=== fault_campaign_ctrl_flat ===
==> fault_campaign_ctrl_flat/m2.png <==
(2 px per um) Cells faint in the background.
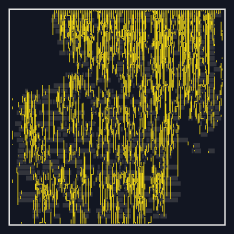
==> fault_campaign_ctrl_flat/gates.png <==
(4 px per um)
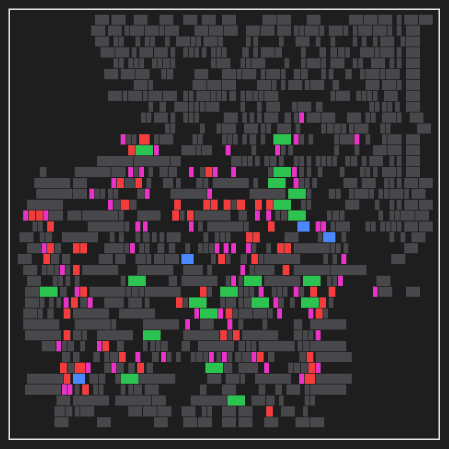
==> src/rtl/fault_campaign_ctrl_pkg.sv <==
// fault_camp_pkg: shared types and defaults for the fault campaign controller.
//   state_t  : controller FSM states
//   cls_t    : injection outcome class (masked / detected / silent corruption)
//   classify : maps checker flag and golden-mismatch flag to a class
package fault_camp_pkg;

   localparam int NG_DEF     = 128;
   localparam int SETTLE_DEF = 2;

   typedef enum logic [2:0] {
      ST_IDLE   = 3'd0,
      ST_INJECT = 3'd1,
      ST_SAMPLE = 3'd2,
      ST_CLEAR  = 3'd3,
      ST_FIN    = 3'd4
   } state_t;

   typedef enum logic [1:0] {
      CLS_MSK = 2'b00,
      CLS_DET = 2'b01,
      CLS_SDC = 2'b10
   } cls_t;

   // The residue checker flag dominates: a detected fault is detected even
   // if the result also differs from golden.
   function automatic cls_t classify(input logic eq_err, input logic res_err);
      if (eq_err)       return CLS_DET;
      else if (res_err) return CLS_SDC;
      else              return CLS_MSK;
   endfunction

endpackage

==> src/rtl/fault_campaign_ctrl_if.sv <==
// fault_campaign_ctrl_if: host / fault-network signals of the campaign controller.
//   master : host side (drives start/abort/range and the DUT flags eq_err/res_err)
//   slave  : controller side (drives fault_en_bus, fault_val, busy, done, counters)
// With FAULT_CAMP_LOG_EN defined, a per-injection log record
// (log_vld/log_gid/log_val/log_cls) is added.
interface fault_campaign_ctrl_if #(
   parameter int NG    = 128,
   parameter int GID_W = 7,
   parameter int CNT_W = 9
);
   logic             start;
   logic             abort;
   logic [GID_W-1:0] gid_first;
   logic [GID_W-1:0] gid_last;
   logic             eq_err;
   logic             res_err;
   logic [NG-1:0]    fault_en_bus;
   logic             fault_val;
   logic             busy;
   logic             done;
   logic [CNT_W-1:0] det_cnt;
   logic [CNT_W-1:0] sdc_cnt;
   logic [CNT_W-1:0] msk_cnt;
`ifdef FAULT_CAMP_LOG_EN
   logic                 log_vld;
   logic [GID_W-1:0]     log_gid;
   logic                 log_val;
   fault_camp_pkg::cls_t log_cls;

   modport master (
      output start, abort, gid_first, gid_last, eq_err, res_err,
      input  fault_en_bus, fault_val, busy, done, det_cnt, sdc_cnt, msk_cnt,
      input  log_vld, log_gid, log_val, log_cls
   );
   modport slave (
      input  start, abort, gid_first, gid_last, eq_err, res_err,
      output fault_en_bus, fault_val, busy, done, det_cnt, sdc_cnt, msk_cnt,
      output log_vld, log_gid, log_val, log_cls
   );
`else
   modport master (
      output start, abort, gid_first, gid_last, eq_err, res_err,
      input  fault_en_bus, fault_val, busy, done, det_cnt, sdc_cnt, msk_cnt
   );
   modport slave (
      input  start, abort, gid_first, gid_last, eq_err, res_err,
      output fault_en_bus, fault_val, busy, done, det_cnt, sdc_cnt, msk_cnt
   );
`endif
endinterface

==> src/rtl/fault_campaign_ctrl_sat_counter.sv <==
// sat_counter: saturating up-counter with synchronous clear.
//   clk, rst_n : clock, async active-low reset
//   clr_i      : clear to zero (wins over inc_i)
//   inc_i      : increment, sticks at all-ones
//   cnt_o      : count value
module sat_counter #(
   parameter int CNT_W = 9
) (
   input  logic             clk,
   input  logic             rst_n,
   input  logic             clr_i,
   input  logic             inc_i,
   output logic [CNT_W-1:0] cnt_o
);
   logic [CNT_W-1:0] cnt_q, cnt_d;

   always_comb begin
      cnt_d = cnt_q;
      if (clr_i)                      cnt_d = '0;
      else if (inc_i && cnt_q != '1)  cnt_d = cnt_q + 1'b1;
   end

   always_ff @(posedge clk or negedge rst_n) begin
      if (!rst_n) cnt_q <= '0;
      else        cnt_q <= cnt_d;
   end

   assign cnt_o = cnt_q;
endmodule

==> src/rtl/fault_campaign_ctrl.sv <==
// fault_campaign_ctrl: single-fault injection campaign sequencer.
// Walks gate IDs gid_first..gid_last (last clamped to NG-1), injecting
// stuck-at-0 then stuck-at-1 on each via a one-hot fault_en_bus, samples the
// checker / golden flags and counts detected, silent and masked outcomes.
//   clk, rst_n : clock, async active-low reset
//   fc         : fault_campaign_ctrl_if.slave (host handshake, fault bus, counters)
// Optional macro FAULT_CAMP_LOG_EN adds a per-injection log record on fc.
//
// state     | meaning
// ----------+---------------------------------------------------------
// ST_IDLE   | waiting for start, bus zero
// ST_INJECT | bus = 1 << gid, settle down-counter running
// ST_SAMPLE | bus still driven, flags classified and counted
// ST_CLEAR  | bus zero for one cycle, advance polarity / gate
// ST_FIN    | done pulse, back to idle
module fault_campaign_ctrl
   import fault_camp_pkg::*;
#(
   parameter int NG         = NG_DEF,
   parameter int GID_W      = 7,
   parameter int SETTLE_CYC = SETTLE_DEF,
   parameter int CNT_W      = 9
) (
   input logic                  clk,
   input logic                  rst_n,
   fault_campaign_ctrl_if.slave fc
);
   localparam int             SET_W    = $clog2(SETTLE_CYC + 1);
   localparam logic [SET_W-1:0] SET_LOAD = SET_W'(SETTLE_CYC - 1);

   state_t           state_q, state_d;
   logic [GID_W-1:0] gid_q, gid_d;
   logic [GID_W-1:0] last_q, last_d;
   logic             val_q, val_d;
   logic [SET_W-1:0] settle_q, settle_d;
   logic             clr;
   logic             smp;
   cls_t             cls;

   always_ff @(posedge clk or negedge rst_n) begin
      if (!rst_n) begin
         state_q  <= ST_IDLE;
         gid_q    <= '0;
         last_q   <= '0;
         val_q    <= 1'b0;
         settle_q <= '0;
      end else begin
         state_q  <= state_d;
         gid_q    <= gid_d;
         last_q   <= last_d;
         val_q    <= val_d;
         settle_q <= settle_d;
      end
   end

   always_comb begin
      state_d  = state_q;
      gid_d    = gid_q;
      last_d   = last_q;
      val_d    = val_q;
      settle_d = settle_q;
      clr      = 1'b0;
      case (state_q)
         ST_IDLE: begin
            if (fc.start) begin
               clr      = 1'b1;
               gid_d    = fc.gid_first;
               val_d    = 1'b0;
               settle_d = SET_LOAD;
               last_d   = (int'(fc.gid_last) >= NG) ? GID_W'(NG - 1) : fc.gid_last;
               state_d  = (fc.gid_first > last_d) ? ST_FIN : ST_INJECT;
            end
         end
         ST_INJECT: begin
            if (settle_q == '0) state_d = ST_SAMPLE;
            else                settle_d = settle_q - 1'b1;
         end
         ST_SAMPLE: state_d = ST_CLEAR;
         ST_CLEAR: begin
            settle_d = SET_LOAD;
            if (!val_q) begin
               val_d   = 1'b1;
               state_d = ST_INJECT;
            end else if (gid_q == last_q) begin
               state_d = ST_FIN;
            end else begin
               gid_d   = gid_q + 1'b1;
               val_d   = 1'b0;
               state_d = ST_INJECT;
            end
         end
         ST_FIN:  state_d = ST_IDLE;
         default: state_d = ST_IDLE;
      endcase
      // Abort drops everything except the counters, which keep partial results.
      if (state_q != ST_IDLE && fc.abort) state_d = ST_IDLE;
   end

   // Bus is decoded straight from the state register so that the async reset
   // clears it in the same cycle.
   assign fc.fault_en_bus = (state_q == ST_INJECT || state_q == ST_SAMPLE)
                            ? (NG'(1) << gid_q) : '0;
   assign fc.fault_val    = val_q;
   assign fc.busy         = (state_q == ST_INJECT) || (state_q == ST_SAMPLE) ||
                            (state_q == ST_CLEAR);
   assign fc.done         = (state_q == ST_FIN);

   assign smp = (state_q == ST_SAMPLE);
   assign cls = classify(fc.eq_err, fc.res_err);

   sat_counter #(.CNT_W(CNT_W)) u_det (
      .clk(clk), .rst_n(rst_n), .clr_i(clr),
      .inc_i(smp && cls == CLS_DET), .cnt_o(fc.det_cnt));
   sat_counter #(.CNT_W(CNT_W)) u_sdc (
      .clk(clk), .rst_n(rst_n), .clr_i(clr),
      .inc_i(smp && cls == CLS_SDC), .cnt_o(fc.sdc_cnt));
   sat_counter #(.CNT_W(CNT_W)) u_msk (
      .clk(clk), .rst_n(rst_n), .clr_i(clr),
      .inc_i(smp && cls == CLS_MSK), .cnt_o(fc.msk_cnt));

`ifdef FAULT_CAMP_LOG_EN
   logic             log_vld_q;
   logic [GID_W-1:0] log_gid_q;
   logic             log_val_q;
   cls_t             log_cls_q;

   always_ff @(posedge clk or negedge rst_n) begin
      if (!rst_n) begin
         log_vld_q <= 1'b0;
         log_gid_q <= '0;
         log_val_q <= 1'b0;
         log_cls_q <= CLS_MSK;
      end else begin
         log_vld_q <= smp;
         if (smp) begin
            log_gid_q <= gid_q;
            log_val_q <= val_q;
            log_cls_q <= cls;
         end
      end
   end

   assign fc.log_vld = log_vld_q;
   assign fc.log_gid = log_gid_q;
   assign fc.log_val = log_val_q;
   assign fc.log_cls = log_cls_q;
`endif
endmodule

==> src/flat_wrapper.sv <==
// flat-port wrapper written by rule: the top's interface ports become plain ports
module fault_campaign_ctrl_flat import fault_camp_pkg::*;
#(
   parameter int NG         = NG_DEF,
   parameter int GID_W      = 7,
   parameter int SETTLE_CYC = SETTLE_DEF,
   parameter int CNT_W      = 9
)
  (clk, rst_n, fc_start, fc_abort, fc_gid_first, fc_gid_last, fc_eq_err, fc_res_err, fc_fault_en_bus, fc_fault_val, fc_busy, fc_done, fc_det_cnt, fc_sdc_cnt, fc_msk_cnt);
  fault_campaign_ctrl_if #(.NG(NG), .GID_W(GID_W), .CNT_W(CNT_W)) fc_i ();
  input logic clk;
  input logic rst_n;
  input wire logic [$bits(fc_i.start)-1:0] fc_start;
  input wire logic [$bits(fc_i.abort)-1:0] fc_abort;
  input wire logic [$bits(fc_i.gid_first)-1:0] fc_gid_first;
  input wire logic [$bits(fc_i.gid_last)-1:0] fc_gid_last;
  input wire logic [$bits(fc_i.eq_err)-1:0] fc_eq_err;
  input wire logic [$bits(fc_i.res_err)-1:0] fc_res_err;
  output wire logic [$bits(fc_i.fault_en_bus)-1:0] fc_fault_en_bus;
  output wire logic [$bits(fc_i.fault_val)-1:0] fc_fault_val;
  output wire logic [$bits(fc_i.busy)-1:0] fc_busy;
  output wire logic [$bits(fc_i.done)-1:0] fc_done;
  output wire logic [$bits(fc_i.det_cnt)-1:0] fc_det_cnt;
  output wire logic [$bits(fc_i.sdc_cnt)-1:0] fc_sdc_cnt;
  output wire logic [$bits(fc_i.msk_cnt)-1:0] fc_msk_cnt;
  assign fc_i.start = fc_start;
  assign fc_i.abort = fc_abort;
  assign fc_i.gid_first = fc_gid_first;
  assign fc_i.gid_last = fc_gid_last;
  assign fc_i.eq_err = fc_eq_err;
  assign fc_i.res_err = fc_res_err;
  assign fc_fault_en_bus = fc_i.fault_en_bus;
  assign fc_fault_val = fc_i.fault_val;
  assign fc_busy = fc_i.busy;
  assign fc_done = fc_i.done;
  assign fc_det_cnt = fc_i.det_cnt;
  assign fc_sdc_cnt = fc_i.sdc_cnt;
  assign fc_msk_cnt = fc_i.msk_cnt;
  fault_campaign_ctrl #(.NG(NG), .GID_W(GID_W), .SETTLE_CYC(SETTLE_CYC), .CNT_W(CNT_W)) u_core (.clk(clk), .rst_n(rst_n), .fc(fc_i));
endmodule
==> config.mk <==
export PLATFORM = sky130hd
export DESIGN_NAME = fault_campaign_ctrl_flat
export DESIGN_NICKNAME = d
export VERILOG_FILES = /design/src/rtl/fault_campaign_ctrl_pkg.sv /design/src/rtl/fault_campaign_ctrl_if.sv /design/src/rtl/fault_campaign_ctrl_sat_counter.sv /design/src/rtl/fault_campaign_ctrl.sv /design/src/flat_wrapper.sv
export SDC_FILE = /design/constraint.sdc
export NUM_CORES = 1
export LEC_CHECK = 0
export ABC_AREA = 1
export ABC_CLOCK_PERIOD_IN_PS = 3600
export CAP_MARGIN = 20
export CORE_MARGIN = 1
export CORE_UTILIZATION = 35
export DETAILED_ROUTE_END_ITERATION = 8
export PLACE_DENSITY = 0.71
export SETUP_SLACK_MARGIN = 0.2
export SLEW_MARGIN = 20
export SYNTH_ARGS = -nofsm -noshare
export SYNTH_HDL_FRONTEND = slang
export SYNTH_SLANG_ARGS = --single-unit
==> constraint.sdc <==
create_clock -name clk -period 3.6 [get_ports clk]
set_input_delay 0.54 -clock clk [delete_from_list [all_inputs] [get_ports clk]]
set_output_delay 0.54 -clock clk [all_outputs]
set_load 0.02 [all_outputs]
==> results.json <==
{
  "p_total_mw": 2.70,
  "synth_area_leader_cell": "dfrtp_1",
  "taps": 140,
  "gp_congestion": 0.858,
  "m1WireLength_um": 5810,
  "placed_area_um2": 5710,
  "r2r_start": "u_core.u_sdc.cnt_o[0]",
  "p_switching_mw": 1.46,
  "post-cts-setup-buffers": 0,
  "cts_hold_buf": 0,
  "seq_area_share_pct": 20.3,
  "critPathCaptureType": "primary output",
  "met2_length_um": 6580,
  "vias": 4680,
  "antenna_found_initial": 0,
  "rsz0062_at_grt": "no",
  "dr.pass1.iters": 5,
  "n_all_buffers": 182,
  "adder_share_pct": 6.47,
  "clkTransAtPathRegs_ps": 80,
  "maxSlewViolCount": 0,
  "path_cells": "nor3_2 > inv_2 > nand2_1 > nand2_2 > buf_4 > nor2_1 > clkdlybuf4s50_1",
  "clkPwrFrac_pct": 11.5,
  "slowest_stage": "clkdlybuf4s50_1",
  "stdcell_count": 940,
  "worst_path_largest_cell_delay_ps": 670,
  "gr-total-overflow": 0,
  "seq_cells": 47,
  "met3_length_um": 775,
  "status": "finished clean"
}
Notes on fault_campaign_ctrl_flat/m2.png above:
The layer holds 49% of the routed length. The longest straight run is 42.1 um. The wires run mostly vertical. The layer carries 6,580 um of wire.
met2 Track Usage GR: 39.8%
DRT Wirelength: 13,400 um

Notes on fault_campaign_ctrl_flat/gates.png above:
xor and xnor cells: marked blue, cells 4. inv cells: marked magenta, cells 67. aoi and oai cells: marked red, cells 56. fa/ha/maj cells: marked green, cells 20.

==> how the worst max path moves through the flow <==
stage / start / to / slack (ps) / cells past startpoint
floorplan: u_core.gid_q[5] / fc_fault_en_bus[10] / 1530 / 6
global placement: u_core.gid_q[4] / fc_fault_en_bus[78] / 890 / 6
detailed placement: u_core.state_q[2] / fc_fault_en_bus[119] / 870 / 7
CTS: u_core.state_q[2] / fc_fault_en_bus[119] / 540 / 7
global route: u_core.state_q[0] / fc_fault_en_bus[74] / 360 / 8
finish: u_core.state_q[2] / fc_fault_en_bus[10] / 530 / 7

=== riscv_fetch_queue ===
==> riscv_fetch_queue/closeup.png <==
Region (70, 105) to (110, 145) um. Cells in grey, sequential cells in the stronger grey; small squares are vias.
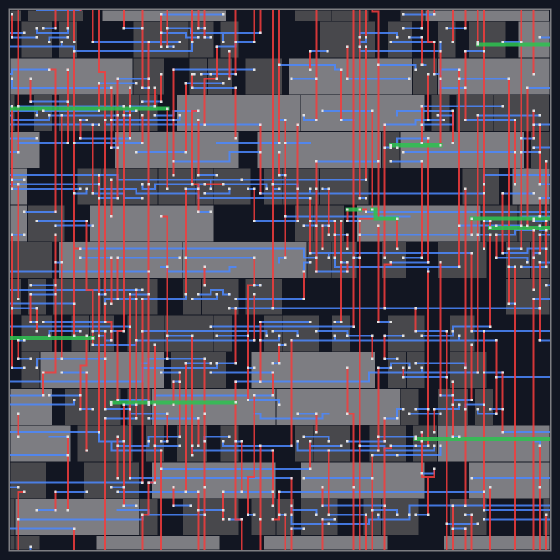
==> riscv_fetch_queue/m2.png <==
(1.5 px per um) Cells faint in the background.
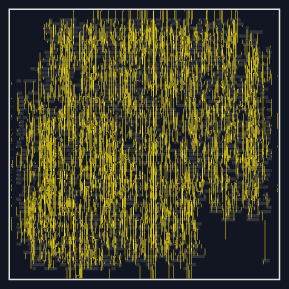
--- config.mk ---
export PLATFORM = sky130hd
export DESIGN_NAME = riscv_fetch_queue
export DESIGN_NICKNAME = d
export VERILOG_FILES = /design/src/rtl/riscv_pkg.sv /design/src/rtl/riscv_fetch_fifo.sv /design/src/rtl/riscv_fetch_queue.sv
export SDC_FILE = /design/constraint.sdc
export NUM_CORES = 1
export LEC_CHECK = 0
export ABC_AREA = 1
export ABC_CLOCK_PERIOD_IN_PS = 6800
export CAP_MARGIN = 20
export CORE_MARGIN = 4
export CORE_UTILIZATION = 55
export CTS_BUF_LIST = sky130_fd_sc_hd__clkbuf_4
export DETAILED_ROUTE_END_ITERATION = 6
export PLACE_DENSITY = 0.75
export SYNTH_ARGS = -nofsm -noshare
export SYNTH_HDL_FRONTEND = slang
export SYNTH_SLANG_ARGS = --single-unit
--- constraint.sdc ---
create_clock -name clock -period 6.8 [get_ports clock]
set_clock_uncertainty 0.1 [all_clocks]
set_input_delay 1.36 -clock clock [delete_from_list [all_inputs] [get_ports clock]]
set_output_delay 1.36 -clock clock [all_outputs]
set_load 0.05 [all_outputs]
--- src/rtl/riscv_pkg.sv ---
// ============================================================================
// riscv_pkg : shared RISC-V core types, opcodes and fetch-queue definitions
// Rev 1.0
// ============================================================================
`default_nettype none

package riscv_pkg;

  localparam logic [31:0] NOP_INSTR = 32'h0000_0013;

  localparam logic [6:0] OPC_LW    = 7'b000_0011;
  localparam logic [6:0] OPC_SW    = 7'b010_0011;
  localparam logic [6:0] OPC_BEQ   = 7'b110_0011;
  localparam logic [6:0] OPC_ALU_R = 7'b011_0011;
  localparam logic [6:0] OPC_ALU_I = 7'b001_0011;

  typedef enum logic [0:0] {
    FETCH = 1'b0,
    FLUSH = 1'b1
  } fetch_state_t;

  typedef struct packed {
    logic [31:0] pc;
    logic [31:0] instr;
  } fetch_entry_t;

  function automatic logic [31:0] align_word(input logic [31:0] addr);
    return {addr[31:2], 2'b00};
  endfunction

endpackage

`default_nettype wire

--- src/rtl/riscv_fetch_fifo.sv ---
// ============================================================================
// riscv_fetch_fifo : DEPTH-entry prefetch queue of {pc, instr} with clear
// Rev 1.0
// ============================================================================
`default_nettype none

module riscv_fetch_fifo
  import riscv_pkg::*;
#(
  parameter int unsigned DEPTH    = 4,
  parameter logic [31:0] RESET_PC = 32'h0,
  localparam int unsigned AW      = $clog2(DEPTH),
  localparam int unsigned CW      = AW + 1
) (
  input  logic           clock,
  input  logic           reset_n,
  input  logic           clear_i,
  input  logic           push_i,
  input  fetch_entry_t   push_data_i,
  input  logic           pop_i,
  output fetch_entry_t   head_o,
  output logic [CW-1:0]  count_o,
  output logic           empty_o,
  output logic           full_o
);

  fetch_entry_t    mem_q [DEPTH];
  logic [AW-1:0]   wr_ptr_q;
  logic [AW-1:0]   rd_ptr_q;
  logic [CW-1:0]   count_q;
  logic            w_push;
  logic            w_pop;

  assign empty_o = (count_q == '0);
  assign full_o  = (count_q == CW'(DEPTH));
  assign count_o = count_q;
  assign head_o  = mem_q[rd_ptr_q];

  // A push into a full queue is legal only when the head leaves the same cycle.
  assign w_pop  = pop_i && !empty_o;
  assign w_push = push_i && (!full_o || w_pop);

  always_ff @(posedge clock or negedge reset_n) begin
    if (!reset_n) begin
      for (int i = 0; i < int'(DEPTH); i++) begin
        mem_q[i] <= '{pc: RESET_PC, instr: NOP_INSTR};
      end
      wr_ptr_q <= '0;
      rd_ptr_q <= '0;
      count_q  <= '0;
    end else if (clear_i) begin
      wr_ptr_q <= '0;
      rd_ptr_q <= '0;
      count_q  <= '0;
    end else begin
      if (w_push) begin
        mem_q[wr_ptr_q] <= push_data_i;
        wr_ptr_q        <= wr_ptr_q + 1'b1;
      end
      if (w_pop) begin
        rd_ptr_q <= rd_ptr_q + 1'b1;
      end
      count_q <= count_q + CW'(w_push) - CW'(w_pop);
    end
  end

endmodule

`default_nettype wire

--- src/rtl/riscv_fetch_queue.sv ---
// ============================================================================
// riscv_fetch_queue : credit-based instruction fetch front end feeding decode
// Optional feature macro: FETCH_BYPASS_EN (0-cycle response-to-decode path)
// Rev 1.0
// ============================================================================
`default_nettype none

module riscv_fetch_queue
  import riscv_pkg::*;
#(
  parameter int unsigned     DEPTH    = 4,
  parameter int unsigned     XLEN     = 32,
  parameter logic [XLEN-1:0] RESET_PC = '0
) (
  input  logic            clock,
  input  logic            reset_n,
  output logic            imem_req_valid,
  input  logic            imem_req_ready,
  output logic [XLEN-1:0] imem_req_addr,
  input  logic            imem_rsp_valid,
  input  logic [XLEN-1:0] imem_rsp_data,
  input  logic            redirect_valid,
  input  logic [XLEN-1:0] redirect_pc,
  output logic            id_valid,
  input  logic            id_ready,
  output logic [XLEN-1:0] id_instr,
  output logic [XLEN-1:0] id_pc
);

  localparam int unsigned     CW         = $clog2(DEPTH) + 1;
  localparam logic [CW:0]     CREDIT_MAX = (CW+1)'(DEPTH);
  localparam logic [XLEN-1:0] PC_STEP    = XLEN'(4);

  fetch_state_t    state_q, state_d;
  logic [XLEN-1:0] fetch_pc_q, fetch_pc_d;
  logic [XLEN-1:0] rsp_pc_q, rsp_pc_d;
  logic [CW-1:0]   outstanding_q, outstanding_d;
  logic            req_valid_q, req_valid_d;

  logic [CW-1:0]   occ_next;
  logic [CW:0]     credit_sum;
  logic            w_req_fire;
  logic            w_rsp_live;
  logic            w_rsp_dec;
  logic            w_bypass;
  logic            w_push;
  logic            w_pop;

  fetch_entry_t    fifo_head;
  fetch_entry_t    fifo_wdata;
  logic [CW-1:0]   fifo_count;
  logic            fifo_empty;
  logic            fifo_full;

  assign imem_req_valid = req_valid_q;
  assign imem_req_addr  = fetch_pc_q;

  assign w_req_fire = req_valid_q && imem_req_ready;
  // Responses are kept only in FETCH and never in a redirect cycle.
  assign w_rsp_live = imem_rsp_valid && (state_q == FETCH) && !redirect_valid;
  assign w_rsp_dec  = imem_rsp_valid && (outstanding_q != '0);

`ifdef FETCH_BYPASS_EN
  assign w_bypass = w_rsp_live && fifo_empty && id_ready;
`else
  assign w_bypass = 1'b0;
`endif

  assign w_pop      = id_ready && !fifo_empty;
  assign w_push     = w_rsp_live && !w_bypass && (!fifo_full || w_pop);
  assign fifo_wdata = '{pc: rsp_pc_q, instr: imem_rsp_data};

  riscv_fetch_fifo #(
    .DEPTH    (DEPTH),
    .RESET_PC (RESET_PC)
  ) u_fifo (
    .clock       (clock),
    .reset_n     (reset_n),
    .clear_i     (redirect_valid),
    .push_i      (w_push),
    .push_data_i (fifo_wdata),
    .pop_i       (w_pop),
    .head_o      (fifo_head),
    .count_o     (fifo_count),
    .empty_o     (fifo_empty),
    .full_o      (fifo_full)
  );

  always_comb begin
    id_valid = !fifo_empty;
    id_instr = fifo_empty ? NOP_INSTR : fifo_head.instr;
    id_pc    = fifo_head.pc;
`ifdef FETCH_BYPASS_EN
    if (w_bypass) begin
      id_valid = 1'b1;
      id_instr = imem_rsp_data;
      id_pc    = rsp_pc_q;
    end
`endif
  end

  // rsp_pc tracks the PC of the oldest response that will be kept.
  always_comb begin
    fetch_pc_d    = fetch_pc_q;
    rsp_pc_d      = rsp_pc_q;
    state_d       = state_q;
    outstanding_d = outstanding_q + CW'(w_req_fire) - CW'(w_rsp_dec);

    if (redirect_valid) begin
      fetch_pc_d = align_word(redirect_pc);
      rsp_pc_d   = align_word(redirect_pc);
    end else begin
      if (w_req_fire) fetch_pc_d = fetch_pc_q + PC_STEP;
      if (w_rsp_live) rsp_pc_d   = rsp_pc_q + PC_STEP;
    end

    occ_next = redirect_valid ? '0 : (fifo_count + CW'(w_push) - CW'(w_pop));

    if (redirect_valid) begin
      state_d = (outstanding_d != '0) ? FLUSH : FETCH;
    end else if (state_q == FLUSH && outstanding_d == '0) begin
      state_d = FETCH;
    end

    credit_sum  = {1'b0, occ_next} + {1'b0, outstanding_d};
    req_valid_d = (state_d == FETCH) && (credit_sum < CREDIT_MAX);
  end

  always_ff @(posedge clock or negedge reset_n) begin
    if (!reset_n) begin
      state_q       <= FETCH;
      fetch_pc_q    <= RESET_PC;
      rsp_pc_q      <= RESET_PC;
      outstanding_q <= '0;
      req_valid_q   <= 1'b0;
    end else begin
      state_q       <= state_d;
      fetch_pc_q    <= fetch_pc_d;
      rsp_pc_q      <= rsp_pc_d;
      outstanding_q <= outstanding_d;
      req_valid_q   <= req_valid_d;
    end
  end

endmodule

`default_nettype wire
==> results.json <==
{
  "ios": 168,
  "area_growth_pct": 17.7,
  "antenna_left": 0,
  "status": "finished clean",
  "min_path_cells": 1,
  "synthArstFlopShare_pct": 100,
  "synth-cells-yosys": 1835,
  "r2r_start": "u_fifo.count_o[2]",
  "dr.pass1.iters": 5,
  "p_comb_share_pct": 42.6,
  "yosysMostFrequentCell": "nand2_1",
  "whs_ps": 383,
  "reg2reg_depth": 14,
  "leakage_nw": 8.66,
  "final_cell_mix": "364 x nand2_1, 306 x dfrtp_1, 230 x o21ai_0",
  "met3_length_um": 2800,
  "power.group.top": "combinational cells",
  "ctsLongestPathBuffers": 3,
  "edf_count": 0,
  "gr-total-overflow": 0,
  "grt_usage_pct": 26.1,
  "gp_congestion": 0.964,
  "worst_path_largest_cell_delay_ps": 880,
  "yosys.cell_types.count": 40
}
About riscv_fetch_queue/closeup.png:
M2: marked red. M1: marked blue. M3: marked green.
Sequential cells in the window: 21. Netlist names of flops here include `u_fifo.mem_q` (21). 110 logic cells have their middle in the window. Most frequent: dfrtp_1 (21), o21ai_0 (16), nand2_1 (12).

About riscv_fetch_queue/m2.png:
The layer holds 48% of the routed length. The wires run mostly vertical. The longest straight run is 80.2 um.

==> final cells by class <==
type	count	area share [%]
diodes	1	0.0132
clock inverters	18	0.620
inverters	172	3.42
flip-flops and latches	320	42.3
multi-input cells	1235	36.3
well taps	384	2.53
clock buffers	133	5.26
repair buffers	184	9.56
==> metrics by stage <==
step                      power (mW)  worst slack (ps)  instance area (um2)
after global placement          6.25              2170                17900
final                           8.04              1590                19000
after global routing            8.52              1420                19000
after CTS                       8.10              1520                19000
after floorplan                 5.21              3090                16100
after detailed placement        6.35              2180                17900

=== mux_arb_nx1 ===
==> mux_arb_nx1/ff_map.png <==
(4 px per um) Other sequential cells in the stronger grey, the rest of the logic in the fainter grey.
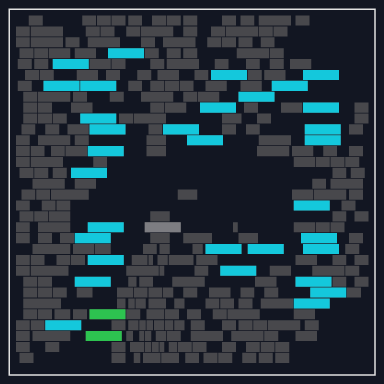
==> mux_arb_nx1/gates.png <==
(4 px per um)
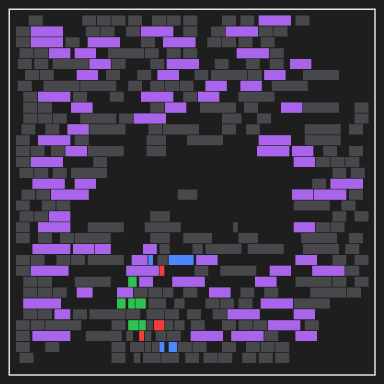
## src/rtl/mux_pkg.sv

```systemverilog
// Shared constants and helpers for the N:1 registered mux/arbiter.
// Combinational only; no latency or backpressure of its own.
package mux_pkg;

    localparam int MODE_SEL = 0;
    localparam int MODE_RR  = 1;

    // Round-robin pointer advance with wrap back to channel 0.
    function automatic int next_ptr(input int g, input int n);
        return (g == n - 1) ? 0 : g + 1;
    endfunction

endpackage

```

## src/rtl/rr_arbiter_n.sv

```systemverilog
// Round-robin grant: first requester at or above ptr, wrapping to 0.
// Purely combinational, zero latency; grants nothing when no request is present.
module rr_arbiter_n
    import mux_pkg::*;
#(
    parameter int N = 4,
    parameter int W = $clog2(N)
) (
    input  logic [N-1:0] req,
    input  logic [W-1:0] ptr,
    output logic [N-1:0] gnt,
    output logic [W-1:0] gnt_idx,
    output logic         any_gnt
);

    int idx;

    always_comb begin
        gnt     = '0;
        gnt_idx = '0;
        any_gnt = 1'b0;
        idx     = 0;
        for (int k = 0; k < N; k++) begin
            idx = (int'(ptr) + k) % N;
            if (!any_gnt && req[idx]) begin
                any_gnt  = 1'b1;
                gnt[idx] = 1'b1;
                gnt_idx  = W'(idx);
            end
        end
    end

endmodule

```

## src/rtl/mux_arb_nx1.sv

```systemverilog
// N:1 channel mux (explicit select or round-robin) into one output register, 1-cycle latency.
// in_ready drops on every channel while the held word is not taken (out_valid && !out_ready).
module mux_arb_nx1
    import mux_pkg::*;
#(
    parameter int WIDTH = 32,
    parameter int N_IN  = 4,
    parameter int SEL_W = $clog2(N_IN),
    parameter int MODE  = 0
) (
    input  logic                  clk,
    input  logic                  rst,
    input  logic [N_IN-1:0]       in_valid,
    input  logic [N_IN*WIDTH-1:0] in_data,
    output logic [N_IN-1:0]       in_ready,
    input  logic [SEL_W-1:0]      sel,
    output logic                  out_valid,
    output logic [WIDTH-1:0]      out_data,
    output logic [SEL_W-1:0]      out_sel,
    input  logic                  out_ready
);

    logic             load_en;
    logic             xfer;
    logic [SEL_W-1:0] src_idx;
    logic [WIDTH-1:0] src_word;

    assign load_en = !out_valid || out_ready;

    generate
        if (MODE == MODE_RR) begin : g_rr
            logic [SEL_W-1:0] rr_ptr;
            logic [N_IN-1:0]  gnt;
            logic [SEL_W-1:0] gnt_idx;
            logic             any_gnt;
            logic             unused_sel;

            assign unused_sel = ^sel;

            rr_arbiter_n #(.N(N_IN), .W(SEL_W)) u_arb (
                .req     (in_valid),
                .ptr     (rr_ptr),
                .gnt     (gnt),
                .gnt_idx (gnt_idx),
                .any_gnt (any_gnt)
            );

            assign in_ready = (load_en && !rst && any_gnt) ? gnt : '0;
            assign src_idx  = gnt_idx;

            always_ff @(posedge clk or posedge rst) begin
                if (rst) begin
                    rr_ptr <= '0;
                end else if (xfer) begin
                    rr_ptr <= SEL_W'(next_ptr(int'(gnt_idx), N_IN));
                end
            end
        end else begin : g_sel
            // An out-of-range sel matches no channel, so nothing becomes ready.
            always_comb begin
                in_ready = '0;
                for (int i = 0; i < N_IN; i++) begin
                    in_ready[i] = load_en && !rst && (int'(sel) == i);
                end
            end
            assign src_idx = sel;
        end
    endgenerate

    assign xfer = |(in_valid & in_ready);

    always_comb begin
        src_word = '0;
        for (int i = 0; i < N_IN; i++) begin
            if (int'(src_idx) == i) begin
                src_word = in_data[i*WIDTH +: WIDTH];
            end
        end
    end

    always_ff @(posedge clk or posedge rst) begin
        if (rst) begin
            out_valid <= 1'b0;
            out_data  <= '0;
            out_sel   <= '0;
        end else if (xfer) begin
            out_valid <= 1'b1;
            out_data  <= src_word;
            out_sel   <= src_idx;
        end else if (out_ready) begin
            out_valid <= 1'b0;
        end
    end

endmodule

```

## config.mk

```make
export PLATFORM = sky130hd
export DESIGN_NAME = mux_arb_nx1
export DESIGN_NICKNAME = d
export VERILOG_FILES = /design/src/rtl/mux_pkg.sv /design/src/rtl/rr_arbiter_n.sv /design/src/rtl/mux_arb_nx1.sv
export SDC_FILE = /design/constraint.sdc
export NUM_CORES = 1
export LEC_CHECK = 0
export ABC_CLOCK_PERIOD_IN_PS = 2500
export CAP_MARGIN = 15
export CORE_UTILIZATION = 30
export DETAILED_ROUTE_END_ITERATION = 10
export HOLD_SLACK_MARGIN = 0.08
export PLACE_DENSITY = 0.78
export SLEW_MARGIN = 10
export SYNTH_ARGS = -nofsm -noshare
export SYNTH_HDL_FRONTEND = slang
export SYNTH_SLANG_ARGS = --single-unit
export TNS_END_PERCENT = 1
```

## constraint.sdc

```tcl
create_clock -name clk -period 2.5 [get_ports clk]
set_input_delay 0.5 -clock clk [delete_from_list [all_inputs] [get_ports clk]]
set_output_delay 0.5 -clock clk [all_outputs]
set_load 0.02 [all_outputs]
```

==> results.json <==
{
  "viasPerCell": 4.83,
  "ys_sh_simple_pct": 2.42,
  "synth_area_leader_cell": "dfrtp_1",
  "peakVddDrop_mv": 0.248,
  "synthXorXnorAreaFrac_pct": 0,
  "maxCapViolations": 0,
  "flop_cell": "dfrtp_1",
  "netlist_area_um2": 2380,
  "path_buffers": 2,
  "ios": 176,
  "area_growth_pct": 81.3,
  "yosysMostFrequentCell": "dfrtp_1",
  "routed.top_layer": "met4",
  "grt.busiest_layer": "met2",
  "crit_path_start": "out_ready",
  "met2_length_um": 3620,
  "worstSetupPathType": "in2out",
  "clk_latency_ps": 280,
  "drc_errors": 0,
  "leakage_nw": 1.82,
  "gp_congestion": 0.925,
  "antenna_found_initial": 0,
  "yosys_register_bits": 35,
  "internal-power_mw": 1.73,
  "grtUsageMet2_pct": 31.4,
  "cp.depth": 5,
  "n_fill_cell": 629,
  "p_comb_share_pct": 48.7,
  "seqPwrFrac_pct": 33.4,
  "status": "finished clean",
  "syn_avg_cell_area_um2": 17.9
}
## Picture notes: mux_arb_nx1/ff_map.png
`out_data`: marked cyan, flops 32. `out_sel`: marked green, flops 2.
Another 1 sequential cells are not coloured.
sequential power: 0.819 mW
flop share of the area: 20.3%
Register Area: 876 um2

## Picture notes: mux_arb_nx1/gates.png
mux cells: marked purple, cells 69, where spread over the die. nand cells: marked blue, cells 4, where bottom centre. aoi and oai cells: marked green, cells 6. inv cells: marked red, cells 3.
most frequent logic cell in the layout: clkdlybuf4s50_1
Comb/total area: 31.7%
Final Instance Count excl. Fillers: 415

==> layout make-up <==
type                    instances  area (um2)  area share, %
well taps                     102         128           2.96
clock buffers                   8         100           2.32
flip-flops and latches         35         876           20.3
repair buffers                183        1820           42.3
multi-input cells              84        1370           31.7
inverters                       3        15.0          0.348
==> worst register-to-register path, cell delays in order (launching register included) <==
cell	delay (ps)
dfrtp_1	410
nand2b_1	110
buf_4	150
nand3_4	90
buf_4	240
mux2_4	310
==> flip-flops by register name, summed over array words and instances (netlist names) <==
signal / count
out_data: 32
out_sel: 2
out_valid: 1

=== pueo_turf_trig_arbiter ===
==> pueo_turf_trig_arbiter/m2.png <==
(3 px per um) Cells faint in the background.
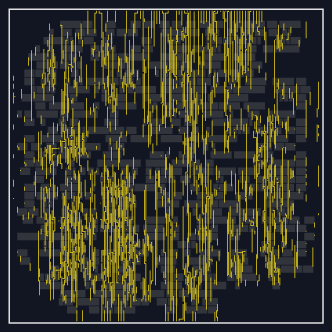
==> pueo_turf_trig_arbiter/congestion_map.png <==
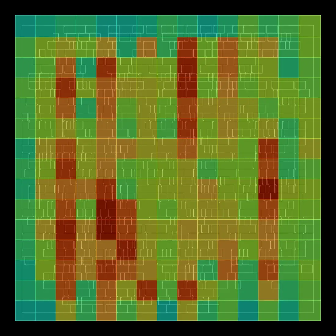
==> pueo_turf_trig_arbiter/ff_map.png <==
(4 px per um) Other sequential cells in the stronger grey, the rest of the logic in the fainter grey.
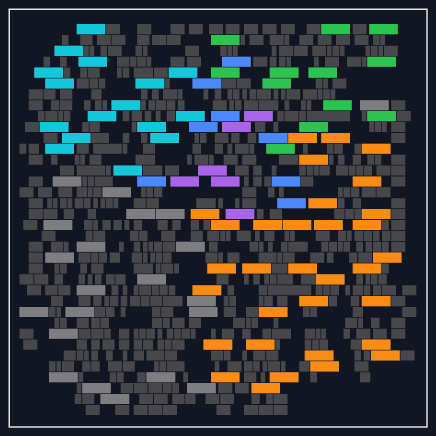
`config.mk`:
```
export PLATFORM = sky130hd
export DESIGN_NAME = pueo_turf_trig_arbiter
export DESIGN_NICKNAME = d
export VERILOG_FILES = /design/src/rtl/pueo_turf_trig_arbiter.sv
export SDC_FILE = /design/constraint.sdc
export NUM_CORES = 1
export LEC_CHECK = 0
export CORE_MARGIN = 2
export CORE_UTILIZATION = 45
export CTS_BUF_LIST = sky130_fd_sc_hd__clkbuf_8
export DETAILED_ROUTE_END_ITERATION = 7
export GPL_ROUTABILITY_DRIVEN = 0
export PLACE_DENSITY = 0.74
export SKIP_CTS_REPAIR_TIMING = 1
export SYNTH_ARGS = -nofsm -noshare
export SYNTH_HDL_FRONTEND = slang
export SYNTH_SLANG_ARGS = --single-unit
```
`constraint.sdc`:
```
create_clock -name sysclk_i -period 5.95 [get_ports sysclk_i]
set_input_delay 1.4875 -clock sysclk_i [delete_from_list [all_inputs] [get_ports sysclk_i]]
set_output_delay 1.4875 -clock sysclk_i [all_outputs]
set_load 0.005 [all_outputs]
```
`src/rtl/pueo_turf_trig_arbiter.sv`:
```
// Trigger arbiter: collects soft/PPS/ext requests into one-deep pending flags
// and issues them on trigger slots with fixed priority and a slot holdoff.
module pueo_turf_trig_arbiter #(
    parameter SYSCLKTYPE = "NONE",
    parameter int HOLDOFF_WIDTH = 16
) (
    input  logic                     sysclk_i,
    input  logic                     rst_i,
    input  logic                     trig_ce_i,
    input  logic                     running_i,
    input  logic [11:0]              cur_addr_i,
    input  logic [2:0]               src_enable_i,
    input  logic [HOLDOFF_WIDTH-1:0] holdoff_i,
    input  logic                     soft_req_i,
    input  logic                     pps_req_i,
    input  logic                     ext_req_i,
    input  logic [5:0]               soft_meta_i,
    output logic [11:0]              turf_trig_o,
    output logic [7:0]               turf_metadata_o,
    output logic                     turf_valid_o,
    output logic [31:0]              issue_count_o,
    output logic [15:0]              drop_count_o,
    output logic                     busy_o
);

    typedef enum logic {IDLE, HOLDOFF} state_t;

    state_t                   state_reg, state_next;
    logic [HOLDOFF_WIDTH-1:0] hold_cnt_reg, hold_cnt_next;
    logic [2:0]               req, pend_reg, active, winner, clr, drop;
    logic [5:0]               soft_meta_reg;
    logic                     issue;
    logic [1:0]               code;
    logic [1:0]               n_drop;
    logic [16:0]              drop_sum;
    logic [11:0]              trig_reg;
    logic [7:0]               meta_reg;
    logic                     valid_reg;
    logic [31:0]              issue_count_reg;
    logic [15:0]              drop_count_reg;

    // The clock-type string is an annotation for downstream tooling only.
    if (SYSCLKTYPE == "NONE") begin : g_sysclk_plain
    end else begin : g_sysclk_annotated
    end

    // Bit order everywhere: [0] soft, [1] PPS, [2] ext.
    assign req    = {ext_req_i, pps_req_i, soft_req_i};
    assign active = pend_reg & src_enable_i;
    assign clr    = issue ? winner : 3'b000;

    // Fixed priority select of the issuing source: ext > PPS > soft.
    always_comb begin
        winner = 3'b000;
        code   = 2'd1;
        if (active[2]) begin
            winner = 3'b100;
            code   = 2'd3;
        end else if (active[1]) begin
            winner = 3'b010;
            code   = 2'd2;
        end else if (active[0]) begin
            winner = 3'b001;
            code   = 2'd1;
        end
    end

    // Next-state logic: issue from IDLE, count holdoff slots in HOLDOFF.
    always_comb begin
        state_next    = state_reg;
        hold_cnt_next = hold_cnt_reg;
        issue         = 1'b0;
        if (!running_i) begin
            state_next    = IDLE;
            hold_cnt_next = '0;
        end else begin
            case (state_reg)
                IDLE: begin
                    if (trig_ce_i && (active != 3'b000)) begin
                        issue = 1'b1;
                        if (holdoff_i != '0) begin
                            state_next    = HOLDOFF;
                            hold_cnt_next = holdoff_i;
                        end
                    end
                end
                HOLDOFF: begin
                    if (trig_ce_i) begin
                        if (hold_cnt_reg <= HOLDOFF_WIDTH'(1)) begin
                            state_next    = IDLE;
                            hold_cnt_next = '0;
                        end else begin
                            hold_cnt_next = hold_cnt_reg - HOLDOFF_WIDTH'(1);
                        end
                    end
                end
                default: begin
                    state_next    = IDLE;
                    hold_cnt_next = '0;
                end
            endcase
        end
    end

    // State and holdoff counter registers.
    always_ff @(posedge sysclk_i) begin
        if (rst_i) begin
            state_reg    <= IDLE;
            hold_cnt_reg <= '0;
        end else begin
            state_reg    <= state_next;
            hold_cnt_reg <= hold_cnt_next;
        end
    end

    // One-deep pending flag per source; a request re-arms even on its clear edge.
    for (genvar gi = 0; gi < 3; gi++) begin : g_pend
        assign drop[gi] = running_i && src_enable_i[gi] && req[gi]
                          && pend_reg[gi] && !clr[gi];

        // Pending flag update for this source.
        always_ff @(posedge sysclk_i) begin
            if (rst_i || !running_i || !src_enable_i[gi]) begin
                pend_reg[gi] <= 1'b0;
            end else if (req[gi]) begin
                pend_reg[gi] <= 1'b1;
            end else if (clr[gi]) begin
                pend_reg[gi] <= 1'b0;
            end
        end
    end

    // Soft metadata is captured only when the request is accepted, not dropped.
    always_ff @(posedge sysclk_i) begin
        if (rst_i) begin
            soft_meta_reg <= '0;
        end else if (running_i && src_enable_i[0] && soft_req_i && !drop[0]) begin
            soft_meta_reg <= soft_meta_i;
        end
    end

    // Up to three drops can land in one cycle; the sum saturates at 0xFFFF.
    assign n_drop   = {1'b0, drop[0]} + {1'b0, drop[1]} + {1'b0, drop[2]};
    assign drop_sum = {1'b0, drop_count_reg} + {15'b0, n_drop};

    // Issue outputs and statistics counters.
    always_ff @(posedge sysclk_i) begin
        if (rst_i) begin
            valid_reg       <= 1'b0;
            trig_reg        <= '0;
            meta_reg        <= '0;
            issue_count_reg <= '0;
            drop_count_reg  <= '0;
        end else begin
            valid_reg <= issue;
            if (issue) begin
                trig_reg        <= cur_addr_i;
                meta_reg        <= {code, (winner[0] ? soft_meta_reg : 6'd0)};
                issue_count_reg <= issue_count_reg + 32'd1;
            end
            drop_count_reg <= drop_sum[16] ? 16'hFFFF : drop_sum[15:0];
        end
    end

    assign turf_valid_o    = valid_reg;
    assign turf_trig_o     = trig_reg;
    assign turf_metadata_o = meta_reg;
    assign issue_count_o   = issue_count_reg;
    assign drop_count_o    = drop_count_reg;
    assign busy_o          = (state_reg == HOLDOFF) || (active != 3'b000);

endmodule

```
==> results.json <==
{
  "final_nets": 699,
  "dpl.cell_count": 770,
  "top_logic_kind": "simple AND/OR/NAND/NOR gates",
  "wl_um": 11900,
  "m1WireLength_um": 5300,
  "largest_reg_flops": 32,
  "antenna_left": 0,
  "holdCritStartpoint": "turf_trig_o[2]",
  "power.group.top": "sequential cells",
  "critPathLaunchType": "input port",
  "reg2reg_slack_ps": 2330,
  "crit_required_ps": 4460,
  "ys_seq_share_pct": 42.2,
  "grt_pass1_wl_um": 19600,
  "worstPathMaxFanout": 6,
  "synth_nets": 597,
  "p_per_area_nw_per_um2": 207,
  "yosysWarnings": 0,
  "maxSlewViolCount": 0,
  "min_path_cells": 2,
  "cts_tree": "yes",
  "stdcell_count": 787,
  "rsz0062_at_grt": "no",
  "cts-root-buf": "clkbuf_8",
  "ctsLongestPathBuffers": 2,
  "cp.arrival_ps": 3440,
  "n_all_buffers": 116,
  "drc_errors": 0,
  "syn_inst": 546,
  "status": "finished clean"
}
Notes on pueo_turf_trig_arbiter/m2.png above:
The layer holds 49% of the routed length. The longest straight run is 38.2 um. 597 nets have wire on it. The wires run mostly vertical. The layer carries 5,800 um of wire.

Notes on pueo_turf_trig_arbiter/congestion_map.png above:
GRT Total Usage: 21.5%
busiest grt layer: met2

Notes on pueo_turf_trig_arbiter/ff_map.png above:
`soft_meta_reg`: marked purple, flops 6, where centre. `turf_trig_o`: marked green, flops 12. `drop_count_o`: marked cyan, flops 16, where upper left. `turf_metadata_o`: marked blue, flops 8. `issue_count_o`: marked orange, flops 32.
Another 21 sequential cells are not coloured.

## worst max-delay path, cell delays in order
cell	delay [ps]
clkdlybuf4s50_1	490
a222oi_1	830
nand2_1	150
clkdlybuf4s50_1	480
## per-stage QoR
| stage | setup slack, ps | hold slack, ps | instance area, um2 |
|---|---|---|---|
| floorplan | 1870 | 447 | 4510 |
| global placement | 970 | 442 | 5720 |
| detailed placement | 699 | 447 | 5720 |
| CTS | 1020 | 461 | 5950 |
| global route | 699 | 476 | 5950 |
| finish | 1020 | 457 | 5950 |

=== clk_gen_ctrl ===
===== src/rtl/clk_gen_ctrl.sv =====
// -----------------------------------------------------------------------------
// clk_gen_ctrl
//
// Run-time programmable clock/PWM generator running from clk100. The derived
// clock clk_out has a period of `per` clk100 cycles and is high for the first
// `ton` cycles of each period. New {period, high time} pairs arrive through a
// valid/ready handshake. While running they are held in a one-deep pending
// slot and swapped in only at a period boundary, so clk_out never glitches.
//
// Optional feature (compile-time macro):
//   CLK_GEN_CTRL_SYNC_STOP_EN
//     defined   : stop lets the current period finish (STOPPING state), and
//                 clk_out ends low at the boundary with no runt pulse.
//     undefined : stop returns to IDLE at the next edge, and clk_out drops
//                 immediately.
//
// Parameters:
//   CNT_W      width of the period/high-time fields and of the counter
//   DEF_PERIOD active period after reset (clk100 cycles)
//   DEF_TON    active high time after reset (clk100 cycles)
//
// Ports:
//   clk100      in   sole clock, rising edge
//   rst         in   asynchronous, active-high reset
//   start       in   begin generating (level, sampled each edge)
//   stop        in   end generating (wins over start)
//   cfg_valid   in   configuration offered
//   cfg_ready   out  controller can accept a configuration (= !pend_v)
//   cfg_period  in   requested period
//   cfg_ton     in   requested high time
//   clk_out     out  generated clock, registered
//   busy        out  controller is not IDLE
//   period_done out  high during the last cycle of each period
//   cfg_err     out  one-cycle pulse after a rejected configuration
// -----------------------------------------------------------------------------
module clk_gen_ctrl #(
    parameter int CNT_W      = 16,
    parameter int DEF_PERIOD = 4,
    parameter int DEF_TON    = 2
) (
    input  logic             clk100,
    input  logic             rst,
    input  logic             start,
    input  logic             stop,
    input  logic             cfg_valid,
    output logic             cfg_ready,
    input  logic [CNT_W-1:0] cfg_period,
    input  logic [CNT_W-1:0] cfg_ton,
    output logic             clk_out,
    output logic             busy,
    output logic             period_done,
    output logic             cfg_err
);

    localparam logic [CNT_W-1:0] DEF_PER_C = CNT_W'(DEF_PERIOD);
    localparam logic [CNT_W-1:0] DEF_TON_C = CNT_W'(DEF_TON);

    typedef enum logic [1:0] {
        ST_IDLE     = 2'd0,
        ST_RUN      = 2'd1,
        ST_STOPPING = 2'd2
    } state_t;

    // A configuration is usable only if the clock has both a high and a low
    // phase: period >= 2 and 1 <= ton <= period-1.
    function automatic logic cfg_legal(input logic [CNT_W-1:0] p,
                                       input logic [CNT_W-1:0] t);
        return (p >= CNT_W'(2)) && (t >= CNT_W'(1)) && (t < p);
    endfunction

    // Last cycle of the current period.
    function automatic logic is_boundary(input logic [CNT_W-1:0] c,
                                         input logic [CNT_W-1:0] p);
        return c == (p - CNT_W'(1));
    endfunction

    // Registered state
    state_t           state;
    logic [CNT_W-1:0] per;
    logic [CNT_W-1:0] ton;
    logic [CNT_W-1:0] pper;
    logic [CNT_W-1:0] pton;
    logic             pend_v;
    logic [CNT_W-1:0] cnt;
    logic             clk_out_q;
    logic             cfg_err_q;

    // Next-state values
    state_t           state_nxt;
    logic [CNT_W-1:0] per_nxt;
    logic [CNT_W-1:0] ton_nxt;
    logic [CNT_W-1:0] pper_nxt;
    logic [CNT_W-1:0] pton_nxt;
    logic             pend_v_nxt;
    logic [CNT_W-1:0] cnt_nxt;
    logic             clk_out_nxt;
    logic             cfg_err_nxt;

    logic             xfer;
    logic             xfer_ok;
    logic             at_bound;

    assign cfg_ready   = !pend_v;
    assign xfer        = cfg_valid && cfg_ready;
    assign xfer_ok     = xfer && cfg_legal(cfg_period, cfg_ton);
    assign at_bound    = is_boundary(cnt, per);

    assign busy        = (state != ST_IDLE);
    assign period_done = (state != ST_IDLE) && at_bound;
    assign clk_out     = clk_out_q;
    assign cfg_err     = cfg_err_q;

    // ---- next-state / datapath decode --------------------------------------
    always_comb begin
        state_nxt   = state;
        per_nxt     = per;
        ton_nxt     = ton;
        pper_nxt    = pper;
        pton_nxt    = pton;
        pend_v_nxt  = pend_v;
        cnt_nxt     = cnt;
        clk_out_nxt = clk_out_q;
        // A rejected offer still completes the handshake; only the flag shows it.
        cfg_err_nxt = xfer && !xfer_ok;

        case (state)
            ST_IDLE: begin
                cnt_nxt     = '0;
                clk_out_nxt = 1'b0;
                // Nothing is running, so configurations go straight to the
                // active registers. A pending pair left over from a stop is
                // applied here; cfg_ready is low then, so no offer competes.
                if (pend_v) begin
                    per_nxt    = pper;
                    ton_nxt    = pton;
                    pend_v_nxt = 1'b0;
                end else if (xfer_ok) begin
                    per_nxt = cfg_period;
                    ton_nxt = cfg_ton;
                end
                if (start && !stop) begin
                    state_nxt   = ST_RUN;
                    cnt_nxt     = '0;
                    // ton >= 1 always, so the first cycle of a period is high.
                    clk_out_nxt = 1'b1;
                end
            end

            ST_RUN, ST_STOPPING: begin
                if (at_bound) begin
                    cnt_nxt = '0;
                    // pend_v and xfer are mutually exclusive (ready = !pend_v).
                    // An offer landing on the boundary is parked, not applied,
                    // so this period's successor still uses the old values.
                    if (pend_v) begin
                        per_nxt    = pper;
                        ton_nxt    = pton;
                        pend_v_nxt = 1'b0;
                    end else if (xfer_ok) begin
                        pper_nxt   = cfg_period;
                        pton_nxt   = cfg_ton;
                        pend_v_nxt = 1'b1;
                    end
                end else begin
                    cnt_nxt = cnt + CNT_W'(1);
                    if (xfer_ok) begin
                        pper_nxt   = cfg_period;
                        pton_nxt   = cfg_ton;
                        pend_v_nxt = 1'b1;
                    end
                end

                // clk_out is registered, so it is computed from the count and
                // high time that will be in effect in the coming cycle.
                clk_out_nxt = (cnt_nxt < ton_nxt);

                if ((state == ST_RUN) && stop) begin
`ifdef CLK_GEN_CTRL_SYNC_STOP_EN
                    // Stopping on the last cycle means the period is already
                    // complete; go straight to IDLE instead of starting another.
                    if (at_bound) begin
                        state_nxt   = ST_IDLE;
                        cnt_nxt     = '0;
                        clk_out_nxt = 1'b0;
                    end else begin
                        state_nxt = ST_STOPPING;
                    end
`else
                    // Immediate stop: the high phase may be cut short. Any
                    // pending configuration is kept and applied in IDLE.
                    state_nxt   = ST_IDLE;
                    cnt_nxt     = '0;
                    clk_out_nxt = 1'b0;
`endif
                end else if ((state == ST_STOPPING) && at_bound) begin
                    state_nxt   = ST_IDLE;
                    cnt_nxt     = '0;
                    clk_out_nxt = 1'b0;
                end
            end

            default: begin
                state_nxt   = ST_IDLE;
                cnt_nxt     = '0;
                clk_out_nxt = 1'b0;
            end
        endcase
    end

    // ---- state register ----------------------------------------------------
    always_ff @(posedge clk100 or posedge rst) begin
        if (rst) begin
            state     <= ST_IDLE;
            per       <= DEF_PER_C;
            ton       <= DEF_TON_C;
            pper      <= '0;
            pton      <= '0;
            pend_v    <= 1'b0;
            cnt       <= '0;
            clk_out_q <= 1'b0;
            cfg_err_q <= 1'b0;
        end else begin
            state     <= state_nxt;
            per       <= per_nxt;
            ton       <= ton_nxt;
            pper      <= pper_nxt;
            pton      <= pton_nxt;
            pend_v    <= pend_v_nxt;
            cnt       <= cnt_nxt;
            clk_out_q <= clk_out_nxt;
            cfg_err_q <= cfg_err_nxt;
        end
    end

endmodule


===== config.mk =====
export PLATFORM = sky130hd
export DESIGN_NAME = clk_gen_ctrl
export DESIGN_NICKNAME = d
export VERILOG_FILES = /design/src/rtl/clk_gen_ctrl.sv
export SDC_FILE = /design/constraint.sdc
export NUM_CORES = 1
export LEC_CHECK = 0
export CELL_PAD_IN_SITES_DETAIL_PLACEMENT = 1
export CELL_PAD_IN_SITES_GLOBAL_PLACEMENT = 1
export CORE_AREA = 3 3 134 123
export DETAILED_ROUTE_END_ITERATION = 8
export DIE_AREA = 0 0 137 126
export PLACE_DENSITY = 0.75
export SLEW_MARGIN = 0
export SYNTH_ARGS = -nofsm -noshare
export SYNTH_HDL_FRONTEND = slang
export SYNTH_SLANG_ARGS = --single-unit

===== constraint.sdc =====
create_clock -name clk100 -period 4.2 [get_ports clk100]
set_input_delay 0.42 -clock clk100 [delete_from_list [all_inputs] [get_ports clk100]]
set_output_delay 0.42 -clock clk100 [all_outputs]
set_load 0.02 [all_outputs]

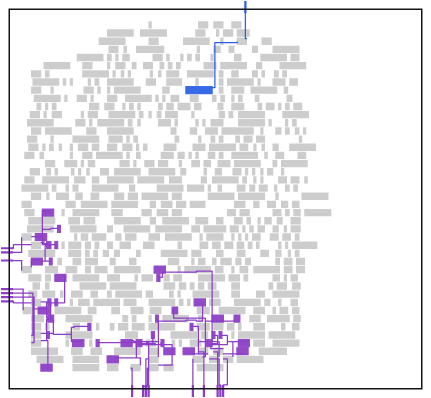
(clk_gen_ctrl/port_trees.png)
(3 px per um)
`clk_out`: marked blue, direction output, edge top, end cells 1, buffers 1, wire 33.3 um. `cfg_period`: marked purple, direction input, edge 9 bottom, 7 left, end cells 37, buffers 16, wire 575 um.
Ports: 42
port bufs: 41

==> results.json <==
{
  "dominant_cells": "multi-input combinational cells",
  "antenna_left": 0,
  "placed_area_um2": 5990,
  "adder_share_pct": 7.41,
  "log.warning_count": 26,
  "fin_worst_skew_ps": 6.06,
  "setup_viol": 0,
  "seqPwrFrac_pct": 42.7,
  "fin_util_pct": 41.6,
  "worstPathMaxFanout": 13,
  "dpl.cell_count": 782,
  "cp.arrival_ps": 4210,
  "status": "finished clean",
  "clk_share_pct": 4.79,
  "path_buffers": 1,
  "gr-total-overflow": 0,
  "maxSlewHeadroom_pct": 48.8,
  "lay_top_count": "dfrtp_1",
  "regArea_um2": 2100,
  "reg2reg_depth": 17,
  "num_rows": 43,
  "clk-power_mw": 0.823,
  "yosysWarnings": 0,
  "period_used_pct": 93.5,
  "final_nets": 660,
  "peakVddDrop_mv": 0.212,
  "comb_cells": 395,
  "worstSetupEndpoint": "clk_out",
  "p_switching_mw": 0.920,
  "antenna_found_initial": 0,
  "final.min_clock_period_ps": 3930,
  "gp_congestion": 0.904,
  "cts_hold_buf": 0,
  "wl_um": 16000,
  "n_fill_cell": 1751,
  "grt_start_max_net_pins": 44,
  "post-cts-setup-buffers": 0,
  "area_growth_pct": 17.5,
  "top_logic_kind": "simple AND/OR/NAND/NOR gates",
  "path_cells": "nor4_4 > buf_4 > and3_1 > o2111ai_1 > nor4b_4 > nand2_1 > nor2_2 > nor2_1 > ha_1 > a21o_1 > a21o_1 > a21oi_1 > nor2_1 > a2111oi_2 > o21ai_1 > o211ai_1 > o22a_1",
  "grt_pass1_wl_um": 26100,
  "hpwl_um": 12100
}
## through the flow
| stage | power [mW] | setup TNS, ps |
|---|---|---|
| final | 2.78 | 0 |
| after global routing | 2.94 | -37.0 |
| after CTS | 2.77 | 0 |
| after detailed placement | 1.93 | -25.7 |
| after global placement | 1.87 | 0 |
| after floorplan | 1.66 | 0 |
## state kept, by name (all words and copies together) (netlist names)
| name | cells |
|---|---|
| state | 1 |
| ton | 16 |
| cnt | 16 |
| pton | 16 |
| pper | 16 |
| cfg_err | 1 |
| pend_v | 1 |
| per | 16 |
| clk_out | 1 |

=== z80_sram_dma_ctrl ===
==> z80_sram_dma_ctrl/ff_map.png <==
(6 px per um) Other sequential cells in the stronger grey, the rest of the logic in the fainter grey.
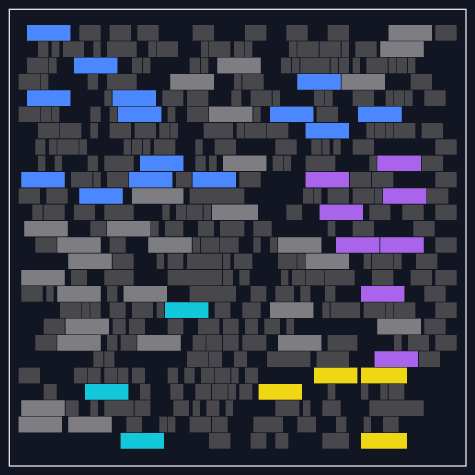
===== config.mk =====
export PLATFORM = sky130hd
export DESIGN_NAME = z80_sram_dma_ctrl
export DESIGN_NICKNAME = d
export VERILOG_FILES = /design/src/rtl/z80_sram_dma_ctrl.sv
export SDC_FILE = /design/constraint.sdc
export NUM_CORES = 1
export LEC_CHECK = 0
export ABC_CLOCK_PERIOD_IN_PS = 1900
export CORE_UTILIZATION = 40
export CTS_CLUSTER_SIZE = 20
export DETAILED_ROUTE_END_ITERATION = 7
export PLACE_DENSITY_LB_ADDON = 0.05
export SETUP_SLACK_MARGIN = 0.1
export SLEW_MARGIN = 20
export SYNTH_ARGS = -nofsm -noshare
export SYNTH_HDL_FRONTEND = slang
export SYNTH_SLANG_ARGS = --single-unit

===== constraint.sdc =====
create_clock -name clk -period 1.9 [get_ports clk]
set_input_delay 0.38 -clock clk [delete_from_list [all_inputs] [get_ports clk]]
set_output_delay 0.38 -clock clk [all_outputs]
set_load 0.01 [all_outputs]

===== src/rtl/z80_sram_dma_ctrl.sv =====
// rtl/z80_sram_dma_ctrl.sv - Z80 bus-request arbiter and SRAM transfer controller
// Requests the Z80 bus, then runs single-byte SRAM reads/writes with registered strobes.
module z80_sram_dma_ctrl #(
    parameter int STROBE_CYC = 2,
    parameter int GRANT_TMO  = 255
) (
    input  logic        clk,
    input  logic        reset,
    input  logic        busack_n,
    output logic        busrq_n,
    input  logic        host_sess,
    output logic        host_owned,
    output logic        host_err,
    input  logic        cmd_valid,
    output logic        cmd_ready,
    input  logic        cmd_wr,
    input  logic [13:0] cmd_addr,
    input  logic [7:0]  cmd_wdata,
    output logic        cmd_done,
    output logic [7:0]  cmd_rdata,
    output logic [13:0] ma,
    output logic [7:0]  md_out,
    output logic        md_oe,
    input  logic [7:0]  md_in,
    output logic        mce,
    output logic        moe,
    output logic        mwe,
    output logic        cpu_lsoe
);

    typedef enum logic [2:0] {
        IDLE,
        REQ,
        OWN,
        SETUP,
        STRB,
        DONE,
        REL
    } state_t;

    localparam logic [8:0] TMO_LIMIT  = 9'(GRANT_TMO);
    localparam logic [3:0] STRB_LAST  = 4'(STROBE_CYC - 1);

    state_t      state_q, state_d;
    logic        busack_meta_q, busack_s_q;
    logic [7:0]  wait_cnt_q, wait_cnt_d;
    logic [3:0]  strb_cnt_q, strb_cnt_d;
    logic [13:0] addr_q, addr_d;
    logic [7:0]  wdata_q, wdata_d;
    logic        wr_q, wr_d;
    logic [7:0]  rdata_q, rdata_d;
    logic        host_err_q, host_err_d;

    logic        busrq_n_q, busrq_n_d;
    logic        cpu_lsoe_q, cpu_lsoe_d;
    logic        mce_q, mce_d;
    logic        moe_q, moe_d;
    logic        mwe_q, mwe_d;
    logic        md_oe_q, md_oe_d;
    logic        owned_q, owned_d;
    logic        done_q, done_d;

    always_ff @(posedge clk) begin
        if (reset) begin
            busack_meta_q <= 1'b1;
            busack_s_q    <= 1'b1;
        end else begin
            busack_meta_q <= busack_n;
            busack_s_q    <= busack_meta_q;
        end
    end

    always_comb begin
        state_d    = state_q;
        wait_cnt_d = '0;
        strb_cnt_d = '0;
        addr_d     = addr_q;
        wdata_d    = wdata_q;
        wr_d       = wr_q;
        rdata_d    = rdata_q;
        host_err_d = 1'b0;

        unique case (state_q)
            IDLE: begin
                if (host_sess) state_d = REQ;
            end
            REQ: begin
                wait_cnt_d = wait_cnt_q + 8'd1;
                if (!host_sess) begin
                    state_d = REL;
                end else if (!busack_s_q) begin
                    state_d = OWN;
                end else if ({1'b0, wait_cnt_q} + 9'd1 >= TMO_LIMIT) begin
                    host_err_d = 1'b1;
                    state_d    = IDLE;
                end
            end
            OWN: begin
                // A pending command wins over a session drop in the same cycle.
                if (cmd_valid) begin
                    addr_d  = cmd_addr;
                    wdata_d = cmd_wdata;
                    wr_d    = cmd_wr;
                    state_d = SETUP;
                end else if (!host_sess) begin
                    state_d = REL;
                end
            end
            SETUP: begin
                state_d = STRB;
            end
            STRB: begin
                if (strb_cnt_q == STRB_LAST) begin
                    if (!wr_q) rdata_d = md_in;
                    state_d = DONE;
                end else begin
                    strb_cnt_d = strb_cnt_q + 4'd1;
                end
            end
            DONE: begin
                state_d = OWN;
            end
            REL: begin
                if (busack_s_q) state_d = IDLE;
            end
            default: state_d = IDLE;
        endcase

        // Outputs are decoded from the next state and registered so SRAM strobes never glitch.
        busrq_n_d  = !(state_d inside {REQ, OWN, SETUP, STRB, DONE});
        cpu_lsoe_d = (state_d inside {IDLE, REQ});
        mce_d      = !(state_d inside {SETUP, STRB, DONE});
        moe_d      = !((state_d == STRB) && !wr_d);
        mwe_d      = !((state_d == STRB) && wr_d);
        md_oe_d    = (state_d inside {SETUP, STRB, DONE}) && wr_d;
        owned_d    = (state_d == OWN);
        done_d     = (state_d == DONE);
    end

    always_ff @(posedge clk) begin
        if (reset) begin
            state_q    <= IDLE;
            wait_cnt_q <= '0;
            strb_cnt_q <= '0;
            addr_q     <= '0;
            wdata_q    <= '0;
            wr_q       <= 1'b0;
            rdata_q    <= '0;
            host_err_q <= 1'b0;
            busrq_n_q  <= 1'b1;
            cpu_lsoe_q <= 1'b1;
            mce_q      <= 1'b1;
            moe_q      <= 1'b1;
            mwe_q      <= 1'b1;
            md_oe_q    <= 1'b0;
            owned_q    <= 1'b0;
            done_q     <= 1'b0;
        end else begin
            state_q    <= state_d;
            wait_cnt_q <= wait_cnt_d;
            strb_cnt_q <= strb_cnt_d;
            addr_q     <= addr_d;
            wdata_q    <= wdata_d;
            wr_q       <= wr_d;
            rdata_q    <= rdata_d;
            host_err_q <= host_err_d;
            busrq_n_q  <= busrq_n_d;
            cpu_lsoe_q <= cpu_lsoe_d;
            mce_q      <= mce_d;
            moe_q      <= moe_d;
            mwe_q      <= mwe_d;
            md_oe_q    <= md_oe_d;
            owned_q    <= owned_d;
            done_q     <= done_d;
        end
    end

    assign busrq_n    = busrq_n_q;
    assign cpu_lsoe   = cpu_lsoe_q;
    assign host_owned = owned_q;
    assign cmd_ready  = owned_q;
    assign host_err   = host_err_q;
    assign cmd_done   = done_q;
    assign cmd_rdata  = rdata_q;
    assign ma         = addr_q;
    assign md_out     = wdata_q;
    assign md_oe      = md_oe_q;
    assign mce        = mce_q;
    assign moe        = moe_q;
    assign mwe        = mwe_q;

endmodule


==> results.json <==
{
  "status": "finished clean",
  "synth-cells-yosys": 245,
  "synth_area_leader_cell": "dfxtp_1",
  "comb_cells": 171,
  "internal-power_mw": 2.12,
  "maxSlewViolCount": 0,
  "cts-root-buf": "clkbuf_8",
  "setup_slack_ps": 109,
  "placed_area_um2": 3090,
  "slowest_stage": "or4b_4",
  "yosysWarnings": 0,
  "hp-class": "reg2reg",
  "rsz0062_at_grt": "yes",
  "worstSetupEndpoint": "cmd_rdata[1]",
  "dominant_cells": "flip-flops and latches",
  "flop_cell": "dfxtp_1",
  "synthArstFlopShare_pct": 0,
  "ctsLongestPathBuffers": 2,
  "h-tree-depth": 3,
  "final.min_clock_period_ps": 1790,
  "dp_slack_ps": -81.5,
  "fmax_mhz": 558,
  "regArea_um2": 1150,
  "holdCritStartpoint": "busack_meta_q",
  "yosys_register_bits": 57,
  "gr-total-overflow": 0
}
## Picture notes: z80_sram_dma_ctrl/ff_map.png
`cmd_rdata`: marked purple, flops 8, where middle right. `ma`: marked blue, flops 14. `state_q`: marked cyan, flops 3. `strb_cnt_q`: marked yellow, flops 4, where lower right.
flop share of the area: 34.1%
sequential power: 1.31 mW
Util after Layout: 65.2%

==> cell families after synthesis <==
| logic type | after synthesis | share of synthesized area (%) |
|---|---|---|
| XOR/XNOR | 8 | 3.21 |
| adder cells (fa/ha/maj) | 4 | 2.29 |
| AND-OR/OR-AND | 39 | 11.0 |
| buffers and inverters | 17 | 3.67 |
| multiplexers | 9 | 4.13 |
| AND/OR/NAND/NOR | 111 | 23.4 |
| flip-flops | 57 | 52.3 |
==> worst reg2reg max path: cells and delay by family (launching register included) <==
kind	cells	cell delay [ps]
buf+inv	2	210
fa+ha+maj	1	130
flops	1	320
mux	1	160
simple gates	3	870

=== factorial_inverse ===
==> factorial_inverse/gates.png <==
(3 px per um)
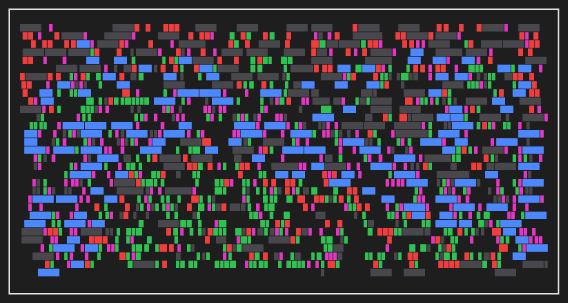
==> factorial_inverse/ff_map.png <==
(3 px per um) Other sequential cells in the stronger grey, the rest of the logic in the fainter grey.
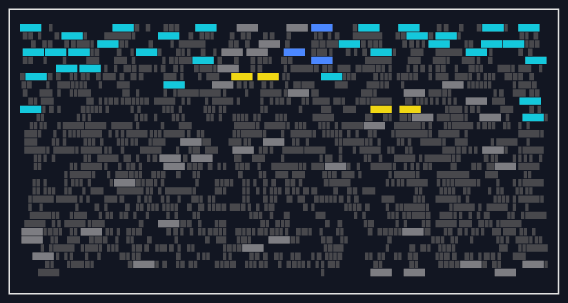
<file path="src/rtl/factorial_inverse.sv">
// Factorial inverse: searches n in 0..MAX_N with n! == VALUE using an iterative
// multiply/compare datapath behind a GO/DONE level handshake.
module factorial_inverse #(
  parameter int unsigned MAX_N = 12,
  parameter int unsigned W     = 32
) (
  input  logic         clk,
  input  logic         rst,
  input  logic         GO,
  input  logic [W-1:0] VALUE,
  output logic         DONE,
  output logic         FOUND,
  output logic [3:0]   N_OUT,
  output logic [3:0]   debugcs
);

  localparam int unsigned PW    = W + 4;
  localparam logic [3:0]  MAX_K = 4'(MAX_N);

  typedef enum logic [3:0] {
    S_IDLE = 4'd0,
    S_LOAD = 4'd1,
    S_CMP  = 4'd2,
    S_MUL  = 4'd3,
    S_DONE = 4'd4
  } state_t;

  state_t       state_q, state_d;
  logic [W-1:0] acc_q, acc_d;
  logic [W-1:0] val_q, val_d;
  logic [3:0]   k_q, k_d;
  logic [3:0]   n_d;
  logic         found_d, done_d;
  logic [3:0]   k_inc_c;
  logic [W-1:0] mul_c;

  assign k_inc_c = k_q + 4'd1;
  // Product is formed W+4 wide; acc is bounded by MAX_N! so the low W bits are exact.
  assign mul_c   = W'(PW'(acc_q) * PW'(k_inc_c));
  assign debugcs = state_q;

  // Next-state and next-register values.
  always_comb begin
    state_d = state_q;
    acc_d   = acc_q;
    val_d   = val_q;
    k_d     = k_q;
    found_d = FOUND;
    n_d     = N_OUT;
    done_d  = 1'b0;
    case (state_q)
      S_IDLE: begin
        if (GO) state_d = S_LOAD;
      end
      S_LOAD: begin
        val_d   = VALUE;
        acc_d   = W'(1);
        k_d     = 4'd0;
        found_d = 1'b0;
        n_d     = 4'd0;
        state_d = S_CMP;
      end
      S_CMP: begin
        if (acc_q == val_q) begin
          found_d = 1'b1;
          n_d     = k_q;
          done_d  = 1'b1;
          state_d = S_DONE;
        end else if ((acc_q > val_q) || (k_q == MAX_K)) begin
          found_d = 1'b0;
          n_d     = 4'd0;
          done_d  = 1'b1;
          state_d = S_DONE;
        end else begin
          state_d = S_MUL;
        end
      end
      S_MUL: begin
        k_d     = k_inc_c;
        acc_d   = mul_c;
        state_d = S_CMP;
      end
      S_DONE: begin
        if (GO) begin
          done_d = 1'b1;
        end else begin
          state_d = S_IDLE;
        end
      end
      default: begin
        state_d = S_IDLE;
      end
    endcase
  end

  // State and output registers.
  always_ff @(posedge clk) begin
    if (rst) begin
      state_q <= S_IDLE;
      acc_q   <= W'(1);
      val_q   <= '0;
      k_q     <= 4'd0;
      DONE    <= 1'b0;
      FOUND   <= 1'b0;
      N_OUT   <= 4'd0;
    end else begin
      state_q <= state_d;
      acc_q   <= acc_d;
      val_q   <= val_d;
      k_q     <= k_d;
      DONE    <= done_d;
      FOUND   <= found_d;
      N_OUT   <= n_d;
    end
  end

endmodule
</file>
<file path="config.mk">
export PLATFORM = sky130hd
export DESIGN_NAME = factorial_inverse
export DESIGN_NICKNAME = d
export VERILOG_FILES = /design/src/rtl/factorial_inverse.sv
export SDC_FILE = /design/constraint.sdc
export NUM_CORES = 1
export LEC_CHECK = 0
export ABC_AREA = 1
export CAP_MARGIN = 20
export CORE_ASPECT_RATIO = 0.5
export CORE_MARGIN = 3
export CORE_UTILIZATION = 50
export CTS_CLUSTER_DIAMETER = 40
export CTS_CLUSTER_SIZE = 10
export DETAILED_ROUTE_END_ITERATION = 12
export DONT_BUFFER_PORTS = 1
export SLEW_MARGIN = 10
export SYNTH_ARGS = -nofsm -noshare
export SYNTH_HDL_FRONTEND = slang
export SYNTH_SLANG_ARGS = --single-unit
</file>
<file path="constraint.sdc">
create_clock -name clk -period 4.86 [get_ports clk]
set_clock_uncertainty 0.15 [all_clocks]
set_input_delay 1.215 -clock clk [delete_from_list [all_inputs] [get_ports clk]]
set_output_delay 1.215 -clock clk [all_outputs]
set_load 0.05 [all_outputs]
</file>
==> results.json <==
{
  "final.min_clock_period_ps": 4300,
  "fmax_mhz": 232,
  "seq_area_share_pct": 18.5,
  "p_per_area_nw_per_um2": 202,
  "syn_inst": 1190,
  "path_buffers": 6,
  "seqPwrFrac_pct": 41.1,
  "viasPerCell": 5.17,
  "final_nets": 1333,
  "ctsLongestPathBuffers": 2,
  "dominant_cells": "multi-input combinational cells",
  "yosysWarnings": 0,
  "r2r_start": "k_q[0]",
  "grt_usage_pct": 25.7,
  "maxSlewViolCount": 0,
  "cts_tree": "yes",
  "synth-cells-yosys": 1190,
  "ys_sh_simple_pct": 26.7,
  "flop_cell": "dfxtp_1",
  "worstSetupEndpoint": "acc_q[20]",
  "diodes": 0,
  "whs_ps": 310,
  "hold_viol_final": 0,
  "min_path_cells": 2,
  "netlist_area_um2": 7800,
  "p_total_mw": 1.68,
  "p_comb_share_pct": 14.1,
  "setup_slack_ps": 557,
  "cp.depth": 18,
  "antenna_left": 0,
  "clk_latency_ps": 350,
  "post-cts-setup-buffers": 0,
  "dp_slack_ps": 655,
  "path_cells": "inv_1 > ha_1 > buf_4 > nand2_1 > inv_1 > fa_1 > inv_1 > fa_1 > inv_1 > ha_1 > nand2_1 > inv_1 > nand2_1 > nor2_1 > nand4_1 > nand4_1 > nand3_1 > a21oi_1",
  "leakage_nw": 4.12,
  "ys_sh_mux_pct": 0,
  "ys_seq_share_pct": 19.8,
  "status": "finished clean",
  "reg2reg_slack_ps": 560,
  "final_cell_mix": "269 x nand2_1, 263 x inv_1, 125 x a21oi_1",
  "clkTransAtPathRegs_ps": 70,
  "setup_tns_ps": 0,
  "peakVddDrop_mv": 0.151
}
About factorial_inverse/gates.png:
nand cells: marked green, cells 351, where spread over the die. inv cells: marked magenta, cells 267, where spread over the die. aoi and oai cells: marked red, cells 195, where spread over the die. fa/ha/maj cells: marked blue, cells 123.
Final Instance Count excl. Fillers: 1,378
most frequent logic cell in the layout: nand2_1
Comb/total area: 61.5%

About factorial_inverse/ff_map.png:
`debugcs`: marked blue, flops 3. `k_q`: marked yellow, flops 4. `val_q`: marked cyan, flops 32, where a band across the top.
Another 38 sequential cells are not coloured.

## layer usage
metal  part of all wire, %  vias up  track usage [%]
met4                  0.61        0             4.31
met5                     0        -                0
met1                    53     3335             39.0
li1                      -     3644                -
met3                   5.0        9             4.87
met2                    42      132             38.5
## power groups by stage
stage,Clock [mW],Sequential [mW],Combinational (mW)
3_3_place_gp,0,0.702,0.220
4_1_cts,0.765,0.689,0.229
6_report,0.750,0.688,0.237
2_1_floorplan,0,0.700,0.181
5_1_grt,0.787,0.692,0.269
3_5_place_dp,0,0.703,0.228

=== exec_sequencer_flat ===
==> exec_sequencer_flat/ff_map.png <==
(4 px per um) Other sequential cells in the stronger grey, the rest of the logic in the fainter grey.
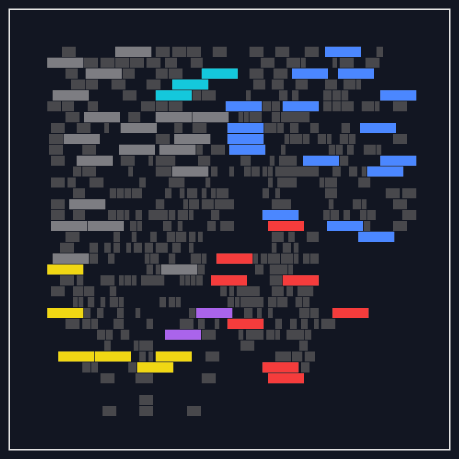
==> exec_sequencer_flat/m2.png <==
(2 px per um) Cells faint in the background.
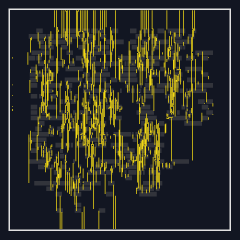
[config.mk]
export PLATFORM = sky130hd
export DESIGN_NAME = exec_sequencer_flat
export DESIGN_NICKNAME = d
export VERILOG_FILES = /design/src/rtl/exec_sequencer_if.sv /design/src/rtl/exec_sequencer.sv /design/src/flat_wrapper.sv
export SDC_FILE = /design/constraint.sdc
export NUM_CORES = 1
export LEC_CHECK = 0
export ABC_AREA = 0
export CAP_MARGIN = 20
export CELL_PAD_IN_SITES_DETAIL_PLACEMENT = 0
export CELL_PAD_IN_SITES_GLOBAL_PLACEMENT = 2
export CORE_MARGIN = 8
export CORE_UTILIZATION = 33
export DETAILED_ROUTE_END_ITERATION = 16
export GPL_TIMING_DRIVEN = 0
export PLACE_DENSITY = 0.89
export SETUP_SLACK_MARGIN = 0.05
export SYNTH_ARGS = -nofsm -noshare
export SYNTH_HDL_FRONTEND = slang
export SYNTH_SLANG_ARGS = --single-unit
[constraint.sdc]
create_clock -name clk -period 3.3 [get_ports clk]
set_input_delay 0.66 -clock clk [delete_from_list [all_inputs] [get_ports clk]]
set_output_delay 0.66 -clock clk [all_outputs]
set_load 0.005 [all_outputs]
[src/rtl/exec_sequencer_if.sv]
// Issue/complete handshake between the instruction sequencer and the matrix datapath.
// The sequencer is the master: it presents an op and its operands, and the datapath accepts it and later reports completion.
interface exec_sequencer_if #(
   parameter int REG_W = 3
);
   logic             issue_valid;
   logic             issue_ready;
   logic [7:0]       issue_sel;
   logic [REG_W-1:0] issue_dest;
   logic [REG_W-1:0] issue_src1;
   logic [REG_W-1:0] issue_src2;
   logic             unit_done;

   modport master (
      output issue_valid, issue_sel, issue_dest, issue_src1, issue_src2,
      input  issue_ready, unit_done
   );

   modport slave (
      input  issue_valid, issue_sel, issue_dest, issue_src1, issue_src2,
      output issue_ready, unit_done
   );
endinterface

[src/rtl/exec_sequencer.sv]
// Instruction sequencer: fetches from a synchronous program memory, decodes, and issues ops to the matrix datapath.
// It then waits for the op to complete, and traps hung units (timeout) and runs past the end of memory (PC overrun).
module exec_sequencer #(
   parameter int REG_W  = 3,
   parameter int ADDR_W = 6,
   parameter int TMO_W  = 8,
   parameter int CNT_W  = 16
) (
   input  logic                   clk,
   input  logic                   reset,
   input  logic                   start,
   output logic [ADDR_W-1:0]      prog_addr,
   output logic                   prog_rd,
   input  logic [3+3*REG_W-1:0]   inst_data,
   exec_sequencer_if.master       bus,
   output logic                   busy,
   output logic                   halted,
   output logic [1:0]             err_code,
   output logic [CNT_W-1:0]       retired
);

   localparam int INST_W = 3 + 3*REG_W;
   localparam logic [TMO_W-1:0] TMO_LAST = '1;

   typedef enum logic [2:0] {
      S_IDLE, S_FETCH, S_DECODE, S_ISSUE, S_WAIT, S_HALT, S_ERROR
   } state_t;

   typedef enum logic [2:0] {
      OP_NOP, OP_LOAD, OP_ADD, OP_SUB, OP_SMUL, OP_MMUL, OP_TRANS, OP_STOP
   } opcode_t;

   state_t            state;
   logic [ADDR_W-1:0] pc;
   logic [TMO_W-1:0]  tmo_cnt;
   opcode_t           opcode;
   logic              pc_last;

   assign opcode    = opcode_t'(inst_data[INST_W-1 -: 3]);
   assign pc_last   = (pc == '1);
   assign prog_addr = pc;
   assign busy      = (state == S_FETCH) || (state == S_DECODE) ||
                      (state == S_ISSUE) || (state == S_WAIT);
   assign halted    = (state == S_HALT);

   // Advancing past the last program address traps with err_code 10 and leaves the PC on that address.
   always_ff @(posedge clk or negedge reset) begin
      if (!reset) begin
         state           <= S_IDLE;
         pc              <= '0;
         tmo_cnt         <= '0;
         retired         <= '0;
         err_code        <= 2'b00;
         prog_rd         <= 1'b0;
         bus.issue_valid <= 1'b0;
         bus.issue_sel   <= 8'h00;
         bus.issue_dest  <= '0;
         bus.issue_src1  <= '0;
         bus.issue_src2  <= '0;
      end else begin
         case (state)
            S_IDLE, S_HALT, S_ERROR: begin
               if (start) begin
                  state    <= S_FETCH;
                  pc       <= '0;
                  retired  <= '0;
                  err_code <= 2'b00;
                  prog_rd  <= 1'b1;
               end
            end
            S_FETCH: begin
               prog_rd <= 1'b0;
               state   <= S_DECODE;
            end
            S_DECODE: begin
               if (opcode == OP_NOP) begin
                  if (pc_last) begin
                     state    <= S_ERROR;
                     err_code <= 2'b10;
                  end else begin
                     pc      <= pc + ADDR_W'(1);
                     prog_rd <= 1'b1;
                     state   <= S_FETCH;
                  end
               end else if (opcode == OP_STOP) begin
                  state <= S_HALT;
               end else begin
                  bus.issue_valid <= 1'b1;
                  bus.issue_sel   <= 8'h01 << opcode;
                  bus.issue_dest  <= inst_data[3*REG_W-1 -: REG_W];
                  bus.issue_src1  <= inst_data[2*REG_W-1 -: REG_W];
                  bus.issue_src2  <= inst_data[REG_W-1:0];
                  state           <= S_ISSUE;
               end
            end
            S_ISSUE: begin
               if (bus.issue_ready) begin
                  bus.issue_valid <= 1'b0;
                  bus.issue_sel   <= 8'h00;
                  bus.issue_dest  <= '0;
                  bus.issue_src1  <= '0;
                  bus.issue_src2  <= '0;
                  tmo_cnt         <= '0;
                  state           <= S_WAIT;
               end
            end
            S_WAIT: begin
               if (bus.unit_done) begin
                  if (retired != '1) retired <= retired + CNT_W'(1);
                  if (pc_last) begin
                     state    <= S_ERROR;
                     err_code <= 2'b10;
                  end else begin
                     pc      <= pc + ADDR_W'(1);
                     prog_rd <= 1'b1;
                     state   <= S_FETCH;
                  end
               end else if (tmo_cnt + TMO_W'(1) == TMO_LAST) begin
                  state    <= S_ERROR;
                  err_code <= 2'b01;
               end else begin
                  tmo_cnt <= tmo_cnt + TMO_W'(1);
               end
            end
            default: state <= S_IDLE;
         endcase
      end
   end

endmodule
[src/flat_wrapper.sv]
// flat-port wrapper written by rule: the top's interface ports become plain ports
module exec_sequencer_flat 
#(
   parameter int REG_W  = 3,
   parameter int ADDR_W = 6,
   parameter int TMO_W  = 8,
   parameter int CNT_W  = 16
)
  (clk, reset, start, prog_addr, prog_rd, inst_data, busy, halted, err_code, retired, bus_issue_valid, bus_issue_sel, bus_issue_dest, bus_issue_src1, bus_issue_src2, bus_issue_ready, bus_unit_done);
  exec_sequencer_if #(.REG_W(REG_W)) bus_i ();
  input  logic clk;
  input  logic reset;
  input  logic start;
  output logic [ADDR_W-1:0] prog_addr;
  output logic prog_rd;
  input  logic [3+3*REG_W-1:0] inst_data;
  output logic busy;
  output logic halted;
  output logic [1:0] err_code;
  output logic [CNT_W-1:0] retired;
  output wire logic [$bits(bus_i.issue_valid)-1:0] bus_issue_valid;
  output wire logic [$bits(bus_i.issue_sel)-1:0] bus_issue_sel;
  output wire logic [$bits(bus_i.issue_dest)-1:0] bus_issue_dest;
  output wire logic [$bits(bus_i.issue_src1)-1:0] bus_issue_src1;
  output wire logic [$bits(bus_i.issue_src2)-1:0] bus_issue_src2;
  input wire logic [$bits(bus_i.issue_ready)-1:0] bus_issue_ready;
  input wire logic [$bits(bus_i.unit_done)-1:0] bus_unit_done;
  assign bus_issue_valid = bus_i.issue_valid;
  assign bus_issue_sel = bus_i.issue_sel;
  assign bus_issue_dest = bus_i.issue_dest;
  assign bus_issue_src1 = bus_i.issue_src1;
  assign bus_issue_src2 = bus_i.issue_src2;
  assign bus_i.issue_ready = bus_issue_ready;
  assign bus_i.unit_done = bus_unit_done;
  exec_sequencer #(.REG_W(REG_W), .ADDR_W(ADDR_W), .TMO_W(TMO_W), .CNT_W(CNT_W)) u_core (.clk(clk), .reset(reset), .start(start), .prog_addr(prog_addr), .prog_rd(prog_rd), .inst_data(inst_data), .bus(bus_i), .busy(busy), .halted(halted), .err_code(err_code), .retired(retired));
endmodule
==> results.json <==
{
  "ctsLongestPathBuffers": 2,
  "p_seq_mw": 0.893,
  "adder_share_pct": 1.73,
  "yosys_register_bits": 54,
  "clkbuf_count": 5,
  "seq_cells": 54,
  "synthXorXnorAreaFrac_pct": 4.49,
  "stdcell_count": 483,
  "regArea_um2": 1350,
  "met3_length_um": 347,
  "grt_pass1_vias": 2494,
  "yosysWarnings": 0,
  "final_nets": 395,
  "rsz0062_at_grt": "no",
  "r2r_start": "u_core.state[0]",
  "post_cts_resized": 0,
  "status": "finished clean",
  "taps": 108,
  "setup_slack_ps": 537,
  "power.group.top": "combinational cells",
  "syn_avg_cell_area_um2": 9.51,
  "numCtsBuffers": 5,
  "grt.busiest_layer": "met2",
  "yosysMostFrequentCell": "dfrtp_1",
  "maxCapViolations": 0,
  "hold_viol_final": 0,
  "p_total_mw": 2.47,
  "p_switching_mw": 0.926,
  "n_all_buffers": 76,
  "antenna_found_initial": 0,
  "m1WireLength_um": 3480,
  "worstPathMaxFanout": 10,
  "top_logic_kind": "simple AND/OR/NAND/NOR gates",
  "synth-cells-yosys": 305,
  "inv_count": 5,
  "worstSetupEndpoint": "u_core.retired[6]",
  "wl_per_cell_um": 15.4,
  "lay_top_count": "clkdlybuf4s50_1",
  "final.min_clock_period_ps": 2760,
  "num_rows": 34
}
About exec_sequencer_flat/ff_map.png:
`u_core.prog_addr`: marked yellow, flops 6, where lower left. `u_core.tmo_cnt`: marked red, flops 8. `u_core.err_code`: marked purple, flops 2. `u_core.bus.issue_src2`: marked cyan, flops 3. `u_core.retired`: marked blue, flops 16.
Another 19 sequential cells are not coloured.

About exec_sequencer_flat/m2.png:
The layer carries 3,550 um of wire. 339 nets have wire on it. The wires run mostly vertical.
met2 Track Usage GR: 20.2%
vias: 2,522
DRT Wirelength: 7450 um

-- cell families (layout without fill, tap and decap cells) --
logic type      count (synthesis)  in the layout
buf+inv                        19             89
mux                             5              5
xor+xnor                       14             14
flops                          54             54
fa+ha+maj                       4              4
simple gates                  129            129
compound gates                 80             80
-- state kept, by name, indices dropped and copies added (netlist names), 2 cells and up --
signal and flops:
u_core.bus.issue_dest 3, u_core.bus.issue_src2 3, u_core.prog_addr 6, u_core.bus.issue_src1 3, u_core.tmo_cnt 8, u_core.state 3
u_core.err_code 2, u_core.bus.issue_sel 8, u_core.retired 16

=== apb_event_arbiter ===
==> apb_event_arbiter/gates.png <==
(3 px per um)
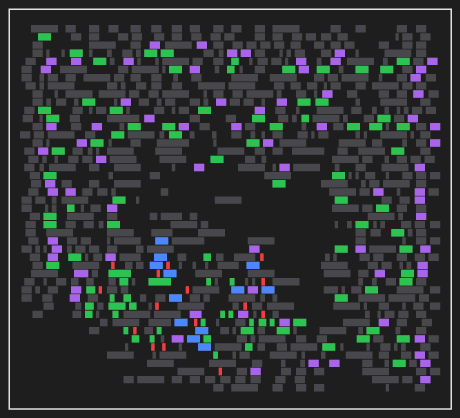
==> apb_event_arbiter/congestion_map.png <==
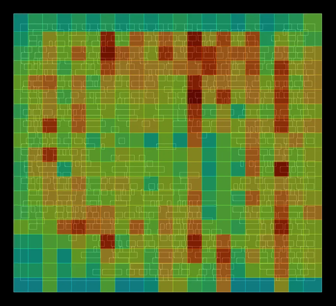
==> apb_event_arbiter/ff_map.png <==
(3 px per um) Other sequential cells in the stronger grey, the rest of the logic in the fainter grey.
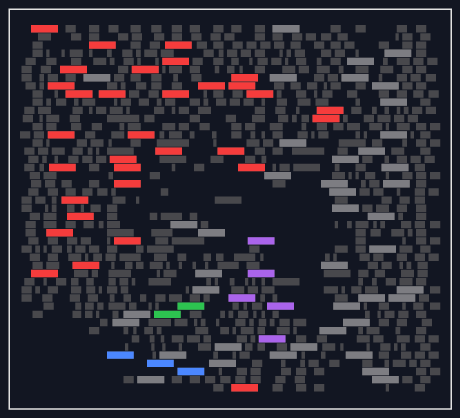
### config.mk
export PLATFORM = sky130hd
export DESIGN_NAME = apb_event_arbiter
export DESIGN_NICKNAME = d
export VERILOG_FILES = /design/src/rtl/apb_events_pkg.sv /design/src/rtl/rr_arbiter.sv /design/src/rtl/apb_event_arbiter.sv
export SDC_FILE = /design/constraint.sdc
export NUM_CORES = 1
export LEC_CHECK = 0
export CELL_PAD_IN_SITES_DETAIL_PLACEMENT = 1
export CELL_PAD_IN_SITES_GLOBAL_PLACEMENT = 1
export CORE_ASPECT_RATIO = 0.9
export CORE_MARGIN = 3
export CORE_UTILIZATION = 29
export DETAILED_ROUTE_END_ITERATION = 6
export HOLD_SLACK_MARGIN = 0.03
export PLACE_DENSITY = 0.78
export SETUP_SLACK_MARGIN = 0.15
export SLEW_MARGIN = 0
export SYNTH_ARGS = -nofsm -noshare
export SYNTH_HDL_FRONTEND = slang
export SYNTH_SLANG_ARGS = --single-unit
### constraint.sdc
create_clock -name clk -period 3.2 [get_ports clk]
set_input_delay 0.64 -clock clk [delete_from_list [all_inputs] [get_ports clk]]
set_output_delay 0.64 -clock clk [all_outputs]
set_load 0.005 [all_outputs]
### src/rtl/apb_events_pkg.sv
// Shared types and constants for the APB event arbiter slice.
// Holds the FSM encoding, the default timeout and an index-width helper.
package apb_events_pkg;

    typedef enum logic [1:0] {
        ST_IDLE   = 2'd0,
        ST_SETUP  = 2'd1,
        ST_ACCESS = 2'd2,
        ST_DONE   = 2'd3
    } apb_state_t;

    localparam int DEFAULT_TIMEOUT = 16;

    // A single requester still needs a one-bit index.
    function automatic int idx_width(input int n);
        return (n > 1) ? $clog2(n) : 1;
    endfunction

endpackage

### src/rtl/rr_arbiter.sv
// Combinational round-robin picker: the first set request at or after ptr,
// wrapping around, wins.
module rr_arbiter
    import apb_events_pkg::*;
#(
    parameter int N_REQ = 3,
    parameter int IDX_W = idx_width(N_REQ)
) (
    input  logic [N_REQ-1:0] req,
    input  logic [IDX_W-1:0] ptr,
    output logic [N_REQ-1:0] grant,
    output logic [IDX_W-1:0] idx,
    output logic             valid
);

    always_comb begin
        int k;
        logic [IDX_W-1:0] kk;
        grant = '0;
        idx   = '0;
        valid = 1'b0;
        k     = 0;
        kk    = '0;
        for (int i = 0; i < N_REQ; i++) begin
            k = int'(ptr) + i;
            if (k >= N_REQ) k = k - N_REQ;
            kk = IDX_W'(k);
            if (!valid && req[kk]) begin
                valid     = 1'b1;
                grant[kk] = 1'b1;
                idx       = kk;
            end
        end
    end

endmodule

### src/rtl/apb_event_arbiter.sv
// Arbitrates N_REQ write requesters onto a single APB master port, one
// transfer at a time, with round-robin fairness and an ACCESS-phase timeout.
module apb_event_arbiter
    import apb_events_pkg::*;
#(
    parameter int N_REQ   = 3,
    parameter int ADDR_W  = 32,
    parameter int DATA_W  = 32,
    parameter int TIMEOUT = DEFAULT_TIMEOUT
) (
    input  logic                    clk,
    input  logic                    reset,
    input  logic [N_REQ-1:0]        req_i,
    input  logic [N_REQ*ADDR_W-1:0] req_addr_i,
    input  logic [N_REQ*DATA_W-1:0] req_wdata_i,
    output logic [N_REQ-1:0]        done_o,
    output logic                    err_o,
    output logic                    apb_psel_o,
    output logic                    apb_penable_o,
    output logic [ADDR_W-1:0]       apb_paddr_o,
    output logic                    apb_pwrite_o,
    output logic [DATA_W-1:0]       apb_pwdata_o,
    input  logic                    apb_pready_i,
    input  logic                    apb_pslverr_i
);

    localparam int IDX_W = idx_width(N_REQ);
    localparam int CNT_W = $clog2(TIMEOUT + 1);

    apb_state_t       state;
    logic [IDX_W-1:0] rr_ptr;
    logic [IDX_W-1:0] grant_idx;
    logic [N_REQ-1:0] grant_oh;
    logic [CNT_W-1:0] wait_cnt;

    logic [N_REQ-1:0] arb_grant;
    logic [IDX_W-1:0] arb_idx;
    logic             arb_valid;
    logic [IDX_W-1:0] next_ptr;
    logic             wait_expired;

    logic [ADDR_W-1:0] addr_arr  [N_REQ];
    logic [DATA_W-1:0] wdata_arr [N_REQ];

    for (genvar g = 0; g < N_REQ; g++) begin : g_unpack
        assign addr_arr[g]  = req_addr_i[g*ADDR_W +: ADDR_W];
        assign wdata_arr[g] = req_wdata_i[g*DATA_W +: DATA_W];
    end

    rr_arbiter #(
        .N_REQ(N_REQ),
        .IDX_W(IDX_W)
    ) u_rr_arbiter (
        .req  (req_i),
        .ptr  (rr_ptr),
        .grant(arb_grant),
        .idx  (arb_idx),
        .valid(arb_valid)
    );

    assign next_ptr     = (grant_idx == IDX_W'(N_REQ - 1)) ? '0 : grant_idx + IDX_W'(1);
    // The cycle that would bring the count to TIMEOUT is the last one allowed.
    assign wait_expired = (wait_cnt == CNT_W'(TIMEOUT - 1));

    always_ff @(posedge clk or negedge reset) begin
        if (!reset) begin
            state         <= ST_IDLE;
            rr_ptr        <= '0;
            grant_idx     <= '0;
            grant_oh      <= '0;
            wait_cnt      <= '0;
            done_o        <= '0;
            err_o         <= 1'b0;
            apb_psel_o    <= 1'b0;
            apb_penable_o <= 1'b0;
            apb_paddr_o   <= '0;
            apb_pwrite_o  <= 1'b0;
            apb_pwdata_o  <= '0;
        end else begin
            done_o <= '0;
            err_o  <= 1'b0;
            case (state)
                ST_IDLE: begin
                    if (arb_valid) begin
                        grant_idx     <= arb_idx;
                        grant_oh      <= arb_grant;
                        apb_paddr_o   <= addr_arr[arb_idx];
                        apb_pwdata_o  <= wdata_arr[arb_idx];
                        apb_pwrite_o  <= 1'b1;
                        apb_psel_o    <= 1'b1;
                        apb_penable_o <= 1'b0;
                        wait_cnt      <= '0;
                        state         <= ST_SETUP;
                    end
                end
                ST_SETUP: begin
                    apb_penable_o <= 1'b1;
                    state         <= ST_ACCESS;
                end
                ST_ACCESS: begin
                    if (!apb_pready_i && wait_cnt != CNT_W'(TIMEOUT))
                        wait_cnt <= wait_cnt + CNT_W'(1);
                    if (apb_pready_i || wait_expired) begin
                        apb_psel_o    <= 1'b0;
                        apb_penable_o <= 1'b0;
                        apb_pwrite_o  <= 1'b0;
                        done_o        <= grant_oh;
                        err_o         <= apb_pready_i ? apb_pslverr_i : 1'b1;
                        rr_ptr        <= next_ptr;
                        state         <= ST_DONE;
                    end
                end
                ST_DONE: begin
                    state <= ST_IDLE;
                end
                default: state <= ST_IDLE;
            endcase
        end
    end

endmodule
==> results.json <==
{
  "whs_endpoint": "apb_pwdata_o[14]",
  "seqPwrFrac_pct": 23.7,
  "antenna_left": 0,
  "adder_share_pct": 2.90,
  "netlist_area_um2": 5170,
  "drc_errors": 0,
  "final_cell_mix": "268 x clkdlybuf4s50_1, 84 x dfrtp_1, 69 x mux2i_1, 69 x nand2_1, 65 x nand3_1",
  "peakVddDrop_mv": 0.672,
  "path_cells": "inv_1 > ha_1 > mux2i_2 > o21ai_4 > o31ai_4 > buf_12 > mux2i_1 > o211ai_2",
  "worst_path_largest_cell_delay_ps": 420,
  "cp.depth": 8,
  "final_area_um2": 8390,
  "dpl.cell_count": 962,
  "grt_usage_pct": 21.0,
  "core_um2": 17200,
  "worstPathMaxFanout": 26,
  "diodes": 0,
  "die_area_um2": 19500,
  "port_buffers": 269,
  "synthArstFlopShare_pct": 100,
  "post-cts-setup-buffers": 0,
  "final_nets": 949,
  "status": "finished clean",
  "r2r-end": "apb_pwdata_o[12]",
  "ys_sh_simple_pct": 14.9,
  "maxCapViolations": 0
}
Notes on apb_event_arbiter/gates.png above:
aoi and oai cells: marked green, cells 91, where spread over the die. fa/ha/maj cells: marked blue, cells 12. mux cells: marked purple, cells 72, where spread over the die. inv cells: marked red, cells 15.

Notes on apb_event_arbiter/congestion_map.png above:
WL/cell: 20.9 um
Global Route met1 Usage: 24.6%

Notes on apb_event_arbiter/ff_map.png above:
`state`: marked green, flops 2. `wait_cnt`: marked purple, flops 5, where bottom centre. `done_o`: marked blue, flops 3. `apb_paddr_o`: marked red, flops 32.
Another 42 sequential cells are not coloured.

==> cell type report <==
type	count	area (um2)
Fill cell	1901	8780
Multi-Input combinational cell	348	2730
Timing Repair Buffer	280	2840
Clock buffer	10	239
Inverter	15	56.3
Tap cell	235	294
Sequential cell	84	2100
Clock inverter	6	134
==> metal layers <==
layer	share of wire (%)	wire (um)	global-route usage (%)	up-vias
li1	-	-	-	2271
met1	40	8090	24.6	2469
met2	50	10200	36.7	205
met3	7.9	1620	6.85	33
met4	2.5	512	5.96	0
met5	0	0	0	-

=== reset_sequencer ===
===== src/rtl/rst_seq_pkg.sv =====
// Shared reset-sequencer types, default timing and counter sizing helper.
// The default timing values are shared with the other domain controllers.
package rst_seq_pkg;

  typedef enum logic [2:0] {
    SYNC,
    HOLD,
    REL,
    DONE,
    ACK
  } state_t;

  localparam int unsigned DEF_NUM_STAGES  = 4;
  localparam int unsigned DEF_SYNC_STAGES = 2;
  localparam int unsigned DEF_HOLD_CYC    = 8;
  localparam int unsigned DEF_GAP_CYC     = 4;

  // Width of a down-counter able to hold max(hold, gap).
  function automatic int unsigned cnt_width(input int unsigned hold, input int unsigned gap);
    int unsigned m;
    m = (hold > gap) ? hold : gap;
    return $clog2(m + 1);
  endfunction

endpackage


===== src/rtl/rst_sync.sv =====
// Reset-deassert synchronizer: asserts asynchronously with rst, releases after STAGES clocks.
module rst_sync #(
  parameter int unsigned STAGES = 2
) (
  input  logic clk,
  input  logic rst,
  output logic sync_rst
);

  logic [STAGES-1:0] chain;

  always_ff @(posedge clk or posedge rst) begin
    if (rst) chain <= '1;
    else     chain <= {chain[STAGES-2:0], 1'b0};
  end

  assign sync_rst = chain[STAGES-1];

endmodule


===== src/rtl/reset_sequencer.sv =====
// Staged reset release: holds all domains in reset, then releases them one by one in
// index order, with a software-requested re-sequence and a 4-phase ack handshake.
module reset_sequencer
  import rst_seq_pkg::*;
#(
  parameter int unsigned NUM_STAGES  = DEF_NUM_STAGES,
  parameter int unsigned SYNC_STAGES = DEF_SYNC_STAGES,
  parameter int unsigned HOLD_CYC    = DEF_HOLD_CYC,
  parameter int unsigned GAP_CYC     = DEF_GAP_CYC
) (
  input  logic                  clk,
  input  logic                  rst,
  input  logic                  sw_rst_req,
  output logic                  sw_rst_ack,
  output logic [NUM_STAGES-1:0] stage_rst_,
  output logic                  seq_done,
  output logic                  busy
);

  localparam int unsigned CNT_W = cnt_width(HOLD_CYC, GAP_CYC);
  localparam int unsigned IDX_W = $clog2(NUM_STAGES + 1);

  state_t                  state;
  logic [CNT_W-1:0]        cnt;
  logic [IDX_W-1:0]        idx;
  logic                    sw_active;
  logic                    sync_rst;
  logic [NUM_STAGES-1:0]   rel_mask;

  rst_sync #(
    .STAGES(SYNC_STAGES)
  ) u_rst_sync (
    .clk     (clk),
    .rst     (rst),
    .sync_rst(sync_rst)
  );

  // Released bits accumulate; the next one to release is selected by idx.
  assign rel_mask = stage_rst_ | (NUM_STAGES'(1) << idx);

  // The SYNC->HOLD transition lands one cycle after the synchronizer releases,
  // so the power-on hold count starts one lower than the software one.
  always_ff @(posedge clk or posedge rst) begin
    if (rst) begin
      state      <= SYNC;
      cnt        <= '0;
      idx        <= '0;
      sw_active  <= 1'b0;
      stage_rst_ <= '0;
      seq_done   <= 1'b0;
      busy       <= 1'b1;
      sw_rst_ack <= 1'b0;
    end else begin
      case (state)
        SYNC: begin
          if (!sync_rst) begin
            if (HOLD_CYC == 1) begin
              stage_rst_ <= rel_mask;
              idx        <= idx + IDX_W'(1);
              cnt        <= CNT_W'(GAP_CYC - 1);
              state      <= REL;
            end else begin
              cnt   <= CNT_W'(HOLD_CYC - 2);
              state <= HOLD;
            end
          end
        end
        HOLD: begin
          if (cnt == '0) begin
            stage_rst_ <= rel_mask;
            idx        <= idx + IDX_W'(1);
            cnt        <= CNT_W'(GAP_CYC - 1);
            state      <= REL;
          end else begin
            cnt <= cnt - CNT_W'(1);
          end
        end
        REL: begin
          if (cnt != '0) begin
            cnt <= cnt - CNT_W'(1);
          end else if (idx == IDX_W'(NUM_STAGES)) begin
            seq_done <= 1'b1;
            busy     <= 1'b0;
            idx      <= '0;
            if (sw_active) begin
              sw_rst_ack <= 1'b1;
              sw_active  <= 1'b0;
              state      <= ACK;
            end else begin
              state <= DONE;
            end
          end else begin
            stage_rst_ <= rel_mask;
            idx        <= idx + IDX_W'(1);
            cnt        <= CNT_W'(GAP_CYC - 1);
          end
        end
        DONE: begin
          if (sw_rst_req) begin
            stage_rst_ <= '0;
            seq_done   <= 1'b0;
            busy       <= 1'b1;
            idx        <= '0;
            sw_active  <= 1'b1;
            cnt        <= CNT_W'(HOLD_CYC - 1);
            state      <= HOLD;
          end
        end
        ACK: begin
          if (!sw_rst_req) begin
            sw_rst_ack <= 1'b0;
            state      <= DONE;
          end
        end
        default: state <= SYNC;
      endcase
    end
  end

endmodule

===== config.mk =====
export PLATFORM = sky130hd
export DESIGN_NAME = reset_sequencer
export DESIGN_NICKNAME = d
export VERILOG_FILES = /design/src/rtl/rst_seq_pkg.sv /design/src/rtl/rst_sync.sv /design/src/rtl/reset_sequencer.sv
export SDC_FILE = /design/constraint.sdc
export NUM_CORES = 1
export LEC_CHECK = 0
export CORE_MARGIN = 1.5
export CORE_UTILIZATION = 50
export DETAILED_ROUTE_END_ITERATION = 8
export PLACE_DENSITY_LB_ADDON = 0.3
export SLEW_MARGIN = 20
export SYNTH_ARGS = -nofsm -noshare
export SYNTH_HDL_FRONTEND = slang
export SYNTH_SLANG_ARGS = --single-unit

===== constraint.sdc =====
create_clock -name clk -period 5.1 [get_ports clk]
set_clock_uncertainty 0.15 [all_clocks]
set_input_delay 0.765 -clock clk [delete_from_list [all_inputs] [get_ports clk]]
set_output_delay 0.765 -clock clk [all_outputs]
set_load 0.01 [all_outputs]

==> results.json <==
{
  "reg2reg_depth": 6,
  "drive_gt1_share_pct": 9.52,
  "r2r-end": "cnt[0]",
  "top_logic_kind": "simple AND/OR/NAND/NOR gates",
  "netlist_area_um2": 1160,
  "ys_sh_simple_pct": 18.4,
  "crit_path_start": "busy",
  "cpLargestDelayFamily": "flip-flops",
  "top_regs": "cnt (4), stage_rst_ (4)",
  "maxSlewViolCount": 0,
  "dp_slack_ps": 2610,
  "cts.sinks": 20,
  "final.min_clock_period_ps": 2290,
  "whs_ps": 216,
  "comb_cells": 84,
  "tightest_slew_ps": 741,
  "grt_start_max_net_pins": 21,
  "final_cell_mix": "17 x dfrtp_1, 14 x nand2_1, 10 x o21ai_0",
  "yosysWarnings": 0,
  "whs_endpoint": "u_rst_sync.chain[1]",
  "maxCapViolations": 0,
  "path_cells": "clkdlybuf4s50_1",
  "synth_area_leader_cell": "dfrtp_1",
  "synthXorXnorAreaFrac_pct": 1.52,
  "gr-total-overflow": 0,
  "port_buffers": 9,
  "worst_path_largest_cell_delay_ps": 540,
  "edf_count": 0,
  "fp.dieW_um": 51.1,
  "status": "finished clean",
  "setup_viol": 0,
  "syn_avg_cell_area_um2": 9.55,
  "placed_area_um2": 1240,
  "adder_share_pct": 7.58,
  "final_area_um2": 1280,
  "dpl.cell_count": 150,
  "taps": 28,
  "period_used_pct": 44.9,
  "sh_comb_area_pct": 45.2,
  "setup_slack_ps": 2810,
  "setup_tns_ps": 0
}
power by group:
group / internal [mW] / switching, mW / leakage (nW)
logic: 0.152 / 0.155 / 0.310
registers: 0.213 / 0.0646 / 0.241
clock network: 0.0436 / 0.0503 / 0.0210
total: 0.409 / 0.270 / 0.572
per-layer routing:
metal / vias to the layer above / global-route usage [%] / share of wire, %
met5: - / 0 / 0
met4: 0 / 9.91 / 2.4
met3: 8 / 3.51 / 3.2
met2: 24 / 30.3 / 47
met1: 391 / 23.2 / 47
li1: 425 / - / -
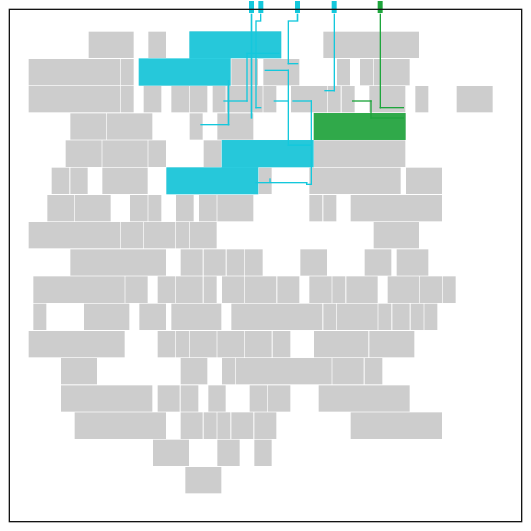
(reset_sequencer/port_trees.png)
(10 px per um)
`stage_rst_`: marked cyan, direction output, edge top, end cells 4, buffers 4, wire 83.1 um. `seq_done`: marked green, direction output, edge top, end cells 1, buffers 1, wire 18.4 um.


=== stopwatch_ctrl_flat ===
[config.mk]
export PLATFORM = sky130hd
export DESIGN_NAME = stopwatch_ctrl_flat
export DESIGN_NICKNAME = d
export VERILOG_FILES = /design/src/rtl/stopwatch_ctrl_if.sv /design/src/rtl/stopwatch_ctrl.sv /design/src/flat_wrapper.sv
export SDC_FILE = /design/constraint.sdc
export NUM_CORES = 1
export LEC_CHECK = 0
export ABC_AREA = 1
export CORE_MARGIN = 3
export CORE_UTILIZATION = 40
export CTS_CLUSTER_DIAMETER = 60
export CTS_CLUSTER_SIZE = 12
export DETAILED_ROUTE_END_ITERATION = 7
export PLACE_DENSITY = 0.73
export SLEW_MARGIN = 30
export SYNTH_ARGS = -nofsm -noshare
export SYNTH_HDL_FRONTEND = slang
export SYNTH_SLANG_ARGS = --single-unit
[constraint.sdc]
create_clock -name clk -period 1.6 [get_ports clk]
set_clock_uncertainty 0.1 [all_clocks]
set_input_delay 0.32 -clock clk [delete_from_list [all_inputs] [get_ports clk]]
set_output_delay 0.32 -clock clk [all_outputs]
set_load 0.05 [all_outputs]
[src/rtl/stopwatch_ctrl_if.sv]
// Button, counter-chain and display signals of the stopwatch controller.
// The lap input exists only when STOPWATCH_LAP_EN is defined.
interface stopwatch_ctrl_if;
  logic        start;
  logic        stop;
  logic        clear;
  logic        up_dn_in;
  logic [15:0] preset;
  logic [3:0]  thr;
  logic [15:0] digits;
  logic [3:0]  en;
  logic        up_dn;
  logic        cnt_rst;
  logic [15:0] rst_val;
  logic        running;
  logic        done;
  logic [15:0] disp_digits;
`ifdef STOPWATCH_LAP_EN
  logic        lap;
`endif

  modport master (
`ifdef STOPWATCH_LAP_EN
    input  lap,
`endif
    input  start, stop, clear, up_dn_in, preset, thr, digits,
    output en, up_dn, cnt_rst, rst_val, running, done, disp_digits
  );

  modport slave (
`ifdef STOPWATCH_LAP_EN
    output lap,
`endif
    output start, stop, clear, up_dn_in, preset, thr, digits,
    input  en, up_dn, cnt_rst, rst_val, running, done, disp_digits
  );
endinterface

[src/rtl/stopwatch_ctrl.sv]
// Run/pause/clear controller for the MM:SS BCD counter chain with 1 Hz prescaler.
// Optional lap-hold display feature enabled by defining STOPWATCH_LAP_EN.
module stopwatch_ctrl #(
  parameter int TICK_DIV = 100000000,
  parameter int TICK_W   = 27
) (
  input logic              clk,
  input logic              reset,
  stopwatch_ctrl_if.master sw
);

  localparam logic [1:0] IDLE  = 2'd0;
  localparam logic [1:0] RUN   = 2'd1;
  localparam logic [1:0] PAUSE = 2'd2;
  localparam logic [1:0] DONE  = 2'd3;

  localparam logic [TICK_W-1:0] TICK_LAST = TICK_W'(TICK_DIV - 1);

  logic [1:0]        state, state_nxt;
  logic [TICK_W-1:0] prescaler, prescaler_nxt;
  logic              up_dn_q;
  logic              cnt_rst_q;
  logic [15:0]       rst_val_q;
  logic              term;
  logic              tick;
  logic [3:0]        en_c;

  assign term = &sw.thr;
  assign tick = (state == RUN) && (prescaler == TICK_LAST);

  // Clear always wins; stop outranks start; a terminal count ends the run.
  always_comb begin
    state_nxt     = state;
    prescaler_nxt = prescaler;
    case (state)
      IDLE: begin
        if (sw.clear) begin
          prescaler_nxt = '0;
        end else if (sw.start && !term) begin
          state_nxt     = RUN;
          prescaler_nxt = '0;
        end
      end
      RUN: begin
        if (sw.clear) begin
          state_nxt     = IDLE;
          prescaler_nxt = '0;
        end else if (sw.stop) begin
          state_nxt = PAUSE;
        end else if (term) begin
          state_nxt = DONE;
        end else begin
          prescaler_nxt = tick ? '0 : prescaler + TICK_W'(1);
        end
      end
      PAUSE: begin
        if (sw.clear) begin
          state_nxt     = IDLE;
          prescaler_nxt = '0;
        end else if (sw.start) begin
          state_nxt = RUN;
        end
      end
      DONE: begin
        if (sw.clear) begin
          state_nxt     = IDLE;
          prescaler_nxt = '0;
        end
      end
      default: begin
        state_nxt     = IDLE;
        prescaler_nxt = '0;
      end
    endcase
  end

  // Reset leaves cnt_rst high for one cycle so the counters start from zero.
  always_ff @(posedge clk) begin
    if (reset) begin
      state     <= IDLE;
      prescaler <= '0;
      up_dn_q   <= 1'b1;
      cnt_rst_q <= 1'b1;
      rst_val_q <= '0;
    end else begin
      state     <= state_nxt;
      prescaler <= prescaler_nxt;
      cnt_rst_q <= sw.clear;
      if (sw.clear) begin
        rst_val_q <= up_dn_q ? 16'h0000 : sw.preset;
      end
      if (state == IDLE) begin
        up_dn_q <= sw.up_dn_in;
      end
    end
  end

  always_comb begin
    en_c    = '0;
    en_c[0] = tick & ~term;
    en_c[1] = en_c[0] & sw.thr[0];
    en_c[2] = en_c[1] & sw.thr[1];
    en_c[3] = en_c[2] & sw.thr[2];
  end

  assign sw.en      = en_c;
  assign sw.up_dn   = up_dn_q;
  assign sw.cnt_rst = cnt_rst_q;
  assign sw.rst_val = rst_val_q;
  assign sw.running = (state == RUN);
  assign sw.done    = (state == DONE);

`ifdef STOPWATCH_LAP_EN
  logic        hold;
  logic [15:0] lap_reg;

  // A lap press freezes the display while running; the next press releases it.
  always_ff @(posedge clk) begin
    if (reset) begin
      hold    <= 1'b0;
      lap_reg <= '0;
    end else if (sw.clear) begin
      hold <= 1'b0;
    end else if (sw.lap) begin
      if (hold) begin
        hold <= 1'b0;
      end else if (state == RUN) begin
        hold    <= 1'b1;
        lap_reg <= sw.digits;
      end
    end
  end

  assign sw.disp_digits = hold ? lap_reg : sw.digits;
`else
  assign sw.disp_digits = sw.digits;
`endif

endmodule

[src/flat_wrapper.sv]
// flat-port wrapper written by rule: the top's interface ports become plain ports
module stopwatch_ctrl_flat 
#(
  parameter int TICK_DIV = 100000000,
  parameter int TICK_W   = 27
)
  (clk, reset, sw_start, sw_stop, sw_clear, sw_up_dn_in, sw_preset, sw_thr, sw_digits, sw_en, sw_up_dn, sw_cnt_rst, sw_rst_val, sw_running, sw_done, sw_disp_digits);
  stopwatch_ctrl_if sw_i ();
  input logic clk;
  input logic reset;
  input wire logic [$bits(sw_i.start)-1:0] sw_start;
  input wire logic [$bits(sw_i.stop)-1:0] sw_stop;
  input wire logic [$bits(sw_i.clear)-1:0] sw_clear;
  input wire logic [$bits(sw_i.up_dn_in)-1:0] sw_up_dn_in;
  input wire logic [$bits(sw_i.preset)-1:0] sw_preset;
  input wire logic [$bits(sw_i.thr)-1:0] sw_thr;
  input wire logic [$bits(sw_i.digits)-1:0] sw_digits;
  output wire logic [$bits(sw_i.en)-1:0] sw_en;
  output wire logic [$bits(sw_i.up_dn)-1:0] sw_up_dn;
  output wire logic [$bits(sw_i.cnt_rst)-1:0] sw_cnt_rst;
  output wire logic [$bits(sw_i.rst_val)-1:0] sw_rst_val;
  output wire logic [$bits(sw_i.running)-1:0] sw_running;
  output wire logic [$bits(sw_i.done)-1:0] sw_done;
  output wire logic [$bits(sw_i.disp_digits)-1:0] sw_disp_digits;
  assign sw_i.start = sw_start;
  assign sw_i.stop = sw_stop;
  assign sw_i.clear = sw_clear;
  assign sw_i.up_dn_in = sw_up_dn_in;
  assign sw_i.preset = sw_preset;
  assign sw_i.thr = sw_thr;
  assign sw_i.digits = sw_digits;
  assign sw_en = sw_i.en;
  assign sw_up_dn = sw_i.up_dn;
  assign sw_cnt_rst = sw_i.cnt_rst;
  assign sw_rst_val = sw_i.rst_val;
  assign sw_running = sw_i.running;
  assign sw_done = sw_i.done;
  assign sw_disp_digits = sw_i.disp_digits;
  stopwatch_ctrl #(.TICK_DIV(TICK_DIV), .TICK_W(TICK_W)) u_core (.clk(clk), .reset(reset), .sw(sw_i));
endmodule
==> results.json <==
{
  "setup_viol": 30,
  "hold_viol_final": 0,
  "cp.arrival_ps": 1880,
  "worstSetupEndpoint": "sw_en[2]",
  "yosys_area_um2": 2640,
  "p_total_mw": 2.98,
  "worst_path_largest_cell_delay_ps": 370,
  "p_comb_share_pct": 27.6,
  "grt_pass1_vias": 3162,
  "dr.pass1.iters": 6,
  "synthArstFlopShare_pct": 0,
  "synth-cells-yosys": 411,
  "p_comb_mw": 0.823,
  "clk-power_mw": 0.923,
  "cts.sinks": 47,
  "maxSlewViolCount": 0,
  "h-tree-depth": 2,
  "adder_share_pct": 0.473,
  "antenna_left": 0,
  "grtUsageMet2_pct": 38.9,
  "r2r-end": "u_core.prescaler[12]",
  "violations": "setup timing",
  "setup_slack_ps": -695,
  "hp-class": "reg2reg",
  "log.warning_count": 29,
  "hpwl_um": 5630,
  "r2r_start": "u_core.prescaler[23]",
  "p_seq_mw": 1.24,
  "period_used_pct": 143,
  "status": "finished with violations",
  "netlist_area_um2": 2640,
  "die_area_um2": 7620,
  "synthXorXnorAreaFrac_pct": 0.663,
  "worstSetupPathType": "reg2out",
  "fin_util_pct": 70.1,
  "routed.top_layer": "met4"
}
flip-flops by register name, indices dropped and copies added (netlist names):
| name | flops |
|---|---|
| u_core.prescaler | 27 |
| u_core.state | 2 |
| u_core.sw.cnt_rst | 1 |
| u_core.sw.rst_val | 16 |
| u_core.sw.up_dn | 1 |
final cells by class:
class	count	area (um2)	share of cell area (%)
multi-input cells	289	1530	35.5
well taps	75	93.8	2.17
clock buffers	5	68.8	1.59
flip-flops and latches	47	955	22.1
clock inverters	3	46.3	1.07
repair buffers	132	1440	33.4
inverters	48	184	4.26
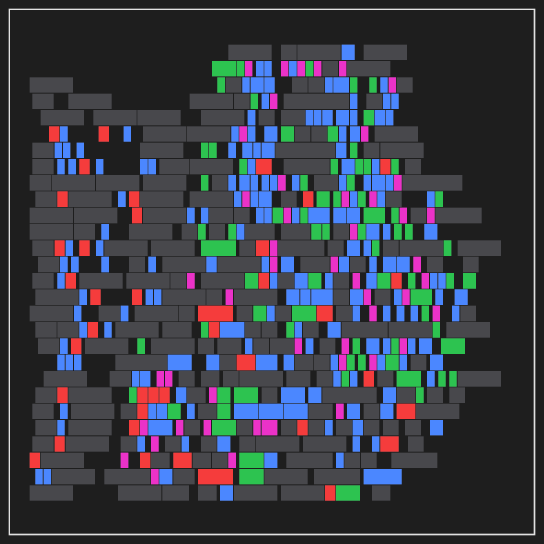
(stopwatch_ctrl_flat/gates.png)
(6 px per um)
nand cells: marked blue, cells 173. aoi and oai cells: marked red, cells 39. inv cells: marked magenta, cells 48. nor cells: marked green, cells 73.
Comb/total area: 35.5%
most frequent logic cell in the layout: nand2_1
Final Instance Count excl. Fillers: 599

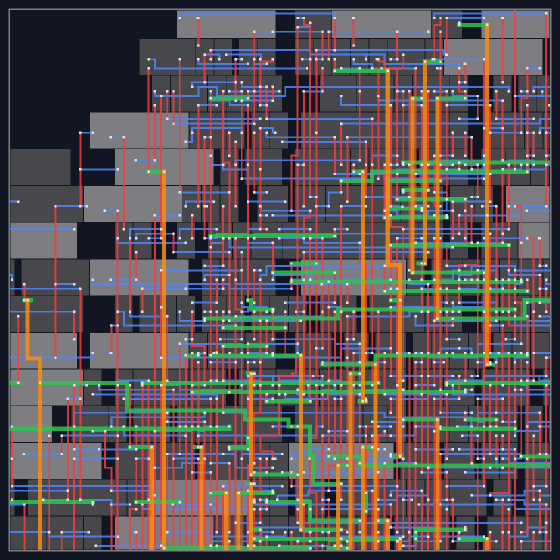
(stopwatch_ctrl_flat/closeup.png)
Region (24, 41) to (64, 81) um. Cells in grey, sequential cells in the stronger grey; small squares are vias.
M2: marked red. M4: marked orange. M1: marked blue. M3: marked green.
Most frequent: nand2_1 (45), nor2_1 (24), buf_4 (24). Sequential cells in the window: 17. Netlist names of flops here include `u_core.prescaler` (14), `u_core.sw.rst_val` (2). 188 logic cells have their middle in the window.

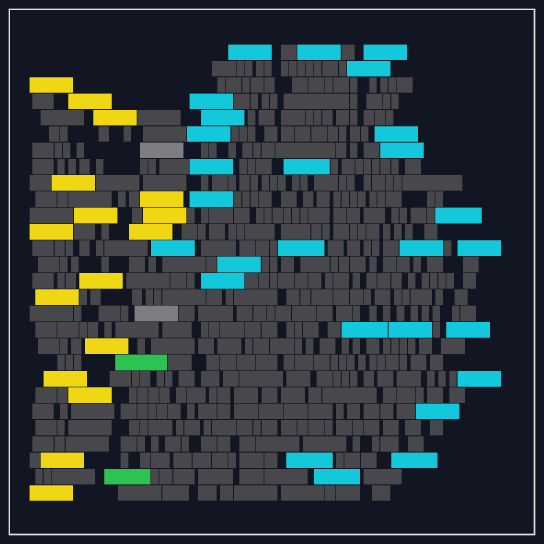
(stopwatch_ctrl_flat/ff_map.png)
(6 px per um) Other sequential cells in the stronger grey, the rest of the logic in the fainter grey.
`u_core.sw.rst_val`: marked yellow, flops 16. `u_core.prescaler`: marked cyan, flops 27. `u_core.state`: marked green, flops 2.
Another 2 sequential cells are not coloured.


=== fetch_controller ===
==> fetch_controller/closeup.png <==
Region (52, 80) to (92, 120) um. Cells in grey, sequential cells in the stronger grey; small squares are vias.
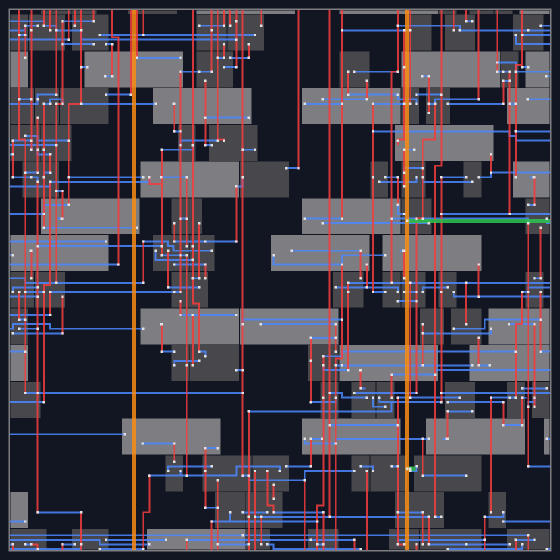
==> fetch_controller/congestion_map.png <==
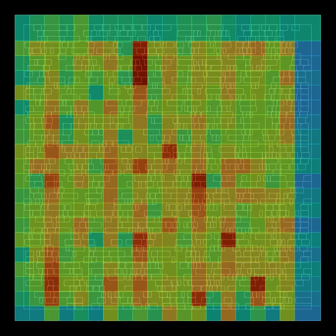
==> config.mk <==
export PLATFORM = sky130hd
export DESIGN_NAME = fetch_controller
export DESIGN_NICKNAME = d
export VERILOG_FILES = /design/src/rtl/fetch_controller.sv
export SDC_FILE = /design/constraint.sdc
export NUM_CORES = 1
export LEC_CHECK = 0
export CAP_MARGIN = 20
export CELL_PAD_IN_SITES_DETAIL_PLACEMENT = 0
export CELL_PAD_IN_SITES_GLOBAL_PLACEMENT = 1
export CORE_MARGIN = 4
export CORE_UTILIZATION = 40
export CTS_BUF_LIST = sky130_fd_sc_hd__clkbuf_8
export CTS_CLUSTER_SIZE = 12
export DETAILED_ROUTE_END_ITERATION = 7
export PLACE_DENSITY_LB_ADDON = 0.1
export SLEW_MARGIN = 30
export SYNTH_ARGS = -nofsm -noshare
export SYNTH_HDL_FRONTEND = slang
export SYNTH_SLANG_ARGS = --single-unit
==> constraint.sdc <==
create_clock -name clk -period 6.1 [get_ports clk]
set_clock_uncertainty 0.05 [all_clocks]
set_input_delay 1.83 -clock clk [delete_from_list [all_inputs] [get_ports clk]]
set_output_delay 1.83 -clock clk [all_outputs]
set_load 0.05 [all_outputs]
==> src/rtl/fetch_controller.sv <==
// IF-stage fetch controller: PC sequencing, 2-entry fetch buffer, redirects, sticky faults.
// Optional FETCH_PERF_CNT_EN adds perf_fetched / perf_bubbles counters.
module fetch_controller #(
  parameter logic [31:0] RESET_PC  = 32'h0000_0000,
  parameter int          MEM_WORDS = 64,
  parameter int          BUF_DEPTH = 2
) (
  input  logic        clk,
  input  logic        reset,
  output logic [31:0] imem_addr,
  input  logic [31:0] imem_rd,
  input  logic        redirect_valid,
  input  logic [31:0] redirect_pc,
  output logic        instr_valid,
  input  logic        instr_ready,
  output logic [31:0] instr_out,
  output logic [31:0] pc_out,
  output logic [31:0] pc_plus4_out,
  output logic        fault,
  output logic [1:0]  fault_code
`ifdef FETCH_PERF_CNT_EN
  ,
  output logic [31:0] perf_fetched,
  output logic [31:0] perf_bubbles
`endif
);

  localparam int          CNT_W    = $clog2(BUF_DEPTH + 1);
  localparam logic [31:0] PC_LIMIT = 32'(MEM_WORDS * 4);

  typedef enum logic [1:0] {S_RUN, S_FLUSH, S_HALT} state_t;

  // Handshake: an entry transfers on a rising edge where instr_valid && instr_ready;
  // instr_valid never depends on instr_ready, and the head is stable while unaccepted.
  state_t           state_q, state_d;
  logic [31:0]      pc_q, pc_d;
  logic [CNT_W-1:0] count_q, count_d;
  logic [31:0]      e0_pc_q, e0_pc_d, e0_ins_q, e0_ins_d;
  logic [31:0]      e1_pc_q, e1_pc_d, e1_ins_q, e1_ins_d;
  logic             fault_q, fault_d;
  logic [1:0]       code_q, code_d;
  logic             pop, push, can_push, oor, redirect_take;

  assign instr_valid  = (count_q != '0);
  assign imem_addr    = pc_q;
  assign instr_out    = e0_ins_q;
  assign pc_out       = e0_pc_q;
  assign pc_plus4_out = e0_pc_q + 32'd4;
  assign fault        = fault_q;
  assign fault_code   = code_q;

  assign pop           = instr_valid && instr_ready;
  assign can_push      = (state_q == S_RUN) && ((count_q != CNT_W'(BUF_DEPTH)) || pop);
  assign oor           = (pc_q >= PC_LIMIT);
  assign redirect_take = redirect_valid && (state_q != S_HALT);
  assign push          = can_push && !redirect_take && !oor;

  always_comb begin
    state_d  = state_q;
    pc_d     = pc_q;
    count_d  = count_q;
    e0_pc_d  = e0_pc_q;
    e0_ins_d = e0_ins_q;
    e1_pc_d  = e1_pc_q;
    e1_ins_d = e1_ins_q;
    fault_d  = fault_q;
    code_d   = code_q;
    if (redirect_take) begin
      // Redirect wins over push and pop: the whole buffer is discarded.
      count_d = '0;
      if (redirect_pc[1:0] != 2'b00) begin
        state_d = S_HALT;
        fault_d = 1'b1;
        code_d  = 2'b01;
      end else begin
        pc_d    = redirect_pc;
        state_d = S_FLUSH;
      end
    end else begin
      if (state_q == S_FLUSH) state_d = S_RUN;
      if (can_push && oor) begin
        state_d = S_HALT;
        fault_d = 1'b1;
        code_d  = 2'b10;
      end
      if (pop && (count_q == CNT_W'(2))) begin
        e0_pc_d  = e1_pc_q;
        e0_ins_d = e1_ins_q;
      end
      if (push) begin
        // Slot for the new entry is the occupancy left after any pop.
        if ((count_q - CNT_W'(pop)) == '0) begin
          e0_pc_d  = pc_q;
          e0_ins_d = imem_rd;
        end else begin
          e1_pc_d  = pc_q;
          e1_ins_d = imem_rd;
        end
        pc_d = pc_q + 32'd4;
      end
      count_d = count_q - CNT_W'(pop) + CNT_W'(push);
    end
  end

  always_ff @(posedge clk) begin
    if (reset) begin
      state_q  <= S_RUN;
      pc_q     <= RESET_PC;
      count_q  <= '0;
      e0_pc_q  <= '0;
      e0_ins_q <= '0;
      e1_pc_q  <= '0;
      e1_ins_q <= '0;
      fault_q  <= 1'b0;
      code_q   <= 2'b00;
    end else begin
      state_q  <= state_d;
      pc_q     <= pc_d;
      count_q  <= count_d;
      e0_pc_q  <= e0_pc_d;
      e0_ins_q <= e0_ins_d;
      e1_pc_q  <= e1_pc_d;
      e1_ins_q <= e1_ins_d;
      fault_q  <= fault_d;
      code_q   <= code_d;
    end
  end

`ifdef FETCH_PERF_CNT_EN
  always_ff @(posedge clk) begin
    if (reset) begin
      perf_fetched <= '0;
      perf_bubbles <= '0;
    end else begin
      if (push) perf_fetched <= perf_fetched + 32'd1;
      if (!instr_valid && (state_q != S_HALT)) perf_bubbles <= perf_bubbles + 32'd1;
    end
  end
`endif

endmodule

==> results.json <==
{
  "grt.busiest_layer": "met2",
  "status": "finished clean",
  "flop_cell": "dfxtp_1",
  "h-tree-depth": 4,
  "path_cells": "ha_1 > and3_1 > nand3_1 > nor3_1 > xor2_1 > clkdlybuf4s50_1",
  "final_cell_mix": "198 x clkdlybuf4s50_1, 167 x dfxtp_1, 100 x nand2_1",
  "p_seq_mw": 1.25,
  "sh_comb_area_pct": 37.7,
  "top_cell_area_share_pct": 45.7,
  "worstSetupEndpoint": "pc_plus4_out[26]",
  "swShare_pct": 36.2,
  "ctsLongestPathBuffers": 2,
  "yosysWarnings": 0,
  "clk-power_mw": 0.745,
  "numCtsBuffers": 17,
  "critPathCaptureType": "primary output",
  "drt-initial-drc-count": 320,
  "dp_slack_ps": 1450,
  "grt_start_max_net_pins": 81,
  "m1WireLength_um": 9830,
  "crit_path_start": "pc_out[2]"
}
Notes on fetch_controller/closeup.png above:
M1: marked blue. M3: marked green. M4: marked orange. M2: marked red.
Most frequent: dfxtp_1 (20), a211oi_1 (13), nand2_1 (11). 85 logic cells have their middle in the window. Sequential cells in the window: 20. Netlist names of flops here include `pc_out` (8), `e1_pc_q` (7), `instr_out` (3).

Notes on fetch_controller/congestion_map.png above:
GRT Total Usage: 19.4%
WL/cell: 16.3 um
Global Route met1 Usage: 27.8%
GR Util met3: 4.39%
met2 Track Usage GR: 29.5%

-- sequential cells by signal (all words and copies together), names as in the netlist --
| register | flops |
|---|---|
| state_q | 2 |
| fault_code | 2 |
| e1_ins_q | 32 |
| imem_addr | 32 |
| count_q | 2 |
| fault | 1 |
| instr_out | 32 |
| e1_pc_q | 32 |
| pc_out | 32 |
-- through the flow --
step                      hold WS [ps]  util (%)  total power [mW]
final                              400      54.5              2.86
after global routing               411      54.5              3.01
after CTS                          400      54.5              2.90
after detailed placement           389      52.5              2.15
after global placement             386      52.4              2.14
after floorplan                    376         -              1.86

=== bch_syndrome_seq ===
==> bch_syndrome_seq/congestion_map.png <==
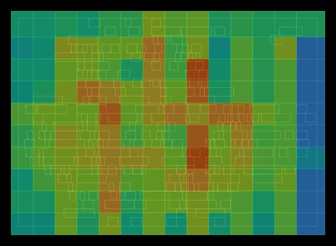
==> config.mk <==
export PLATFORM = sky130hd
export DESIGN_NAME = bch_syndrome_seq
export DESIGN_NICKNAME = d
export VERILOG_FILES = /design/src/rtl/bch_pkg.sv /design/src/rtl/bch_syndrome_lane.sv /design/src/rtl/bch_syndrome_seq.sv
export SDC_FILE = /design/constraint.sdc
export NUM_CORES = 1
export LEC_CHECK = 0
export CAP_MARGIN = 15
export CORE_ASPECT_RATIO = 0.7
export CORE_MARGIN = 2
export CORE_UTILIZATION = 25
export CTS_BUF_LIST = sky130_fd_sc_hd__clkbuf_8
export DETAILED_ROUTE_END_ITERATION = 8
export HOLD_SLACK_MARGIN = 0.12
export PLACE_DENSITY = 0.47
export SLEW_MARGIN = 5
export SYNTH_ARGS = -nofsm -noshare
export SYNTH_HDL_FRONTEND = slang
export SYNTH_SLANG_ARGS = --single-unit
==> constraint.sdc <==
create_clock -name clk -period 1.7 [get_ports clk]
set_clock_uncertainty 0.15 [all_clocks]
set_input_delay 0.425 -clock clk [delete_from_list [all_inputs] [get_ports clk]]
set_output_delay 0.425 -clock clk [all_outputs]
set_load 0.02 [all_outputs]
==> src/rtl/bch_pkg.sv <==
// Shared GF(2^m) arithmetic and FSM state type for the BCH syndrome datapath.
// Functions take the field width and polynomial as arguments so one package serves every M.
package bch_pkg;

    localparam int unsigned GF_MAX_M = 16;

    typedef logic [GF_MAX_M-1:0] gf_elem_t;
    typedef logic [GF_MAX_M:0]   gf_poly_t;

    typedef enum logic [1:0] {
        IDLE,
        ACC,
        HOLD
    } state_t;

    // Shift-and-add multiply, MSB of b first, reducing by poly whenever bit m appears.
    function automatic gf_elem_t gf_mul(input gf_elem_t a, input gf_elem_t b,
                                        input int unsigned m, input gf_poly_t poly);
        gf_poly_t r;
        gf_poly_t top;
        gf_elem_t bsel;
        r   = '0;
        top = gf_poly_t'(1) << m;
        for (int unsigned i = 0; i < m; i++) begin
            r = r << 1;
            if ((r & top) != '0)
                r = r ^ poly;
            bsel = gf_elem_t'(1) << (m - 1 - i);
            if ((b & bsel) != '0)
                r = r ^ {1'b0, a};
        end
        return r[GF_MAX_M-1:0];
    endfunction

    function automatic gf_elem_t gf_pow(input int unsigned e, input int unsigned m,
                                        input gf_poly_t poly);
        gf_elem_t    r;
        int unsigned n;
        n = (1 << m) - 1;
        r = gf_elem_t'(1);
        for (int unsigned i = 0; i < e % n; i++)
            r = gf_mul(r, gf_elem_t'(2), m, poly);
        return r;
    endfunction

endpackage

==> src/rtl/bch_syndrome_lane.sv <==
// One syndrome accumulator S_J: Horner step over a P-bit beat using elaboration-time
// constant multipliers alpha^(J*P) and alpha^(J*k).
module bch_syndrome_lane
    import bch_pkg::*;
#(
    parameter int unsigned M         = 5,
    parameter int unsigned P         = 1,
    parameter int unsigned J         = 1,
    parameter int unsigned PRIM_POLY = 'h25
) (
    input  logic         clk,
    input  logic         rst_n,
    input  logic         load,
    input  logic         first,
    input  logic [P-1:0] data,
    output logic [M-1:0] syn,
    output logic [M-1:0] syn_nxt
);

    localparam gf_poly_t POLY  = gf_poly_t'(PRIM_POLY);
    localparam gf_elem_t MUL_C = gf_pow(J * P, M, POLY);

    function automatic logic [P*M-1:0] build_ktab();
        logic [P*M-1:0] t;
        t = '0;
        for (int unsigned k = 0; k < P; k++)
            t[k*M +: M] = M'(gf_pow(J * k, M, POLY));
        return t;
    endfunction

    localparam logic [P*M-1:0] KTAB = build_ktab();

    always_comb begin
        syn_nxt = first ? '0 : M'(gf_mul(gf_elem_t'(syn), MUL_C, M, POLY));
        for (int unsigned k = 0; k < P; k++) begin
            if (data[k])
                syn_nxt = syn_nxt ^ KTAB[k*M +: M];
        end
    end

    always_ff @(posedge clk or negedge rst_n) begin
        if (!rst_n)
            syn <= '0;
        else if (load)
            syn <= syn_nxt;
    end

endmodule

==> src/rtl/bch_syndrome_seq.sv <==
// Streaming BCH syndrome generator: accepts a codeword MSB-first P bits per beat and
// presents S1..S2T plus an error-free flag on a held valid/ready output.
module bch_syndrome_seq
    import bch_pkg::*;
#(
    parameter int unsigned M         = 5,
    parameter int unsigned T         = 2,
    parameter int unsigned P         = 1,
    parameter int unsigned PRIM_POLY = 'h25
) (
    input  logic              clk,
    input  logic              rst_n,
    input  logic              flush,
    input  logic              in_valid,
    output logic              in_ready,
    input  logic [P-1:0]      in_data,
    output logic              out_valid,
    input  logic              out_ready,
    output logic [2*T*M-1:0]  out_syn,
    output logic              out_err_free
);

    localparam int unsigned N     = (1 << M) - 1;
    localparam int unsigned NS    = 2 * T;
    localparam int unsigned BEATS = (N + P - 1) / P;
    localparam int unsigned PAD   = BEATS * P - N;
    localparam int unsigned CW    = (BEATS > 1) ? $clog2(BEATS) : 1;

    localparam logic [CW-1:0] CNT_LAST = CW'(BEATS - 1);
    // Beat 0 carries positions above N-1 in its top PAD bits; they are forced to zero.
    localparam logic [P-1:0]  MASK0    = {P{1'b1}} >> PAD;

    state_t        state;
    logic [CW-1:0] cnt;
    logic          first;
    logic          beat_acc;
    logic          last_beat;
    logic          err_free_nxt;
    logic [P-1:0]  data_m;
    logic [M-1:0]  syn_q [1:NS];
    logic [M-1:0]  syn_n [1:NS];

    assign first     = (state == IDLE);
    assign beat_acc  = in_valid && in_ready && !flush;
    assign last_beat = (cnt == CNT_LAST);
    assign data_m    = in_data & (first ? MASK0 : {P{1'b1}});

    for (genvar j = 1; j <= NS; j++) begin : g_lane
        bch_syndrome_lane #(
            .M         (M),
            .P         (P),
            .J         (j),
            .PRIM_POLY (PRIM_POLY)
        ) u_lane (
            .clk     (clk),
            .rst_n   (rst_n),
            .load    (beat_acc),
            .first   (first),
            .data    (data_m),
            .syn     (syn_q[j]),
            .syn_nxt (syn_n[j])
        );
        assign out_syn[j*M-1 -: M] = syn_q[j];
    end

    always_comb begin
        logic [M-1:0] any;
        any = '0;
        for (int unsigned j = 1; j <= NS; j++)
            any = any | syn_n[j];
        err_free_nxt = (any == '0);
    end

    always_ff @(posedge clk or negedge rst_n) begin
        if (!rst_n) begin
            state        <= IDLE;
            cnt          <= '0;
            out_valid    <= 1'b0;
            out_err_free <= 1'b0;
            in_ready     <= 1'b1;
        end else if (flush) begin
            state        <= IDLE;
            cnt          <= '0;
            out_valid    <= 1'b0;
            out_err_free <= 1'b0;
            in_ready     <= 1'b1;
        end else begin
            case (state)
                IDLE, ACC: begin
                    if (beat_acc) begin
                        if (last_beat) begin
                            state        <= HOLD;
                            cnt          <= '0;
                            out_valid    <= 1'b1;
                            out_err_free <= err_free_nxt;
                            in_ready     <= 1'b0;
                        end else begin
                            state <= ACC;
                            cnt   <= cnt + 1'b1;
                        end
                    end
                end
                HOLD: begin
                    if (out_ready) begin
                        state        <= IDLE;
                        out_valid    <= 1'b0;
                        out_err_free <= 1'b0;
                        in_ready     <= 1'b1;
                    end
                end
                default: begin
                    state    <= IDLE;
                    in_ready <= 1'b1;
                end
            endcase
        end
    end

endmodule

==> results.json <==
{
  "status": "finished with violations",
  "violations": "setup timing",
  "cpLargestDelayFamily": "simple AND/OR/NAND/NOR gates",
  "yosysMostFrequentCell": "nand2_1",
  "ctsLongestPathBuffers": 2,
  "met3_length_um": 116,
  "gp_congestion": 0.788,
  "dp_slack_ps": -213,
  "setup_slack_ps": -48.4,
  "drive_gt1_share_pct": 21.9,
  "p_comb_share_pct": 23.5,
  "synth_nets": 183,
  "grt_usage_pct": 12.9,
  "synthArstFlopShare_pct": 100,
  "reg2reg_slack_ps": -50,
  "h-tree-depth": 2,
  "maxSlewViolCount": 0,
  "setup_tns_ps": -48.4,
  "reg2reg_depth": 4,
  "whs_ps": 359,
  "final_nets": 240,
  "synth_area_leader_cell": "dfrtp_1",
  "ys_sh_simple_pct": 20.2,
  "synthAoiAreaFrac_pct": 19.5,
  "power.group.top": "sequential cells",
  "worstPathMaxFanout": 2,
  "tightest_slew_ps": 325,
  "log.warning_count": 30,
  "clkTransAtPathRegs_ps": 70,
  "grt_pass1_vias": 1370,
  "clkPwrFrac_pct": 30.7,
  "worstSetupPathType": "reg2reg",
  "synthTopCellsByCount": "35 x nand2_1, 29 x dfrtp_1, 16 x o21ai_0, 12 x nor2_1",
  "setup_viol": 1,
  "met2_length_um": 1690,
  "leakage_nw": 1.07,
  "gr-total-overflow": 0,
  "cp.depth": 4,
  "final_area_um2": 2230,
  "netlist_area_um2": 1570,
  "diodes": 0,
  "ys_seq_share_pct": 48.0,
  "m1WireLength_um": 2260
}
## Picture notes: bch_syndrome_seq/congestion_map.png
GR Util met3: 3.10%
busiest grt layer: met1
met2 Track Usage GR: 17.7%
Global Route met1 Usage: 19.9%

[what timing repair did]
action                     CTS  global route
setup buffers                0             0
gates resized               26             6
setup endpoints to repair   24             8
gates cloned                 0             0
pin swaps                    1             0
[state kept, by name, summed over array words and instances (netlist names)]
register           flops
g_lane.u_lane.syn     20
out_valid              1
in_ready               1
cnt                    5
state                  2
out_err_free           1
[cell type report]
class	instances	area, um2
fillers	669	3890
multi-input cells	130	768
flip-flops and latches	30	756
repair buffers	62	520
well taps	78	97.6
clock buffers	5	68.8
clock inverters	3	11.3
inverters	3	11.3

=== timing_sequence_gen ===
==> timing_sequence_gen/m2.png <==
(6 px per um) Cells faint in the background.
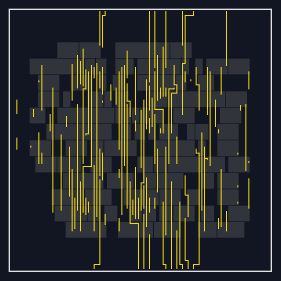
==> timing_sequence_gen/port_trees.png <==
(12 px per um)
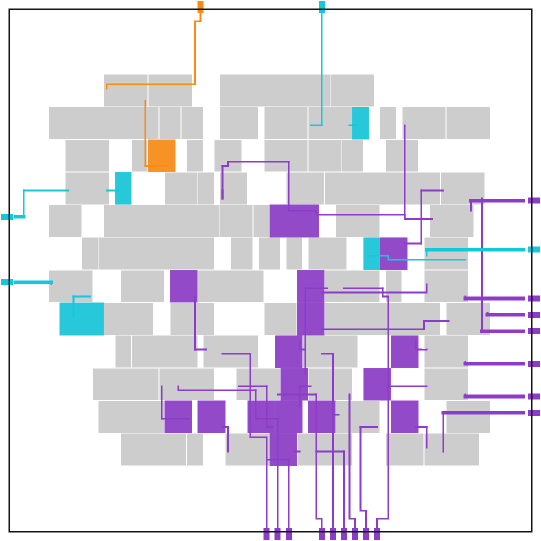
==> timing_sequence_gen/congestion_map.png <==
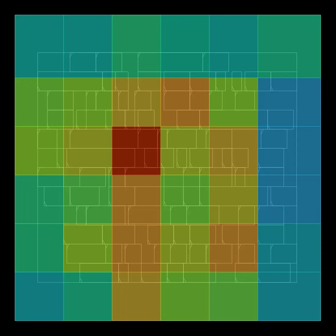
===== src/rtl/timing_sequence_gen.sv =====
// timing_sequence_gen: micro-step sequence counter with one-hot timing decode.
// Supports clear / parallel load / increment (in that priority), wrap or
// saturate at MAX_COUNT, a one-cycle wrap pulse and a sticky error flag that
// records command conflicts and out-of-range loads.
module timing_sequence_gen #(
    parameter int WIDTH     = 4,
    parameter int MAX_COUNT = 15,
    parameter bit WRAP      = 1'b1
) (
    input  logic                 clk,
    input  logic                 rst,
    input  logic                 clr,
    input  logic                 inc,
    input  logic                 ld,
    input  logic [WIDTH-1:0]     ld_val,
    input  logic                 err_clr,
    output logic [WIDTH-1:0]     seq,
    output logic [MAX_COUNT:0]   t,
    output logic                 tc,
    output logic                 wrap_pulse,
    output logic                 err
);

    localparam logic [WIDTH-1:0] MAX_V  = WIDTH'(MAX_COUNT);
    localparam logic [WIDTH-1:0] ZERO_V = {WIDTH{1'b0}};
    localparam logic [WIDTH-1:0] ONE_V  = WIDTH'(1);

    logic [WIDTH-1:0] seq_r;
    logic [WIDTH-1:0] next_seq_s;
    logic             wrap_r;
    logic             next_wrap_s;
    logic             err_r;
    logic             next_err_s;
    logic             conflict_s;
    logic             ld_bad_s;

    // Detect two or more commands asserted on the same edge.
    always_comb begin
        conflict_s = (clr && ld) || (clr && inc) || (ld && inc);
    end

    // Next count and wrap pulse: clr beats ld beats inc beats hold.
    always_comb begin
        next_seq_s  = seq_r;
        next_wrap_s = 1'b0;
        ld_bad_s    = 1'b0;
        if (clr) begin
            next_seq_s = ZERO_V;
        end else if (ld) begin
            if (ld_val <= MAX_V) begin
                next_seq_s = ld_val;
            end else begin
                // Out-of-range load clamps to the terminal count and flags it.
                next_seq_s = MAX_V;
                ld_bad_s   = 1'b1;
            end
        end else if (inc) begin
            if (seq_r < MAX_V) begin
                next_seq_s = seq_r + ONE_V;
            end else if (WRAP) begin
                next_seq_s  = ZERO_V;
                next_wrap_s = 1'b1;
            end else begin
                next_seq_s = seq_r;
            end
        end else begin
            next_seq_s = seq_r;
        end
    end

    // Sticky error: a new error on the same edge overrides err_clr.
    always_comb begin
        next_err_s = err_r;
        if (conflict_s || ld_bad_s) begin
            next_err_s = 1'b1;
        end else if (err_clr) begin
            next_err_s = 1'b0;
        end else begin
            next_err_s = err_r;
        end
    end

    // State registers with asynchronous reset to count 0, no pulse, no error.
    always_ff @(posedge clk or posedge rst) begin
        if (rst) begin
            seq_r  <= ZERO_V;
            wrap_r <= 1'b0;
            err_r  <= 1'b0;
        end else begin
            seq_r  <= next_seq_s;
            wrap_r <= next_wrap_s;
            err_r  <= next_err_s;
        end
    end

    // One-hot timing decode straight from the count register.
    always_comb begin
        t = {(MAX_COUNT+1){1'b0}};
        for (int i = 0; i <= MAX_COUNT; i++) begin
            t[i] = (seq_r == WIDTH'(i));
        end
    end

    // Terminal-count flag is a pure decode of the count register.
    always_comb begin
        tc = (seq_r == MAX_V);
    end

    // Drive registered outputs.
    always_comb begin
        seq        = seq_r;
        wrap_pulse = wrap_r;
        err        = err_r;
    end

endmodule


===== config.mk =====
export PLATFORM = sky130hd
export DESIGN_NAME = timing_sequence_gen
export DESIGN_NICKNAME = d
export VERILOG_FILES = /design/src/rtl/timing_sequence_gen.sv
export SDC_FILE = /design/constraint.sdc
export NUM_CORES = 1
export LEC_CHECK = 0
export ABC_CLOCK_PERIOD_IN_PS = 2000
export CORE_MARGIN = 3
export CORE_UTILIZATION = 36
export CTS_BUF_LIST = sky130_fd_sc_hd__clkbuf_4 sky130_fd_sc_hd__clkbuf_8
export CTS_CLUSTER_DIAMETER = 150
export DETAILED_ROUTE_END_ITERATION = 6
export HOLD_SLACK_MARGIN = 0.08
export PLACE_DENSITY_LB_ADDON = 0.25
export SKIP_LAST_GASP = 1
export SLEW_MARGIN = 10
export SYNTH_ARGS = -nofsm -noshare
export SYNTH_HDL_FRONTEND = slang
export SYNTH_SLANG_ARGS = --single-unit

===== constraint.sdc =====
create_clock -name clk -period 2 [get_ports clk]
set_input_delay 0.3 -clock clk [delete_from_list [all_inputs] [get_ports clk]]
set_output_delay 0.3 -clock clk [all_outputs]
set_load 0.01 [all_outputs]

==> results.json <==
{
  "setup_tns_ps": 0,
  "grt_pass1_vias": 475,
  "yosysWarnings": 0,
  "fmax_mhz": 507,
  "p_comb_share_pct": 33.5,
  "synth_area_leader_cell": "dfrtp_1",
  "ys_sh_mux_pct": 4.22,
  "maxSlewHeadroom_pct": 76.4,
  "die_h_um": 43.4,
  "post-cts-setup-buffers": 0,
  "netlist_area_um2": 504,
  "final_nets": 108,
  "hp-class": "in2async",
  "numCtsBuffers": 3,
  "status": "finished clean",
  "critPathCaptureType": "primary output",
  "leakage_nw": 0.481,
  "crit_required_ps": 1700,
  "met2_length_um": 818,
  "synthXorXnorAreaFrac_pct": 1.74,
  "r2r-end": "seq[0]",
  "rsz0062_at_grt": "yes",
  "reg2reg_depth": 4,
  "yosysMostFrequentCell": "and2_1",
  "grt_pass1_wl_um": 2220,
  "worstSetupPathType": "reg2out",
  "fin_util_pct": 73.4,
  "gp_congestion": 0.764,
  "grt_util_met3_pct": 6.22,
  "synthTopCellsByCount": "12 x and2_1, 8 x inv_1, 6 x dfrtp_1",
  "path_cells": "inv_1 > ha_2 > and3_1 > clkdlybuf4s50_1",
  "p_seq_mw": 0.145,
  "maxSlewViolCount": 0,
  "routed.top_layer": "met3",
  "log.warning_count": 30,
  "met3_length_um": 91,
  "peakVddDrop_mv": 0.393,
  "flop_cell": "dfrtp_1",
  "seqPwrFrac_pct": 37.1,
  "top_logic_kind": "simple AND/OR/NAND/NOR gates",
  "antenna_left": 0
}
## Picture notes: timing_sequence_gen/m2.png
The layer carries 819 um of wire. The longest straight run is 25.5 um.

## Picture notes: timing_sequence_gen/port_trees.png
`ld_val`: marked cyan, direction input, edge 2 left, 1 top, 1 right, end cells 4, buffers 4, wire 41.7 um. `t`: marked purple, direction output, edge 9 bottom, 7 right, end cells 16, buffers 16, wire 281 um. `err_clr`: marked orange, direction input, edge top, end cells 1, buffers 1, wire 21.4 um.
Ports: 33
port bufs: 32

## Picture notes: timing_sequence_gen/congestion_map.png
WL/cell: 13.8 um
busiest grt layer: met2
met2 Track Usage GR: 27.7%

worst max-delay path: cells and delay by family (launching register included):
| family | cells | cell delay [ps] |
|---|---|---|
| flops | 1 | 440 |
| simple gates | 1 | 160 |
| buf+inv | 2 | 640 |
| fa+ha+maj | 1 | 190 |
registers in the layout, summed over array words and instances, names as in the netlist:
| register | flops |
|---|---|
| seq | 4 |
| wrap_pulse | 1 |
| err | 1 |
cell type report:
class | count | area, um2
timing repair buffer | 33 | 343
fill | 93 | 319
multi-input combinational | 42 | 314
sequential | 6 | 155
inverter | 8 | 30.0
clock buffer | 3 | 22.5
tap | 14 | 17.5

=== div_stall_unit ===
==> div_stall_unit/gates.png <==
(2 px per um)
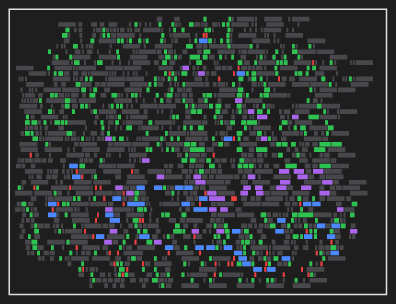
==> div_stall_unit/port_trees.png <==
(2 px per um)
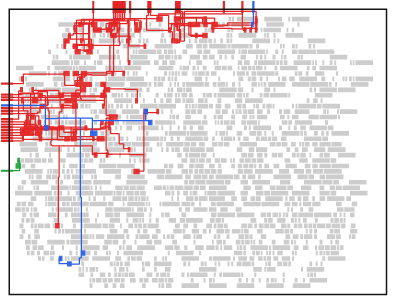
File: config.mk
export PLATFORM = sky130hd
export DESIGN_NAME = div_stall_unit
export DESIGN_NICKNAME = d
export VERILOG_FILES = /design/src/rtl/div_pkg.sv /design/src/rtl/div_step.sv /design/src/rtl/div_stall_unit.sv
export SDC_FILE = /design/constraint.sdc
export NUM_CORES = 1
export LEC_CHECK = 0
export CAP_MARGIN = 30
export CORE_ASPECT_RATIO = 0.75
export CORE_MARGIN = 2
export CORE_UTILIZATION = 50
export CTS_CLUSTER_SIZE = 30
export DETAILED_ROUTE_END_ITERATION = 16
export DONT_BUFFER_PORTS = 1
export PLACE_DENSITY_LB_ADDON = 0.2
export SETUP_SLACK_MARGIN = 0.3
export SYNTH_ARGS = -nofsm -noshare
export SYNTH_HDL_FRONTEND = slang
export SYNTH_HIERARCHICAL = 1
export SYNTH_SLANG_ARGS = --single-unit
File: constraint.sdc
create_clock -name clk -period 5.2 [get_ports clk]
set_input_delay 0.52 -clock clk [delete_from_list [all_inputs] [get_ports clk]]
set_output_delay 0.52 -clock clk [all_outputs]
set_load 0.01 [all_outputs]
File: src/rtl/div_pkg.sv
// +----------------------------------------------------------------------+
// | div_pkg : op/state encodings and op-decode helpers for div_stall_unit |
// | Revision: 1.0                                                         |
// +----------------------------------------------------------------------+
`default_nettype none

package div_pkg;

  localparam logic [1:0] OP_DIV_ENC  = 2'b00;
  localparam logic [1:0] OP_DIVU_ENC = 2'b01;
  localparam logic [1:0] OP_REM_ENC  = 2'b10;
  localparam logic [1:0] OP_REMU_ENC = 2'b11;

  typedef enum logic [1:0] {
    OP_DIV  = OP_DIV_ENC,
    OP_DIVU = OP_DIVU_ENC,
    OP_REM  = OP_REM_ENC,
    OP_REMU = OP_REMU_ENC
  } op_e;

  typedef enum logic [1:0] {
    IDLE = 2'b00,
    BUSY = 2'b01,
    DONE = 2'b10
  } state_e;

  function automatic logic is_signed(input logic [1:0] op);
    return ~op[0];
  endfunction

  function automatic logic is_rem(input logic [1:0] op);
    return op[1];
  endfunction

endpackage

`default_nettype wire

File: src/rtl/div_step.sv
// +----------------------------------------------------------------------+
// | div_step : one combinational radix-2 restoring division iteration    |
// | Revision: 1.0                                                         |
// +----------------------------------------------------------------------+
`default_nettype none

module div_step #(
  parameter int WIDTH = 32
) (
  input  logic [WIDTH-1:0] rem,
  input  logic [WIDTH-1:0] quo,
  input  logic [WIDTH-1:0] divisor,
  output logic [WIDTH-1:0] rem_next,
  output logic [WIDTH-1:0] quo_next
);

  logic [WIDTH:0]   w_shift;
  logic [WIDTH-1:0] w_sub;
  logic             w_ge;

  // Compare one bit wider so no partial remainder bit is ever discarded.
  assign w_shift  = {rem, quo[WIDTH-1]};
  assign w_ge     = (w_shift >= {1'b0, divisor});
  assign w_sub    = w_shift[WIDTH-1:0] - divisor;
  assign rem_next = w_ge ? w_sub : w_shift[WIDTH-1:0];
  assign quo_next = {quo[WIDTH-2:0], w_ge};

endmodule

`default_nettype wire

File: src/rtl/div_stall_unit.sv
// +----------------------------------------------------------------------+
// | div_stall_unit : iterative RV32M divider with EX-stage stall output   |
// | Option: DIV_FAST_SPECIAL_EN (div-by-zero / overflow skip iterations) |
// | Revision: 1.0                                                         |
// +----------------------------------------------------------------------+
`default_nettype none

module div_stall_unit
  import div_pkg::*;
#(
  parameter int WIDTH = 32,
  parameter int CNT_W = $clog2(WIDTH) + 1
) (
  input  logic             clk,
  input  logic             rst_n,
  input  logic             start,
  input  logic [1:0]       op,
  input  logic [WIDTH-1:0] rs1,
  input  logic [WIDTH-1:0] rs2,
  input  logic             flush,
  output logic             stall,
  output logic             busy,
  output logic             done,
  output logic [WIDTH-1:0] result
);

  localparam logic [WIDTH-1:0] MOST_NEG = {1'b1, {(WIDTH-1){1'b0}}};

  state_e           state_r, state_next;
  logic [CNT_W-1:0] cnt_r;
  logic [1:0]       op_r;
  logic [WIDTH-1:0] dividend_r, divisor_r, rem_r, quo_r, result_r;
  logic             neg_q_r, neg_r_r, div0_r, ovf_r;

  logic [WIDTH-1:0] w_abs1, w_abs2, w_rem_n, w_quo_n, w_final;
  logic             w_in_div0, w_in_ovf, w_fast_special, w_last;

  function automatic logic [WIDTH-1:0] special_val(input logic [1:0] o,
                                                   input logic [WIDTH-1:0] dvd,
                                                   input logic dz);
    if (dz) return is_rem(o) ? dvd : {WIDTH{1'b1}};
    return is_rem(o) ? {WIDTH{1'b0}} : MOST_NEG;
  endfunction

  assign w_abs1    = (is_signed(op) && rs1[WIDTH-1]) ? -rs1 : rs1;
  assign w_abs2    = (is_signed(op) && rs2[WIDTH-1]) ? -rs2 : rs2;
  assign w_in_div0 = (rs2 == '0);
  assign w_in_ovf  = is_signed(op) && (rs1 == MOST_NEG) && (rs2 == {WIDTH{1'b1}});
  assign w_last    = (cnt_r == CNT_W'(1));

`ifdef DIV_FAST_SPECIAL_EN
  assign w_fast_special = w_in_div0 | w_in_ovf;
`else
  assign w_fast_special = 1'b0;
`endif

  div_step #(.WIDTH(WIDTH)) u_step (
    .rem      (rem_r),
    .quo      (quo_r),
    .divisor  (divisor_r),
    .rem_next (w_rem_n),
    .quo_next (w_quo_n)
  );

  // Final iteration result with sign correction; special cases override.
  always_comb begin
    w_final = is_rem(op_r) ? (neg_r_r ? -w_rem_n : w_rem_n)
                           : (neg_q_r ? -w_quo_n : w_quo_n);
    if (div0_r || ovf_r) w_final = special_val(op_r, dividend_r, div0_r);
  end

  always_ff @(posedge clk or negedge rst_n) begin
    if (!rst_n) state_r <= IDLE;
    else        state_r <= state_next;
  end

  always_comb begin
    state_next = state_r;
    case (state_r)
      IDLE:    if (start) state_next = w_fast_special ? DONE : BUSY;
      BUSY:    if (w_last) state_next = DONE;
      DONE:    state_next = IDLE;
      default: state_next = IDLE;
    endcase
    if (flush) state_next = IDLE;
  end

  always_comb begin
    busy  = (state_r == BUSY);
    done  = (state_r == DONE) && !flush;
    stall = start && !done && !flush;
  end

  always_ff @(posedge clk or negedge rst_n) begin
    if (!rst_n) begin
      cnt_r      <= '0;
      op_r       <= '0;
      dividend_r <= '0;
      divisor_r  <= '0;
      rem_r      <= '0;
      quo_r      <= '0;
      result_r   <= '0;
      neg_q_r    <= 1'b0;
      neg_r_r    <= 1'b0;
      div0_r     <= 1'b0;
      ovf_r      <= 1'b0;
    end else if (!flush) begin
      case (state_r)
        IDLE: begin
          if (start) begin
            op_r       <= op;
            dividend_r <= rs1;
            quo_r      <= w_abs1;
            divisor_r  <= w_abs2;
            rem_r      <= '0;
            cnt_r      <= CNT_W'(WIDTH);
            neg_q_r    <= is_signed(op) && (rs1[WIDTH-1] ^ rs2[WIDTH-1]);
            neg_r_r    <= is_signed(op) && rs1[WIDTH-1];
            div0_r     <= w_in_div0;
            ovf_r      <= w_in_ovf;
            if (w_fast_special) result_r <= special_val(op, rs1, w_in_div0);
          end
        end
        BUSY: begin
          rem_r <= w_rem_n;
          quo_r <= w_quo_n;
          cnt_r <= cnt_r - CNT_W'(1);
          if (w_last) result_r <= w_final;
        end
        default: ;
      endcase
    end
  end

  assign result = result_r;

endmodule

`default_nettype wire

==> results.json <==
{
  "inv_count": 61,
  "fp.dieW_um": 188,
  "p_comb_mw": 6.31,
  "n_all_buffers": 34,
  "whs_ps": 63.9,
  "clkTransAtPathRegs_ps": 70,
  "synth_area_leader_cell": "dfrtp_1",
  "synth-cells-yosys": 1541,
  "dpl.cell_count": 1782,
  "wl_per_cell_um": 22.9,
  "gp_congestion": 0.946,
  "status": "finished clean",
  "fin_util_pct": 54.2,
  "cp.arrival_ps": 5070,
  "met3_length_um": 5250,
  "maxCapViolations": 0,
  "h-tree-depth": 4,
  "gr-total-overflow": 0,
  "synthTopCellsByCount": "234 x nand2_1, 173 x dfrtp_1, 139 x o21ai_0, 122 x nor2_1, 84 x a21oi_1",
  "edf_count": 0,
  "comb_area_um2": 7710,
  "tightest_slew_ps": 1180,
  "hold_viol_final": 0,
  "antenna_left": 0,
  "setup_slack_ps": 446,
  "adder_share_pct": 4.01,
  "ys_seq_share_pct": 34.1,
  "taps": 338,
  "yosys_register_bits": 173,
  "p_comb_share_pct": 61.1,
  "ios": 105,
  "clk_share_pct": 4.13,
  "diodes": 0,
  "leakage_nw": 5.75
}
## Picture notes: div_stall_unit/gates.png
mux cells: marked purple, cells 40. fa/ha/maj cells: marked blue, cells 40. inv cells: marked red, cells 61. aoi and oai cells: marked green, cells 359, where spread over the die.

## Picture notes: div_stall_unit/port_trees.png
`start`: marked green, direction input, edge left, end cells 2, buffers 0, wire 10.6 um. `rs1`: marked red, direction input, edge 16 top, 16 left, end cells 107, buffers 0, wire 2,060 um. `op`: marked blue, direction input, edge 1 left, 1 top, end cells 8, buffers 0, wire 190 um.

==> timing repair <==
action,in CTS,in global routing
setup buffers,2,5
hold buffers,1,0
gates cloned,0,0
pin swaps,4,11
gates resized,10,29
hold endpoints to repair,173,0
setup endpoints to repair,24,21
==> worst paths after layout <==
kind                           startpoint        endpoint  cells after the start  slack, ps
max in group asynchronous           rst_n       rem_r[16]                      1       4360
min in group clk                    op[0]         neg_q_r                      1        150
min                                 rst_n       rem_r[10]                      1         60
min reg2reg                dividend_r[18]  dividend_r[18]                      2        470
max reg2reg                      rem_r[5]       result[9]                     16        450
max                              rem_r[5]       result[9]                     16        450

=== regfile_cmd_unit ===
==> regfile_cmd_unit/closeup.png <==
Region (113, 166) to (153, 206) um. Cells in grey, sequential cells in the stronger grey; small squares are vias.
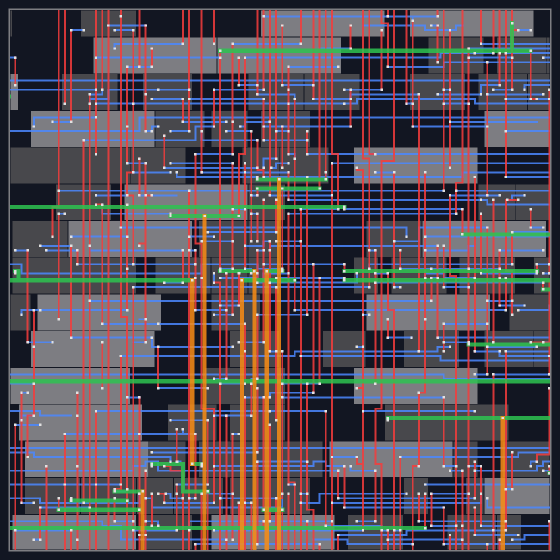
==> regfile_cmd_unit/m2.png <==
(1 px per um) Cells faint in the background.
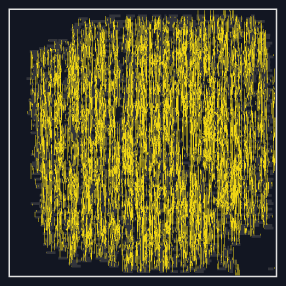
==> regfile_cmd_unit/gates.png <==
(2 px per um)
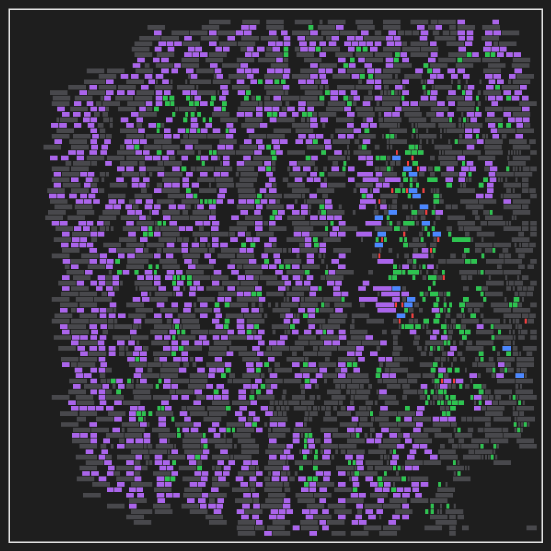
`src/rtl/regfile_cmd_pkg.sv`:
```
// rtl/regfile_cmd_pkg.sv - opcode/state enums and operand nibble-count helpers
package regfile_cmd_pkg;

    typedef enum logic [2:0] {
        OP_WR    = 3'd0,
        OP_RD    = 3'd1,
        OP_RD2   = 3'd2,
        OP_RDWR  = 3'd3,
        OP_RD2WR = 3'd4,
        OP_SLT   = 3'd5,
        OP_XOR   = 3'd6,
        OP_SRA   = 3'd7
    } op_e;

    typedef enum logic [1:0] {
        IDLE    = 2'd0,
        COLLECT = 2'd1,
        EXEC    = 2'd2,
        RESP    = 2'd3
    } state_e;

    function automatic int addr_nibs(input int depth);
        return ($clog2(depth) + 3) / 4;
    endfunction

    function automatic int sh_nibs(input int data_w);
        return ($clog2(data_w) + 3) / 4;
    endfunction

    // an/dn/sn: nibbles per address, immediate and shift-amount field
    function automatic int op_nibs(input op_e op, input int an, input int dn, input int sn);
        case (op)
            OP_WR:          return an + dn;
            OP_RD:          return an;
            OP_RD2:         return 2 * an;
            OP_RDWR:        return 2 * an + dn;
            OP_RD2WR:       return 3 * an + dn;
            OP_SLT, OP_XOR: return 3 * an;
            default:        return 2 * an + sn;
        endcase
    endfunction

endpackage

```
`src/rtl/regfile_2r1w.sv`:
```
// rtl/regfile_2r1w.sv - register array, two async read ports, one sync write port
module regfile_2r1w #(
    parameter int DATA_W = 16,
    parameter int DEPTH  = 32,
    localparam int ADDR_W = $clog2(DEPTH)
) (
    input  logic              clk,
    input  logic              rst_n,
    input  logic [ADDR_W-1:0] raddr_a,
    input  logic [ADDR_W-1:0] raddr_b,
    output logic [DATA_W-1:0] rdata_a,
    output logic [DATA_W-1:0] rdata_b,
    input  logic              we,
    input  logic [ADDR_W-1:0] waddr,
    input  logic [DATA_W-1:0] wdata
);
    logic [DATA_W-1:0] mem_q [DEPTH];

    always_ff @(posedge clk or negedge rst_n) begin
        if (!rst_n) begin
            for (int i = 0; i < DEPTH; i++) begin
                mem_q[i] <= '0;
            end
        end else if (we) begin
            mem_q[waddr] <= wdata;
        end
    end

    assign rdata_a = mem_q[raddr_a];
    assign rdata_b = mem_q[raddr_b];

endmodule

```
`src/rtl/regfile_cmd_unit.sv`:
```
// rtl/regfile_cmd_unit.sv - nibble-serial command front end for a 2R1W register file
module regfile_cmd_unit
    import regfile_cmd_pkg::*;
#(
    parameter int DATA_W  = 16,
    parameter int DEPTH   = 32,
    parameter int ZERO_R0 = 0,
    localparam int ADDR_W = $clog2(DEPTH)
) (
    input  logic              clk,
    input  logic              rst_n,
    input  logic              cmd_valid,
    input  logic [2:0]        cmd_op,
    input  logic              nib_valid,
    input  logic [3:0]        nib,
    input  logic              abort,
    input  logic              rsp_ready,
    output logic              busy,
    output logic              rsp_valid,
    output logic [ADDR_W-1:0] rsp_addr,
    output logic [DATA_W-1:0] rsp_a,
    output logic [DATA_W-1:0] rsp_b,
    output logic              cmd_err
);
    localparam int AN    = addr_nibs(DEPTH);
    localparam int DN    = DATA_W / 4;
    localparam int SH_W  = $clog2(DATA_W);
    localparam int SN    = sh_nibs(DATA_W);
    localparam int LA    = 4 * AN;
    localparam int LS    = 4 * SN;
    localparam int MAX_N = 3 * AN + DN;
    localparam int SR_W  = 4 * MAX_N;
    localparam int CNT_W = $clog2(MAX_N + 1);

    state_e            state_q, state_d;
    op_e               op_q, op_d;
    logic [CNT_W-1:0]  cnt_q, cnt_d;
    logic [SR_W-1:0]   sr_q, sr_d;
    logic [ADDR_W-1:0] rsp_addr_q, rsp_addr_d;
    logic [DATA_W-1:0] rsp_a_q, rsp_a_d;
    logic [DATA_W-1:0] rsp_b_q, rsp_b_d;
    logic              cmd_err_q, cmd_err_d;

    logic [ADDR_W-1:0] ra, rb, rd;
    logic [DATA_W-1:0] imm;
    logic [SH_W-1:0]   sh;
    logic              ra_oob, rb_oob, rd_oob;
    logic [DATA_W-1:0] rdata_a, rdata_b, a_val, b_val, result;
    logic              we, last_nib;

    // Fields are shifted in MSB first, so the last operand sits at the bottom.
    always_comb begin
        ra  = '0;
        rb  = '0;
        rd  = '0;
        imm = sr_q[0 +: DATA_W];
        sh  = sr_q[0 +: SH_W];
        case (op_q)
            OP_WR:    rd = sr_q[DATA_W +: ADDR_W];
            OP_RD:    ra = sr_q[0 +: ADDR_W];
            OP_RD2: begin
                rb = sr_q[0 +: ADDR_W];
                ra = sr_q[LA +: ADDR_W];
            end
            OP_RDWR: begin
                rd = sr_q[DATA_W +: ADDR_W];
                ra = sr_q[DATA_W + LA +: ADDR_W];
            end
            OP_RD2WR: begin
                rd = sr_q[DATA_W +: ADDR_W];
                rb = sr_q[DATA_W + LA +: ADDR_W];
                ra = sr_q[DATA_W + 2 * LA +: ADDR_W];
            end
            OP_SLT, OP_XOR: begin
                rd = sr_q[0 +: ADDR_W];
                rb = sr_q[LA +: ADDR_W];
                ra = sr_q[2 * LA +: ADDR_W];
            end
            default: begin
                rd = sr_q[LS +: ADDR_W];
                ra = sr_q[LS + LA +: ADDR_W];
            end
        endcase
    end

    if (DEPTH == (1 << ADDR_W)) begin : g_pow2
        assign ra_oob = 1'b0;
        assign rb_oob = 1'b0;
        assign rd_oob = 1'b0;
    end else begin : g_npow2
        assign ra_oob = ra > ADDR_W'(DEPTH - 1);
        assign rb_oob = rb > ADDR_W'(DEPTH - 1);
        assign rd_oob = rd > ADDR_W'(DEPTH - 1);
    end

    regfile_2r1w #(
        .DATA_W (DATA_W),
        .DEPTH  (DEPTH)
    ) u_rf (
        .clk     (clk),
        .rst_n   (rst_n),
        .raddr_a (ra),
        .raddr_b (rb),
        .rdata_a (rdata_a),
        .rdata_b (rdata_b),
        .we      (we),
        .waddr   (rd),
        .wdata   (result)
    );

    assign a_val = (ra_oob || (ZERO_R0 != 0 && ra == '0)) ? '0 : rdata_a;
    assign b_val = (rb_oob || (ZERO_R0 != 0 && rb == '0)) ? '0 : rdata_b;

    always_comb begin
        result = imm;
        case (op_q)
            OP_SLT:  result = {{(DATA_W-1){1'b0}}, $signed(a_val) < $signed(b_val)};
            OP_XOR:  result = a_val ^ b_val;
            OP_SRA:  result = $signed(a_val) >>> sh;
            default: result = imm;
        endcase
    end

    assign we = (state_q == EXEC) && !abort && (op_q != OP_RD) && (op_q != OP_RD2)
                && !rd_oob && !(ZERO_R0 != 0 && rd == '0);

    assign last_nib = (int'(cnt_q) == op_nibs(op_q, AN, DN, SN) - 1);

    always_comb begin
        state_d    = state_q;
        op_d       = op_q;
        cnt_d      = cnt_q;
        sr_d       = sr_q;
        rsp_addr_d = rsp_addr_q;
        rsp_a_d    = rsp_a_q;
        rsp_b_d    = rsp_b_q;
        cmd_err_d  = cmd_valid && (state_q != IDLE);
        case (state_q)
            IDLE: begin
                if (cmd_valid) begin
                    state_d = COLLECT;
                    op_d    = op_e'(cmd_op);
                    cnt_d   = '0;
                    sr_d    = '0;
                end
            end
            COLLECT: begin
                if (abort) begin
                    state_d = IDLE;
                end else if (nib_valid) begin
                    sr_d  = {sr_q[SR_W-5:0], nib};
                    cnt_d = cnt_q + CNT_W'(1);
                    if (last_nib) begin
                        state_d = EXEC;
                    end
                end
            end
            EXEC: begin
                if (abort) begin
                    state_d = IDLE;
                end else begin
                    state_d    = RESP;
                    cmd_err_d  = cmd_err_d || ra_oob || rb_oob || rd_oob;
                    rsp_addr_d = rd;
                    rsp_a_d    = result;
                    rsp_b_d    = '0;
                    case (op_q)
                        OP_RD: begin
                            rsp_addr_d = ra;
                            rsp_a_d    = a_val;
                        end
                        OP_RD2: begin
                            rsp_addr_d = ra;
                            rsp_a_d    = a_val;
                            rsp_b_d    = b_val;
                        end
                        OP_RDWR: begin
                            rsp_addr_d = ra;
                            rsp_a_d    = a_val;
                            rsp_b_d    = imm;
                        end
                        OP_RD2WR: begin
                            rsp_a_d = a_val;
                            rsp_b_d = b_val;
                        end
                        default: ;
                    endcase
                end
            end
            default: begin
                if (abort || rsp_ready) begin
                    state_d = IDLE;
                end
            end
        endcase
    end

    always_ff @(posedge clk or negedge rst_n) begin
        if (!rst_n) begin
            state_q    <= IDLE;
            op_q       <= OP_WR;
            cnt_q      <= '0;
            sr_q       <= '0;
            rsp_addr_q <= '0;
            rsp_a_q    <= '0;
            rsp_b_q    <= '0;
            cmd_err_q  <= 1'b0;
        end else begin
            state_q    <= state_d;
            op_q       <= op_d;
            cnt_q      <= cnt_d;
            sr_q       <= sr_d;
            rsp_addr_q <= rsp_addr_d;
            rsp_a_q    <= rsp_a_d;
            rsp_b_q    <= rsp_b_d;
            cmd_err_q  <= cmd_err_d;
        end
    end

    assign busy      = (state_q != IDLE);
    assign rsp_valid = (state_q == RESP);
    assign rsp_addr  = rsp_addr_q;
    assign rsp_a     = rsp_a_q;
    assign rsp_b     = rsp_b_q;
    assign cmd_err   = cmd_err_q;

endmodule

```
`config.mk`:
```
export PLATFORM = sky130hd
export DESIGN_NAME = regfile_cmd_unit
export DESIGN_NICKNAME = d
export VERILOG_FILES = /design/src/rtl/regfile_cmd_pkg.sv /design/src/rtl/regfile_2r1w.sv /design/src/rtl/regfile_cmd_unit.sv
export SDC_FILE = /design/constraint.sdc
export NUM_CORES = 2
export LEC_CHECK = 0
export CORE_MARGIN = 2
export CORE_UTILIZATION = 50
export CTS_CLUSTER_DIAMETER = 40
export DETAILED_ROUTE_END_ITERATION = 6
export PLACE_DENSITY = 0.67
export SETUP_SLACK_MARGIN = 0.15
export SLEW_MARGIN = 20
export SYNTH_ARGS = -nofsm -noshare
export SYNTH_HDL_FRONTEND = slang
export SYNTH_HIERARCHICAL = 1
export SYNTH_SLANG_ARGS = --single-unit
```
`constraint.sdc`:
```
create_clock -name clk -period 7.22 [get_ports clk]
set_clock_uncertainty 0.1 [all_clocks]
set_input_delay 1.444 -clock clk [delete_from_list [all_inputs] [get_ports clk]]
set_output_delay 1.444 -clock clk [all_outputs]
set_load 0.005 [all_outputs]
```
==> results.json <==
{
  "seq_cells": 596,
  "path_buffers": 5,
  "dp_slack_ps": 643,
  "ys_seq_share_pct": 43.5,
  "antenna_left": 0,
  "path_cells": "inv_1 > buf_4 > nor3_1 > a22o_1 > nor2b_4 > buf_4 > buf_4 > a22oi_1 > a31oi_1 > nand3_1 > inv_1 > ha_1 > nand4_1 > a2111o_1 > o211ai_1 > mux2i_1 > o21a_1 > mux2_2",
  "top_cells_by_area": "dfrtp_1 44%, mux2i_1 16%, mux2_2 15%",
  "rsz0062_at_grt": "no",
  "fin_util_pct": 57.9,
  "synth_nets": 2974,
  "final_area_um2": 39100,
  "path_common_cell": "buf_4",
  "viasPerCell": 6.59,
  "fmax_mhz": 147,
  "grt_util_met1_pct": 40.3,
  "synthTopCellsByCount": "596 x dfrtp_1, 537 x mux2i_1, 467 x mux2_2, 138 x a22oi_1, 135 x nand2_1",
  "top_regs": "u_rf/mem_q (512), sr_q (37)",
  "numCtsBuffers": 99,
  "port_buffers": 52,
  "grt.busiest_layer": "met2",
  "yosys.cell_types.count": 78,
  "yosys_register_bits": 596,
  "clkTransAtPathRegs_ps": 50,
  "p_total_mw": 14.8,
  "worst_path_largest_cell_delay_ps": 890,
  "h-tree-depth": 3,
  "grt_usage_pct": 30.4,
  "status": "finished clean",
  "synth-cells-yosys": 2943
}
About regfile_cmd_unit/closeup.png:
M3: marked green. M2: marked red. M1: marked blue. M4: marked orange.
Netlist names of flops here include `u_rf/mem_q` (21). Most frequent: dfrtp_1 (21), mux2i_1 (18), mux2_2 (14). Sequential cells in the window: 21. 82 logic cells have their middle in the window.

About regfile_cmd_unit/m2.png:
The layer holds 46% of the routed length. The longest straight run is 70.5 um. The wires run mostly vertical. The layer carries 49.6 mm of wire. 2,605 nets have wire on it.

About regfile_cmd_unit/gates.png:
aoi and oai cells: marked green, cells 378. inv cells: marked red, cells 22, where middle right. fa/ha/maj cells: marked blue, cells 18, where middle right. mux cells: marked purple, cells 1,078, where spread over the die.
Comb/total area: 46.0%
most frequent logic cell in the layout: dfrtp_1
Final Instance Count excl. Fillers: 3,878

[power breakdown]
part	switching [mW]	leakage, nW	internal, mW
clock network	1.80	1.66	3.13
logic	4.06	7.29	2.17
registers	0.167	8.31	3.46
[kinds of logic after synthesis]
| kind of cell | count (synthesis) | synth area share, % |
|---|---|---|
| flops | 596 | 43.5 |
| mux | 1078 | 34.0 |
| xor+xnor | 6 | 0.153 |
| buf+inv | 299 | 4.48 |
| simple gates | 450 | 7.04 |
| fa+ha+maj | 18 | 0.657 |
| compound gates | 496 | 10.2 |

=== ysyx_22041461_fetch_unit ===
==> ysyx_22041461_fetch_unit/m2.png <==
(1.5 px per um) Cells faint in the background.
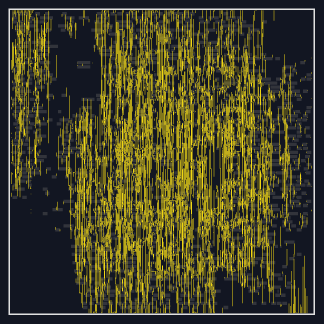
==> ysyx_22041461_fetch_unit/congestion_map.png <==
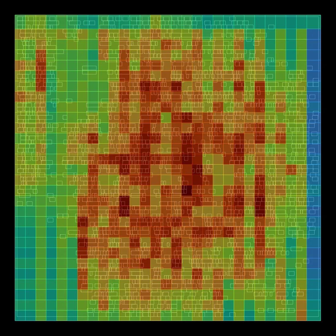
<file path="src/rtl/ysyx_22041461_fetch_unit.sv">
// Instruction fetch stage: owns the fetch PC, issues one handshaked request at a
// time, drops stale responses after redirects and latches the fetched word for decode.
module ysyx_22041461_fetch_unit #(
    parameter logic [63:0] RESET_PC = 64'h0000_0000_8000_0000
) (
    input  logic        clk,
    input  logic        rst,
    output logic        ifu_req_valid,
    input  logic        ifu_req_ready,
    output logic [63:0] ifu_req_addr,
    input  logic        ifu_rsp_valid,
    output logic        ifu_rsp_ready,
    input  logic [31:0] ifu_rsp_data,
    input  logic        ifu_rsp_err,
    input  logic        redirect_valid,
    input  logic [63:0] redirect_pc,
    output logic        if_valid,
    input  logic        if_ready,
    output logic [63:0] if_pc,
    output logic [31:0] if_inst,
    output logic [1:0]  if_err
);

    typedef enum logic [1:0] {
        S_BOOT = 2'd0,
        S_REQ  = 2'd1,
        S_WAIT = 2'd2,
        S_HOLD = 2'd3
    } state_e;

    state_e      state_q, state_d;
    logic [63:0] fetch_pc_q, fetch_pc_d;
    logic [63:0] req_addr_q, req_addr_d;
    logic        kill_q, kill_d;
    logic        req_valid_q, req_valid_d;
    logic        rsp_ready_q, rsp_ready_d;
    logic        if_valid_q, if_valid_d;
    logic [63:0] if_pc_q, if_pc_d;
    logic [31:0] if_inst_q, if_inst_d;
    logic [1:0]  if_err_q, if_err_d;
    logic        enter_req_s;
    logic [63:0] next_pc_s;

    // Next-state logic; every path into REQ goes through enter_req_s so the
    // request outputs are prepared one cycle ahead and stay registered.
    always_comb begin
        state_d     = state_q;
        fetch_pc_d  = fetch_pc_q;
        req_addr_d  = req_addr_q;
        kill_d      = kill_q;
        req_valid_d = req_valid_q;
        rsp_ready_d = rsp_ready_q;
        if_valid_d  = if_valid_q;
        if_pc_d     = if_pc_q;
        if_inst_d   = if_inst_q;
        if_err_d    = if_err_q;
        enter_req_s = 1'b0;
        next_pc_s   = fetch_pc_q;

        case (state_q)
            S_BOOT: begin
                enter_req_s = 1'b1;
                next_pc_s   = redirect_valid ? redirect_pc : fetch_pc_q;
            end
            S_REQ: begin
                if (!req_valid_q) begin
                    // No request was issued: the PC is misaligned.
                    if (redirect_valid) begin
                        enter_req_s = 1'b1;
                        next_pc_s   = redirect_pc;
                    end else begin
                        state_d    = S_HOLD;
                        if_valid_d = 1'b1;
                        if_pc_d    = fetch_pc_q;
                        if_inst_d  = 32'h0000_0000;
                        if_err_d   = 2'b01;
                    end
                end else begin
                    if (redirect_valid) begin
                        fetch_pc_d = redirect_pc;
                        kill_d     = 1'b1;
                    end else begin
                        fetch_pc_d = fetch_pc_q;
                    end
                    if (ifu_req_ready) begin
                        req_valid_d = 1'b0;
                        rsp_ready_d = 1'b1;
                        state_d     = S_WAIT;
                    end else begin
                        state_d = S_REQ;
                    end
                end
            end
            S_WAIT: begin
                if (redirect_valid) begin
                    fetch_pc_d = redirect_pc;
                    if (ifu_rsp_valid) begin
                        // The in-flight response drains right now, so nothing is left to kill.
                        kill_d      = 1'b0;
                        rsp_ready_d = 1'b0;
                        enter_req_s = 1'b1;
                        next_pc_s   = redirect_pc;
                    end else begin
                        kill_d = 1'b1;
                    end
                end else if (ifu_rsp_valid) begin
                    rsp_ready_d = 1'b0;
                    if (kill_q) begin
                        kill_d      = 1'b0;
                        enter_req_s = 1'b1;
                        next_pc_s   = fetch_pc_q;
                    end else begin
                        state_d    = S_HOLD;
                        if_valid_d = 1'b1;
                        if_pc_d    = req_addr_q;
                        if_inst_d  = ifu_rsp_err ? 32'h0000_0000 : ifu_rsp_data;
                        if_err_d   = ifu_rsp_err ? 2'b10 : 2'b00;
                    end
                end else begin
                    state_d = S_WAIT;
                end
            end
            S_HOLD: begin
                if (redirect_valid) begin
                    if_valid_d  = 1'b0;
                    enter_req_s = 1'b1;
                    next_pc_s   = redirect_pc;
                end else if (if_ready) begin
                    if_valid_d  = 1'b0;
                    enter_req_s = 1'b1;
                    next_pc_s   = fetch_pc_q + 64'd4;
                end else begin
                    state_d = S_HOLD;
                end
            end
            default: begin
                state_d = S_BOOT;
            end
        endcase

        if (enter_req_s) begin
            state_d     = S_REQ;
            fetch_pc_d  = next_pc_s;
            req_valid_d = (next_pc_s[1:0] == 2'b00);
            req_addr_d  = (next_pc_s[1:0] == 2'b00) ? next_pc_s : req_addr_q;
        end else begin
            req_addr_d = req_addr_q;
        end
    end

    // State and output registers with synchronous active-low reset.
    always_ff @(posedge clk) begin
        if (!rst) begin
            state_q     <= S_BOOT;
            fetch_pc_q  <= RESET_PC;
            req_addr_q  <= 64'h0;
            kill_q      <= 1'b0;
            req_valid_q <= 1'b0;
            rsp_ready_q <= 1'b0;
            if_valid_q  <= 1'b0;
            if_pc_q     <= 64'h0;
            if_inst_q   <= 32'h0;
            if_err_q    <= 2'b00;
        end else begin
            state_q     <= state_d;
            fetch_pc_q  <= fetch_pc_d;
            req_addr_q  <= req_addr_d;
            kill_q      <= kill_d;
            req_valid_q <= req_valid_d;
            rsp_ready_q <= rsp_ready_d;
            if_valid_q  <= if_valid_d;
            if_pc_q     <= if_pc_d;
            if_inst_q   <= if_inst_d;
            if_err_q    <= if_err_d;
        end
    end

    assign ifu_req_valid = req_valid_q;
    assign ifu_req_addr  = req_addr_q;
    assign ifu_rsp_ready = rsp_ready_q;
    assign if_valid      = if_valid_q;
    assign if_pc         = if_pc_q;
    assign if_inst       = if_inst_q;
    assign if_err        = if_err_q;

endmodule

</file>
<file path="config.mk">
export PLATFORM = sky130hd
export DESIGN_NAME = ysyx_22041461_fetch_unit
export DESIGN_NICKNAME = d
export VERILOG_FILES = /design/src/rtl/ysyx_22041461_fetch_unit.sv
export SDC_FILE = /design/constraint.sdc
export NUM_CORES = 1
export LEC_CHECK = 0
export ABC_CLOCK_PERIOD_IN_PS = 6400
export CAP_MARGIN = 10
export CORE_UTILIZATION = 35
export CTS_CLUSTER_DIAMETER = 60
export DETAILED_ROUTE_END_ITERATION = 12
export GPL_ROUTABILITY_DRIVEN = 1
export PLACE_DENSITY = 0.63
export SLEW_MARGIN = 30
export SYNTH_ARGS = -nofsm -noshare
export SYNTH_HDL_FRONTEND = slang
export SYNTH_SLANG_ARGS = --single-unit
</file>
<file path="constraint.sdc">
create_clock -name clk -period 6.4 [get_ports clk]
set_input_delay 1.28 -clock clk [delete_from_list [all_inputs] [get_ports clk]]
set_output_delay 1.28 -clock clk [all_outputs]
set_load 0.005 [all_outputs]
</file>
==> results.json <==
{
  "setup_viol": 0,
  "cts-root-buf": "clkbuf_16",
  "reg2reg_slack_ps": 2230,
  "leakage_nw": 6.18,
  "yosysMostFrequentCell": "nand2_1",
  "status": "finished clean",
  "path_common_cell": "buf_4",
  "peakVddDrop_mv": 0.186,
  "final_cell_mix": "265 x clkdlybuf4s50_1, 251 x nand2_1, 232 x dfxtp_1",
  "rsz0062_at_grt": "no",
  "placed_area_um2": 16800,
  "tightest_slew_ps": 982,
  "p_seq_mw": 2.13,
  "die_h_um": 202,
  "cts_tree": "yes"
}
About ysyx_22041461_fetch_unit/m2.png:
The layer holds 45% of the routed length. 1,715 nets have wire on it. The longest straight run is 88.1 um. The wires run mostly vertical.
vias: 15.5k
DRT Wirelength: 58,100 um

About ysyx_22041461_fetch_unit/congestion_map.png:
WL/cell: 23.1 um
Util after Layout: 45.3%
GR Util met3: 6.26%

-- sequential cells by signal (all words and copies together), names as in the netlist --
| register | flops |
|---|---|
| if_inst | 32 |
| ifu_req_valid | 1 |
| fetch_pc_q | 64 |
| ifu_req_addr | 64 |
| ifu_rsp_ready | 1 |
| if_valid | 1 |
| if_pc | 64 |
| kill_q | 1 |
| if_err | 2 |
| state_q | 2 |
-- routing by layer --
metal | vias up | global-route usage (%)
li1 | 7082 | -
met1 | 7377 | 36.0
met2 | 881 | 42.9
met3 | 140 | 6.26
met4 | 0 | 11.6
met5 | - | 0

=== stopwatch_ctrl ===
==> stopwatch_ctrl/m2.png <==
(2 px per um) Cells faint in the background.
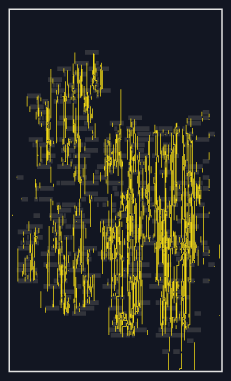
==> stopwatch_ctrl/ff_map.png <==
(3 px per um) Other sequential cells in the stronger grey, the rest of the logic in the fainter grey.
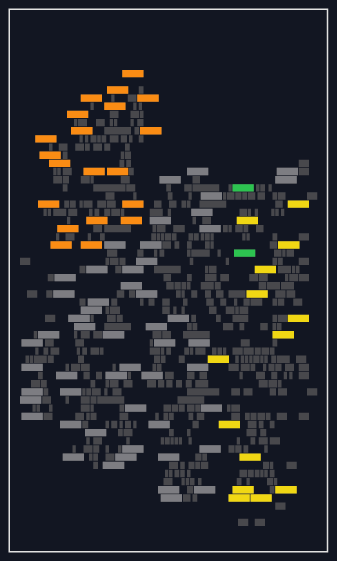
==> config.mk <==
export PLATFORM = sky130hd
export DESIGN_NAME = stopwatch_ctrl
export DESIGN_NICKNAME = d
export VERILOG_FILES = /design/src/rtl/stopwatch_ctrl.sv
export SDC_FILE = /design/constraint.sdc
export NUM_CORES = 1
export LEC_CHECK = 0
export CORE_ASPECT_RATIO = 1.75
export CORE_MARGIN = 3
export CORE_UTILIZATION = 25
export DETAILED_ROUTE_END_ITERATION = 7
export GPL_TIMING_DRIVEN = 1
export PLACE_DENSITY = 0.46
export SLEW_MARGIN = 0
export SYNTH_ARGS = -nofsm -noshare
export SYNTH_HDL_FRONTEND = slang
export SYNTH_SLANG_ARGS = --single-unit
==> constraint.sdc <==
create_clock -name clk -period 2.6 [get_ports clk]
set_input_delay 0.39 -clock clk [delete_from_list [all_inputs] [get_ports clk]]
set_output_delay 0.39 -clock clk [all_outputs]
set_load 0.02 [all_outputs]
==> src/rtl/stopwatch_ctrl.sv <==
// Centisecond stopwatch controller: debounced start/stop and clear buttons drive
// an IDLE/RUN/PAUSE/DONE machine with a prescaled, saturating binary counter.

module stopwatch_debounce #(
  parameter int DEBOUNCE = 1_000_000
) (
  input  logic clk,
  input  logic rst,
  input  logic raw,
  output logic press
);

  localparam int DW = $clog2(DEBOUNCE);
  localparam logic [DW-1:0] DB_LAST = DW'(DEBOUNCE - 1);

  logic          sync1;
  logic          sync2;
  logic          level;
  logic          level_d;
  logic [DW-1:0] cnt;

  // Synchroniser, stability counter and one-cycle press pulse on a debounced rise.
  always_ff @(posedge clk) begin
    if (rst) begin
      sync1   <= 1'b0;
      sync2   <= 1'b0;
      level   <= 1'b0;
      level_d <= 1'b0;
      cnt     <= {DW{1'b0}};
      press   <= 1'b0;
    end else begin
      sync1   <= raw;
      sync2   <= sync1;
      level_d <= level;
      press   <= level & ~level_d;
      if (sync2 == level) begin
        cnt <= {DW{1'b0}};
      end else if (cnt == DB_LAST) begin
        level <= sync2;
        cnt   <= {DW{1'b0}};
      end else begin
        cnt <= cnt + DW'(1);
      end
    end
  end

endmodule

module stopwatch_ctrl #(
  parameter int TICK_DIV  = 1_000_000,
  parameter int DEBOUNCE  = 1_000_000,
  parameter int MAX_COUNT = 9999
) (
  input  logic        clk,
  input  logic        rst,
  input  logic        btn_ss,
  input  logic        btn_clr,
  output logic [13:0] count,
  output logic        running,
  output logic        done
);

  localparam int PW = $clog2(TICK_DIV);
  localparam logic [PW-1:0] TICK_LAST = PW'(TICK_DIV - 1);
  localparam logic [13:0]   MAX_VAL   = 14'(MAX_COUNT);

  typedef enum logic [1:0] {
    IDLE  = 2'd0,
    RUN   = 2'd1,
    PAUSE = 2'd2,
    DONE  = 2'd3
  } state_t;

  state_t        state;
  state_t        state_next;
  logic [PW-1:0] presc;
  logic [PW-1:0] presc_next;
  logic [13:0]   count_next;
  logic [13:0]   count_inc;
  logic          ss_press;
  logic          clr_press;

  stopwatch_debounce #(.DEBOUNCE(DEBOUNCE)) u_db_ss (
    .clk   (clk),
    .rst   (rst),
    .raw   (btn_ss),
    .press (ss_press)
  );

  stopwatch_debounce #(.DEBOUNCE(DEBOUNCE)) u_db_clr (
    .clk   (clk),
    .rst   (rst),
    .raw   (btn_clr),
    .press (clr_press)
  );

  // State, prescaler, count and decoded status flags.
  always_ff @(posedge clk) begin
    if (rst) begin
      state   <= IDLE;
      presc   <= {PW{1'b0}};
      count   <= 14'd0;
      running <= 1'b0;
      done    <= 1'b0;
    end else begin
      state   <= state_next;
      presc   <= presc_next;
      count   <= count_next;
      running <= (state_next == RUN);
      done    <= (state_next == DONE);
    end
  end

  // Next-state logic; a tick that lands on the saturation value beats a pause request.
  always_comb begin
    state_next = state;
    presc_next = presc;
    count_next = count;
    count_inc  = count + 14'd1;
    case (state)
      IDLE: begin
        presc_next = {PW{1'b0}};
        count_next = 14'd0;
        if (ss_press) begin
          state_next = RUN;
        end else begin
          state_next = IDLE;
        end
      end
      RUN: begin
        if (presc == TICK_LAST) begin
          presc_next = {PW{1'b0}};
          if (count_inc >= MAX_VAL) begin
            count_next = MAX_VAL;
            state_next = DONE;
          end else begin
            count_next = count_inc;
            state_next = ss_press ? PAUSE : RUN;
          end
        end else begin
          presc_next = presc + PW'(1);
          state_next = ss_press ? PAUSE : RUN;
        end
      end
      PAUSE: begin
        if (ss_press) begin
          state_next = RUN;
        end else begin
          state_next = PAUSE;
        end
      end
      DONE: begin
        count_next = MAX_VAL;
        state_next = DONE;
      end
      default: begin
        state_next = IDLE;
        presc_next = {PW{1'b0}};
        count_next = 14'd0;
      end
    endcase
    if (clr_press) begin
      state_next = IDLE;
      presc_next = {PW{1'b0}};
      count_next = 14'd0;
    end else begin
      state_next = state_next;
    end
  end

endmodule

==> results.json <==
{
  "status": "finished clean",
  "cts-root-buf": "clkbuf_16",
  "r2r_start": "count[1]",
  "drc_errors": 0,
  "ctsLongestPathBuffers": 2,
  "ys_sh_simple_pct": 29.8,
  "antenna_left": 0,
  "final_nets": 550,
  "p_per_area_nw_per_um2": 544,
  "gr-total-overflow": 0,
  "cts_tree": "yes",
  "n_all_buffers": 36,
  "log.warning_count": 27,
  "stdcell_count": 773,
  "dp_slack_ps": 240,
  "syn_inst": 518,
  "p_comb_share_pct": 1.2,
  "final.min_clock_period_ps": 2360,
  "edf_count": 0,
  "m1WireLength_um": 4350,
  "path_cells": "ha_1 > and3_1 > and4_1 > o221ai_1 > a31o_2 > a21oi_2 > o21ai_1 > a32o_1"
}
## Picture notes: stopwatch_ctrl/m2.png
The wires run mostly vertical. The layer holds 53% of the routed length. 460 nets have wire on it.

## Picture notes: stopwatch_ctrl/ff_map.png
`u_db_ss.cnt`: marked orange, flops 20, where upper left. `count`: marked yellow, flops 14. `state`: marked green, flops 2.
Another 52 sequential cells are not coloured.

## cells in the mapped netlist (7+ instances only)
cell	instances	area, um2
nor2b_1	10	62.6
clkbuf_1	12	45.0
inv_1	7	26.3
nand2_1	53	199
or3_1	9	56.3
nor3_1	11	55.1
and4_1	10	87.6
dfxtp_1	88	1760
xnor2_1	14	123
nor2_1	74	278
nand3_1	25	125
a31oi_1	8	50.1
xor2_1	25	219
a21oi_1	31	155
o21ai_0	19	95.1
and3_1	16	100
## sequential cells by signal (all words and copies together) (netlist names), 2 cells and up
name and count:
presc 20, count 14, u_db_clr.cnt 20, state 2, u_db_ss.cnt 20

=== crossbar_slave_responder ===
==> crossbar_slave_responder/gates.png <==
(2 px per um)
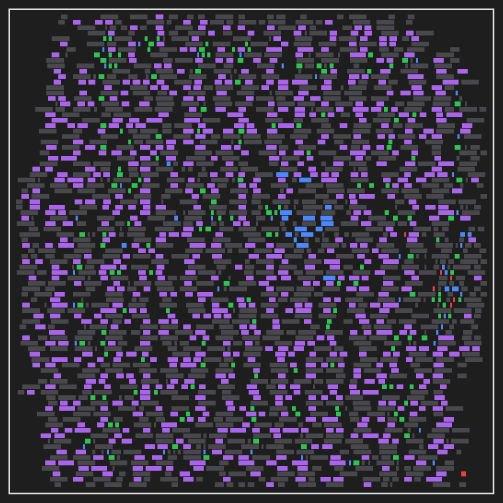
==> crossbar_slave_responder/m2.png <==
(1 px per um) Cells faint in the background.
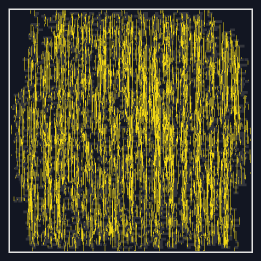
==> crossbar_slave_responder/ff_map.png <==
(2 px per um) Other sequential cells in the stronger grey, the rest of the logic in the fainter grey.
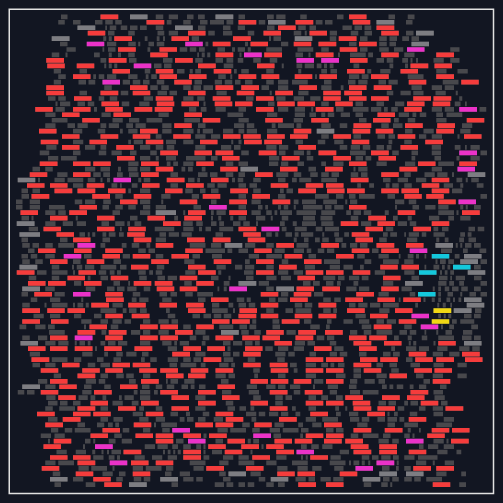
File: src/rtl/crossbar_slave_responder.sv
// crossbar_slave_responder
// Target-side endpoint for one crossbar slave port. A request is accepted from
// IDLE, held for a programmable number of cycles, then serviced from a local
// word-addressed register file and acknowledged with a four-phase req/ack
// handshake. Requests whose slave-select bits do not match SLAVE_ID return
// MISS_DATA and set a sticky miss flag.
module crossbar_slave_responder #(
  parameter int          ADDR_W    = 4,
  parameter int          LATENCY   = 2,
  parameter logic [1:0]  SLAVE_ID  = 2'b01,
  parameter logic [31:0] MISS_DATA = 32'hDEADBEEF
) (
  input  logic        clk,
  input  logic        reset,
  input  logic        rreq,
  input  logic [31:0] aaddr,
  input  logic        ccmd,
  input  logic [31:0] wwdata,
  output logic        aack,
  output logic [31:0] rrdata,
  output logic        busy,
  output logic        miss
);

  localparam int         DEPTH    = 1 << ADDR_W;
  localparam logic [3:0] CNT_LOAD = 4'(LATENCY - 1);

  typedef enum logic [1:0] {
    IDLE,
    WAIT,
    ACK,
    DONE
  } state_e;

  state_e state_q, state_d;

  logic [3:0]        cnt_q, cnt_d;
  logic [1:0]        sel_q, sel_d;
  logic [ADDR_W-1:0] idx_q, idx_d;
  logic              cmd_q, cmd_d;
  logic [31:0]       wdata_q, wdata_d;
  logic              aack_q, aack_d;
  logic [31:0]       rrdata_q, rrdata_d;
  logic              miss_q, miss_d;
  logic              busy_q;

  logic [31:0]       mem_q [DEPTH];
  logic              memWe;

  logic              hit;
  logic              accessNow;

  // Byte-offset bits and the address bits between the word index and the
  // slave-select field carry no meaning for this slave.
  logic unusedAddrBits;
  assign unusedAddrBits = ^{aaddr[29:ADDR_W+2], aaddr[1:0]};

  assign hit       = (sel_q == SLAVE_ID);
  assign accessNow = (state_q == WAIT) && rreq && (cnt_q == 4'd0);

  // State register; reset drops any request in flight.
  always_ff @(posedge clk or posedge reset) begin
    if (reset) begin
      state_q <= IDLE;
    end else begin
      state_q <= state_d;
    end
  end

  // Next-state logic for the four-phase handshake.
  always_comb begin
    state_d = state_q;
    unique case (state_q)
      IDLE: begin
        if (rreq) begin
          state_d = WAIT;
        end
      end
      WAIT: begin
        if (!rreq) begin
          state_d = IDLE;
        end else if (cnt_q == 4'd0) begin
          state_d = ACK;
        end
      end
      ACK: begin
        if (!rreq) begin
          state_d = DONE;
        end
      end
      DONE: begin
        state_d = IDLE;
      end
      default: begin
        state_d = IDLE;
      end
    endcase
  end

  // Datapath and output next values: request latching, latency countdown,
  // the register-file access itself and the ack/data/miss outputs.
  always_comb begin
    cnt_d    = cnt_q;
    sel_d    = sel_q;
    idx_d    = idx_q;
    cmd_d    = cmd_q;
    wdata_d  = wdata_q;
    aack_d   = aack_q;
    rrdata_d = rrdata_q;
    miss_d   = miss_q;
    memWe    = 1'b0;
    unique case (state_q)
      IDLE: begin
        if (rreq) begin
          sel_d   = aaddr[31:30];
          idx_d   = aaddr[ADDR_W+1:2];
          cmd_d   = ccmd;
          wdata_d = wwdata;
          cnt_d   = CNT_LOAD;
        end
      end
      WAIT: begin
        if (cnt_q != 4'd0) begin
          cnt_d = cnt_q - 4'd1;
        end
        if (accessNow) begin
          aack_d = 1'b1;
          if (!hit) begin
            rrdata_d = MISS_DATA;
            miss_d   = 1'b1;
          end else if (cmd_q) begin
            memWe    = 1'b1;
            rrdata_d = wdata_q;
          end else begin
            rrdata_d = mem_q[idx_q];
          end
        end
      end
      ACK: begin
        if (!rreq) begin
          aack_d = 1'b0;
        end
      end
      DONE: begin
        aack_d = 1'b0;
      end
      default: begin
        aack_d = 1'b0;
      end
    endcase
  end

  // Request latches, countdown and registered outputs.
  always_ff @(posedge clk or posedge reset) begin
    if (reset) begin
      cnt_q    <= 4'd0;
      sel_q    <= 2'd0;
      idx_q    <= '0;
      cmd_q    <= 1'b0;
      wdata_q  <= 32'd0;
      aack_q   <= 1'b0;
      rrdata_q <= 32'd0;
      miss_q   <= 1'b0;
      busy_q   <= 1'b0;
    end else begin
      cnt_q    <= cnt_d;
      sel_q    <= sel_d;
      idx_q    <= idx_d;
      cmd_q    <= cmd_d;
      wdata_q  <= wdata_d;
      aack_q   <= aack_d;
      rrdata_q <= rrdata_d;
      miss_q   <= miss_d;
      busy_q   <= (state_d != IDLE);
    end
  end

  // Register file; every word is cleared by reset.
  always_ff @(posedge clk or posedge reset) begin
    if (reset) begin
      for (int i = 0; i < DEPTH; i++) begin
        mem_q[i] <= 32'd0;
      end
    end else if (memWe) begin
      mem_q[idx_q] <= wdata_q;
    end
  end

  assign aack   = aack_q;
  assign rrdata = rrdata_q;
  assign busy   = busy_q;
  assign miss   = miss_q;

endmodule
File: config.mk
export PLATFORM = sky130hd
export DESIGN_NAME = crossbar_slave_responder
export DESIGN_NICKNAME = d
export VERILOG_FILES = /design/src/rtl/crossbar_slave_responder.sv
export SDC_FILE = /design/constraint.sdc
export NUM_CORES = 1
export LEC_CHECK = 0
export CAP_MARGIN = 40
export CELL_PAD_IN_SITES_DETAIL_PLACEMENT = 1
export CELL_PAD_IN_SITES_GLOBAL_PLACEMENT = 1
export CORE_MARGIN = 2
export CORE_UTILIZATION = 49
export CTS_BUF_LIST = sky130_fd_sc_hd__clkbuf_8
export DETAILED_ROUTE_END_ITERATION = 12
export PLACE_DENSITY_LB_ADDON = 0.1
export SLEW_MARGIN = 20
export SYNTH_ARGS = -nofsm -noshare
export SYNTH_HDL_FRONTEND = slang
export SYNTH_SLANG_ARGS = --single-unit
File: constraint.sdc
create_clock -name clk -period 17.51 [get_ports clk]
set_clock_uncertainty 0.15 [all_clocks]
set_input_delay 1.751 -clock clk [delete_from_list [all_inputs] [get_ports clk]]
set_output_delay 1.751 -clock clk [all_outputs]
set_load 0.01 [all_outputs]
==> results.json <==
{
  "status": "finished clean",
  "grtUsageMet2_pct": 40.3,
  "ys_sh_mux_pct": 35.4,
  "synth-cells-yosys": 1842,
  "drive_gt1_share_pct": 43.0,
  "whs_ps": 313,
  "cp.depth": 6,
  "grt.busiest_layer": "met2",
  "fmax_mhz": 212,
  "worstSetupPathType": "in2reg",
  "critPathLaunchType": "input port",
  "edf_count": 0,
  "power.group.top": "sequential cells",
  "swShare_pct": 34.7,
  "netlist_area_um2": 27600,
  "synthArstFlopShare_pct": 100,
  "setup_slack_ps": 12790,
  "flop_cell": "dfrtp_1",
  "die_area_um2": 58300,
  "holdCritStartpoint": "miss",
  "syn_inst": 1842,
  "n_fill_cell": 5255,
  "routed.top_layer": "met4",
  "gr-total-overflow": 0,
  "tightest_slew_ps": 961,
  "yosys_area_um2": 27600,
  "clk_latency_ps": 710,
  "p_switching_mw": 1.40,
  "drc_errors": 0,
  "synthXorXnorAreaFrac_pct": 0.0634,
  "worstSetupEndpoint": "mem_q[120]"
}
## Picture notes: crossbar_slave_responder/gates.png
inv cells: marked red, cells 7, where middle right. mux cells: marked purple, cells 750, where spread over the die. aoi and oai cells: marked green, cells 162, where spread over the die. nand cells: marked blue, cells 61, where spread over the die.
Final Instance Count excl. Fillers: 2,730
Comb/total area: 38.0%
most frequent logic cell in the layout: dfrtp_1

## Picture notes: crossbar_slave_responder/m2.png
The longest straight run is 98.2 um. The layer carries 33.4 mm of wire. 1,817 nets have wire on it. The layer holds 47% of the routed length.
vias: 16.1k
DRT Wirelength: 71,500 um

## Picture notes: crossbar_slave_responder/ff_map.png
`cnt_q`: marked cyan, flops 4, where middle right. `rrdata`: marked magenta, flops 32, where spread over the die. `state_q`: marked yellow, flops 2. `mem_q`: marked red, flops 512, where spread over the die.
Another 42 sequential cells are not coloured.
Register Area: 14,800 um2
flop share of the area: 47.6%
Util after Layout: 55.6%
sequential power: 1.83 mW

[layout make-up]
type | instances | area (um2) | area share [%]
multi-input combinational | 1062 | 11800 | 38.0
clock inverter | 47 | 210 | 0.675
clock buffer | 139 | 1910 | 6.14
antenna | 1 | 2.50 | 0.00803
timing repair buffer | 126 | 1400 | 4.50
tap | 756 | 946 | 3.04
inverter | 7 | 30.0 | 0.0964
sequential | 592 | 14800 | 47.6
[flip-flops by register name, indices dropped and copies added, names as in the netlist]
name / count
idx_q: 4
busy: 1
cnt_q: 4
mem_q: 512
sel_q: 2
miss: 1
rrdata: 32
wdata_q: 32
cmd_q: 1
state_q: 2
aack: 1

=== amber48_ex_ctrl ===
File: src/rtl/amber48_ex_ctrl.sv
// amber48 execute-stage sequencer: ex/result pipeline registers with valid/ready
// handshakes, branch redirect with a squash window, and a held trap request.
package amber48_pkg;

    localparam int unsigned XLEN  = 32;
    localparam int unsigned REG_W = 5;

    typedef enum logic [2:0] {
        OP_NOP,
        OP_ADD,
        OP_SUB,
        OP_AND,
        OP_OR,
        OP_XOR,
        OP_BR_UNCOND,
        OP_BR_EQ
    } amber48_op_e;

    typedef enum logic [1:0] {
        TRAP_NONE,
        TRAP_ILLEGAL,
        TRAP_ECALL,
        TRAP_MISALIGN
    } amber48_trap_e;

    typedef struct packed {
        logic                valid;
        amber48_op_e         op;
        logic [XLEN-1:0]     pc;
        logic [XLEN-1:0]     rs1_val;
        logic [XLEN-1:0]     rs2_val;
        logic [XLEN-1:0]     imm;
        logic [REG_W-1:0]    rd;
        amber48_trap_e       trap_cause;
    } amber48_execute_in_s;

    typedef struct packed {
        logic                valid;
        logic [XLEN-1:0]     pc;
        logic [REG_W-1:0]    rd;
        logic                wb_en;
        logic [XLEN-1:0]     result;
        logic                branch_taken;
        logic [XLEN-1:0]     branch_target;
        logic                trap;
        amber48_trap_e       trap_cause;
    } amber48_execute_out_s;

endpackage

module amber48_ex_ctrl
    import amber48_pkg::*;
#(
    parameter int unsigned SQUASH_CYCLES = 1
) (
    input  logic                 clk_i,
    input  logic                 rst_i,
    input  logic                 flush_i,
    input  logic                 in_valid_i,
    output logic                 in_ready_o,
    input  amber48_execute_in_s  in_pkt_i,
    output amber48_execute_in_s  alu_in_o,
    input  amber48_execute_out_s alu_out_i,
    output logic                 out_valid_o,
    input  logic                 out_ready_i,
    output amber48_execute_out_s out_pkt_o,
    output logic                 redirect_o,
    output logic [XLEN-1:0]      redirect_pc_o,
    output logic                 trap_req_o,
    output amber48_trap_e        trap_cause_o,
    output logic [XLEN-1:0]      trap_pc_o,
    input  logic                 trap_ack_i
);

    // A zero-length squash window still needs a legal one-bit counter.
    localparam int unsigned CNT_W = (SQUASH_CYCLES > 0) ? $clog2(SQUASH_CYCLES + 1) : 1;

    typedef enum logic [1:0] {
        ST_RUN,
        ST_SQUASH,
        ST_TRAP_WAIT
    } state_e;

    state_e               state_q,       state_d;
    logic                 ex_valid_q,    ex_valid_d;
    amber48_execute_in_s  ex_pkt_q,      ex_pkt_d;
    logic                 out_valid_q,   out_valid_d;
    amber48_execute_out_s out_pkt_q,     out_pkt_d;
    logic [CNT_W-1:0]     cnt_q,         cnt_d;
    logic                 redirect_q,    redirect_d;
    logic [XLEN-1:0]      redirect_pc_q, redirect_pc_d;
    logic                 trap_req_q,    trap_req_d;
    amber48_trap_e        trap_cause_q,  trap_cause_d;
    logic [XLEN-1:0]      trap_pc_q,     trap_pc_d;

    logic                 ex_adv_c;
    logic                 in_ready_c;
    logic                 accept_c;
    amber48_execute_in_s  alu_in_c;

    // Handshake qualifiers shared by the next-state logic and the ports.
    always_comb begin
        ex_adv_c   = ex_valid_q && (!out_valid_q || out_ready_i) && (state_q == ST_RUN);
        in_ready_c = (state_q != ST_TRAP_WAIT) && (!ex_valid_q || ex_adv_c);
        accept_c   = in_valid_i && in_ready_c;
        alu_in_c       = ex_pkt_q;
        alu_in_c.valid = ex_valid_q;
    end

    always_comb begin
        state_d       = state_q;
        ex_valid_d    = ex_valid_q;
        ex_pkt_d      = ex_pkt_q;
        out_valid_d   = out_valid_q;
        out_pkt_d     = out_pkt_q;
        cnt_d         = cnt_q;
        redirect_d    = 1'b0;
        redirect_pc_d = redirect_pc_q;
        trap_req_d    = trap_req_q;
        trap_cause_d  = trap_cause_q;
        trap_pc_d     = trap_pc_q;

        if (out_valid_q && out_ready_i) begin
            out_valid_d = 1'b0;
        end

        unique case (state_q)
            ST_RUN: begin
                if (ex_adv_c) begin
                    if (alu_out_i.trap) begin
                        // Trapping packet never reaches memory; anything accepted alongside dies.
                        ex_valid_d   = 1'b0;
                        trap_cause_d = alu_out_i.trap_cause;
                        trap_pc_d    = ex_pkt_q.pc;
                        trap_req_d   = 1'b1;
                        state_d      = ST_TRAP_WAIT;
                    end else if (alu_out_i.branch_taken) begin
                        out_valid_d   = 1'b1;
                        out_pkt_d     = alu_out_i;
                        redirect_d    = 1'b1;
                        redirect_pc_d = alu_out_i.branch_target;
                        ex_valid_d    = 1'b0;
                        if (SQUASH_CYCLES > 0) begin
                            cnt_d   = CNT_W'(SQUASH_CYCLES);
                            state_d = ST_SQUASH;
                        end
                    end else begin
                        out_valid_d = 1'b1;
                        out_pkt_d   = alu_out_i;
                        ex_valid_d  = accept_c;
                        if (accept_c) begin
                            ex_pkt_d = in_pkt_i;
                        end
                    end
                end else if (accept_c) begin
                    ex_valid_d = 1'b1;
                    ex_pkt_d   = in_pkt_i;
                end
            end
            ST_SQUASH: begin
                // Wrong-path packets are swallowed: in_ready stays high, ex stays empty.
                if (cnt_q <= CNT_W'(1)) begin
                    cnt_d   = '0;
                    state_d = ST_RUN;
                end else begin
                    cnt_d = cnt_q - CNT_W'(1);
                end
            end
            ST_TRAP_WAIT: begin
                if (trap_ack_i) begin
                    trap_req_d = 1'b0;
                    state_d    = ST_RUN;
                end
            end
            default: begin
                state_d = ST_RUN;
            end
        endcase

        if (flush_i) begin
            state_d     = ST_RUN;
            ex_valid_d  = 1'b0;
            out_valid_d = 1'b0;
            trap_req_d  = 1'b0;
            redirect_d  = 1'b0;
            cnt_d       = '0;
        end
    end

    always_ff @(posedge clk_i or posedge rst_i) begin
        if (rst_i) begin
            state_q       <= ST_RUN;
            ex_valid_q    <= 1'b0;
            ex_pkt_q      <= '0;
            out_valid_q   <= 1'b0;
            out_pkt_q     <= '0;
            cnt_q         <= '0;
            redirect_q    <= 1'b0;
            redirect_pc_q <= '0;
            trap_req_q    <= 1'b0;
            trap_cause_q  <= TRAP_NONE;
            trap_pc_q     <= '0;
        end else begin
            state_q       <= state_d;
            ex_valid_q    <= ex_valid_d;
            ex_pkt_q      <= ex_pkt_d;
            out_valid_q   <= out_valid_d;
            out_pkt_q     <= out_pkt_d;
            cnt_q         <= cnt_d;
            redirect_q    <= redirect_d;
            redirect_pc_q <= redirect_pc_d;
            trap_req_q    <= trap_req_d;
            trap_cause_q  <= trap_cause_d;
            trap_pc_q     <= trap_pc_d;
        end
    end

    assign in_ready_o    = in_ready_c;
    assign alu_in_o      = alu_in_c;
    assign out_valid_o   = out_valid_q;
    assign out_pkt_o     = out_pkt_q;
    assign redirect_o    = redirect_q;
    assign redirect_pc_o = redirect_pc_q;
    assign trap_req_o    = trap_req_q;
    assign trap_cause_o  = trap_cause_q;
    assign trap_pc_o     = trap_pc_q;

endmodule

File: config.mk
export PLATFORM = sky130hd
export DESIGN_NAME = amber48_ex_ctrl
export DESIGN_NICKNAME = d
export VERILOG_FILES = /design/src/rtl/amber48_ex_ctrl.sv
export SDC_FILE = /design/constraint.sdc
export NUM_CORES = 1
export LEC_CHECK = 0
export CAP_MARGIN = 5
export CORE_AREA = 2 2 220 222
export CTS_BUF_LIST = sky130_fd_sc_hd__clkbuf_4 sky130_fd_sc_hd__clkbuf_8 sky130_fd_sc_hd__clkbuf_16
export CTS_CLUSTER_DIAMETER = 200
export DETAILED_ROUTE_END_ITERATION = 6
export DIE_AREA = 0 0 222 224
export MAX_ROUTING_LAYER = met4
export PLACE_DENSITY = 0.56
export SLEW_MARGIN = 20
export SYNTH_ARGS = -nofsm -noshare
export SYNTH_HDL_FRONTEND = slang
export SYNTH_SLANG_ARGS = --single-unit
File: constraint.sdc
create_clock -name clk_i -period 26.6 [get_ports clk_i]
set_input_delay 5.32 -clock clk_i [delete_from_list [all_inputs] [get_ports clk_i]]
set_output_delay 5.32 -clock clk_i [all_outputs]
set_load 0.05 [all_outputs]
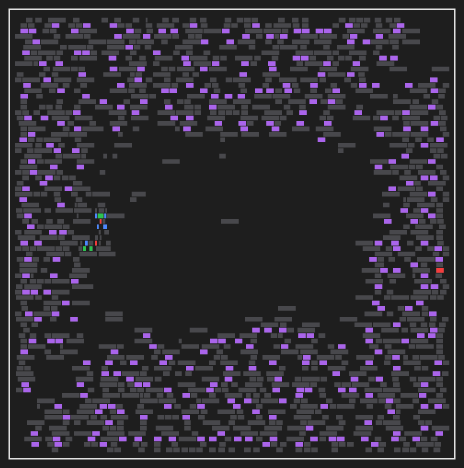
(amber48_ex_ctrl/gates.png)
(2 px per um)
aoi and oai cells: marked green, cells 3. mux cells: marked purple, cells 310, where spread over the die. nand cells: marked blue, cells 5, where middle left. inv cells: marked red, cells 3.
most frequent logic cell in the layout: clkdlybuf4s50_1
Comb/total area: 19.1%
Final Instance Count excl. Fillers: 1,911

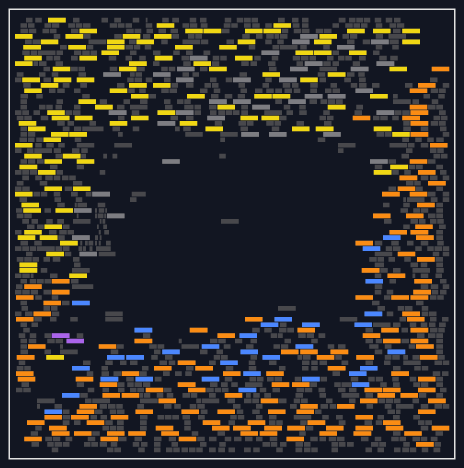
(amber48_ex_ctrl/ff_map.png)
(2 px per um) Other sequential cells in the stronger grey, the rest of the logic in the fainter grey.
`alu_in_o`: marked orange, flops 138. `trap_pc_o`: marked blue, flops 32, where a band across the bottom. `trap_cause_o`: marked purple, flops 2. `out_pkt_o`: marked yellow, flops 106.
Another 38 sequential cells are not coloured.
flop share of the area: 40.9%
sequential power: 0.689 mW
Util after Layout: 40.9%

==> results.json <==
{
  "maxSlewHeadroom_pct": 27.0,
  "ys_sh_mux_pct": 28.9,
  "crit_required_ps": 21280,
  "syn_avg_cell_area_um2": 17.3,
  "grt_util_met3_pct": 4.29,
  "whs_ps": 486,
  "min_path_cells": 1,
  "gr-total-overflow": 0,
  "grt_usage_pct": 14.6,
  "regArea_um2": 7910,
  "cts-root-buf": "clkbuf_16",
  "status": "finished clean",
  "leakage_nw": 7.85,
  "synthTopCellsByCount": "316 x dfrtp_1, 297 x mux2_2, 13 x buf_4, 13 x mux2_1, 12 x buf_6",
  "comb_cells": 339,
  "die_area_um2": 49700,
  "seq_cells": 316
}
power by group:
| group | leakage [nW] | switching (mW) | internal, mW |
|---|---|---|---|
| clock network | 0.625 | 0.203 | 0.313 |
| registers | 3.73 | 0.0719 | 0.618 |
| logic | 3.50 | 0.647 | 0.365 |
sequential cells by signal, summed over array words and instances (netlist names):
register       cells
trap_pc_o         32
alu_in_o         138
ex_valid_q         1
redirect_pc_o     32
state_q            2
redirect_o         1
out_valid_o        1
out_pkt_o        106
trap_cause_o       2
trap_req_o         1

=== add_sched ===
==> add_sched/port_trees.png <==
(10 px per um)
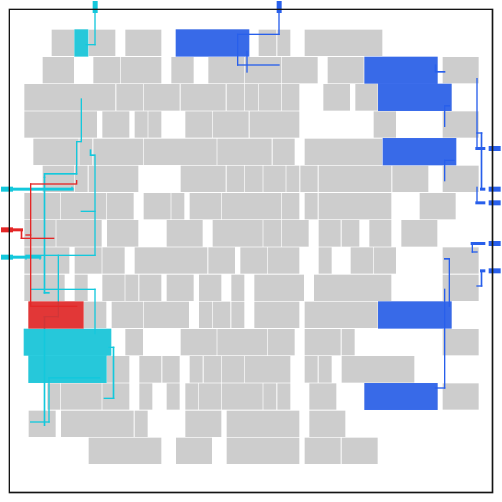
==> add_sched/congestion_map.png <==
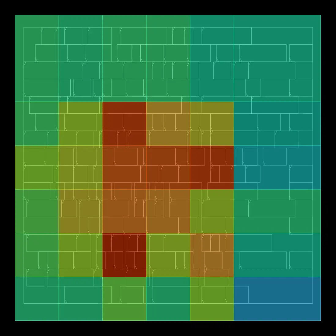
`src/rtl/add_sched.sv`:
```
// Sequencer for the polynomial-add stage: time-multiplexes one LANES-wide adder over
// five jobs (u0..u2, v=y+e2, v+=msg) and drives operand-fetch / write-back strobes.
module add_sched #(
  parameter int N       = 256,
  parameter int LANES   = 4,
  parameter int ADD_LAT = 1,
  parameter int IW      = $clog2(N / LANES)
) (
  input  logic          clk,
  input  logic          rst,
  input  logic          enable,
  input  logic          dp_ready,
  output logic          rd_en,
  output logic [2:0]    rd_job,
  output logic [IW-1:0] rd_idx,
  output logic          wr_en,
  output logic [2:0]    wr_job,
  output logic [IW-1:0] wr_idx,
  output logic          busy,
  output logic          valid,
  output logic [2:0]    debug_state
);

  localparam int            CHUNKS     = N / LANES;
  localparam logic [IW-1:0] LAST_IDX   = IW'(CHUNKS - 1);
  localparam int            DW         = (ADD_LAT > 1) ? $clog2(ADD_LAT) : 1;
  localparam logic [DW-1:0] DRAIN_LAST = DW'(ADD_LAT - 1);

  typedef enum logic [2:0] {
    S_IDLE  = 3'd0,
    S_ISSUE = 3'd1,
    S_DRAIN = 3'd2,
    S_DONE  = 3'd3
  } state_t;

  state_t          r_state;
  logic [2:0]      r_job;
  logic [IW-1:0]   r_idx;
  logic [DW-1:0]   r_drain;
  logic            r_v_last;

  state_t          w_state_nxt;
  logic [2:0]      w_job_nxt;
  logic [IW-1:0]   w_idx_nxt;
  logic [DW-1:0]   w_drain_nxt;
  logic            w_v_last_nxt;
  logic            w_issue;

  logic            r_pipe_en  [ADD_LAT];
  logic [2:0]      r_pipe_job [ADD_LAT];
  logic [IW-1:0]   r_pipe_idx [ADD_LAT];

  always_ff @(posedge clk) begin
    if (!rst) begin
      r_state  <= S_IDLE;
      r_job    <= 3'd0;
      r_idx    <= '0;
      r_drain  <= '0;
      r_v_last <= 1'b0;
    end else begin
      r_state  <= w_state_nxt;
      r_job    <= w_job_nxt;
      r_idx    <= w_idx_nxt;
      r_drain  <= w_drain_nxt;
      r_v_last <= w_v_last_nxt;
    end
  end

  always_comb begin
    w_state_nxt  = r_state;
    w_job_nxt    = r_job;
    w_idx_nxt    = r_idx;
    w_drain_nxt  = r_drain;
    w_v_last_nxt = r_v_last;
    w_issue      = 1'b0;
    case (r_state)
      S_IDLE: begin
        if (enable) begin
          w_state_nxt  = S_ISSUE;
          w_job_nxt    = 3'd0;
          w_idx_nxt    = '0;
          w_v_last_nxt = 1'b0;
        end
      end
      S_ISSUE: begin
        w_issue = dp_ready;
        if (dp_ready) begin
          if (r_idx == LAST_IDX) begin
            w_idx_nxt = '0;
            // v is read back by J4, so both v-producing jobs end in a drain
            if (r_job == 3'd3) begin
              w_state_nxt = S_DRAIN;
              w_job_nxt   = 3'd4;
              w_drain_nxt = '0;
            end else if (r_job == 3'd4) begin
              w_state_nxt  = S_DRAIN;
              w_drain_nxt  = '0;
              w_v_last_nxt = 1'b1;
            end else begin
              w_job_nxt = r_job + 3'd1;
            end
          end else begin
            w_idx_nxt = r_idx + 1'b1;
          end
        end
      end
      S_DRAIN: begin
        if (r_drain == DRAIN_LAST) begin
          w_state_nxt = r_v_last ? S_DONE : S_ISSUE;
        end else begin
          w_drain_nxt = r_drain + 1'b1;
        end
      end
      S_DONE: begin
        if (!enable) begin
          w_state_nxt = S_IDLE;
        end
      end
      default: w_state_nxt = S_IDLE;
    endcase
  end

  // Write-back delay line: runs every cycle so writes land exactly ADD_LAT after issue
  always_ff @(posedge clk) begin
    if (!rst) begin
      for (int i = 0; i < ADD_LAT; i++) begin
        r_pipe_en[i]  <= 1'b0;
        r_pipe_job[i] <= 3'd0;
        r_pipe_idx[i] <= '0;
      end
    end else begin
      r_pipe_en[0]  <= w_issue;
      r_pipe_job[0] <= r_job;
      r_pipe_idx[0] <= r_idx;
      for (int i = 1; i < ADD_LAT; i++) begin
        r_pipe_en[i]  <= r_pipe_en[i-1];
        r_pipe_job[i] <= r_pipe_job[i-1];
        r_pipe_idx[i] <= r_pipe_idx[i-1];
      end
    end
  end

  assign rd_en       = w_issue;
  assign rd_job      = r_job;
  assign rd_idx      = r_idx;
  assign wr_en       = r_pipe_en[ADD_LAT-1];
  assign wr_job      = r_pipe_job[ADD_LAT-1];
  assign wr_idx      = r_pipe_idx[ADD_LAT-1];
  assign busy        = (r_state == S_ISSUE) || (r_state == S_DRAIN);
  assign valid       = (r_state == S_DONE);
  assign debug_state = r_state;

endmodule

```
`config.mk`:
```
export PLATFORM = sky130hd
export DESIGN_NAME = add_sched
export DESIGN_NICKNAME = d
export VERILOG_FILES = /design/src/rtl/add_sched.sv
export SDC_FILE = /design/constraint.sdc
export NUM_CORES = 1
export LEC_CHECK = 0
export CORE_UTILIZATION = 48
export CTS_BUF_LIST = sky130_fd_sc_hd__clkbuf_8
export DETAILED_ROUTE_END_ITERATION = 16
export PLACE_DENSITY = 0.8
export SETUP_SLACK_MARGIN = 0.3
export SLEW_MARGIN = 20
export SYNTH_ARGS = -nofsm -noshare
export SYNTH_HDL_FRONTEND = slang
export SYNTH_SLANG_ARGS = --single-unit
export TNS_END_PERCENT = 5
```
`constraint.sdc`:
```
create_clock -name clk -period 1.95 [get_ports clk]
set_input_delay 0.585 -clock clk [delete_from_list [all_inputs] [get_ports clk]]
set_output_delay 0.585 -clock clk [all_outputs]
set_load 0.005 [all_outputs]
```
==> results.json <==
{
  "min_path_cells": 2,
  "regArea_um2": 449,
  "yosysMostFrequentCell": "dfxtp_1",
  "clkTransAtPathRegs_ps": 80,
  "synth_area_leader_cell": "dfxtp_1",
  "top_cells_by_area": "dfxtp_1 43%, ha_1 9.8%, and2_1 3.7%",
  "clk-power_mw": 0.322,
  "log.warning_count": 33,
  "top_cell_area_share_pct": 43.0,
  "antenna_found_initial": 0,
  "holdCritStartpoint": "rd_job[1]",
  "status": "finished clean",
  "drive_gt1_share_pct": 26.5,
  "die_area_um2": 2320,
  "netlist_area_um2": 1020
}
## Picture notes: add_sched/port_trees.png
`debug_state`: marked cyan, direction output, edge 2 left, 1 top, end cells 3, buffers 4, wire 103 um. `wr_idx`: marked blue, direction output, edge 5 right, 1 top, end cells 6, buffers 6, wire 59.5 um. `valid`: marked red, direction output, edge left, end cells 1, buffers 1, wire 27.0 um.
Ports: 29
port bufs: 27

## Picture notes: add_sched/congestion_map.png
Util after Layout: 77.5%
busiest grt layer: met2
GR Util met3: 2.59%

==> logic make-up (layout without fill, tap and decap cells) <==
group                      Yosys count  count (layout)  share of synthesized area [%]
AOI/OAI and AO/OA                   18              18                           13.2
xor gates and xnor gates             1               1                          0.856
adders and majority gates            8               8                           9.78
buffers and inverters               11              55                           4.77
DFF                                 22              22                           43.0
muxes                                3               3                           3.18
other                                1               1                          0.366
and+or+nand+nor                     47              47                           24.8
==> worst max-delay path: stages (launching register included) <==
cell             delay (ps)
dfxtp_4                 360
buf_6                   120
ha_4                    150
nand2_2                  70
inv_1                    40
clkdlybuf4s15_2         200

=== axi_stream_dw_upsizer_flat ===
==> src/rtl/axi_stream_dw_upsizer_if.sv <==
// AXI Stream bundle used on both sides of axi_stream_dw_upsizer.
// Zero-width sideband fields collapse to a single bit that is tied off by
// the driver; the upsizer ignores them in that case.
interface axi_stream_dw_upsizer_if #(
  parameter int unsigned DataWidth = 8,
  parameter int unsigned IdWidth   = 0,
  parameter int unsigned DestWidth = 0,
  parameter int unsigned UserWidth = 0
);
  localparam int unsigned StrbWidth = DataWidth / 8;
  localparam int unsigned IdW       = (IdWidth   > 0) ? IdWidth   : 1;
  localparam int unsigned DestW     = (DestWidth > 0) ? DestWidth : 1;
  localparam int unsigned UserW     = (UserWidth > 0) ? UserWidth : 1;

  logic                 tvalid;
  logic                 tready;
  logic [DataWidth-1:0] tdata;
  logic [StrbWidth-1:0] tstrb;
  logic [StrbWidth-1:0] tkeep;
  logic                 tlast;
  logic [IdW-1:0]       tid;
  logic [DestW-1:0]     tdest;
  logic [UserW-1:0]     tuser;

  modport master (
    output tvalid, tdata, tstrb, tkeep, tlast, tid, tdest, tuser,
    input  tready
  );

  modport slave (
    input  tvalid, tdata, tstrb, tkeep, tlast, tid, tdest, tuser,
    output tready
  );
endinterface

==> src/rtl/axi_stream_dw_upsizer.sv <==
// AXI Stream data-width upsizer: packs DataWidthOut/DataWidthIn narrow beats
// into one wide beat, little-endian lane order (first beat in the low lane).
// One narrow beat per cycle is sustained; the closing beat of a word is
// accepted whenever the output register is free or being drained.
// Optional feature macro: AXI_STREAM_DW_UPSIZER_FLUSH_EN
//   defined   -> s_tlast on any lane closes the word early, zero padded
//   undefined -> only the last lane closes a word; early tlast is flagged
module axi_stream_dw_upsizer #(
  parameter int unsigned DataWidthIn  = 8,
  parameter int unsigned DataWidthOut = 64,
  parameter int unsigned IdWidth      = 0,
  parameter int unsigned DestWidth    = 0,
  parameter int unsigned UserWidth    = 0
) (
  input  logic                        clk_i,
  input  logic                        rst_ni,
  axi_stream_dw_upsizer_if.slave      s,
  axi_stream_dw_upsizer_if.master     m
);

  localparam int unsigned N         = DataWidthOut / DataWidthIn;
  localparam int unsigned StrbIn    = DataWidthIn / 8;
  localparam int unsigned StrbOut   = DataWidthOut / 8;
  localparam int unsigned CntW      = (N > 1) ? $clog2(N) : 1;
  localparam int unsigned IdW       = (IdWidth   > 0) ? IdWidth   : 1;
  localparam int unsigned DestW     = (DestWidth > 0) ? DestWidth : 1;
  localparam int unsigned UserW     = (UserWidth > 0) ? UserWidth : 1;
  localparam logic [CntW-1:0] LastLane = CntW'(N - 1);

  // Reject configurations the lane arithmetic cannot represent.
  if (DataWidthOut % DataWidthIn != 0) begin : g_err_ratio
    $error("DataWidthOut must be an integer multiple of DataWidthIn");
  end
  if (DataWidthOut <= DataWidthIn) begin : g_err_wider
    $error("DataWidthOut must be wider than DataWidthIn");
  end
  if (DataWidthIn % 8 != 0) begin : g_err_bytes
    $error("DataWidthIn must be a multiple of 8");
  end

  // Accumulator (stage p0) and output register (stage p1).
  logic [CntW-1:0]         cnt_q;
  logic [DataWidthOut-1:0] acc_data_p0;
  logic [StrbOut-1:0]      acc_strb_p0;
  logic [StrbOut-1:0]      acc_keep_p0;
  logic [IdW-1:0]          acc_id_p0;
  logic [DestW-1:0]        acc_dest_p0;
  logic [UserW-1:0]        acc_user_p0;

  logic                    vld_p1;
  logic [DataWidthOut-1:0] data_p1;
  logic [StrbOut-1:0]      strb_p1;
  logic [StrbOut-1:0]      keep_p1;
  logic                    last_p1;
  logic [IdW-1:0]          id_p1;
  logic [DestW-1:0]        dest_p1;
  logic [UserW-1:0]        user_p1;

  // Accumulator with the current narrow beat merged into lane cnt_q.
  logic [DataWidthOut-1:0] mrg_data;
  logic [StrbOut-1:0]      mrg_strb;
  logic [StrbOut-1:0]      mrg_keep;
  logic [IdW-1:0]          mrg_id;
  logic [DestW-1:0]        mrg_dest;
  logic [UserW-1:0]        mrg_user;

  logic out_free;
  logic last_lane;
  logic closing;
  logic s_fire;

  assign out_free  = !vld_p1 || m.tready;
  assign last_lane = (cnt_q == LastLane);
`ifdef AXI_STREAM_DW_UPSIZER_FLUSH_EN
  assign closing   = last_lane || s.tlast;
`else
  assign closing   = last_lane;
`endif
  // Only the closing beat needs room in the output register.
  assign s.tready  = closing ? out_free : 1'b1;
  assign s_fire    = s.tvalid && s.tready;

  // Merge the incoming beat into its lane; lanes above cnt_q are still zero.
  always_comb begin
    mrg_data = acc_data_p0;
    mrg_strb = acc_strb_p0;
    mrg_keep = acc_keep_p0;
    for (int unsigned i = 0; i < N; i++) begin
      if (cnt_q == CntW'(i)) begin
        mrg_data[i*DataWidthIn +: DataWidthIn] = s.tdata;
        mrg_strb[i*StrbIn +: StrbIn]           = s.tstrb;
        mrg_keep[i*StrbIn +: StrbIn]           = s.tkeep;
      end
    end
    mrg_id   = '0;
    mrg_dest = '0;
    mrg_user = '0;
    if (IdWidth > 0)   mrg_id   = (cnt_q == '0) ? s.tid   : acc_id_p0;
    if (DestWidth > 0) mrg_dest = (cnt_q == '0) ? s.tdest : acc_dest_p0;
    if (UserWidth > 0) mrg_user = (cnt_q == '0) ? s.tuser : acc_user_p0;
  end

  // ---- stage p0: lane counter and accumulator ----
  // Advance the lane counter and accumulate; clear everything on a close.
  always_ff @(posedge clk_i or negedge rst_ni) begin
    if (!rst_ni) begin
      cnt_q       <= '0;
      acc_data_p0 <= '0;
      acc_strb_p0 <= '0;
      acc_keep_p0 <= '0;
      acc_id_p0   <= '0;
      acc_dest_p0 <= '0;
      acc_user_p0 <= '0;
    end else if (s_fire) begin
      if (closing) begin
        cnt_q       <= '0;
        acc_data_p0 <= '0;
        acc_strb_p0 <= '0;
        acc_keep_p0 <= '0;
        acc_id_p0   <= '0;
        acc_dest_p0 <= '0;
        acc_user_p0 <= '0;
      end else begin
        cnt_q       <= cnt_q + CntW'(1);
        acc_data_p0 <= mrg_data;
        acc_strb_p0 <= mrg_strb;
        acc_keep_p0 <= mrg_keep;
        acc_id_p0   <= mrg_id;
        acc_dest_p0 <= mrg_dest;
        acc_user_p0 <= mrg_user;
      end
    end
  end

  // ---- stage p1: registered wide output ----
  // Load on a closing accept (even while draining), else drop valid on ready.
  always_ff @(posedge clk_i or negedge rst_ni) begin
    if (!rst_ni) begin
      vld_p1  <= 1'b0;
      data_p1 <= '0;
      strb_p1 <= '0;
      keep_p1 <= '0;
      last_p1 <= 1'b0;
      id_p1   <= '0;
      dest_p1 <= '0;
      user_p1 <= '0;
    end else if (s_fire && closing) begin
      vld_p1  <= 1'b1;
      data_p1 <= mrg_data;
      strb_p1 <= mrg_strb;
      keep_p1 <= mrg_keep;
      last_p1 <= s.tlast;
      id_p1   <= mrg_id;
      dest_p1 <= mrg_dest;
      user_p1 <= mrg_user;
    end else if (m.tready) begin
      vld_p1  <= 1'b0;
    end
  end

  assign m.tvalid = vld_p1;
  assign m.tdata  = data_p1;
  assign m.tstrb  = strb_p1;
  assign m.tkeep  = keep_p1;
  assign m.tlast  = last_p1;
  assign m.tid    = id_p1;
  assign m.tdest  = dest_p1;
  assign m.tuser  = user_p1;

  // Flag producer protocol errors; the datapath takes no action on them.
  always_ff @(posedge clk_i) begin
    if (rst_ni && s_fire && (cnt_q != '0)) begin
      assert ((IdWidth == 0 || s.tid == acc_id_p0) &&
              (DestWidth == 0 || s.tdest == acc_dest_p0))
        else $error("tid/tdest changed inside one wide word");
    end
`ifndef AXI_STREAM_DW_UPSIZER_FLUSH_EN
    if (rst_ni && s_fire) begin
      assert (!(s.tlast && !last_lane))
        else $error("s_tlast on a non-final lane without flush support");
    end
`endif
  end

endmodule
==> src/flat_wrapper.sv <==
// flat-port wrapper written by rule: the top's interface ports become plain ports
module axi_stream_dw_upsizer_flat 
#(
  parameter int unsigned DataWidthIn  = 8,
  parameter int unsigned DataWidthOut = 64,
  parameter int unsigned IdWidth      = 0,
  parameter int unsigned DestWidth    = 0,
  parameter int unsigned UserWidth    = 0
)
  (clk_i, rst_ni, s_tvalid, s_tdata, s_tstrb, s_tkeep, s_tlast, s_tid, s_tdest, s_tuser, s_tready, m_tvalid, m_tdata, m_tstrb, m_tkeep, m_tlast, m_tid, m_tdest, m_tuser, m_tready);
  axi_stream_dw_upsizer_if #(.IdWidth(IdWidth), .DestWidth(DestWidth), .UserWidth(UserWidth)) s_i ();
  axi_stream_dw_upsizer_if #(.IdWidth(IdWidth), .DestWidth(DestWidth), .UserWidth(UserWidth)) m_i ();
  input  logic clk_i;
  input  logic rst_ni;
  input wire logic [$bits(s_i.tvalid)-1:0] s_tvalid;
  input wire logic [$bits(s_i.tdata)-1:0] s_tdata;
  input wire logic [$bits(s_i.tstrb)-1:0] s_tstrb;
  input wire logic [$bits(s_i.tkeep)-1:0] s_tkeep;
  input wire logic [$bits(s_i.tlast)-1:0] s_tlast;
  input wire logic [$bits(s_i.tid)-1:0] s_tid;
  input wire logic [$bits(s_i.tdest)-1:0] s_tdest;
  input wire logic [$bits(s_i.tuser)-1:0] s_tuser;
  output wire logic [$bits(s_i.tready)-1:0] s_tready;
  output wire logic [$bits(m_i.tvalid)-1:0] m_tvalid;
  output wire logic [$bits(m_i.tdata)-1:0] m_tdata;
  output wire logic [$bits(m_i.tstrb)-1:0] m_tstrb;
  output wire logic [$bits(m_i.tkeep)-1:0] m_tkeep;
  output wire logic [$bits(m_i.tlast)-1:0] m_tlast;
  output wire logic [$bits(m_i.tid)-1:0] m_tid;
  output wire logic [$bits(m_i.tdest)-1:0] m_tdest;
  output wire logic [$bits(m_i.tuser)-1:0] m_tuser;
  input wire logic [$bits(m_i.tready)-1:0] m_tready;
  assign s_i.tvalid = s_tvalid;
  assign s_i.tdata = s_tdata;
  assign s_i.tstrb = s_tstrb;
  assign s_i.tkeep = s_tkeep;
  assign s_i.tlast = s_tlast;
  assign s_i.tid = s_tid;
  assign s_i.tdest = s_tdest;
  assign s_i.tuser = s_tuser;
  assign s_tready = s_i.tready;
  assign m_tvalid = m_i.tvalid;
  assign m_tdata = m_i.tdata;
  assign m_tstrb = m_i.tstrb;
  assign m_tkeep = m_i.tkeep;
  assign m_tlast = m_i.tlast;
  assign m_tid = m_i.tid;
  assign m_tdest = m_i.tdest;
  assign m_tuser = m_i.tuser;
  assign m_i.tready = m_tready;
  axi_stream_dw_upsizer #(.DataWidthIn(DataWidthIn), .DataWidthOut(DataWidthOut), .IdWidth(IdWidth), .DestWidth(DestWidth), .UserWidth(UserWidth)) u_core (.clk_i(clk_i), .rst_ni(rst_ni), .s(s_i), .m(m_i));
endmodule
==> config.mk <==
export PLATFORM = sky130hd
export DESIGN_NAME = axi_stream_dw_upsizer_flat
export DESIGN_NICKNAME = d
export VERILOG_FILES = /design/src/rtl/axi_stream_dw_upsizer_if.sv /design/src/rtl/axi_stream_dw_upsizer.sv /design/src/flat_wrapper.sv
export SDC_FILE = /design/constraint.sdc
export NUM_CORES = 1
export LEC_CHECK = 0
export ABC_AREA = 1
export CAP_MARGIN = 20
export CORE_ASPECT_RATIO = 1.5
export CORE_UTILIZATION = 42
export CTS_CLUSTER_DIAMETER = 150
export DETAILED_ROUTE_END_ITERATION = 7
export GPL_TIMING_DRIVEN = 0
export HOLD_SLACK_MARGIN = 0.08
export PLACE_DENSITY = 0.86
export SLEW_MARGIN = 20
export SYNTH_ARGS = -nofsm -noshare
export SYNTH_HDL_FRONTEND = slang
export SYNTH_SLANG_ARGS = --single-unit
==> constraint.sdc <==
create_clock -name clk_i -period 1.3 [get_ports clk_i]
set_input_delay 0.325 -clock clk_i [delete_from_list [all_inputs] [get_ports clk_i]]
set_output_delay 0.325 -clock clk_i [all_outputs]
set_load 0.01 [all_outputs]
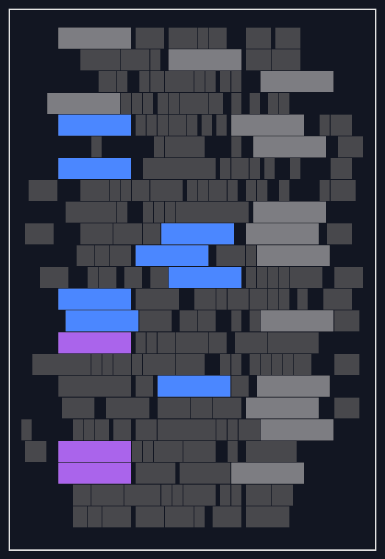
(axi_stream_dw_upsizer_flat/ff_map.png)
(8 px per um) Other sequential cells in the stronger grey, the rest of the logic in the fainter grey.
`u_core.cnt_q`: marked purple, flops 3. `u_core.acc_data_p0`: marked blue, flops 8.
sequential power: 1.40 mW
Util after Layout: 71.4%
Register Area: 626 um2
flop share of the area: 32.4%

==> results.json <==
{
  "ys_sh_simple_pct": 36.8,
  "vias": 1202,
  "wl_um": 3710,
  "period_used_pct": 122,
  "final_area_um2": 1930,
  "adder_share_pct": 3.13,
  "n_fill_cell": 201,
  "critPathCaptureType": "primary output",
  "grt_pass1_vias": 1045,
  "ys_seq_share_pct": 52.2,
  "p_switching_mw": 1.61,
  "p_total_mw": 3.90,
  "violations": "setup timing",
  "top_logic_kind": "simple AND/OR/NAND/NOR gates",
  "inv_count": 6,
  "viasPerCell": 5.03,
  "netlist_area_um2": 1200,
  "maxSlewHeadroom_pct": 62.0,
  "setup_viol": 26,
  "buffer_area_share_pct": 26.6,
  "worstPathMaxFanout": 2,
  "synth-cells-yosys": 153,
  "placed_area_um2": 1530,
  "hold_viol_final": 0,
  "setup_slack_ps": -280,
  "status": "finished with violations",
  "p_per_area_nw_per_um2": 2020,
  "crit_path_start": "u_core.cnt_q[0]",
  "synthXorXnorAreaFrac_pct": 0,
  "wl_per_cell_um": 15.5
}
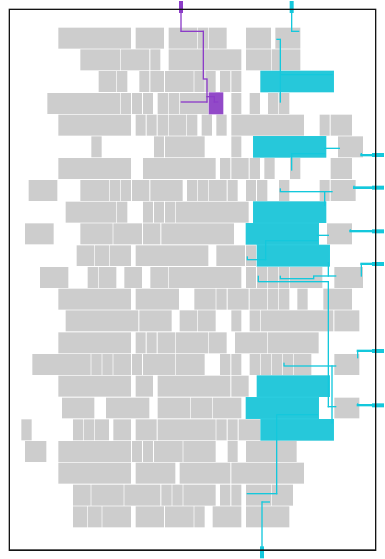
(axi_stream_dw_upsizer_flat/port_trees.png)
(8 px per um)
`s_tkeep`: marked purple, direction input, edge top, end cells 1, buffers 1, wire 19.5 um. `m_tdata`: marked cyan, direction output, edge 6 right, 1 bottom, 1 top, end cells 8, buffers 8, wire 136 um.

[worst max-delay path by stage]
stage                     slack [ps]                     to  cells past startpoint
after floorplan                    4  u_core.acc_data_p0[3]                      7
after global placement          -510               s_tready                      4
after detailed placement        -520               s_tready                      4
after CTS                       -210               s_tready                      4
after global routing            -290               s_tready                      4
final                           -280               s_tready                      4
[what timing repair did]
action | in CTS | in global routing
buffers inserted | 11 | 3
pin swaps | 2 | 15
cloned | 2 | 2
hold buffers | 0 | 1
gates resized | 36 | 49
setup endpoints to repair | 61 | 29
hold endpoints to repair | 0 | 25

=== cnt_poll_master ===
<file path="config.mk">
export PLATFORM = sky130hd
export DESIGN_NAME = cnt_poll_master
export DESIGN_NICKNAME = d
export VERILOG_FILES = /design/src/rtl/cnt_poll_pkg.sv /design/src/rtl/cnt_poll_timer.sv /design/src/rtl/cnt_poll_master.sv
export SDC_FILE = /design/constraint.sdc
export NUM_CORES = 1
export LEC_CHECK = 0
export ABC_AREA = 1
export CAP_MARGIN = 0
export CORE_MARGIN = 2
export CORE_UTILIZATION = 40
export CTS_CLUSTER_SIZE = 28
export DETAILED_ROUTE_END_ITERATION = 6
export GPL_TIMING_DRIVEN = 0
export PLACE_DENSITY_LB_ADDON = 0.12
export RECOVER_POWER = 100
export REMOVE_ABC_BUFFERS = 1
export SYNTH_ARGS = -nofsm -noshare
export SYNTH_HDL_FRONTEND = slang
export SYNTH_HIERARCHICAL = 1
export SYNTH_SLANG_ARGS = --single-unit
</file>
<file path="constraint.sdc">
create_clock -name m_axi_aclk -period 2.4 [get_ports m_axi_aclk]
set_input_delay 0.36 -clock m_axi_aclk [delete_from_list [all_inputs] [get_ports m_axi_aclk]]
set_output_delay 0.36 -clock m_axi_aclk [all_outputs]
set_load 0.05 [all_outputs]
</file>
<file path="src/rtl/cnt_poll_pkg.sv">
// Shared types and constants for the counter polling read master.
package cnt_poll_pkg;

  typedef enum logic [1:0] {
    StIdle = 2'd0,
    StAr   = 2'd1,
    StR    = 2'd2,
    StOut  = 2'd3
  } state_e;

  localparam logic [1:0]  RESP_OKAY        = 2'b00;
  localparam logic [11:0] CNT_ADDR_DEFAULT = 12'h000;

endpackage

</file>
<file path="src/rtl/cnt_poll_timer.sv">
// Free-running period timer; pulses start_o every period_i cycles while enabled.
module cnt_poll_timer #(
  parameter int unsigned PERIOD_W = 16
) (
  input  logic                clk_i,
  input  logic                rst_ni,
  input  logic                enable_i,
  input  logic [PERIOD_W-1:0] period_i,
  output logic                start_o
);

  logic [PERIOD_W-1:0] timer_q, timer_d;
  logic [PERIOD_W-1:0] last_cnt;

  always_comb begin
    // A period of 0 behaves like 1: start on every enabled cycle.
    last_cnt = (period_i == '0) ? '0 : period_i - PERIOD_W'(1);
    // >= so that shrinking the period below the running count still fires.
    start_o  = enable_i && (timer_q >= last_cnt);
    timer_d  = timer_q;
    if (!enable_i || start_o) begin
      timer_d = '0;
    end else begin
      timer_d = timer_q + PERIOD_W'(1);
    end
  end

  always_ff @(posedge clk_i or negedge rst_ni) begin
    if (!rst_ni) begin
      timer_q <= '0;
    end else begin
      timer_q <= timer_d;
    end
  end

endmodule

</file>
<file path="src/rtl/cnt_poll_master.sv">
// AXI4-Lite read master that samples a 64-bit counter periodically or on trigger
// and streams timestamp plus delta to the previous good sample.
module cnt_poll_master
  import cnt_poll_pkg::*;
#(
  parameter logic [11:0] CNT_ADDR = CNT_ADDR_DEFAULT,
  parameter int unsigned PERIOD_W = 16,
  parameter int unsigned OVR_W    = 8
) (
  input  logic                m_axi_aclk,
  input  logic                m_axi_aresetn,
  input  logic                enable,
  input  logic [PERIOD_W-1:0] period,
  input  logic                trigger,
  output logic                m_axi_arvalid,
  input  logic                m_axi_arready,
  output logic [11:0]         m_axi_araddr,
  output logic [2:0]          m_axi_arprot,
  input  logic                m_axi_rvalid,
  output logic                m_axi_rready,
  input  logic [1:0]          m_axi_rresp,
  input  logic [63:0]         m_axi_rdata,
  output logic                smp_valid,
  input  logic                smp_ready,
  output logic [63:0]         smp_ts,
  output logic [63:0]         smp_delta,
  output logic                smp_first,
  output logic                smp_restart,
  output logic                err_sticky,
  output logic [OVR_W-1:0]    ovr_cnt
);

  state_e             state_q, state_d;
  logic [63:0]        ts_q, ts_d;
  logic [63:0]        delta_q, delta_d;
  logic               first_q, first_d;
  logic               restart_q, restart_d;
  logic               have_prev_q, have_prev_d;
  logic               err_q, err_d;
  logic [OVR_W-1:0]   ovr_q, ovr_d;
  logic               per_start;
  logic               start;

  cnt_poll_timer #(
    .PERIOD_W (PERIOD_W)
  ) u_timer (
    .clk_i    (m_axi_aclk),
    .rst_ni   (m_axi_aresetn),
    .enable_i (enable),
    .period_i (period),
    .start_o  (per_start)
  );

  // A trigger coinciding with a periodic start is a single request.
  assign start = trigger | per_start;

  always_comb begin
    state_d     = state_q;
    ts_d        = ts_q;
    delta_d     = delta_q;
    first_d     = first_q;
    restart_d   = restart_q;
    have_prev_d = have_prev_q;
    err_d       = err_q;
    ovr_d       = ovr_q;

    unique case (state_q)
      StIdle: begin
        if (start) state_d = StAr;
      end
      StAr: begin
        if (m_axi_arready) state_d = StR;
      end
      StR: begin
        if (m_axi_rvalid) begin
          if (m_axi_rresp == RESP_OKAY) begin
            // ts_q doubles as the previous-sample register.
            ts_d        = m_axi_rdata;
            have_prev_d = 1'b1;
            if (!have_prev_q || (m_axi_rdata < ts_q)) begin
              first_d   = 1'b1;
              restart_d = have_prev_q;
              delta_d   = '0;
            end else begin
              first_d   = 1'b0;
              restart_d = 1'b0;
              delta_d   = m_axi_rdata - ts_q;
            end
            state_d = StOut;
          end else begin
            err_d   = 1'b1;
            state_d = StIdle;
          end
        end
      end
      StOut: begin
        if (smp_ready) state_d = StIdle;
      end
    endcase

    if (start && (state_q != StIdle) && (ovr_q != '1)) begin
      ovr_d = ovr_q + OVR_W'(1);
    end
  end

  always_ff @(posedge m_axi_aclk or negedge m_axi_aresetn) begin
    if (!m_axi_aresetn) begin
      state_q     <= StIdle;
      ts_q        <= '0;
      delta_q     <= '0;
      first_q     <= 1'b0;
      restart_q   <= 1'b0;
      have_prev_q <= 1'b0;
      err_q       <= 1'b0;
      ovr_q       <= '0;
    end else begin
      state_q     <= state_d;
      ts_q        <= ts_d;
      delta_q     <= delta_d;
      first_q     <= first_d;
      restart_q   <= restart_d;
      have_prev_q <= have_prev_d;
      err_q       <= err_d;
      ovr_q       <= ovr_d;
    end
  end

  assign m_axi_arvalid = (state_q == StAr);
  assign m_axi_araddr  = CNT_ADDR;
  assign m_axi_arprot  = 3'b000;
  assign m_axi_rready  = (state_q == StR);
  assign smp_valid     = (state_q == StOut);
  assign smp_ts        = ts_q;
  assign smp_delta     = delta_q;
  assign smp_first     = first_q;
  assign smp_restart   = restart_q;
  assign err_sticky    = err_q;
  assign ovr_cnt       = ovr_q;

endmodule

</file>
==> results.json <==
{
  "status": "finished with violations",
  "post-cts-setup-buffers": 42,
  "r2r_start": "smp_ts[0]",
  "p_switching_mw": 14.0,
  "seq_area_share_pct": 21.5,
  "lay_top_count": "nand2_1",
  "rsz0062_at_grt": "yes",
  "dominant_cells": "multi-input combinational cells",
  "placed_area_um2": 15900,
  "post_cts_resized": 203,
  "flop_cell": "dfrtp_1",
  "ctsLongestPathBuffers": 2,
  "violations": "capacitance limit, slew limit, setup timing",
  "syn_inst": 2079,
  "min_path_cells": 2,
  "maxCapViolations": 1,
  "worstSetupPathType": "in2reg",
  "buffer_area_share_pct": 15.6,
  "gp_congestion": 0.925,
  "met3_length_um": 3000,
  "vias": 13900,
  "grt_usage_pct": 27.4,
  "period_used_pct": 115,
  "maxSlewViolCount": 62,
  "setup_slack_ps": -361,
  "setup_viol": 26
}
-- through the flow --
| step | std cells | setup slack (ps) | power, mW |
|---|---|---|---|
| after floorplan | 2050 | -1290 | 15.1 |
| after global placement | 2722 | -5870 | 20.2 |
| after detailed placement | 2724 | -1910 | 20.3 |
| after CTS | 2807 | -380 | 24.2 |
| after global routing | 2828 | -551 | 26.8 |
| final | 2828 | -361 | 25.1 |
-- sequential cells by signal, indices dropped and copies added (netlist names) --
signal           count
err_sticky           1
have_prev_q          1
ovr_cnt              8
smp_delta           64
smp_first            1
smp_restart          1
smp_ts              64
state_q              2
u_timer/timer_q     16
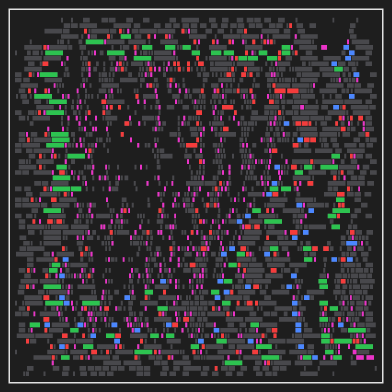
(cnt_poll_master/gates.png)
(2 px per um)
fa/ha/maj cells: marked green, cells 85, where spread over the die. inv cells: marked magenta, cells 398, where spread over the die. xor and xnor cells: marked blue, cells 55, where spread over the die. aoi and oai cells: marked red, cells 198, where spread over the die.

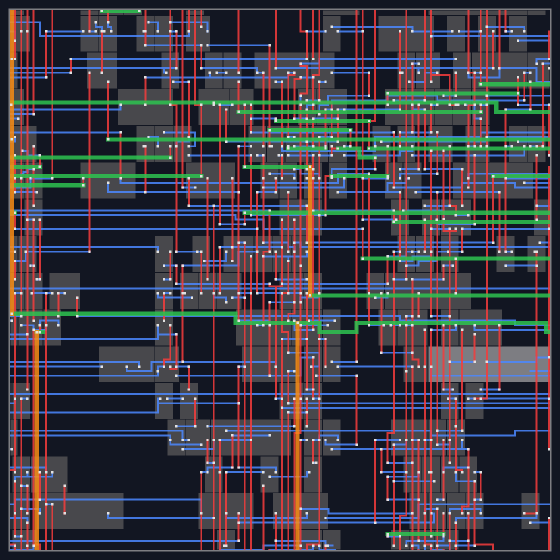
(cnt_poll_master/closeup.png)
Region (73, 110) to (113, 150) um. Cells in grey, sequential cells in the stronger grey; small squares are vias.
M2: marked red. M1: marked blue. M4: marked orange. M3: marked green.
144 logic cells have their middle in the window. Most frequent: nand2_1 (49), inv_1 (28), nor2_1 (15). Sequential cells in the window: 1. Netlist names of flops here include `smp_delta` (1).

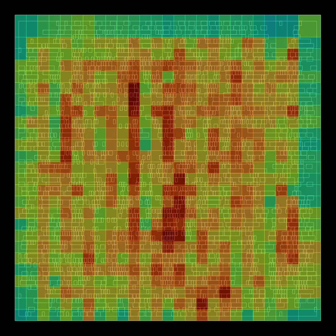
(cnt_poll_master/congestion_map.png)
Global Route met1 Usage: 38.1%
GR Util met3: 4.21%
busiest grt layer: met2
WL/cell: 16.8 um


=== reg_alu_seq ===
==> reg_alu_seq/m2.png <==
(1.5 px per um) Cells faint in the background.
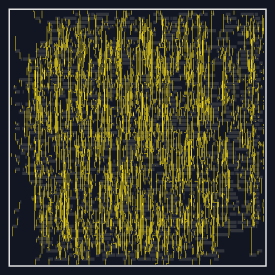
==> reg_alu_seq/ff_map.png <==
(3 px per um) Other sequential cells in the stronger grey, the rest of the logic in the fainter grey.
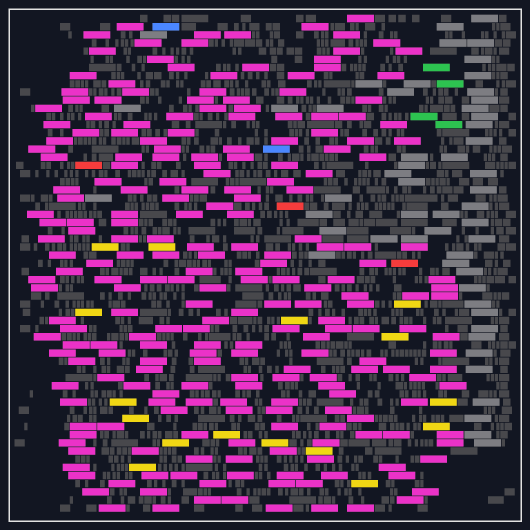
==> reg_alu_seq/congestion_map.png <==
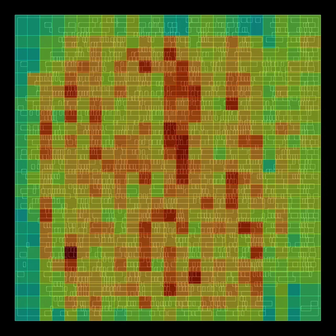
### src/rtl/reg_alu_pkg.sv
// reg_alu_pkg
// Shared definitions for the reg_alu program sequencer:
//   - buffer geometry (DEPTH, AW, IW)
//   - instruction word field layout and a packed view of it
//   - reg_alu opcode constants
//   - sequencer FSM state encoding
//   - run-length clamp helper
package reg_alu_pkg;

   localparam int DEPTH = 8;
   localparam int AW    = 3;
   localparam int IW    = 29;

   // Instruction field positions
   localparam int SEL_BIT    = 28;
   localparam int WR_BIT     = 27;
   localparam int OP_MSB     = 26;
   localparam int OP_LSB     = 25;
   localparam int RDA_MSB    = 24;
   localparam int RDA_LSB    = 22;
   localparam int RDB_MSB    = 21;
   localparam int RDB_LSB    = 19;
   localparam int WADDR_MSB  = 18;
   localparam int WADDR_LSB  = 16;
   localparam int DIN_MSB    = 15;
   localparam int DIN_LSB    = 0;

   // reg_alu opcodes
   localparam logic [1:0] OP_ADD = 2'b00;
   localparam logic [1:0] OP_SUB = 2'b01;
   localparam logic [1:0] OP_AND = 2'b10;
   localparam logic [1:0] OP_OR  = 2'b11;

   typedef enum logic [1:0] {
      ST_IDLE = 2'b00,
      ST_RUN  = 2'b01,
      ST_DONE = 2'b10
   } seq_state_e;

   // Packed view matching the field positions above, MSB first
   typedef struct packed {
      logic        sel;
      logic        wr;
      logic [1:0]  op;
      logic [2:0]  rd_a;
      logic [2:0]  rd_b;
      logic [2:0]  wr_addr;
      logic [15:0] d_in;
   } instr_t;

   // Requested run lengths above the buffer depth run the whole buffer
   function automatic logic [AW:0] clamp_len(input logic [AW:0] l);
      if (l > (AW+1)'(DEPTH)) begin
         clamp_len = (AW+1)'(DEPTH);
      end else begin
         clamp_len = l;
      end
   endfunction

endpackage

### src/rtl/reg_alu_prog_mem.sv
// reg_alu_prog_mem
// Instruction buffer: DEPTH x IW register array, one synchronous write
// port and one combinational read port. Cleared to zero by reset.
// Ports:
//   clk, reset      clock, asynchronous active-low reset
//   i_we/i_waddr/i_wdata   write port
//   i_raddr/o_rdata        combinational read port
module reg_alu_prog_mem #(
   parameter int DEPTH = 8,
   parameter int AW    = 3,
   parameter int IW    = 29
) (
   input  logic          clk,
   input  logic          reset,
   input  logic          i_we,
   input  logic [AW-1:0] i_waddr,
   input  logic [IW-1:0] i_wdata,
   input  logic [AW-1:0] i_raddr,
   output logic [IW-1:0] o_rdata
);

   logic [IW-1:0] r_mem [DEPTH];

   // Storage array write, cleared on reset
   always_ff @(posedge clk or negedge reset) begin
      if (!reset) begin
         for (int i = 0; i < DEPTH; i++) begin
            r_mem[i] <= '0;
         end
      end else if (i_we) begin
         r_mem[i_waddr] <= i_wdata;
      end
   end

   assign o_rdata = r_mem[i_raddr];

endmodule

### src/rtl/reg_alu_seq.sv
// reg_alu_seq
// Program sequencer driving the reg_alu control port from an 8-entry
// instruction buffer. One instruction is issued per clock while busy;
// read data and carry are captured per instruction into res_*.
// Ports:
//   clk, reset                   clock, asynchronous active-low reset
//   prog_we/prog_addr/prog_data  buffer load (ignored while running)
//   start, len                   run request and run length (clamped)
//   busy, done                   run status
//   sel, wr, op, rd_addr_a, rd_addr_b, wr_addr, d_in   reg_alu control
//   d_out_a, d_out_b, cout       reg_alu results
//   res_a, res_b, res_cout, res_valid   captured results
//   carry_cnt                    carries from ALU-sourced instructions
module reg_alu_seq
   import reg_alu_pkg::*;
(
   input  logic          clk,
   input  logic          reset,
   input  logic          prog_we,
   input  logic [AW-1:0] prog_addr,
   input  logic [IW-1:0] prog_data,
   input  logic          start,
   input  logic [AW:0]   len,
   output logic          busy,
   output logic          done,
   output logic          sel,
   output logic          wr,
   output logic [1:0]    op,
   output logic [2:0]    rd_addr_a,
   output logic [2:0]    rd_addr_b,
   output logic [2:0]    wr_addr,
   output logic [15:0]   d_in,
   input  logic [15:0]   d_out_a,
   input  logic [15:0]   d_out_b,
   input  logic          cout,
   output logic [15:0]   res_a,
   output logic [15:0]   res_b,
   output logic          res_cout,
   output logic          res_valid,
   output logic [AW:0]   carry_cnt
);

   seq_state_e    r_state;
   seq_state_e    w_state_nxt;
   logic [AW-1:0] r_pc;
   logic [AW:0]   r_len;
   logic [AW-1:0] w_rd_addr;
   logic          w_load;
   logic          w_start_ok;
   logic          w_last;
   logic          w_mem_we;
   logic [IW-1:0] w_rdata;
   instr_t        w_instr;

   assign w_start_ok = (r_state == ST_IDLE) && start && (len != '0);
   // r_pc indexes the instruction currently on the control outputs
   assign w_last     = ({1'b0, r_pc} == (r_len - (AW+1)'(1)));
   // The buffer is frozen during a run
   assign w_mem_we   = prog_we && (r_state != ST_RUN);
   assign w_instr    = instr_t'(w_rdata);

   reg_alu_prog_mem #(
      .DEPTH (DEPTH),
      .AW    (AW),
      .IW    (IW)
   ) u_prog_mem (
      .clk     (clk),
      .reset   (reset),
      .i_we    (w_mem_we),
      .i_waddr (prog_addr),
      .i_wdata (prog_data),
      .i_raddr (w_rd_addr),
      .o_rdata (w_rdata)
   );

   // FSM state register
   always_ff @(posedge clk or negedge reset) begin
      if (!reset) begin
         r_state <= ST_IDLE;
      end else begin
         r_state <= w_state_nxt;
      end
   end

   // Next state, plus which buffer word (if any) is issued at the next edge
   always_comb begin
      w_state_nxt = r_state;
      w_load      = 1'b0;
      w_rd_addr   = '0;
      case (r_state)
         ST_IDLE: begin
            if (w_start_ok) begin
               w_state_nxt = ST_RUN;
               w_load      = 1'b1;
            end else begin
               w_state_nxt = ST_IDLE;
            end
         end
         ST_RUN: begin
            if (w_last) begin
               w_state_nxt = ST_DONE;
            end else begin
               w_load    = 1'b1;
               w_rd_addr = r_pc + AW'(1);
            end
         end
         ST_DONE: begin
            w_state_nxt = ST_IDLE;
         end
         default: begin
            w_state_nxt = ST_IDLE;
         end
      endcase
   end

   // Program counter, run length and carry counter
   always_ff @(posedge clk or negedge reset) begin
      if (!reset) begin
         r_pc      <= '0;
         r_len     <= '0;
         carry_cnt <= '0;
      end else if (w_start_ok) begin
         r_pc      <= '0;
         r_len     <= clamp_len(len);
         carry_cnt <= '0;
      end else if (r_state == ST_RUN) begin
         if (!w_last) begin
            r_pc <= r_pc + AW'(1);
         end
         // sel here is the instruction being closed by this edge
         if (sel && cout) begin
            carry_cnt <= carry_cnt + (AW+1)'(1);
         end
      end
   end

   // Registered status and control outputs; control is zero when not issuing
   always_ff @(posedge clk or negedge reset) begin
      if (!reset) begin
         busy      <= 1'b0;
         done      <= 1'b0;
         sel       <= 1'b0;
         wr        <= 1'b0;
         op        <= 2'b00;
         rd_addr_a <= 3'd0;
         rd_addr_b <= 3'd0;
         wr_addr   <= 3'd0;
         d_in      <= 16'h0000;
      end else begin
         busy <= (w_state_nxt == ST_RUN);
         done <= (w_state_nxt == ST_DONE);
         if (w_load) begin
            sel       <= w_instr.sel;
            wr        <= w_instr.wr;
            op        <= w_instr.op;
            rd_addr_a <= w_instr.rd_a;
            rd_addr_b <= w_instr.rd_b;
            wr_addr   <= w_instr.wr_addr;
            d_in      <= w_instr.d_in;
         end else begin
            sel       <= 1'b0;
            wr        <= 1'b0;
            op        <= 2'b00;
            rd_addr_a <= 3'd0;
            rd_addr_b <= 3'd0;
            wr_addr   <= 3'd0;
            d_in      <= 16'h0000;
         end
      end
   end

   // Result capture at the edge closing each issued instruction
   always_ff @(posedge clk or negedge reset) begin
      if (!reset) begin
         res_a     <= 16'h0000;
         res_b     <= 16'h0000;
         res_cout  <= 1'b0;
         res_valid <= 1'b0;
      end else if (r_state == ST_RUN) begin
         res_a     <= d_out_a;
         res_b     <= d_out_b;
         res_cout  <= cout;
         res_valid <= 1'b1;
      end else begin
         res_valid <= 1'b0;
      end
   end

endmodule

### config.mk
export PLATFORM = sky130hd
export DESIGN_NAME = reg_alu_seq
export DESIGN_NICKNAME = d
export VERILOG_FILES = /design/src/rtl/reg_alu_pkg.sv /design/src/rtl/reg_alu_prog_mem.sv /design/src/rtl/reg_alu_seq.sv
export SDC_FILE = /design/constraint.sdc
export NUM_CORES = 1
export LEC_CHECK = 0
export ABC_AREA = 1
export CORE_UTILIZATION = 50
export DETAILED_ROUTE_END_ITERATION = 8
export GPL_ROUTABILITY_DRIVEN = 0
export PLACE_DENSITY_LB_ADDON = 0.15
export SYNTH_ARGS = -nofsm -noshare
export SYNTH_HDL_FRONTEND = slang
export SYNTH_SLANG_ARGS = --single-unit
### constraint.sdc
create_clock -name clk -period 2.6 [get_ports clk]
set_input_delay 0.39 -clock clk [delete_from_list [all_inputs] [get_ports clk]]
set_output_delay 0.39 -clock clk [all_outputs]
set_load 0.1 [all_outputs]
==> results.json <==
{
  "status": "finished clean",
  "path_buffers": 3,
  "final_nets": 1955,
  "setup_slack_ps": 292,
  "drt-initial-drc-count": 837,
  "num_rows": 61,
  "buffer_area_share_pct": 10.2,
  "gr-total-overflow": 0,
  "m1WireLength_um": 16300,
  "maxCapViolations": 0,
  "p_switching_mw": 2.50,
  "n_all_buffers": 182,
  "r2r_start": "r_len[0]",
  "numCtsBuffers": 34,
  "final_cell_mix": "553 x nand2_1, 310 x dfrtp_1, 241 x o21ai_0",
  "cp.arrival_ps": 2720,
  "ios": 142,
  "leakage_nw": 8.43,
  "final.min_clock_period_ps": 2310,
  "synthAoiAreaFrac_pct": 8.76,
  "path_common_cell": "nand2_1",
  "edf_count": 0,
  "p_comb_share_pct": 7.7,
  "sh_comb_area_pct": 30.3,
  "p_total_mw": 10.7,
  "antenna_left": 0,
  "internal-power_mw": 8.17,
  "syn_avg_cell_area_um2": 7.98,
  "r2r-end": "r_pc[1]",
  "period_used_pct": 88.8,
  "n_fill_cell": 2515,
  "flop_cell": "dfrtp_1",
  "synth_area_leader_cell": "dfrtp_1"
}
Notes on reg_alu_seq/m2.png above:
The wires run mostly vertical. 1,400 nets have wire on it.
met2 Track Usage GR: 41.0%
vias: 11.6k

Notes on reg_alu_seq/ff_map.png above:
`d_in`: marked yellow, flops 16. `op`: marked blue, flops 2. `wr_addr`: marked red, flops 3. `u_prog_mem.r_mem`: marked magenta, flops 232, where spread over the die. `carry_cnt`: marked green, flops 4, where upper right.
flop share of the area: 45.5%
Util after Layout: 61.3%
Register Area: 7760 um2

Notes on reg_alu_seq/congestion_map.png above:
GR Util met3: 3.09%
busiest grt layer: met2
WL/cell: 15.0 um
Global Route met1 Usage: 34.8%
GRT Total Usage: 24.8%

## repair_timing
item | in CTS | in global routing
setup buffers | 0 | 4
hold buffers | 1 | 0
setup endpoints to repair | 0 | 22
endpoints found under the hold margin | 51 | 0
gates resized | 0 | 1
## registers in the layout (all words and copies together), names as in the netlist
signal and flops:
busy 1, carry_cnt 4, d_in 16, done 1, op 2, r_len 4
r_pc 3, r_state 2, rd_addr_a 3, rd_addr_b 3, res_a 16, res_b 16
res_cout 1, res_valid 1, sel 1, u_prog_mem.r_mem 232, wr 1, wr_addr 3


==> gallery <==
Sequential cells coloured by netlist name.
(a)
(10 px per um) Other sequential cells in the stronger grey, the rest of the logic in the fainter grey.
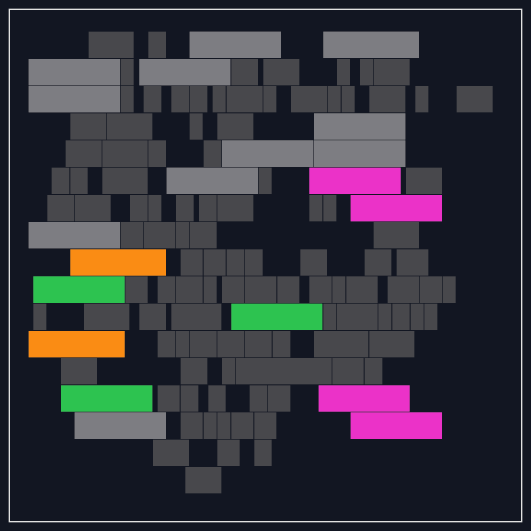
(b)
(2 px per um) Other sequential cells in the stronger grey, the rest of the logic in the fainter grey.
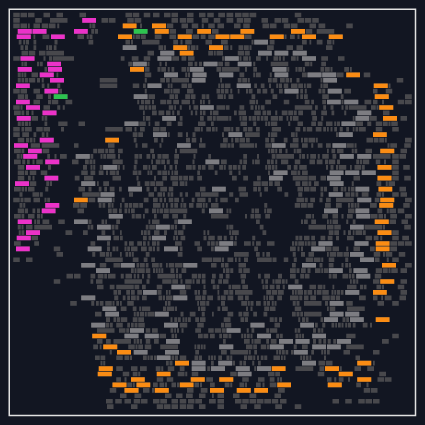
(c)
(2 px per um) Other sequential cells in the stronger grey, the rest of the logic in the fainter grey.
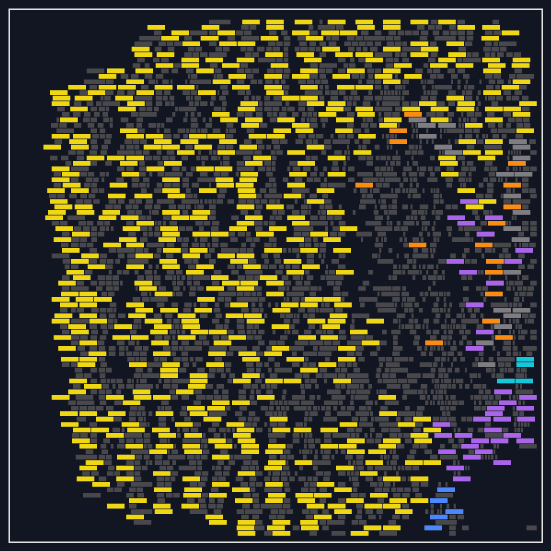
(d)
(10 px per um) Other sequential cells in the stronger grey, the rest of the logic in the fainter grey.
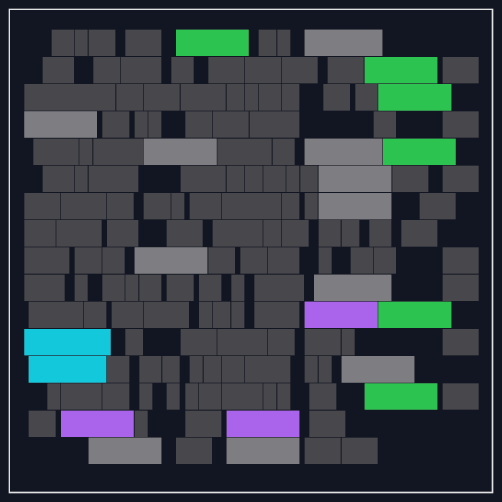
(e)
(4 px per um) Other sequential cells in the stronger grey, the rest of the logic in the fainter grey.
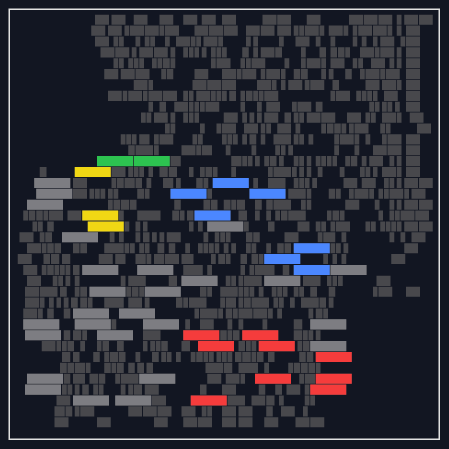
(f)
(3 px per um) Other sequential cells in the stronger grey, the rest of the logic in the fainter grey.
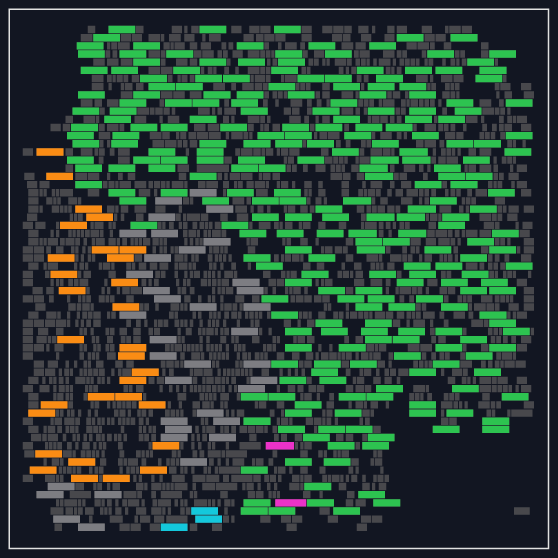
riscv_fetch_queue: (f)
reset_sequencer: (a)
ysyx_22041461_fetch_unit: (b)
fault_campaign_ctrl_flat: (e)
add_sched: (d)
regfile_cmd_unit: (c)
- largest die: (c)


==> screenshots <==
Selected gate families.
Plate I
(3 px per um)
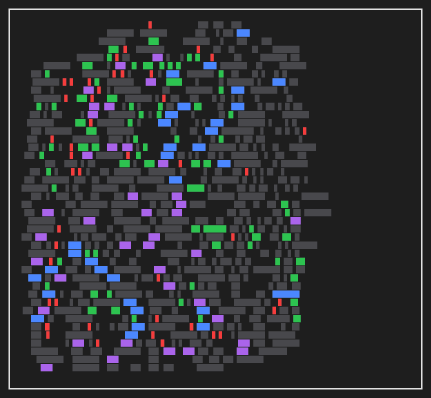
Plate II
(12 px per um)
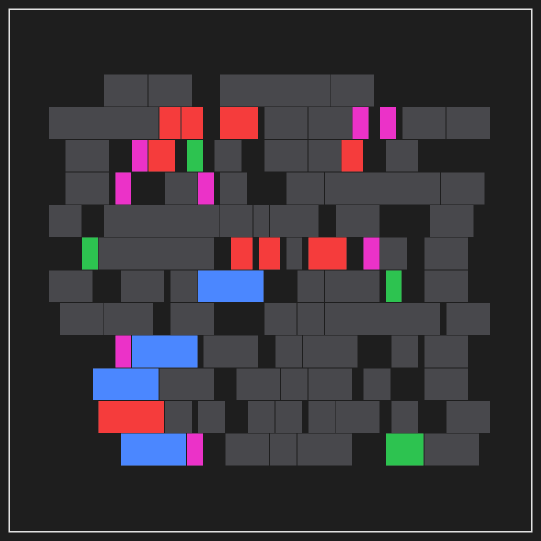
Plate III
(4 px per um)
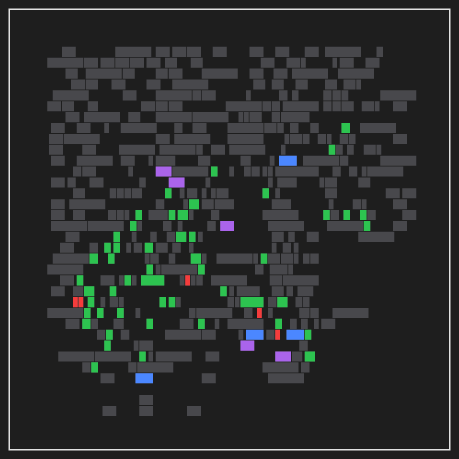
Plate IV
(3 px per um)
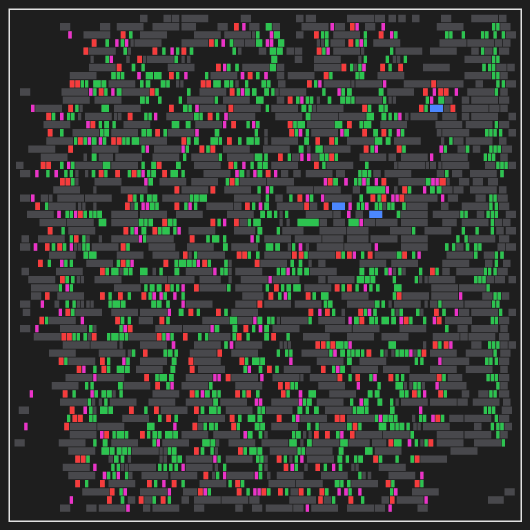
Plate V
(4 px per um)
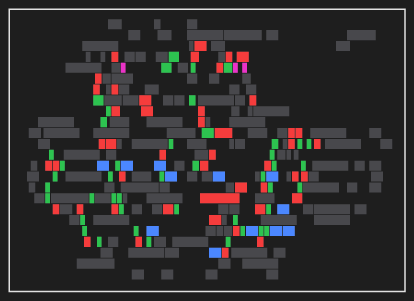
Plate VI
(10 px per um)
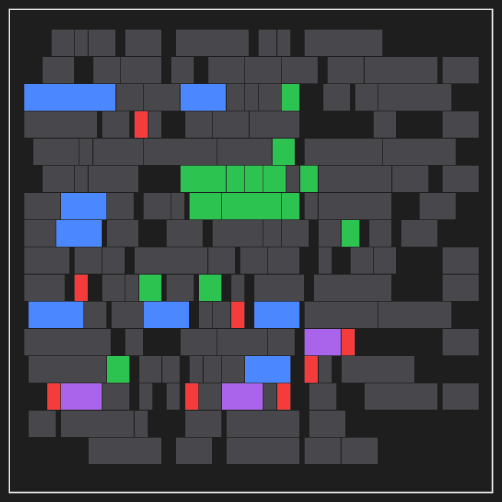
| from | picture |
|---|---|
| bch_syndrome_seq | Plate V |
| clk_gen_ctrl | Plate I |
| reg_alu_seq | Plate IV |
| exec_sequencer_flat | Plate III |
| timing_sequence_gen | Plate II |
| add_sched | Plate VI |
- most cells: Plate IV

Key to Plate VI:
fa/ha/maj cells: marked blue, cells 8. mux cells: marked purple, cells 3. inv cells: marked red, cells 8. aoi and oai cells: marked green, cells 14.

Power and IR drop assume default switching activity.
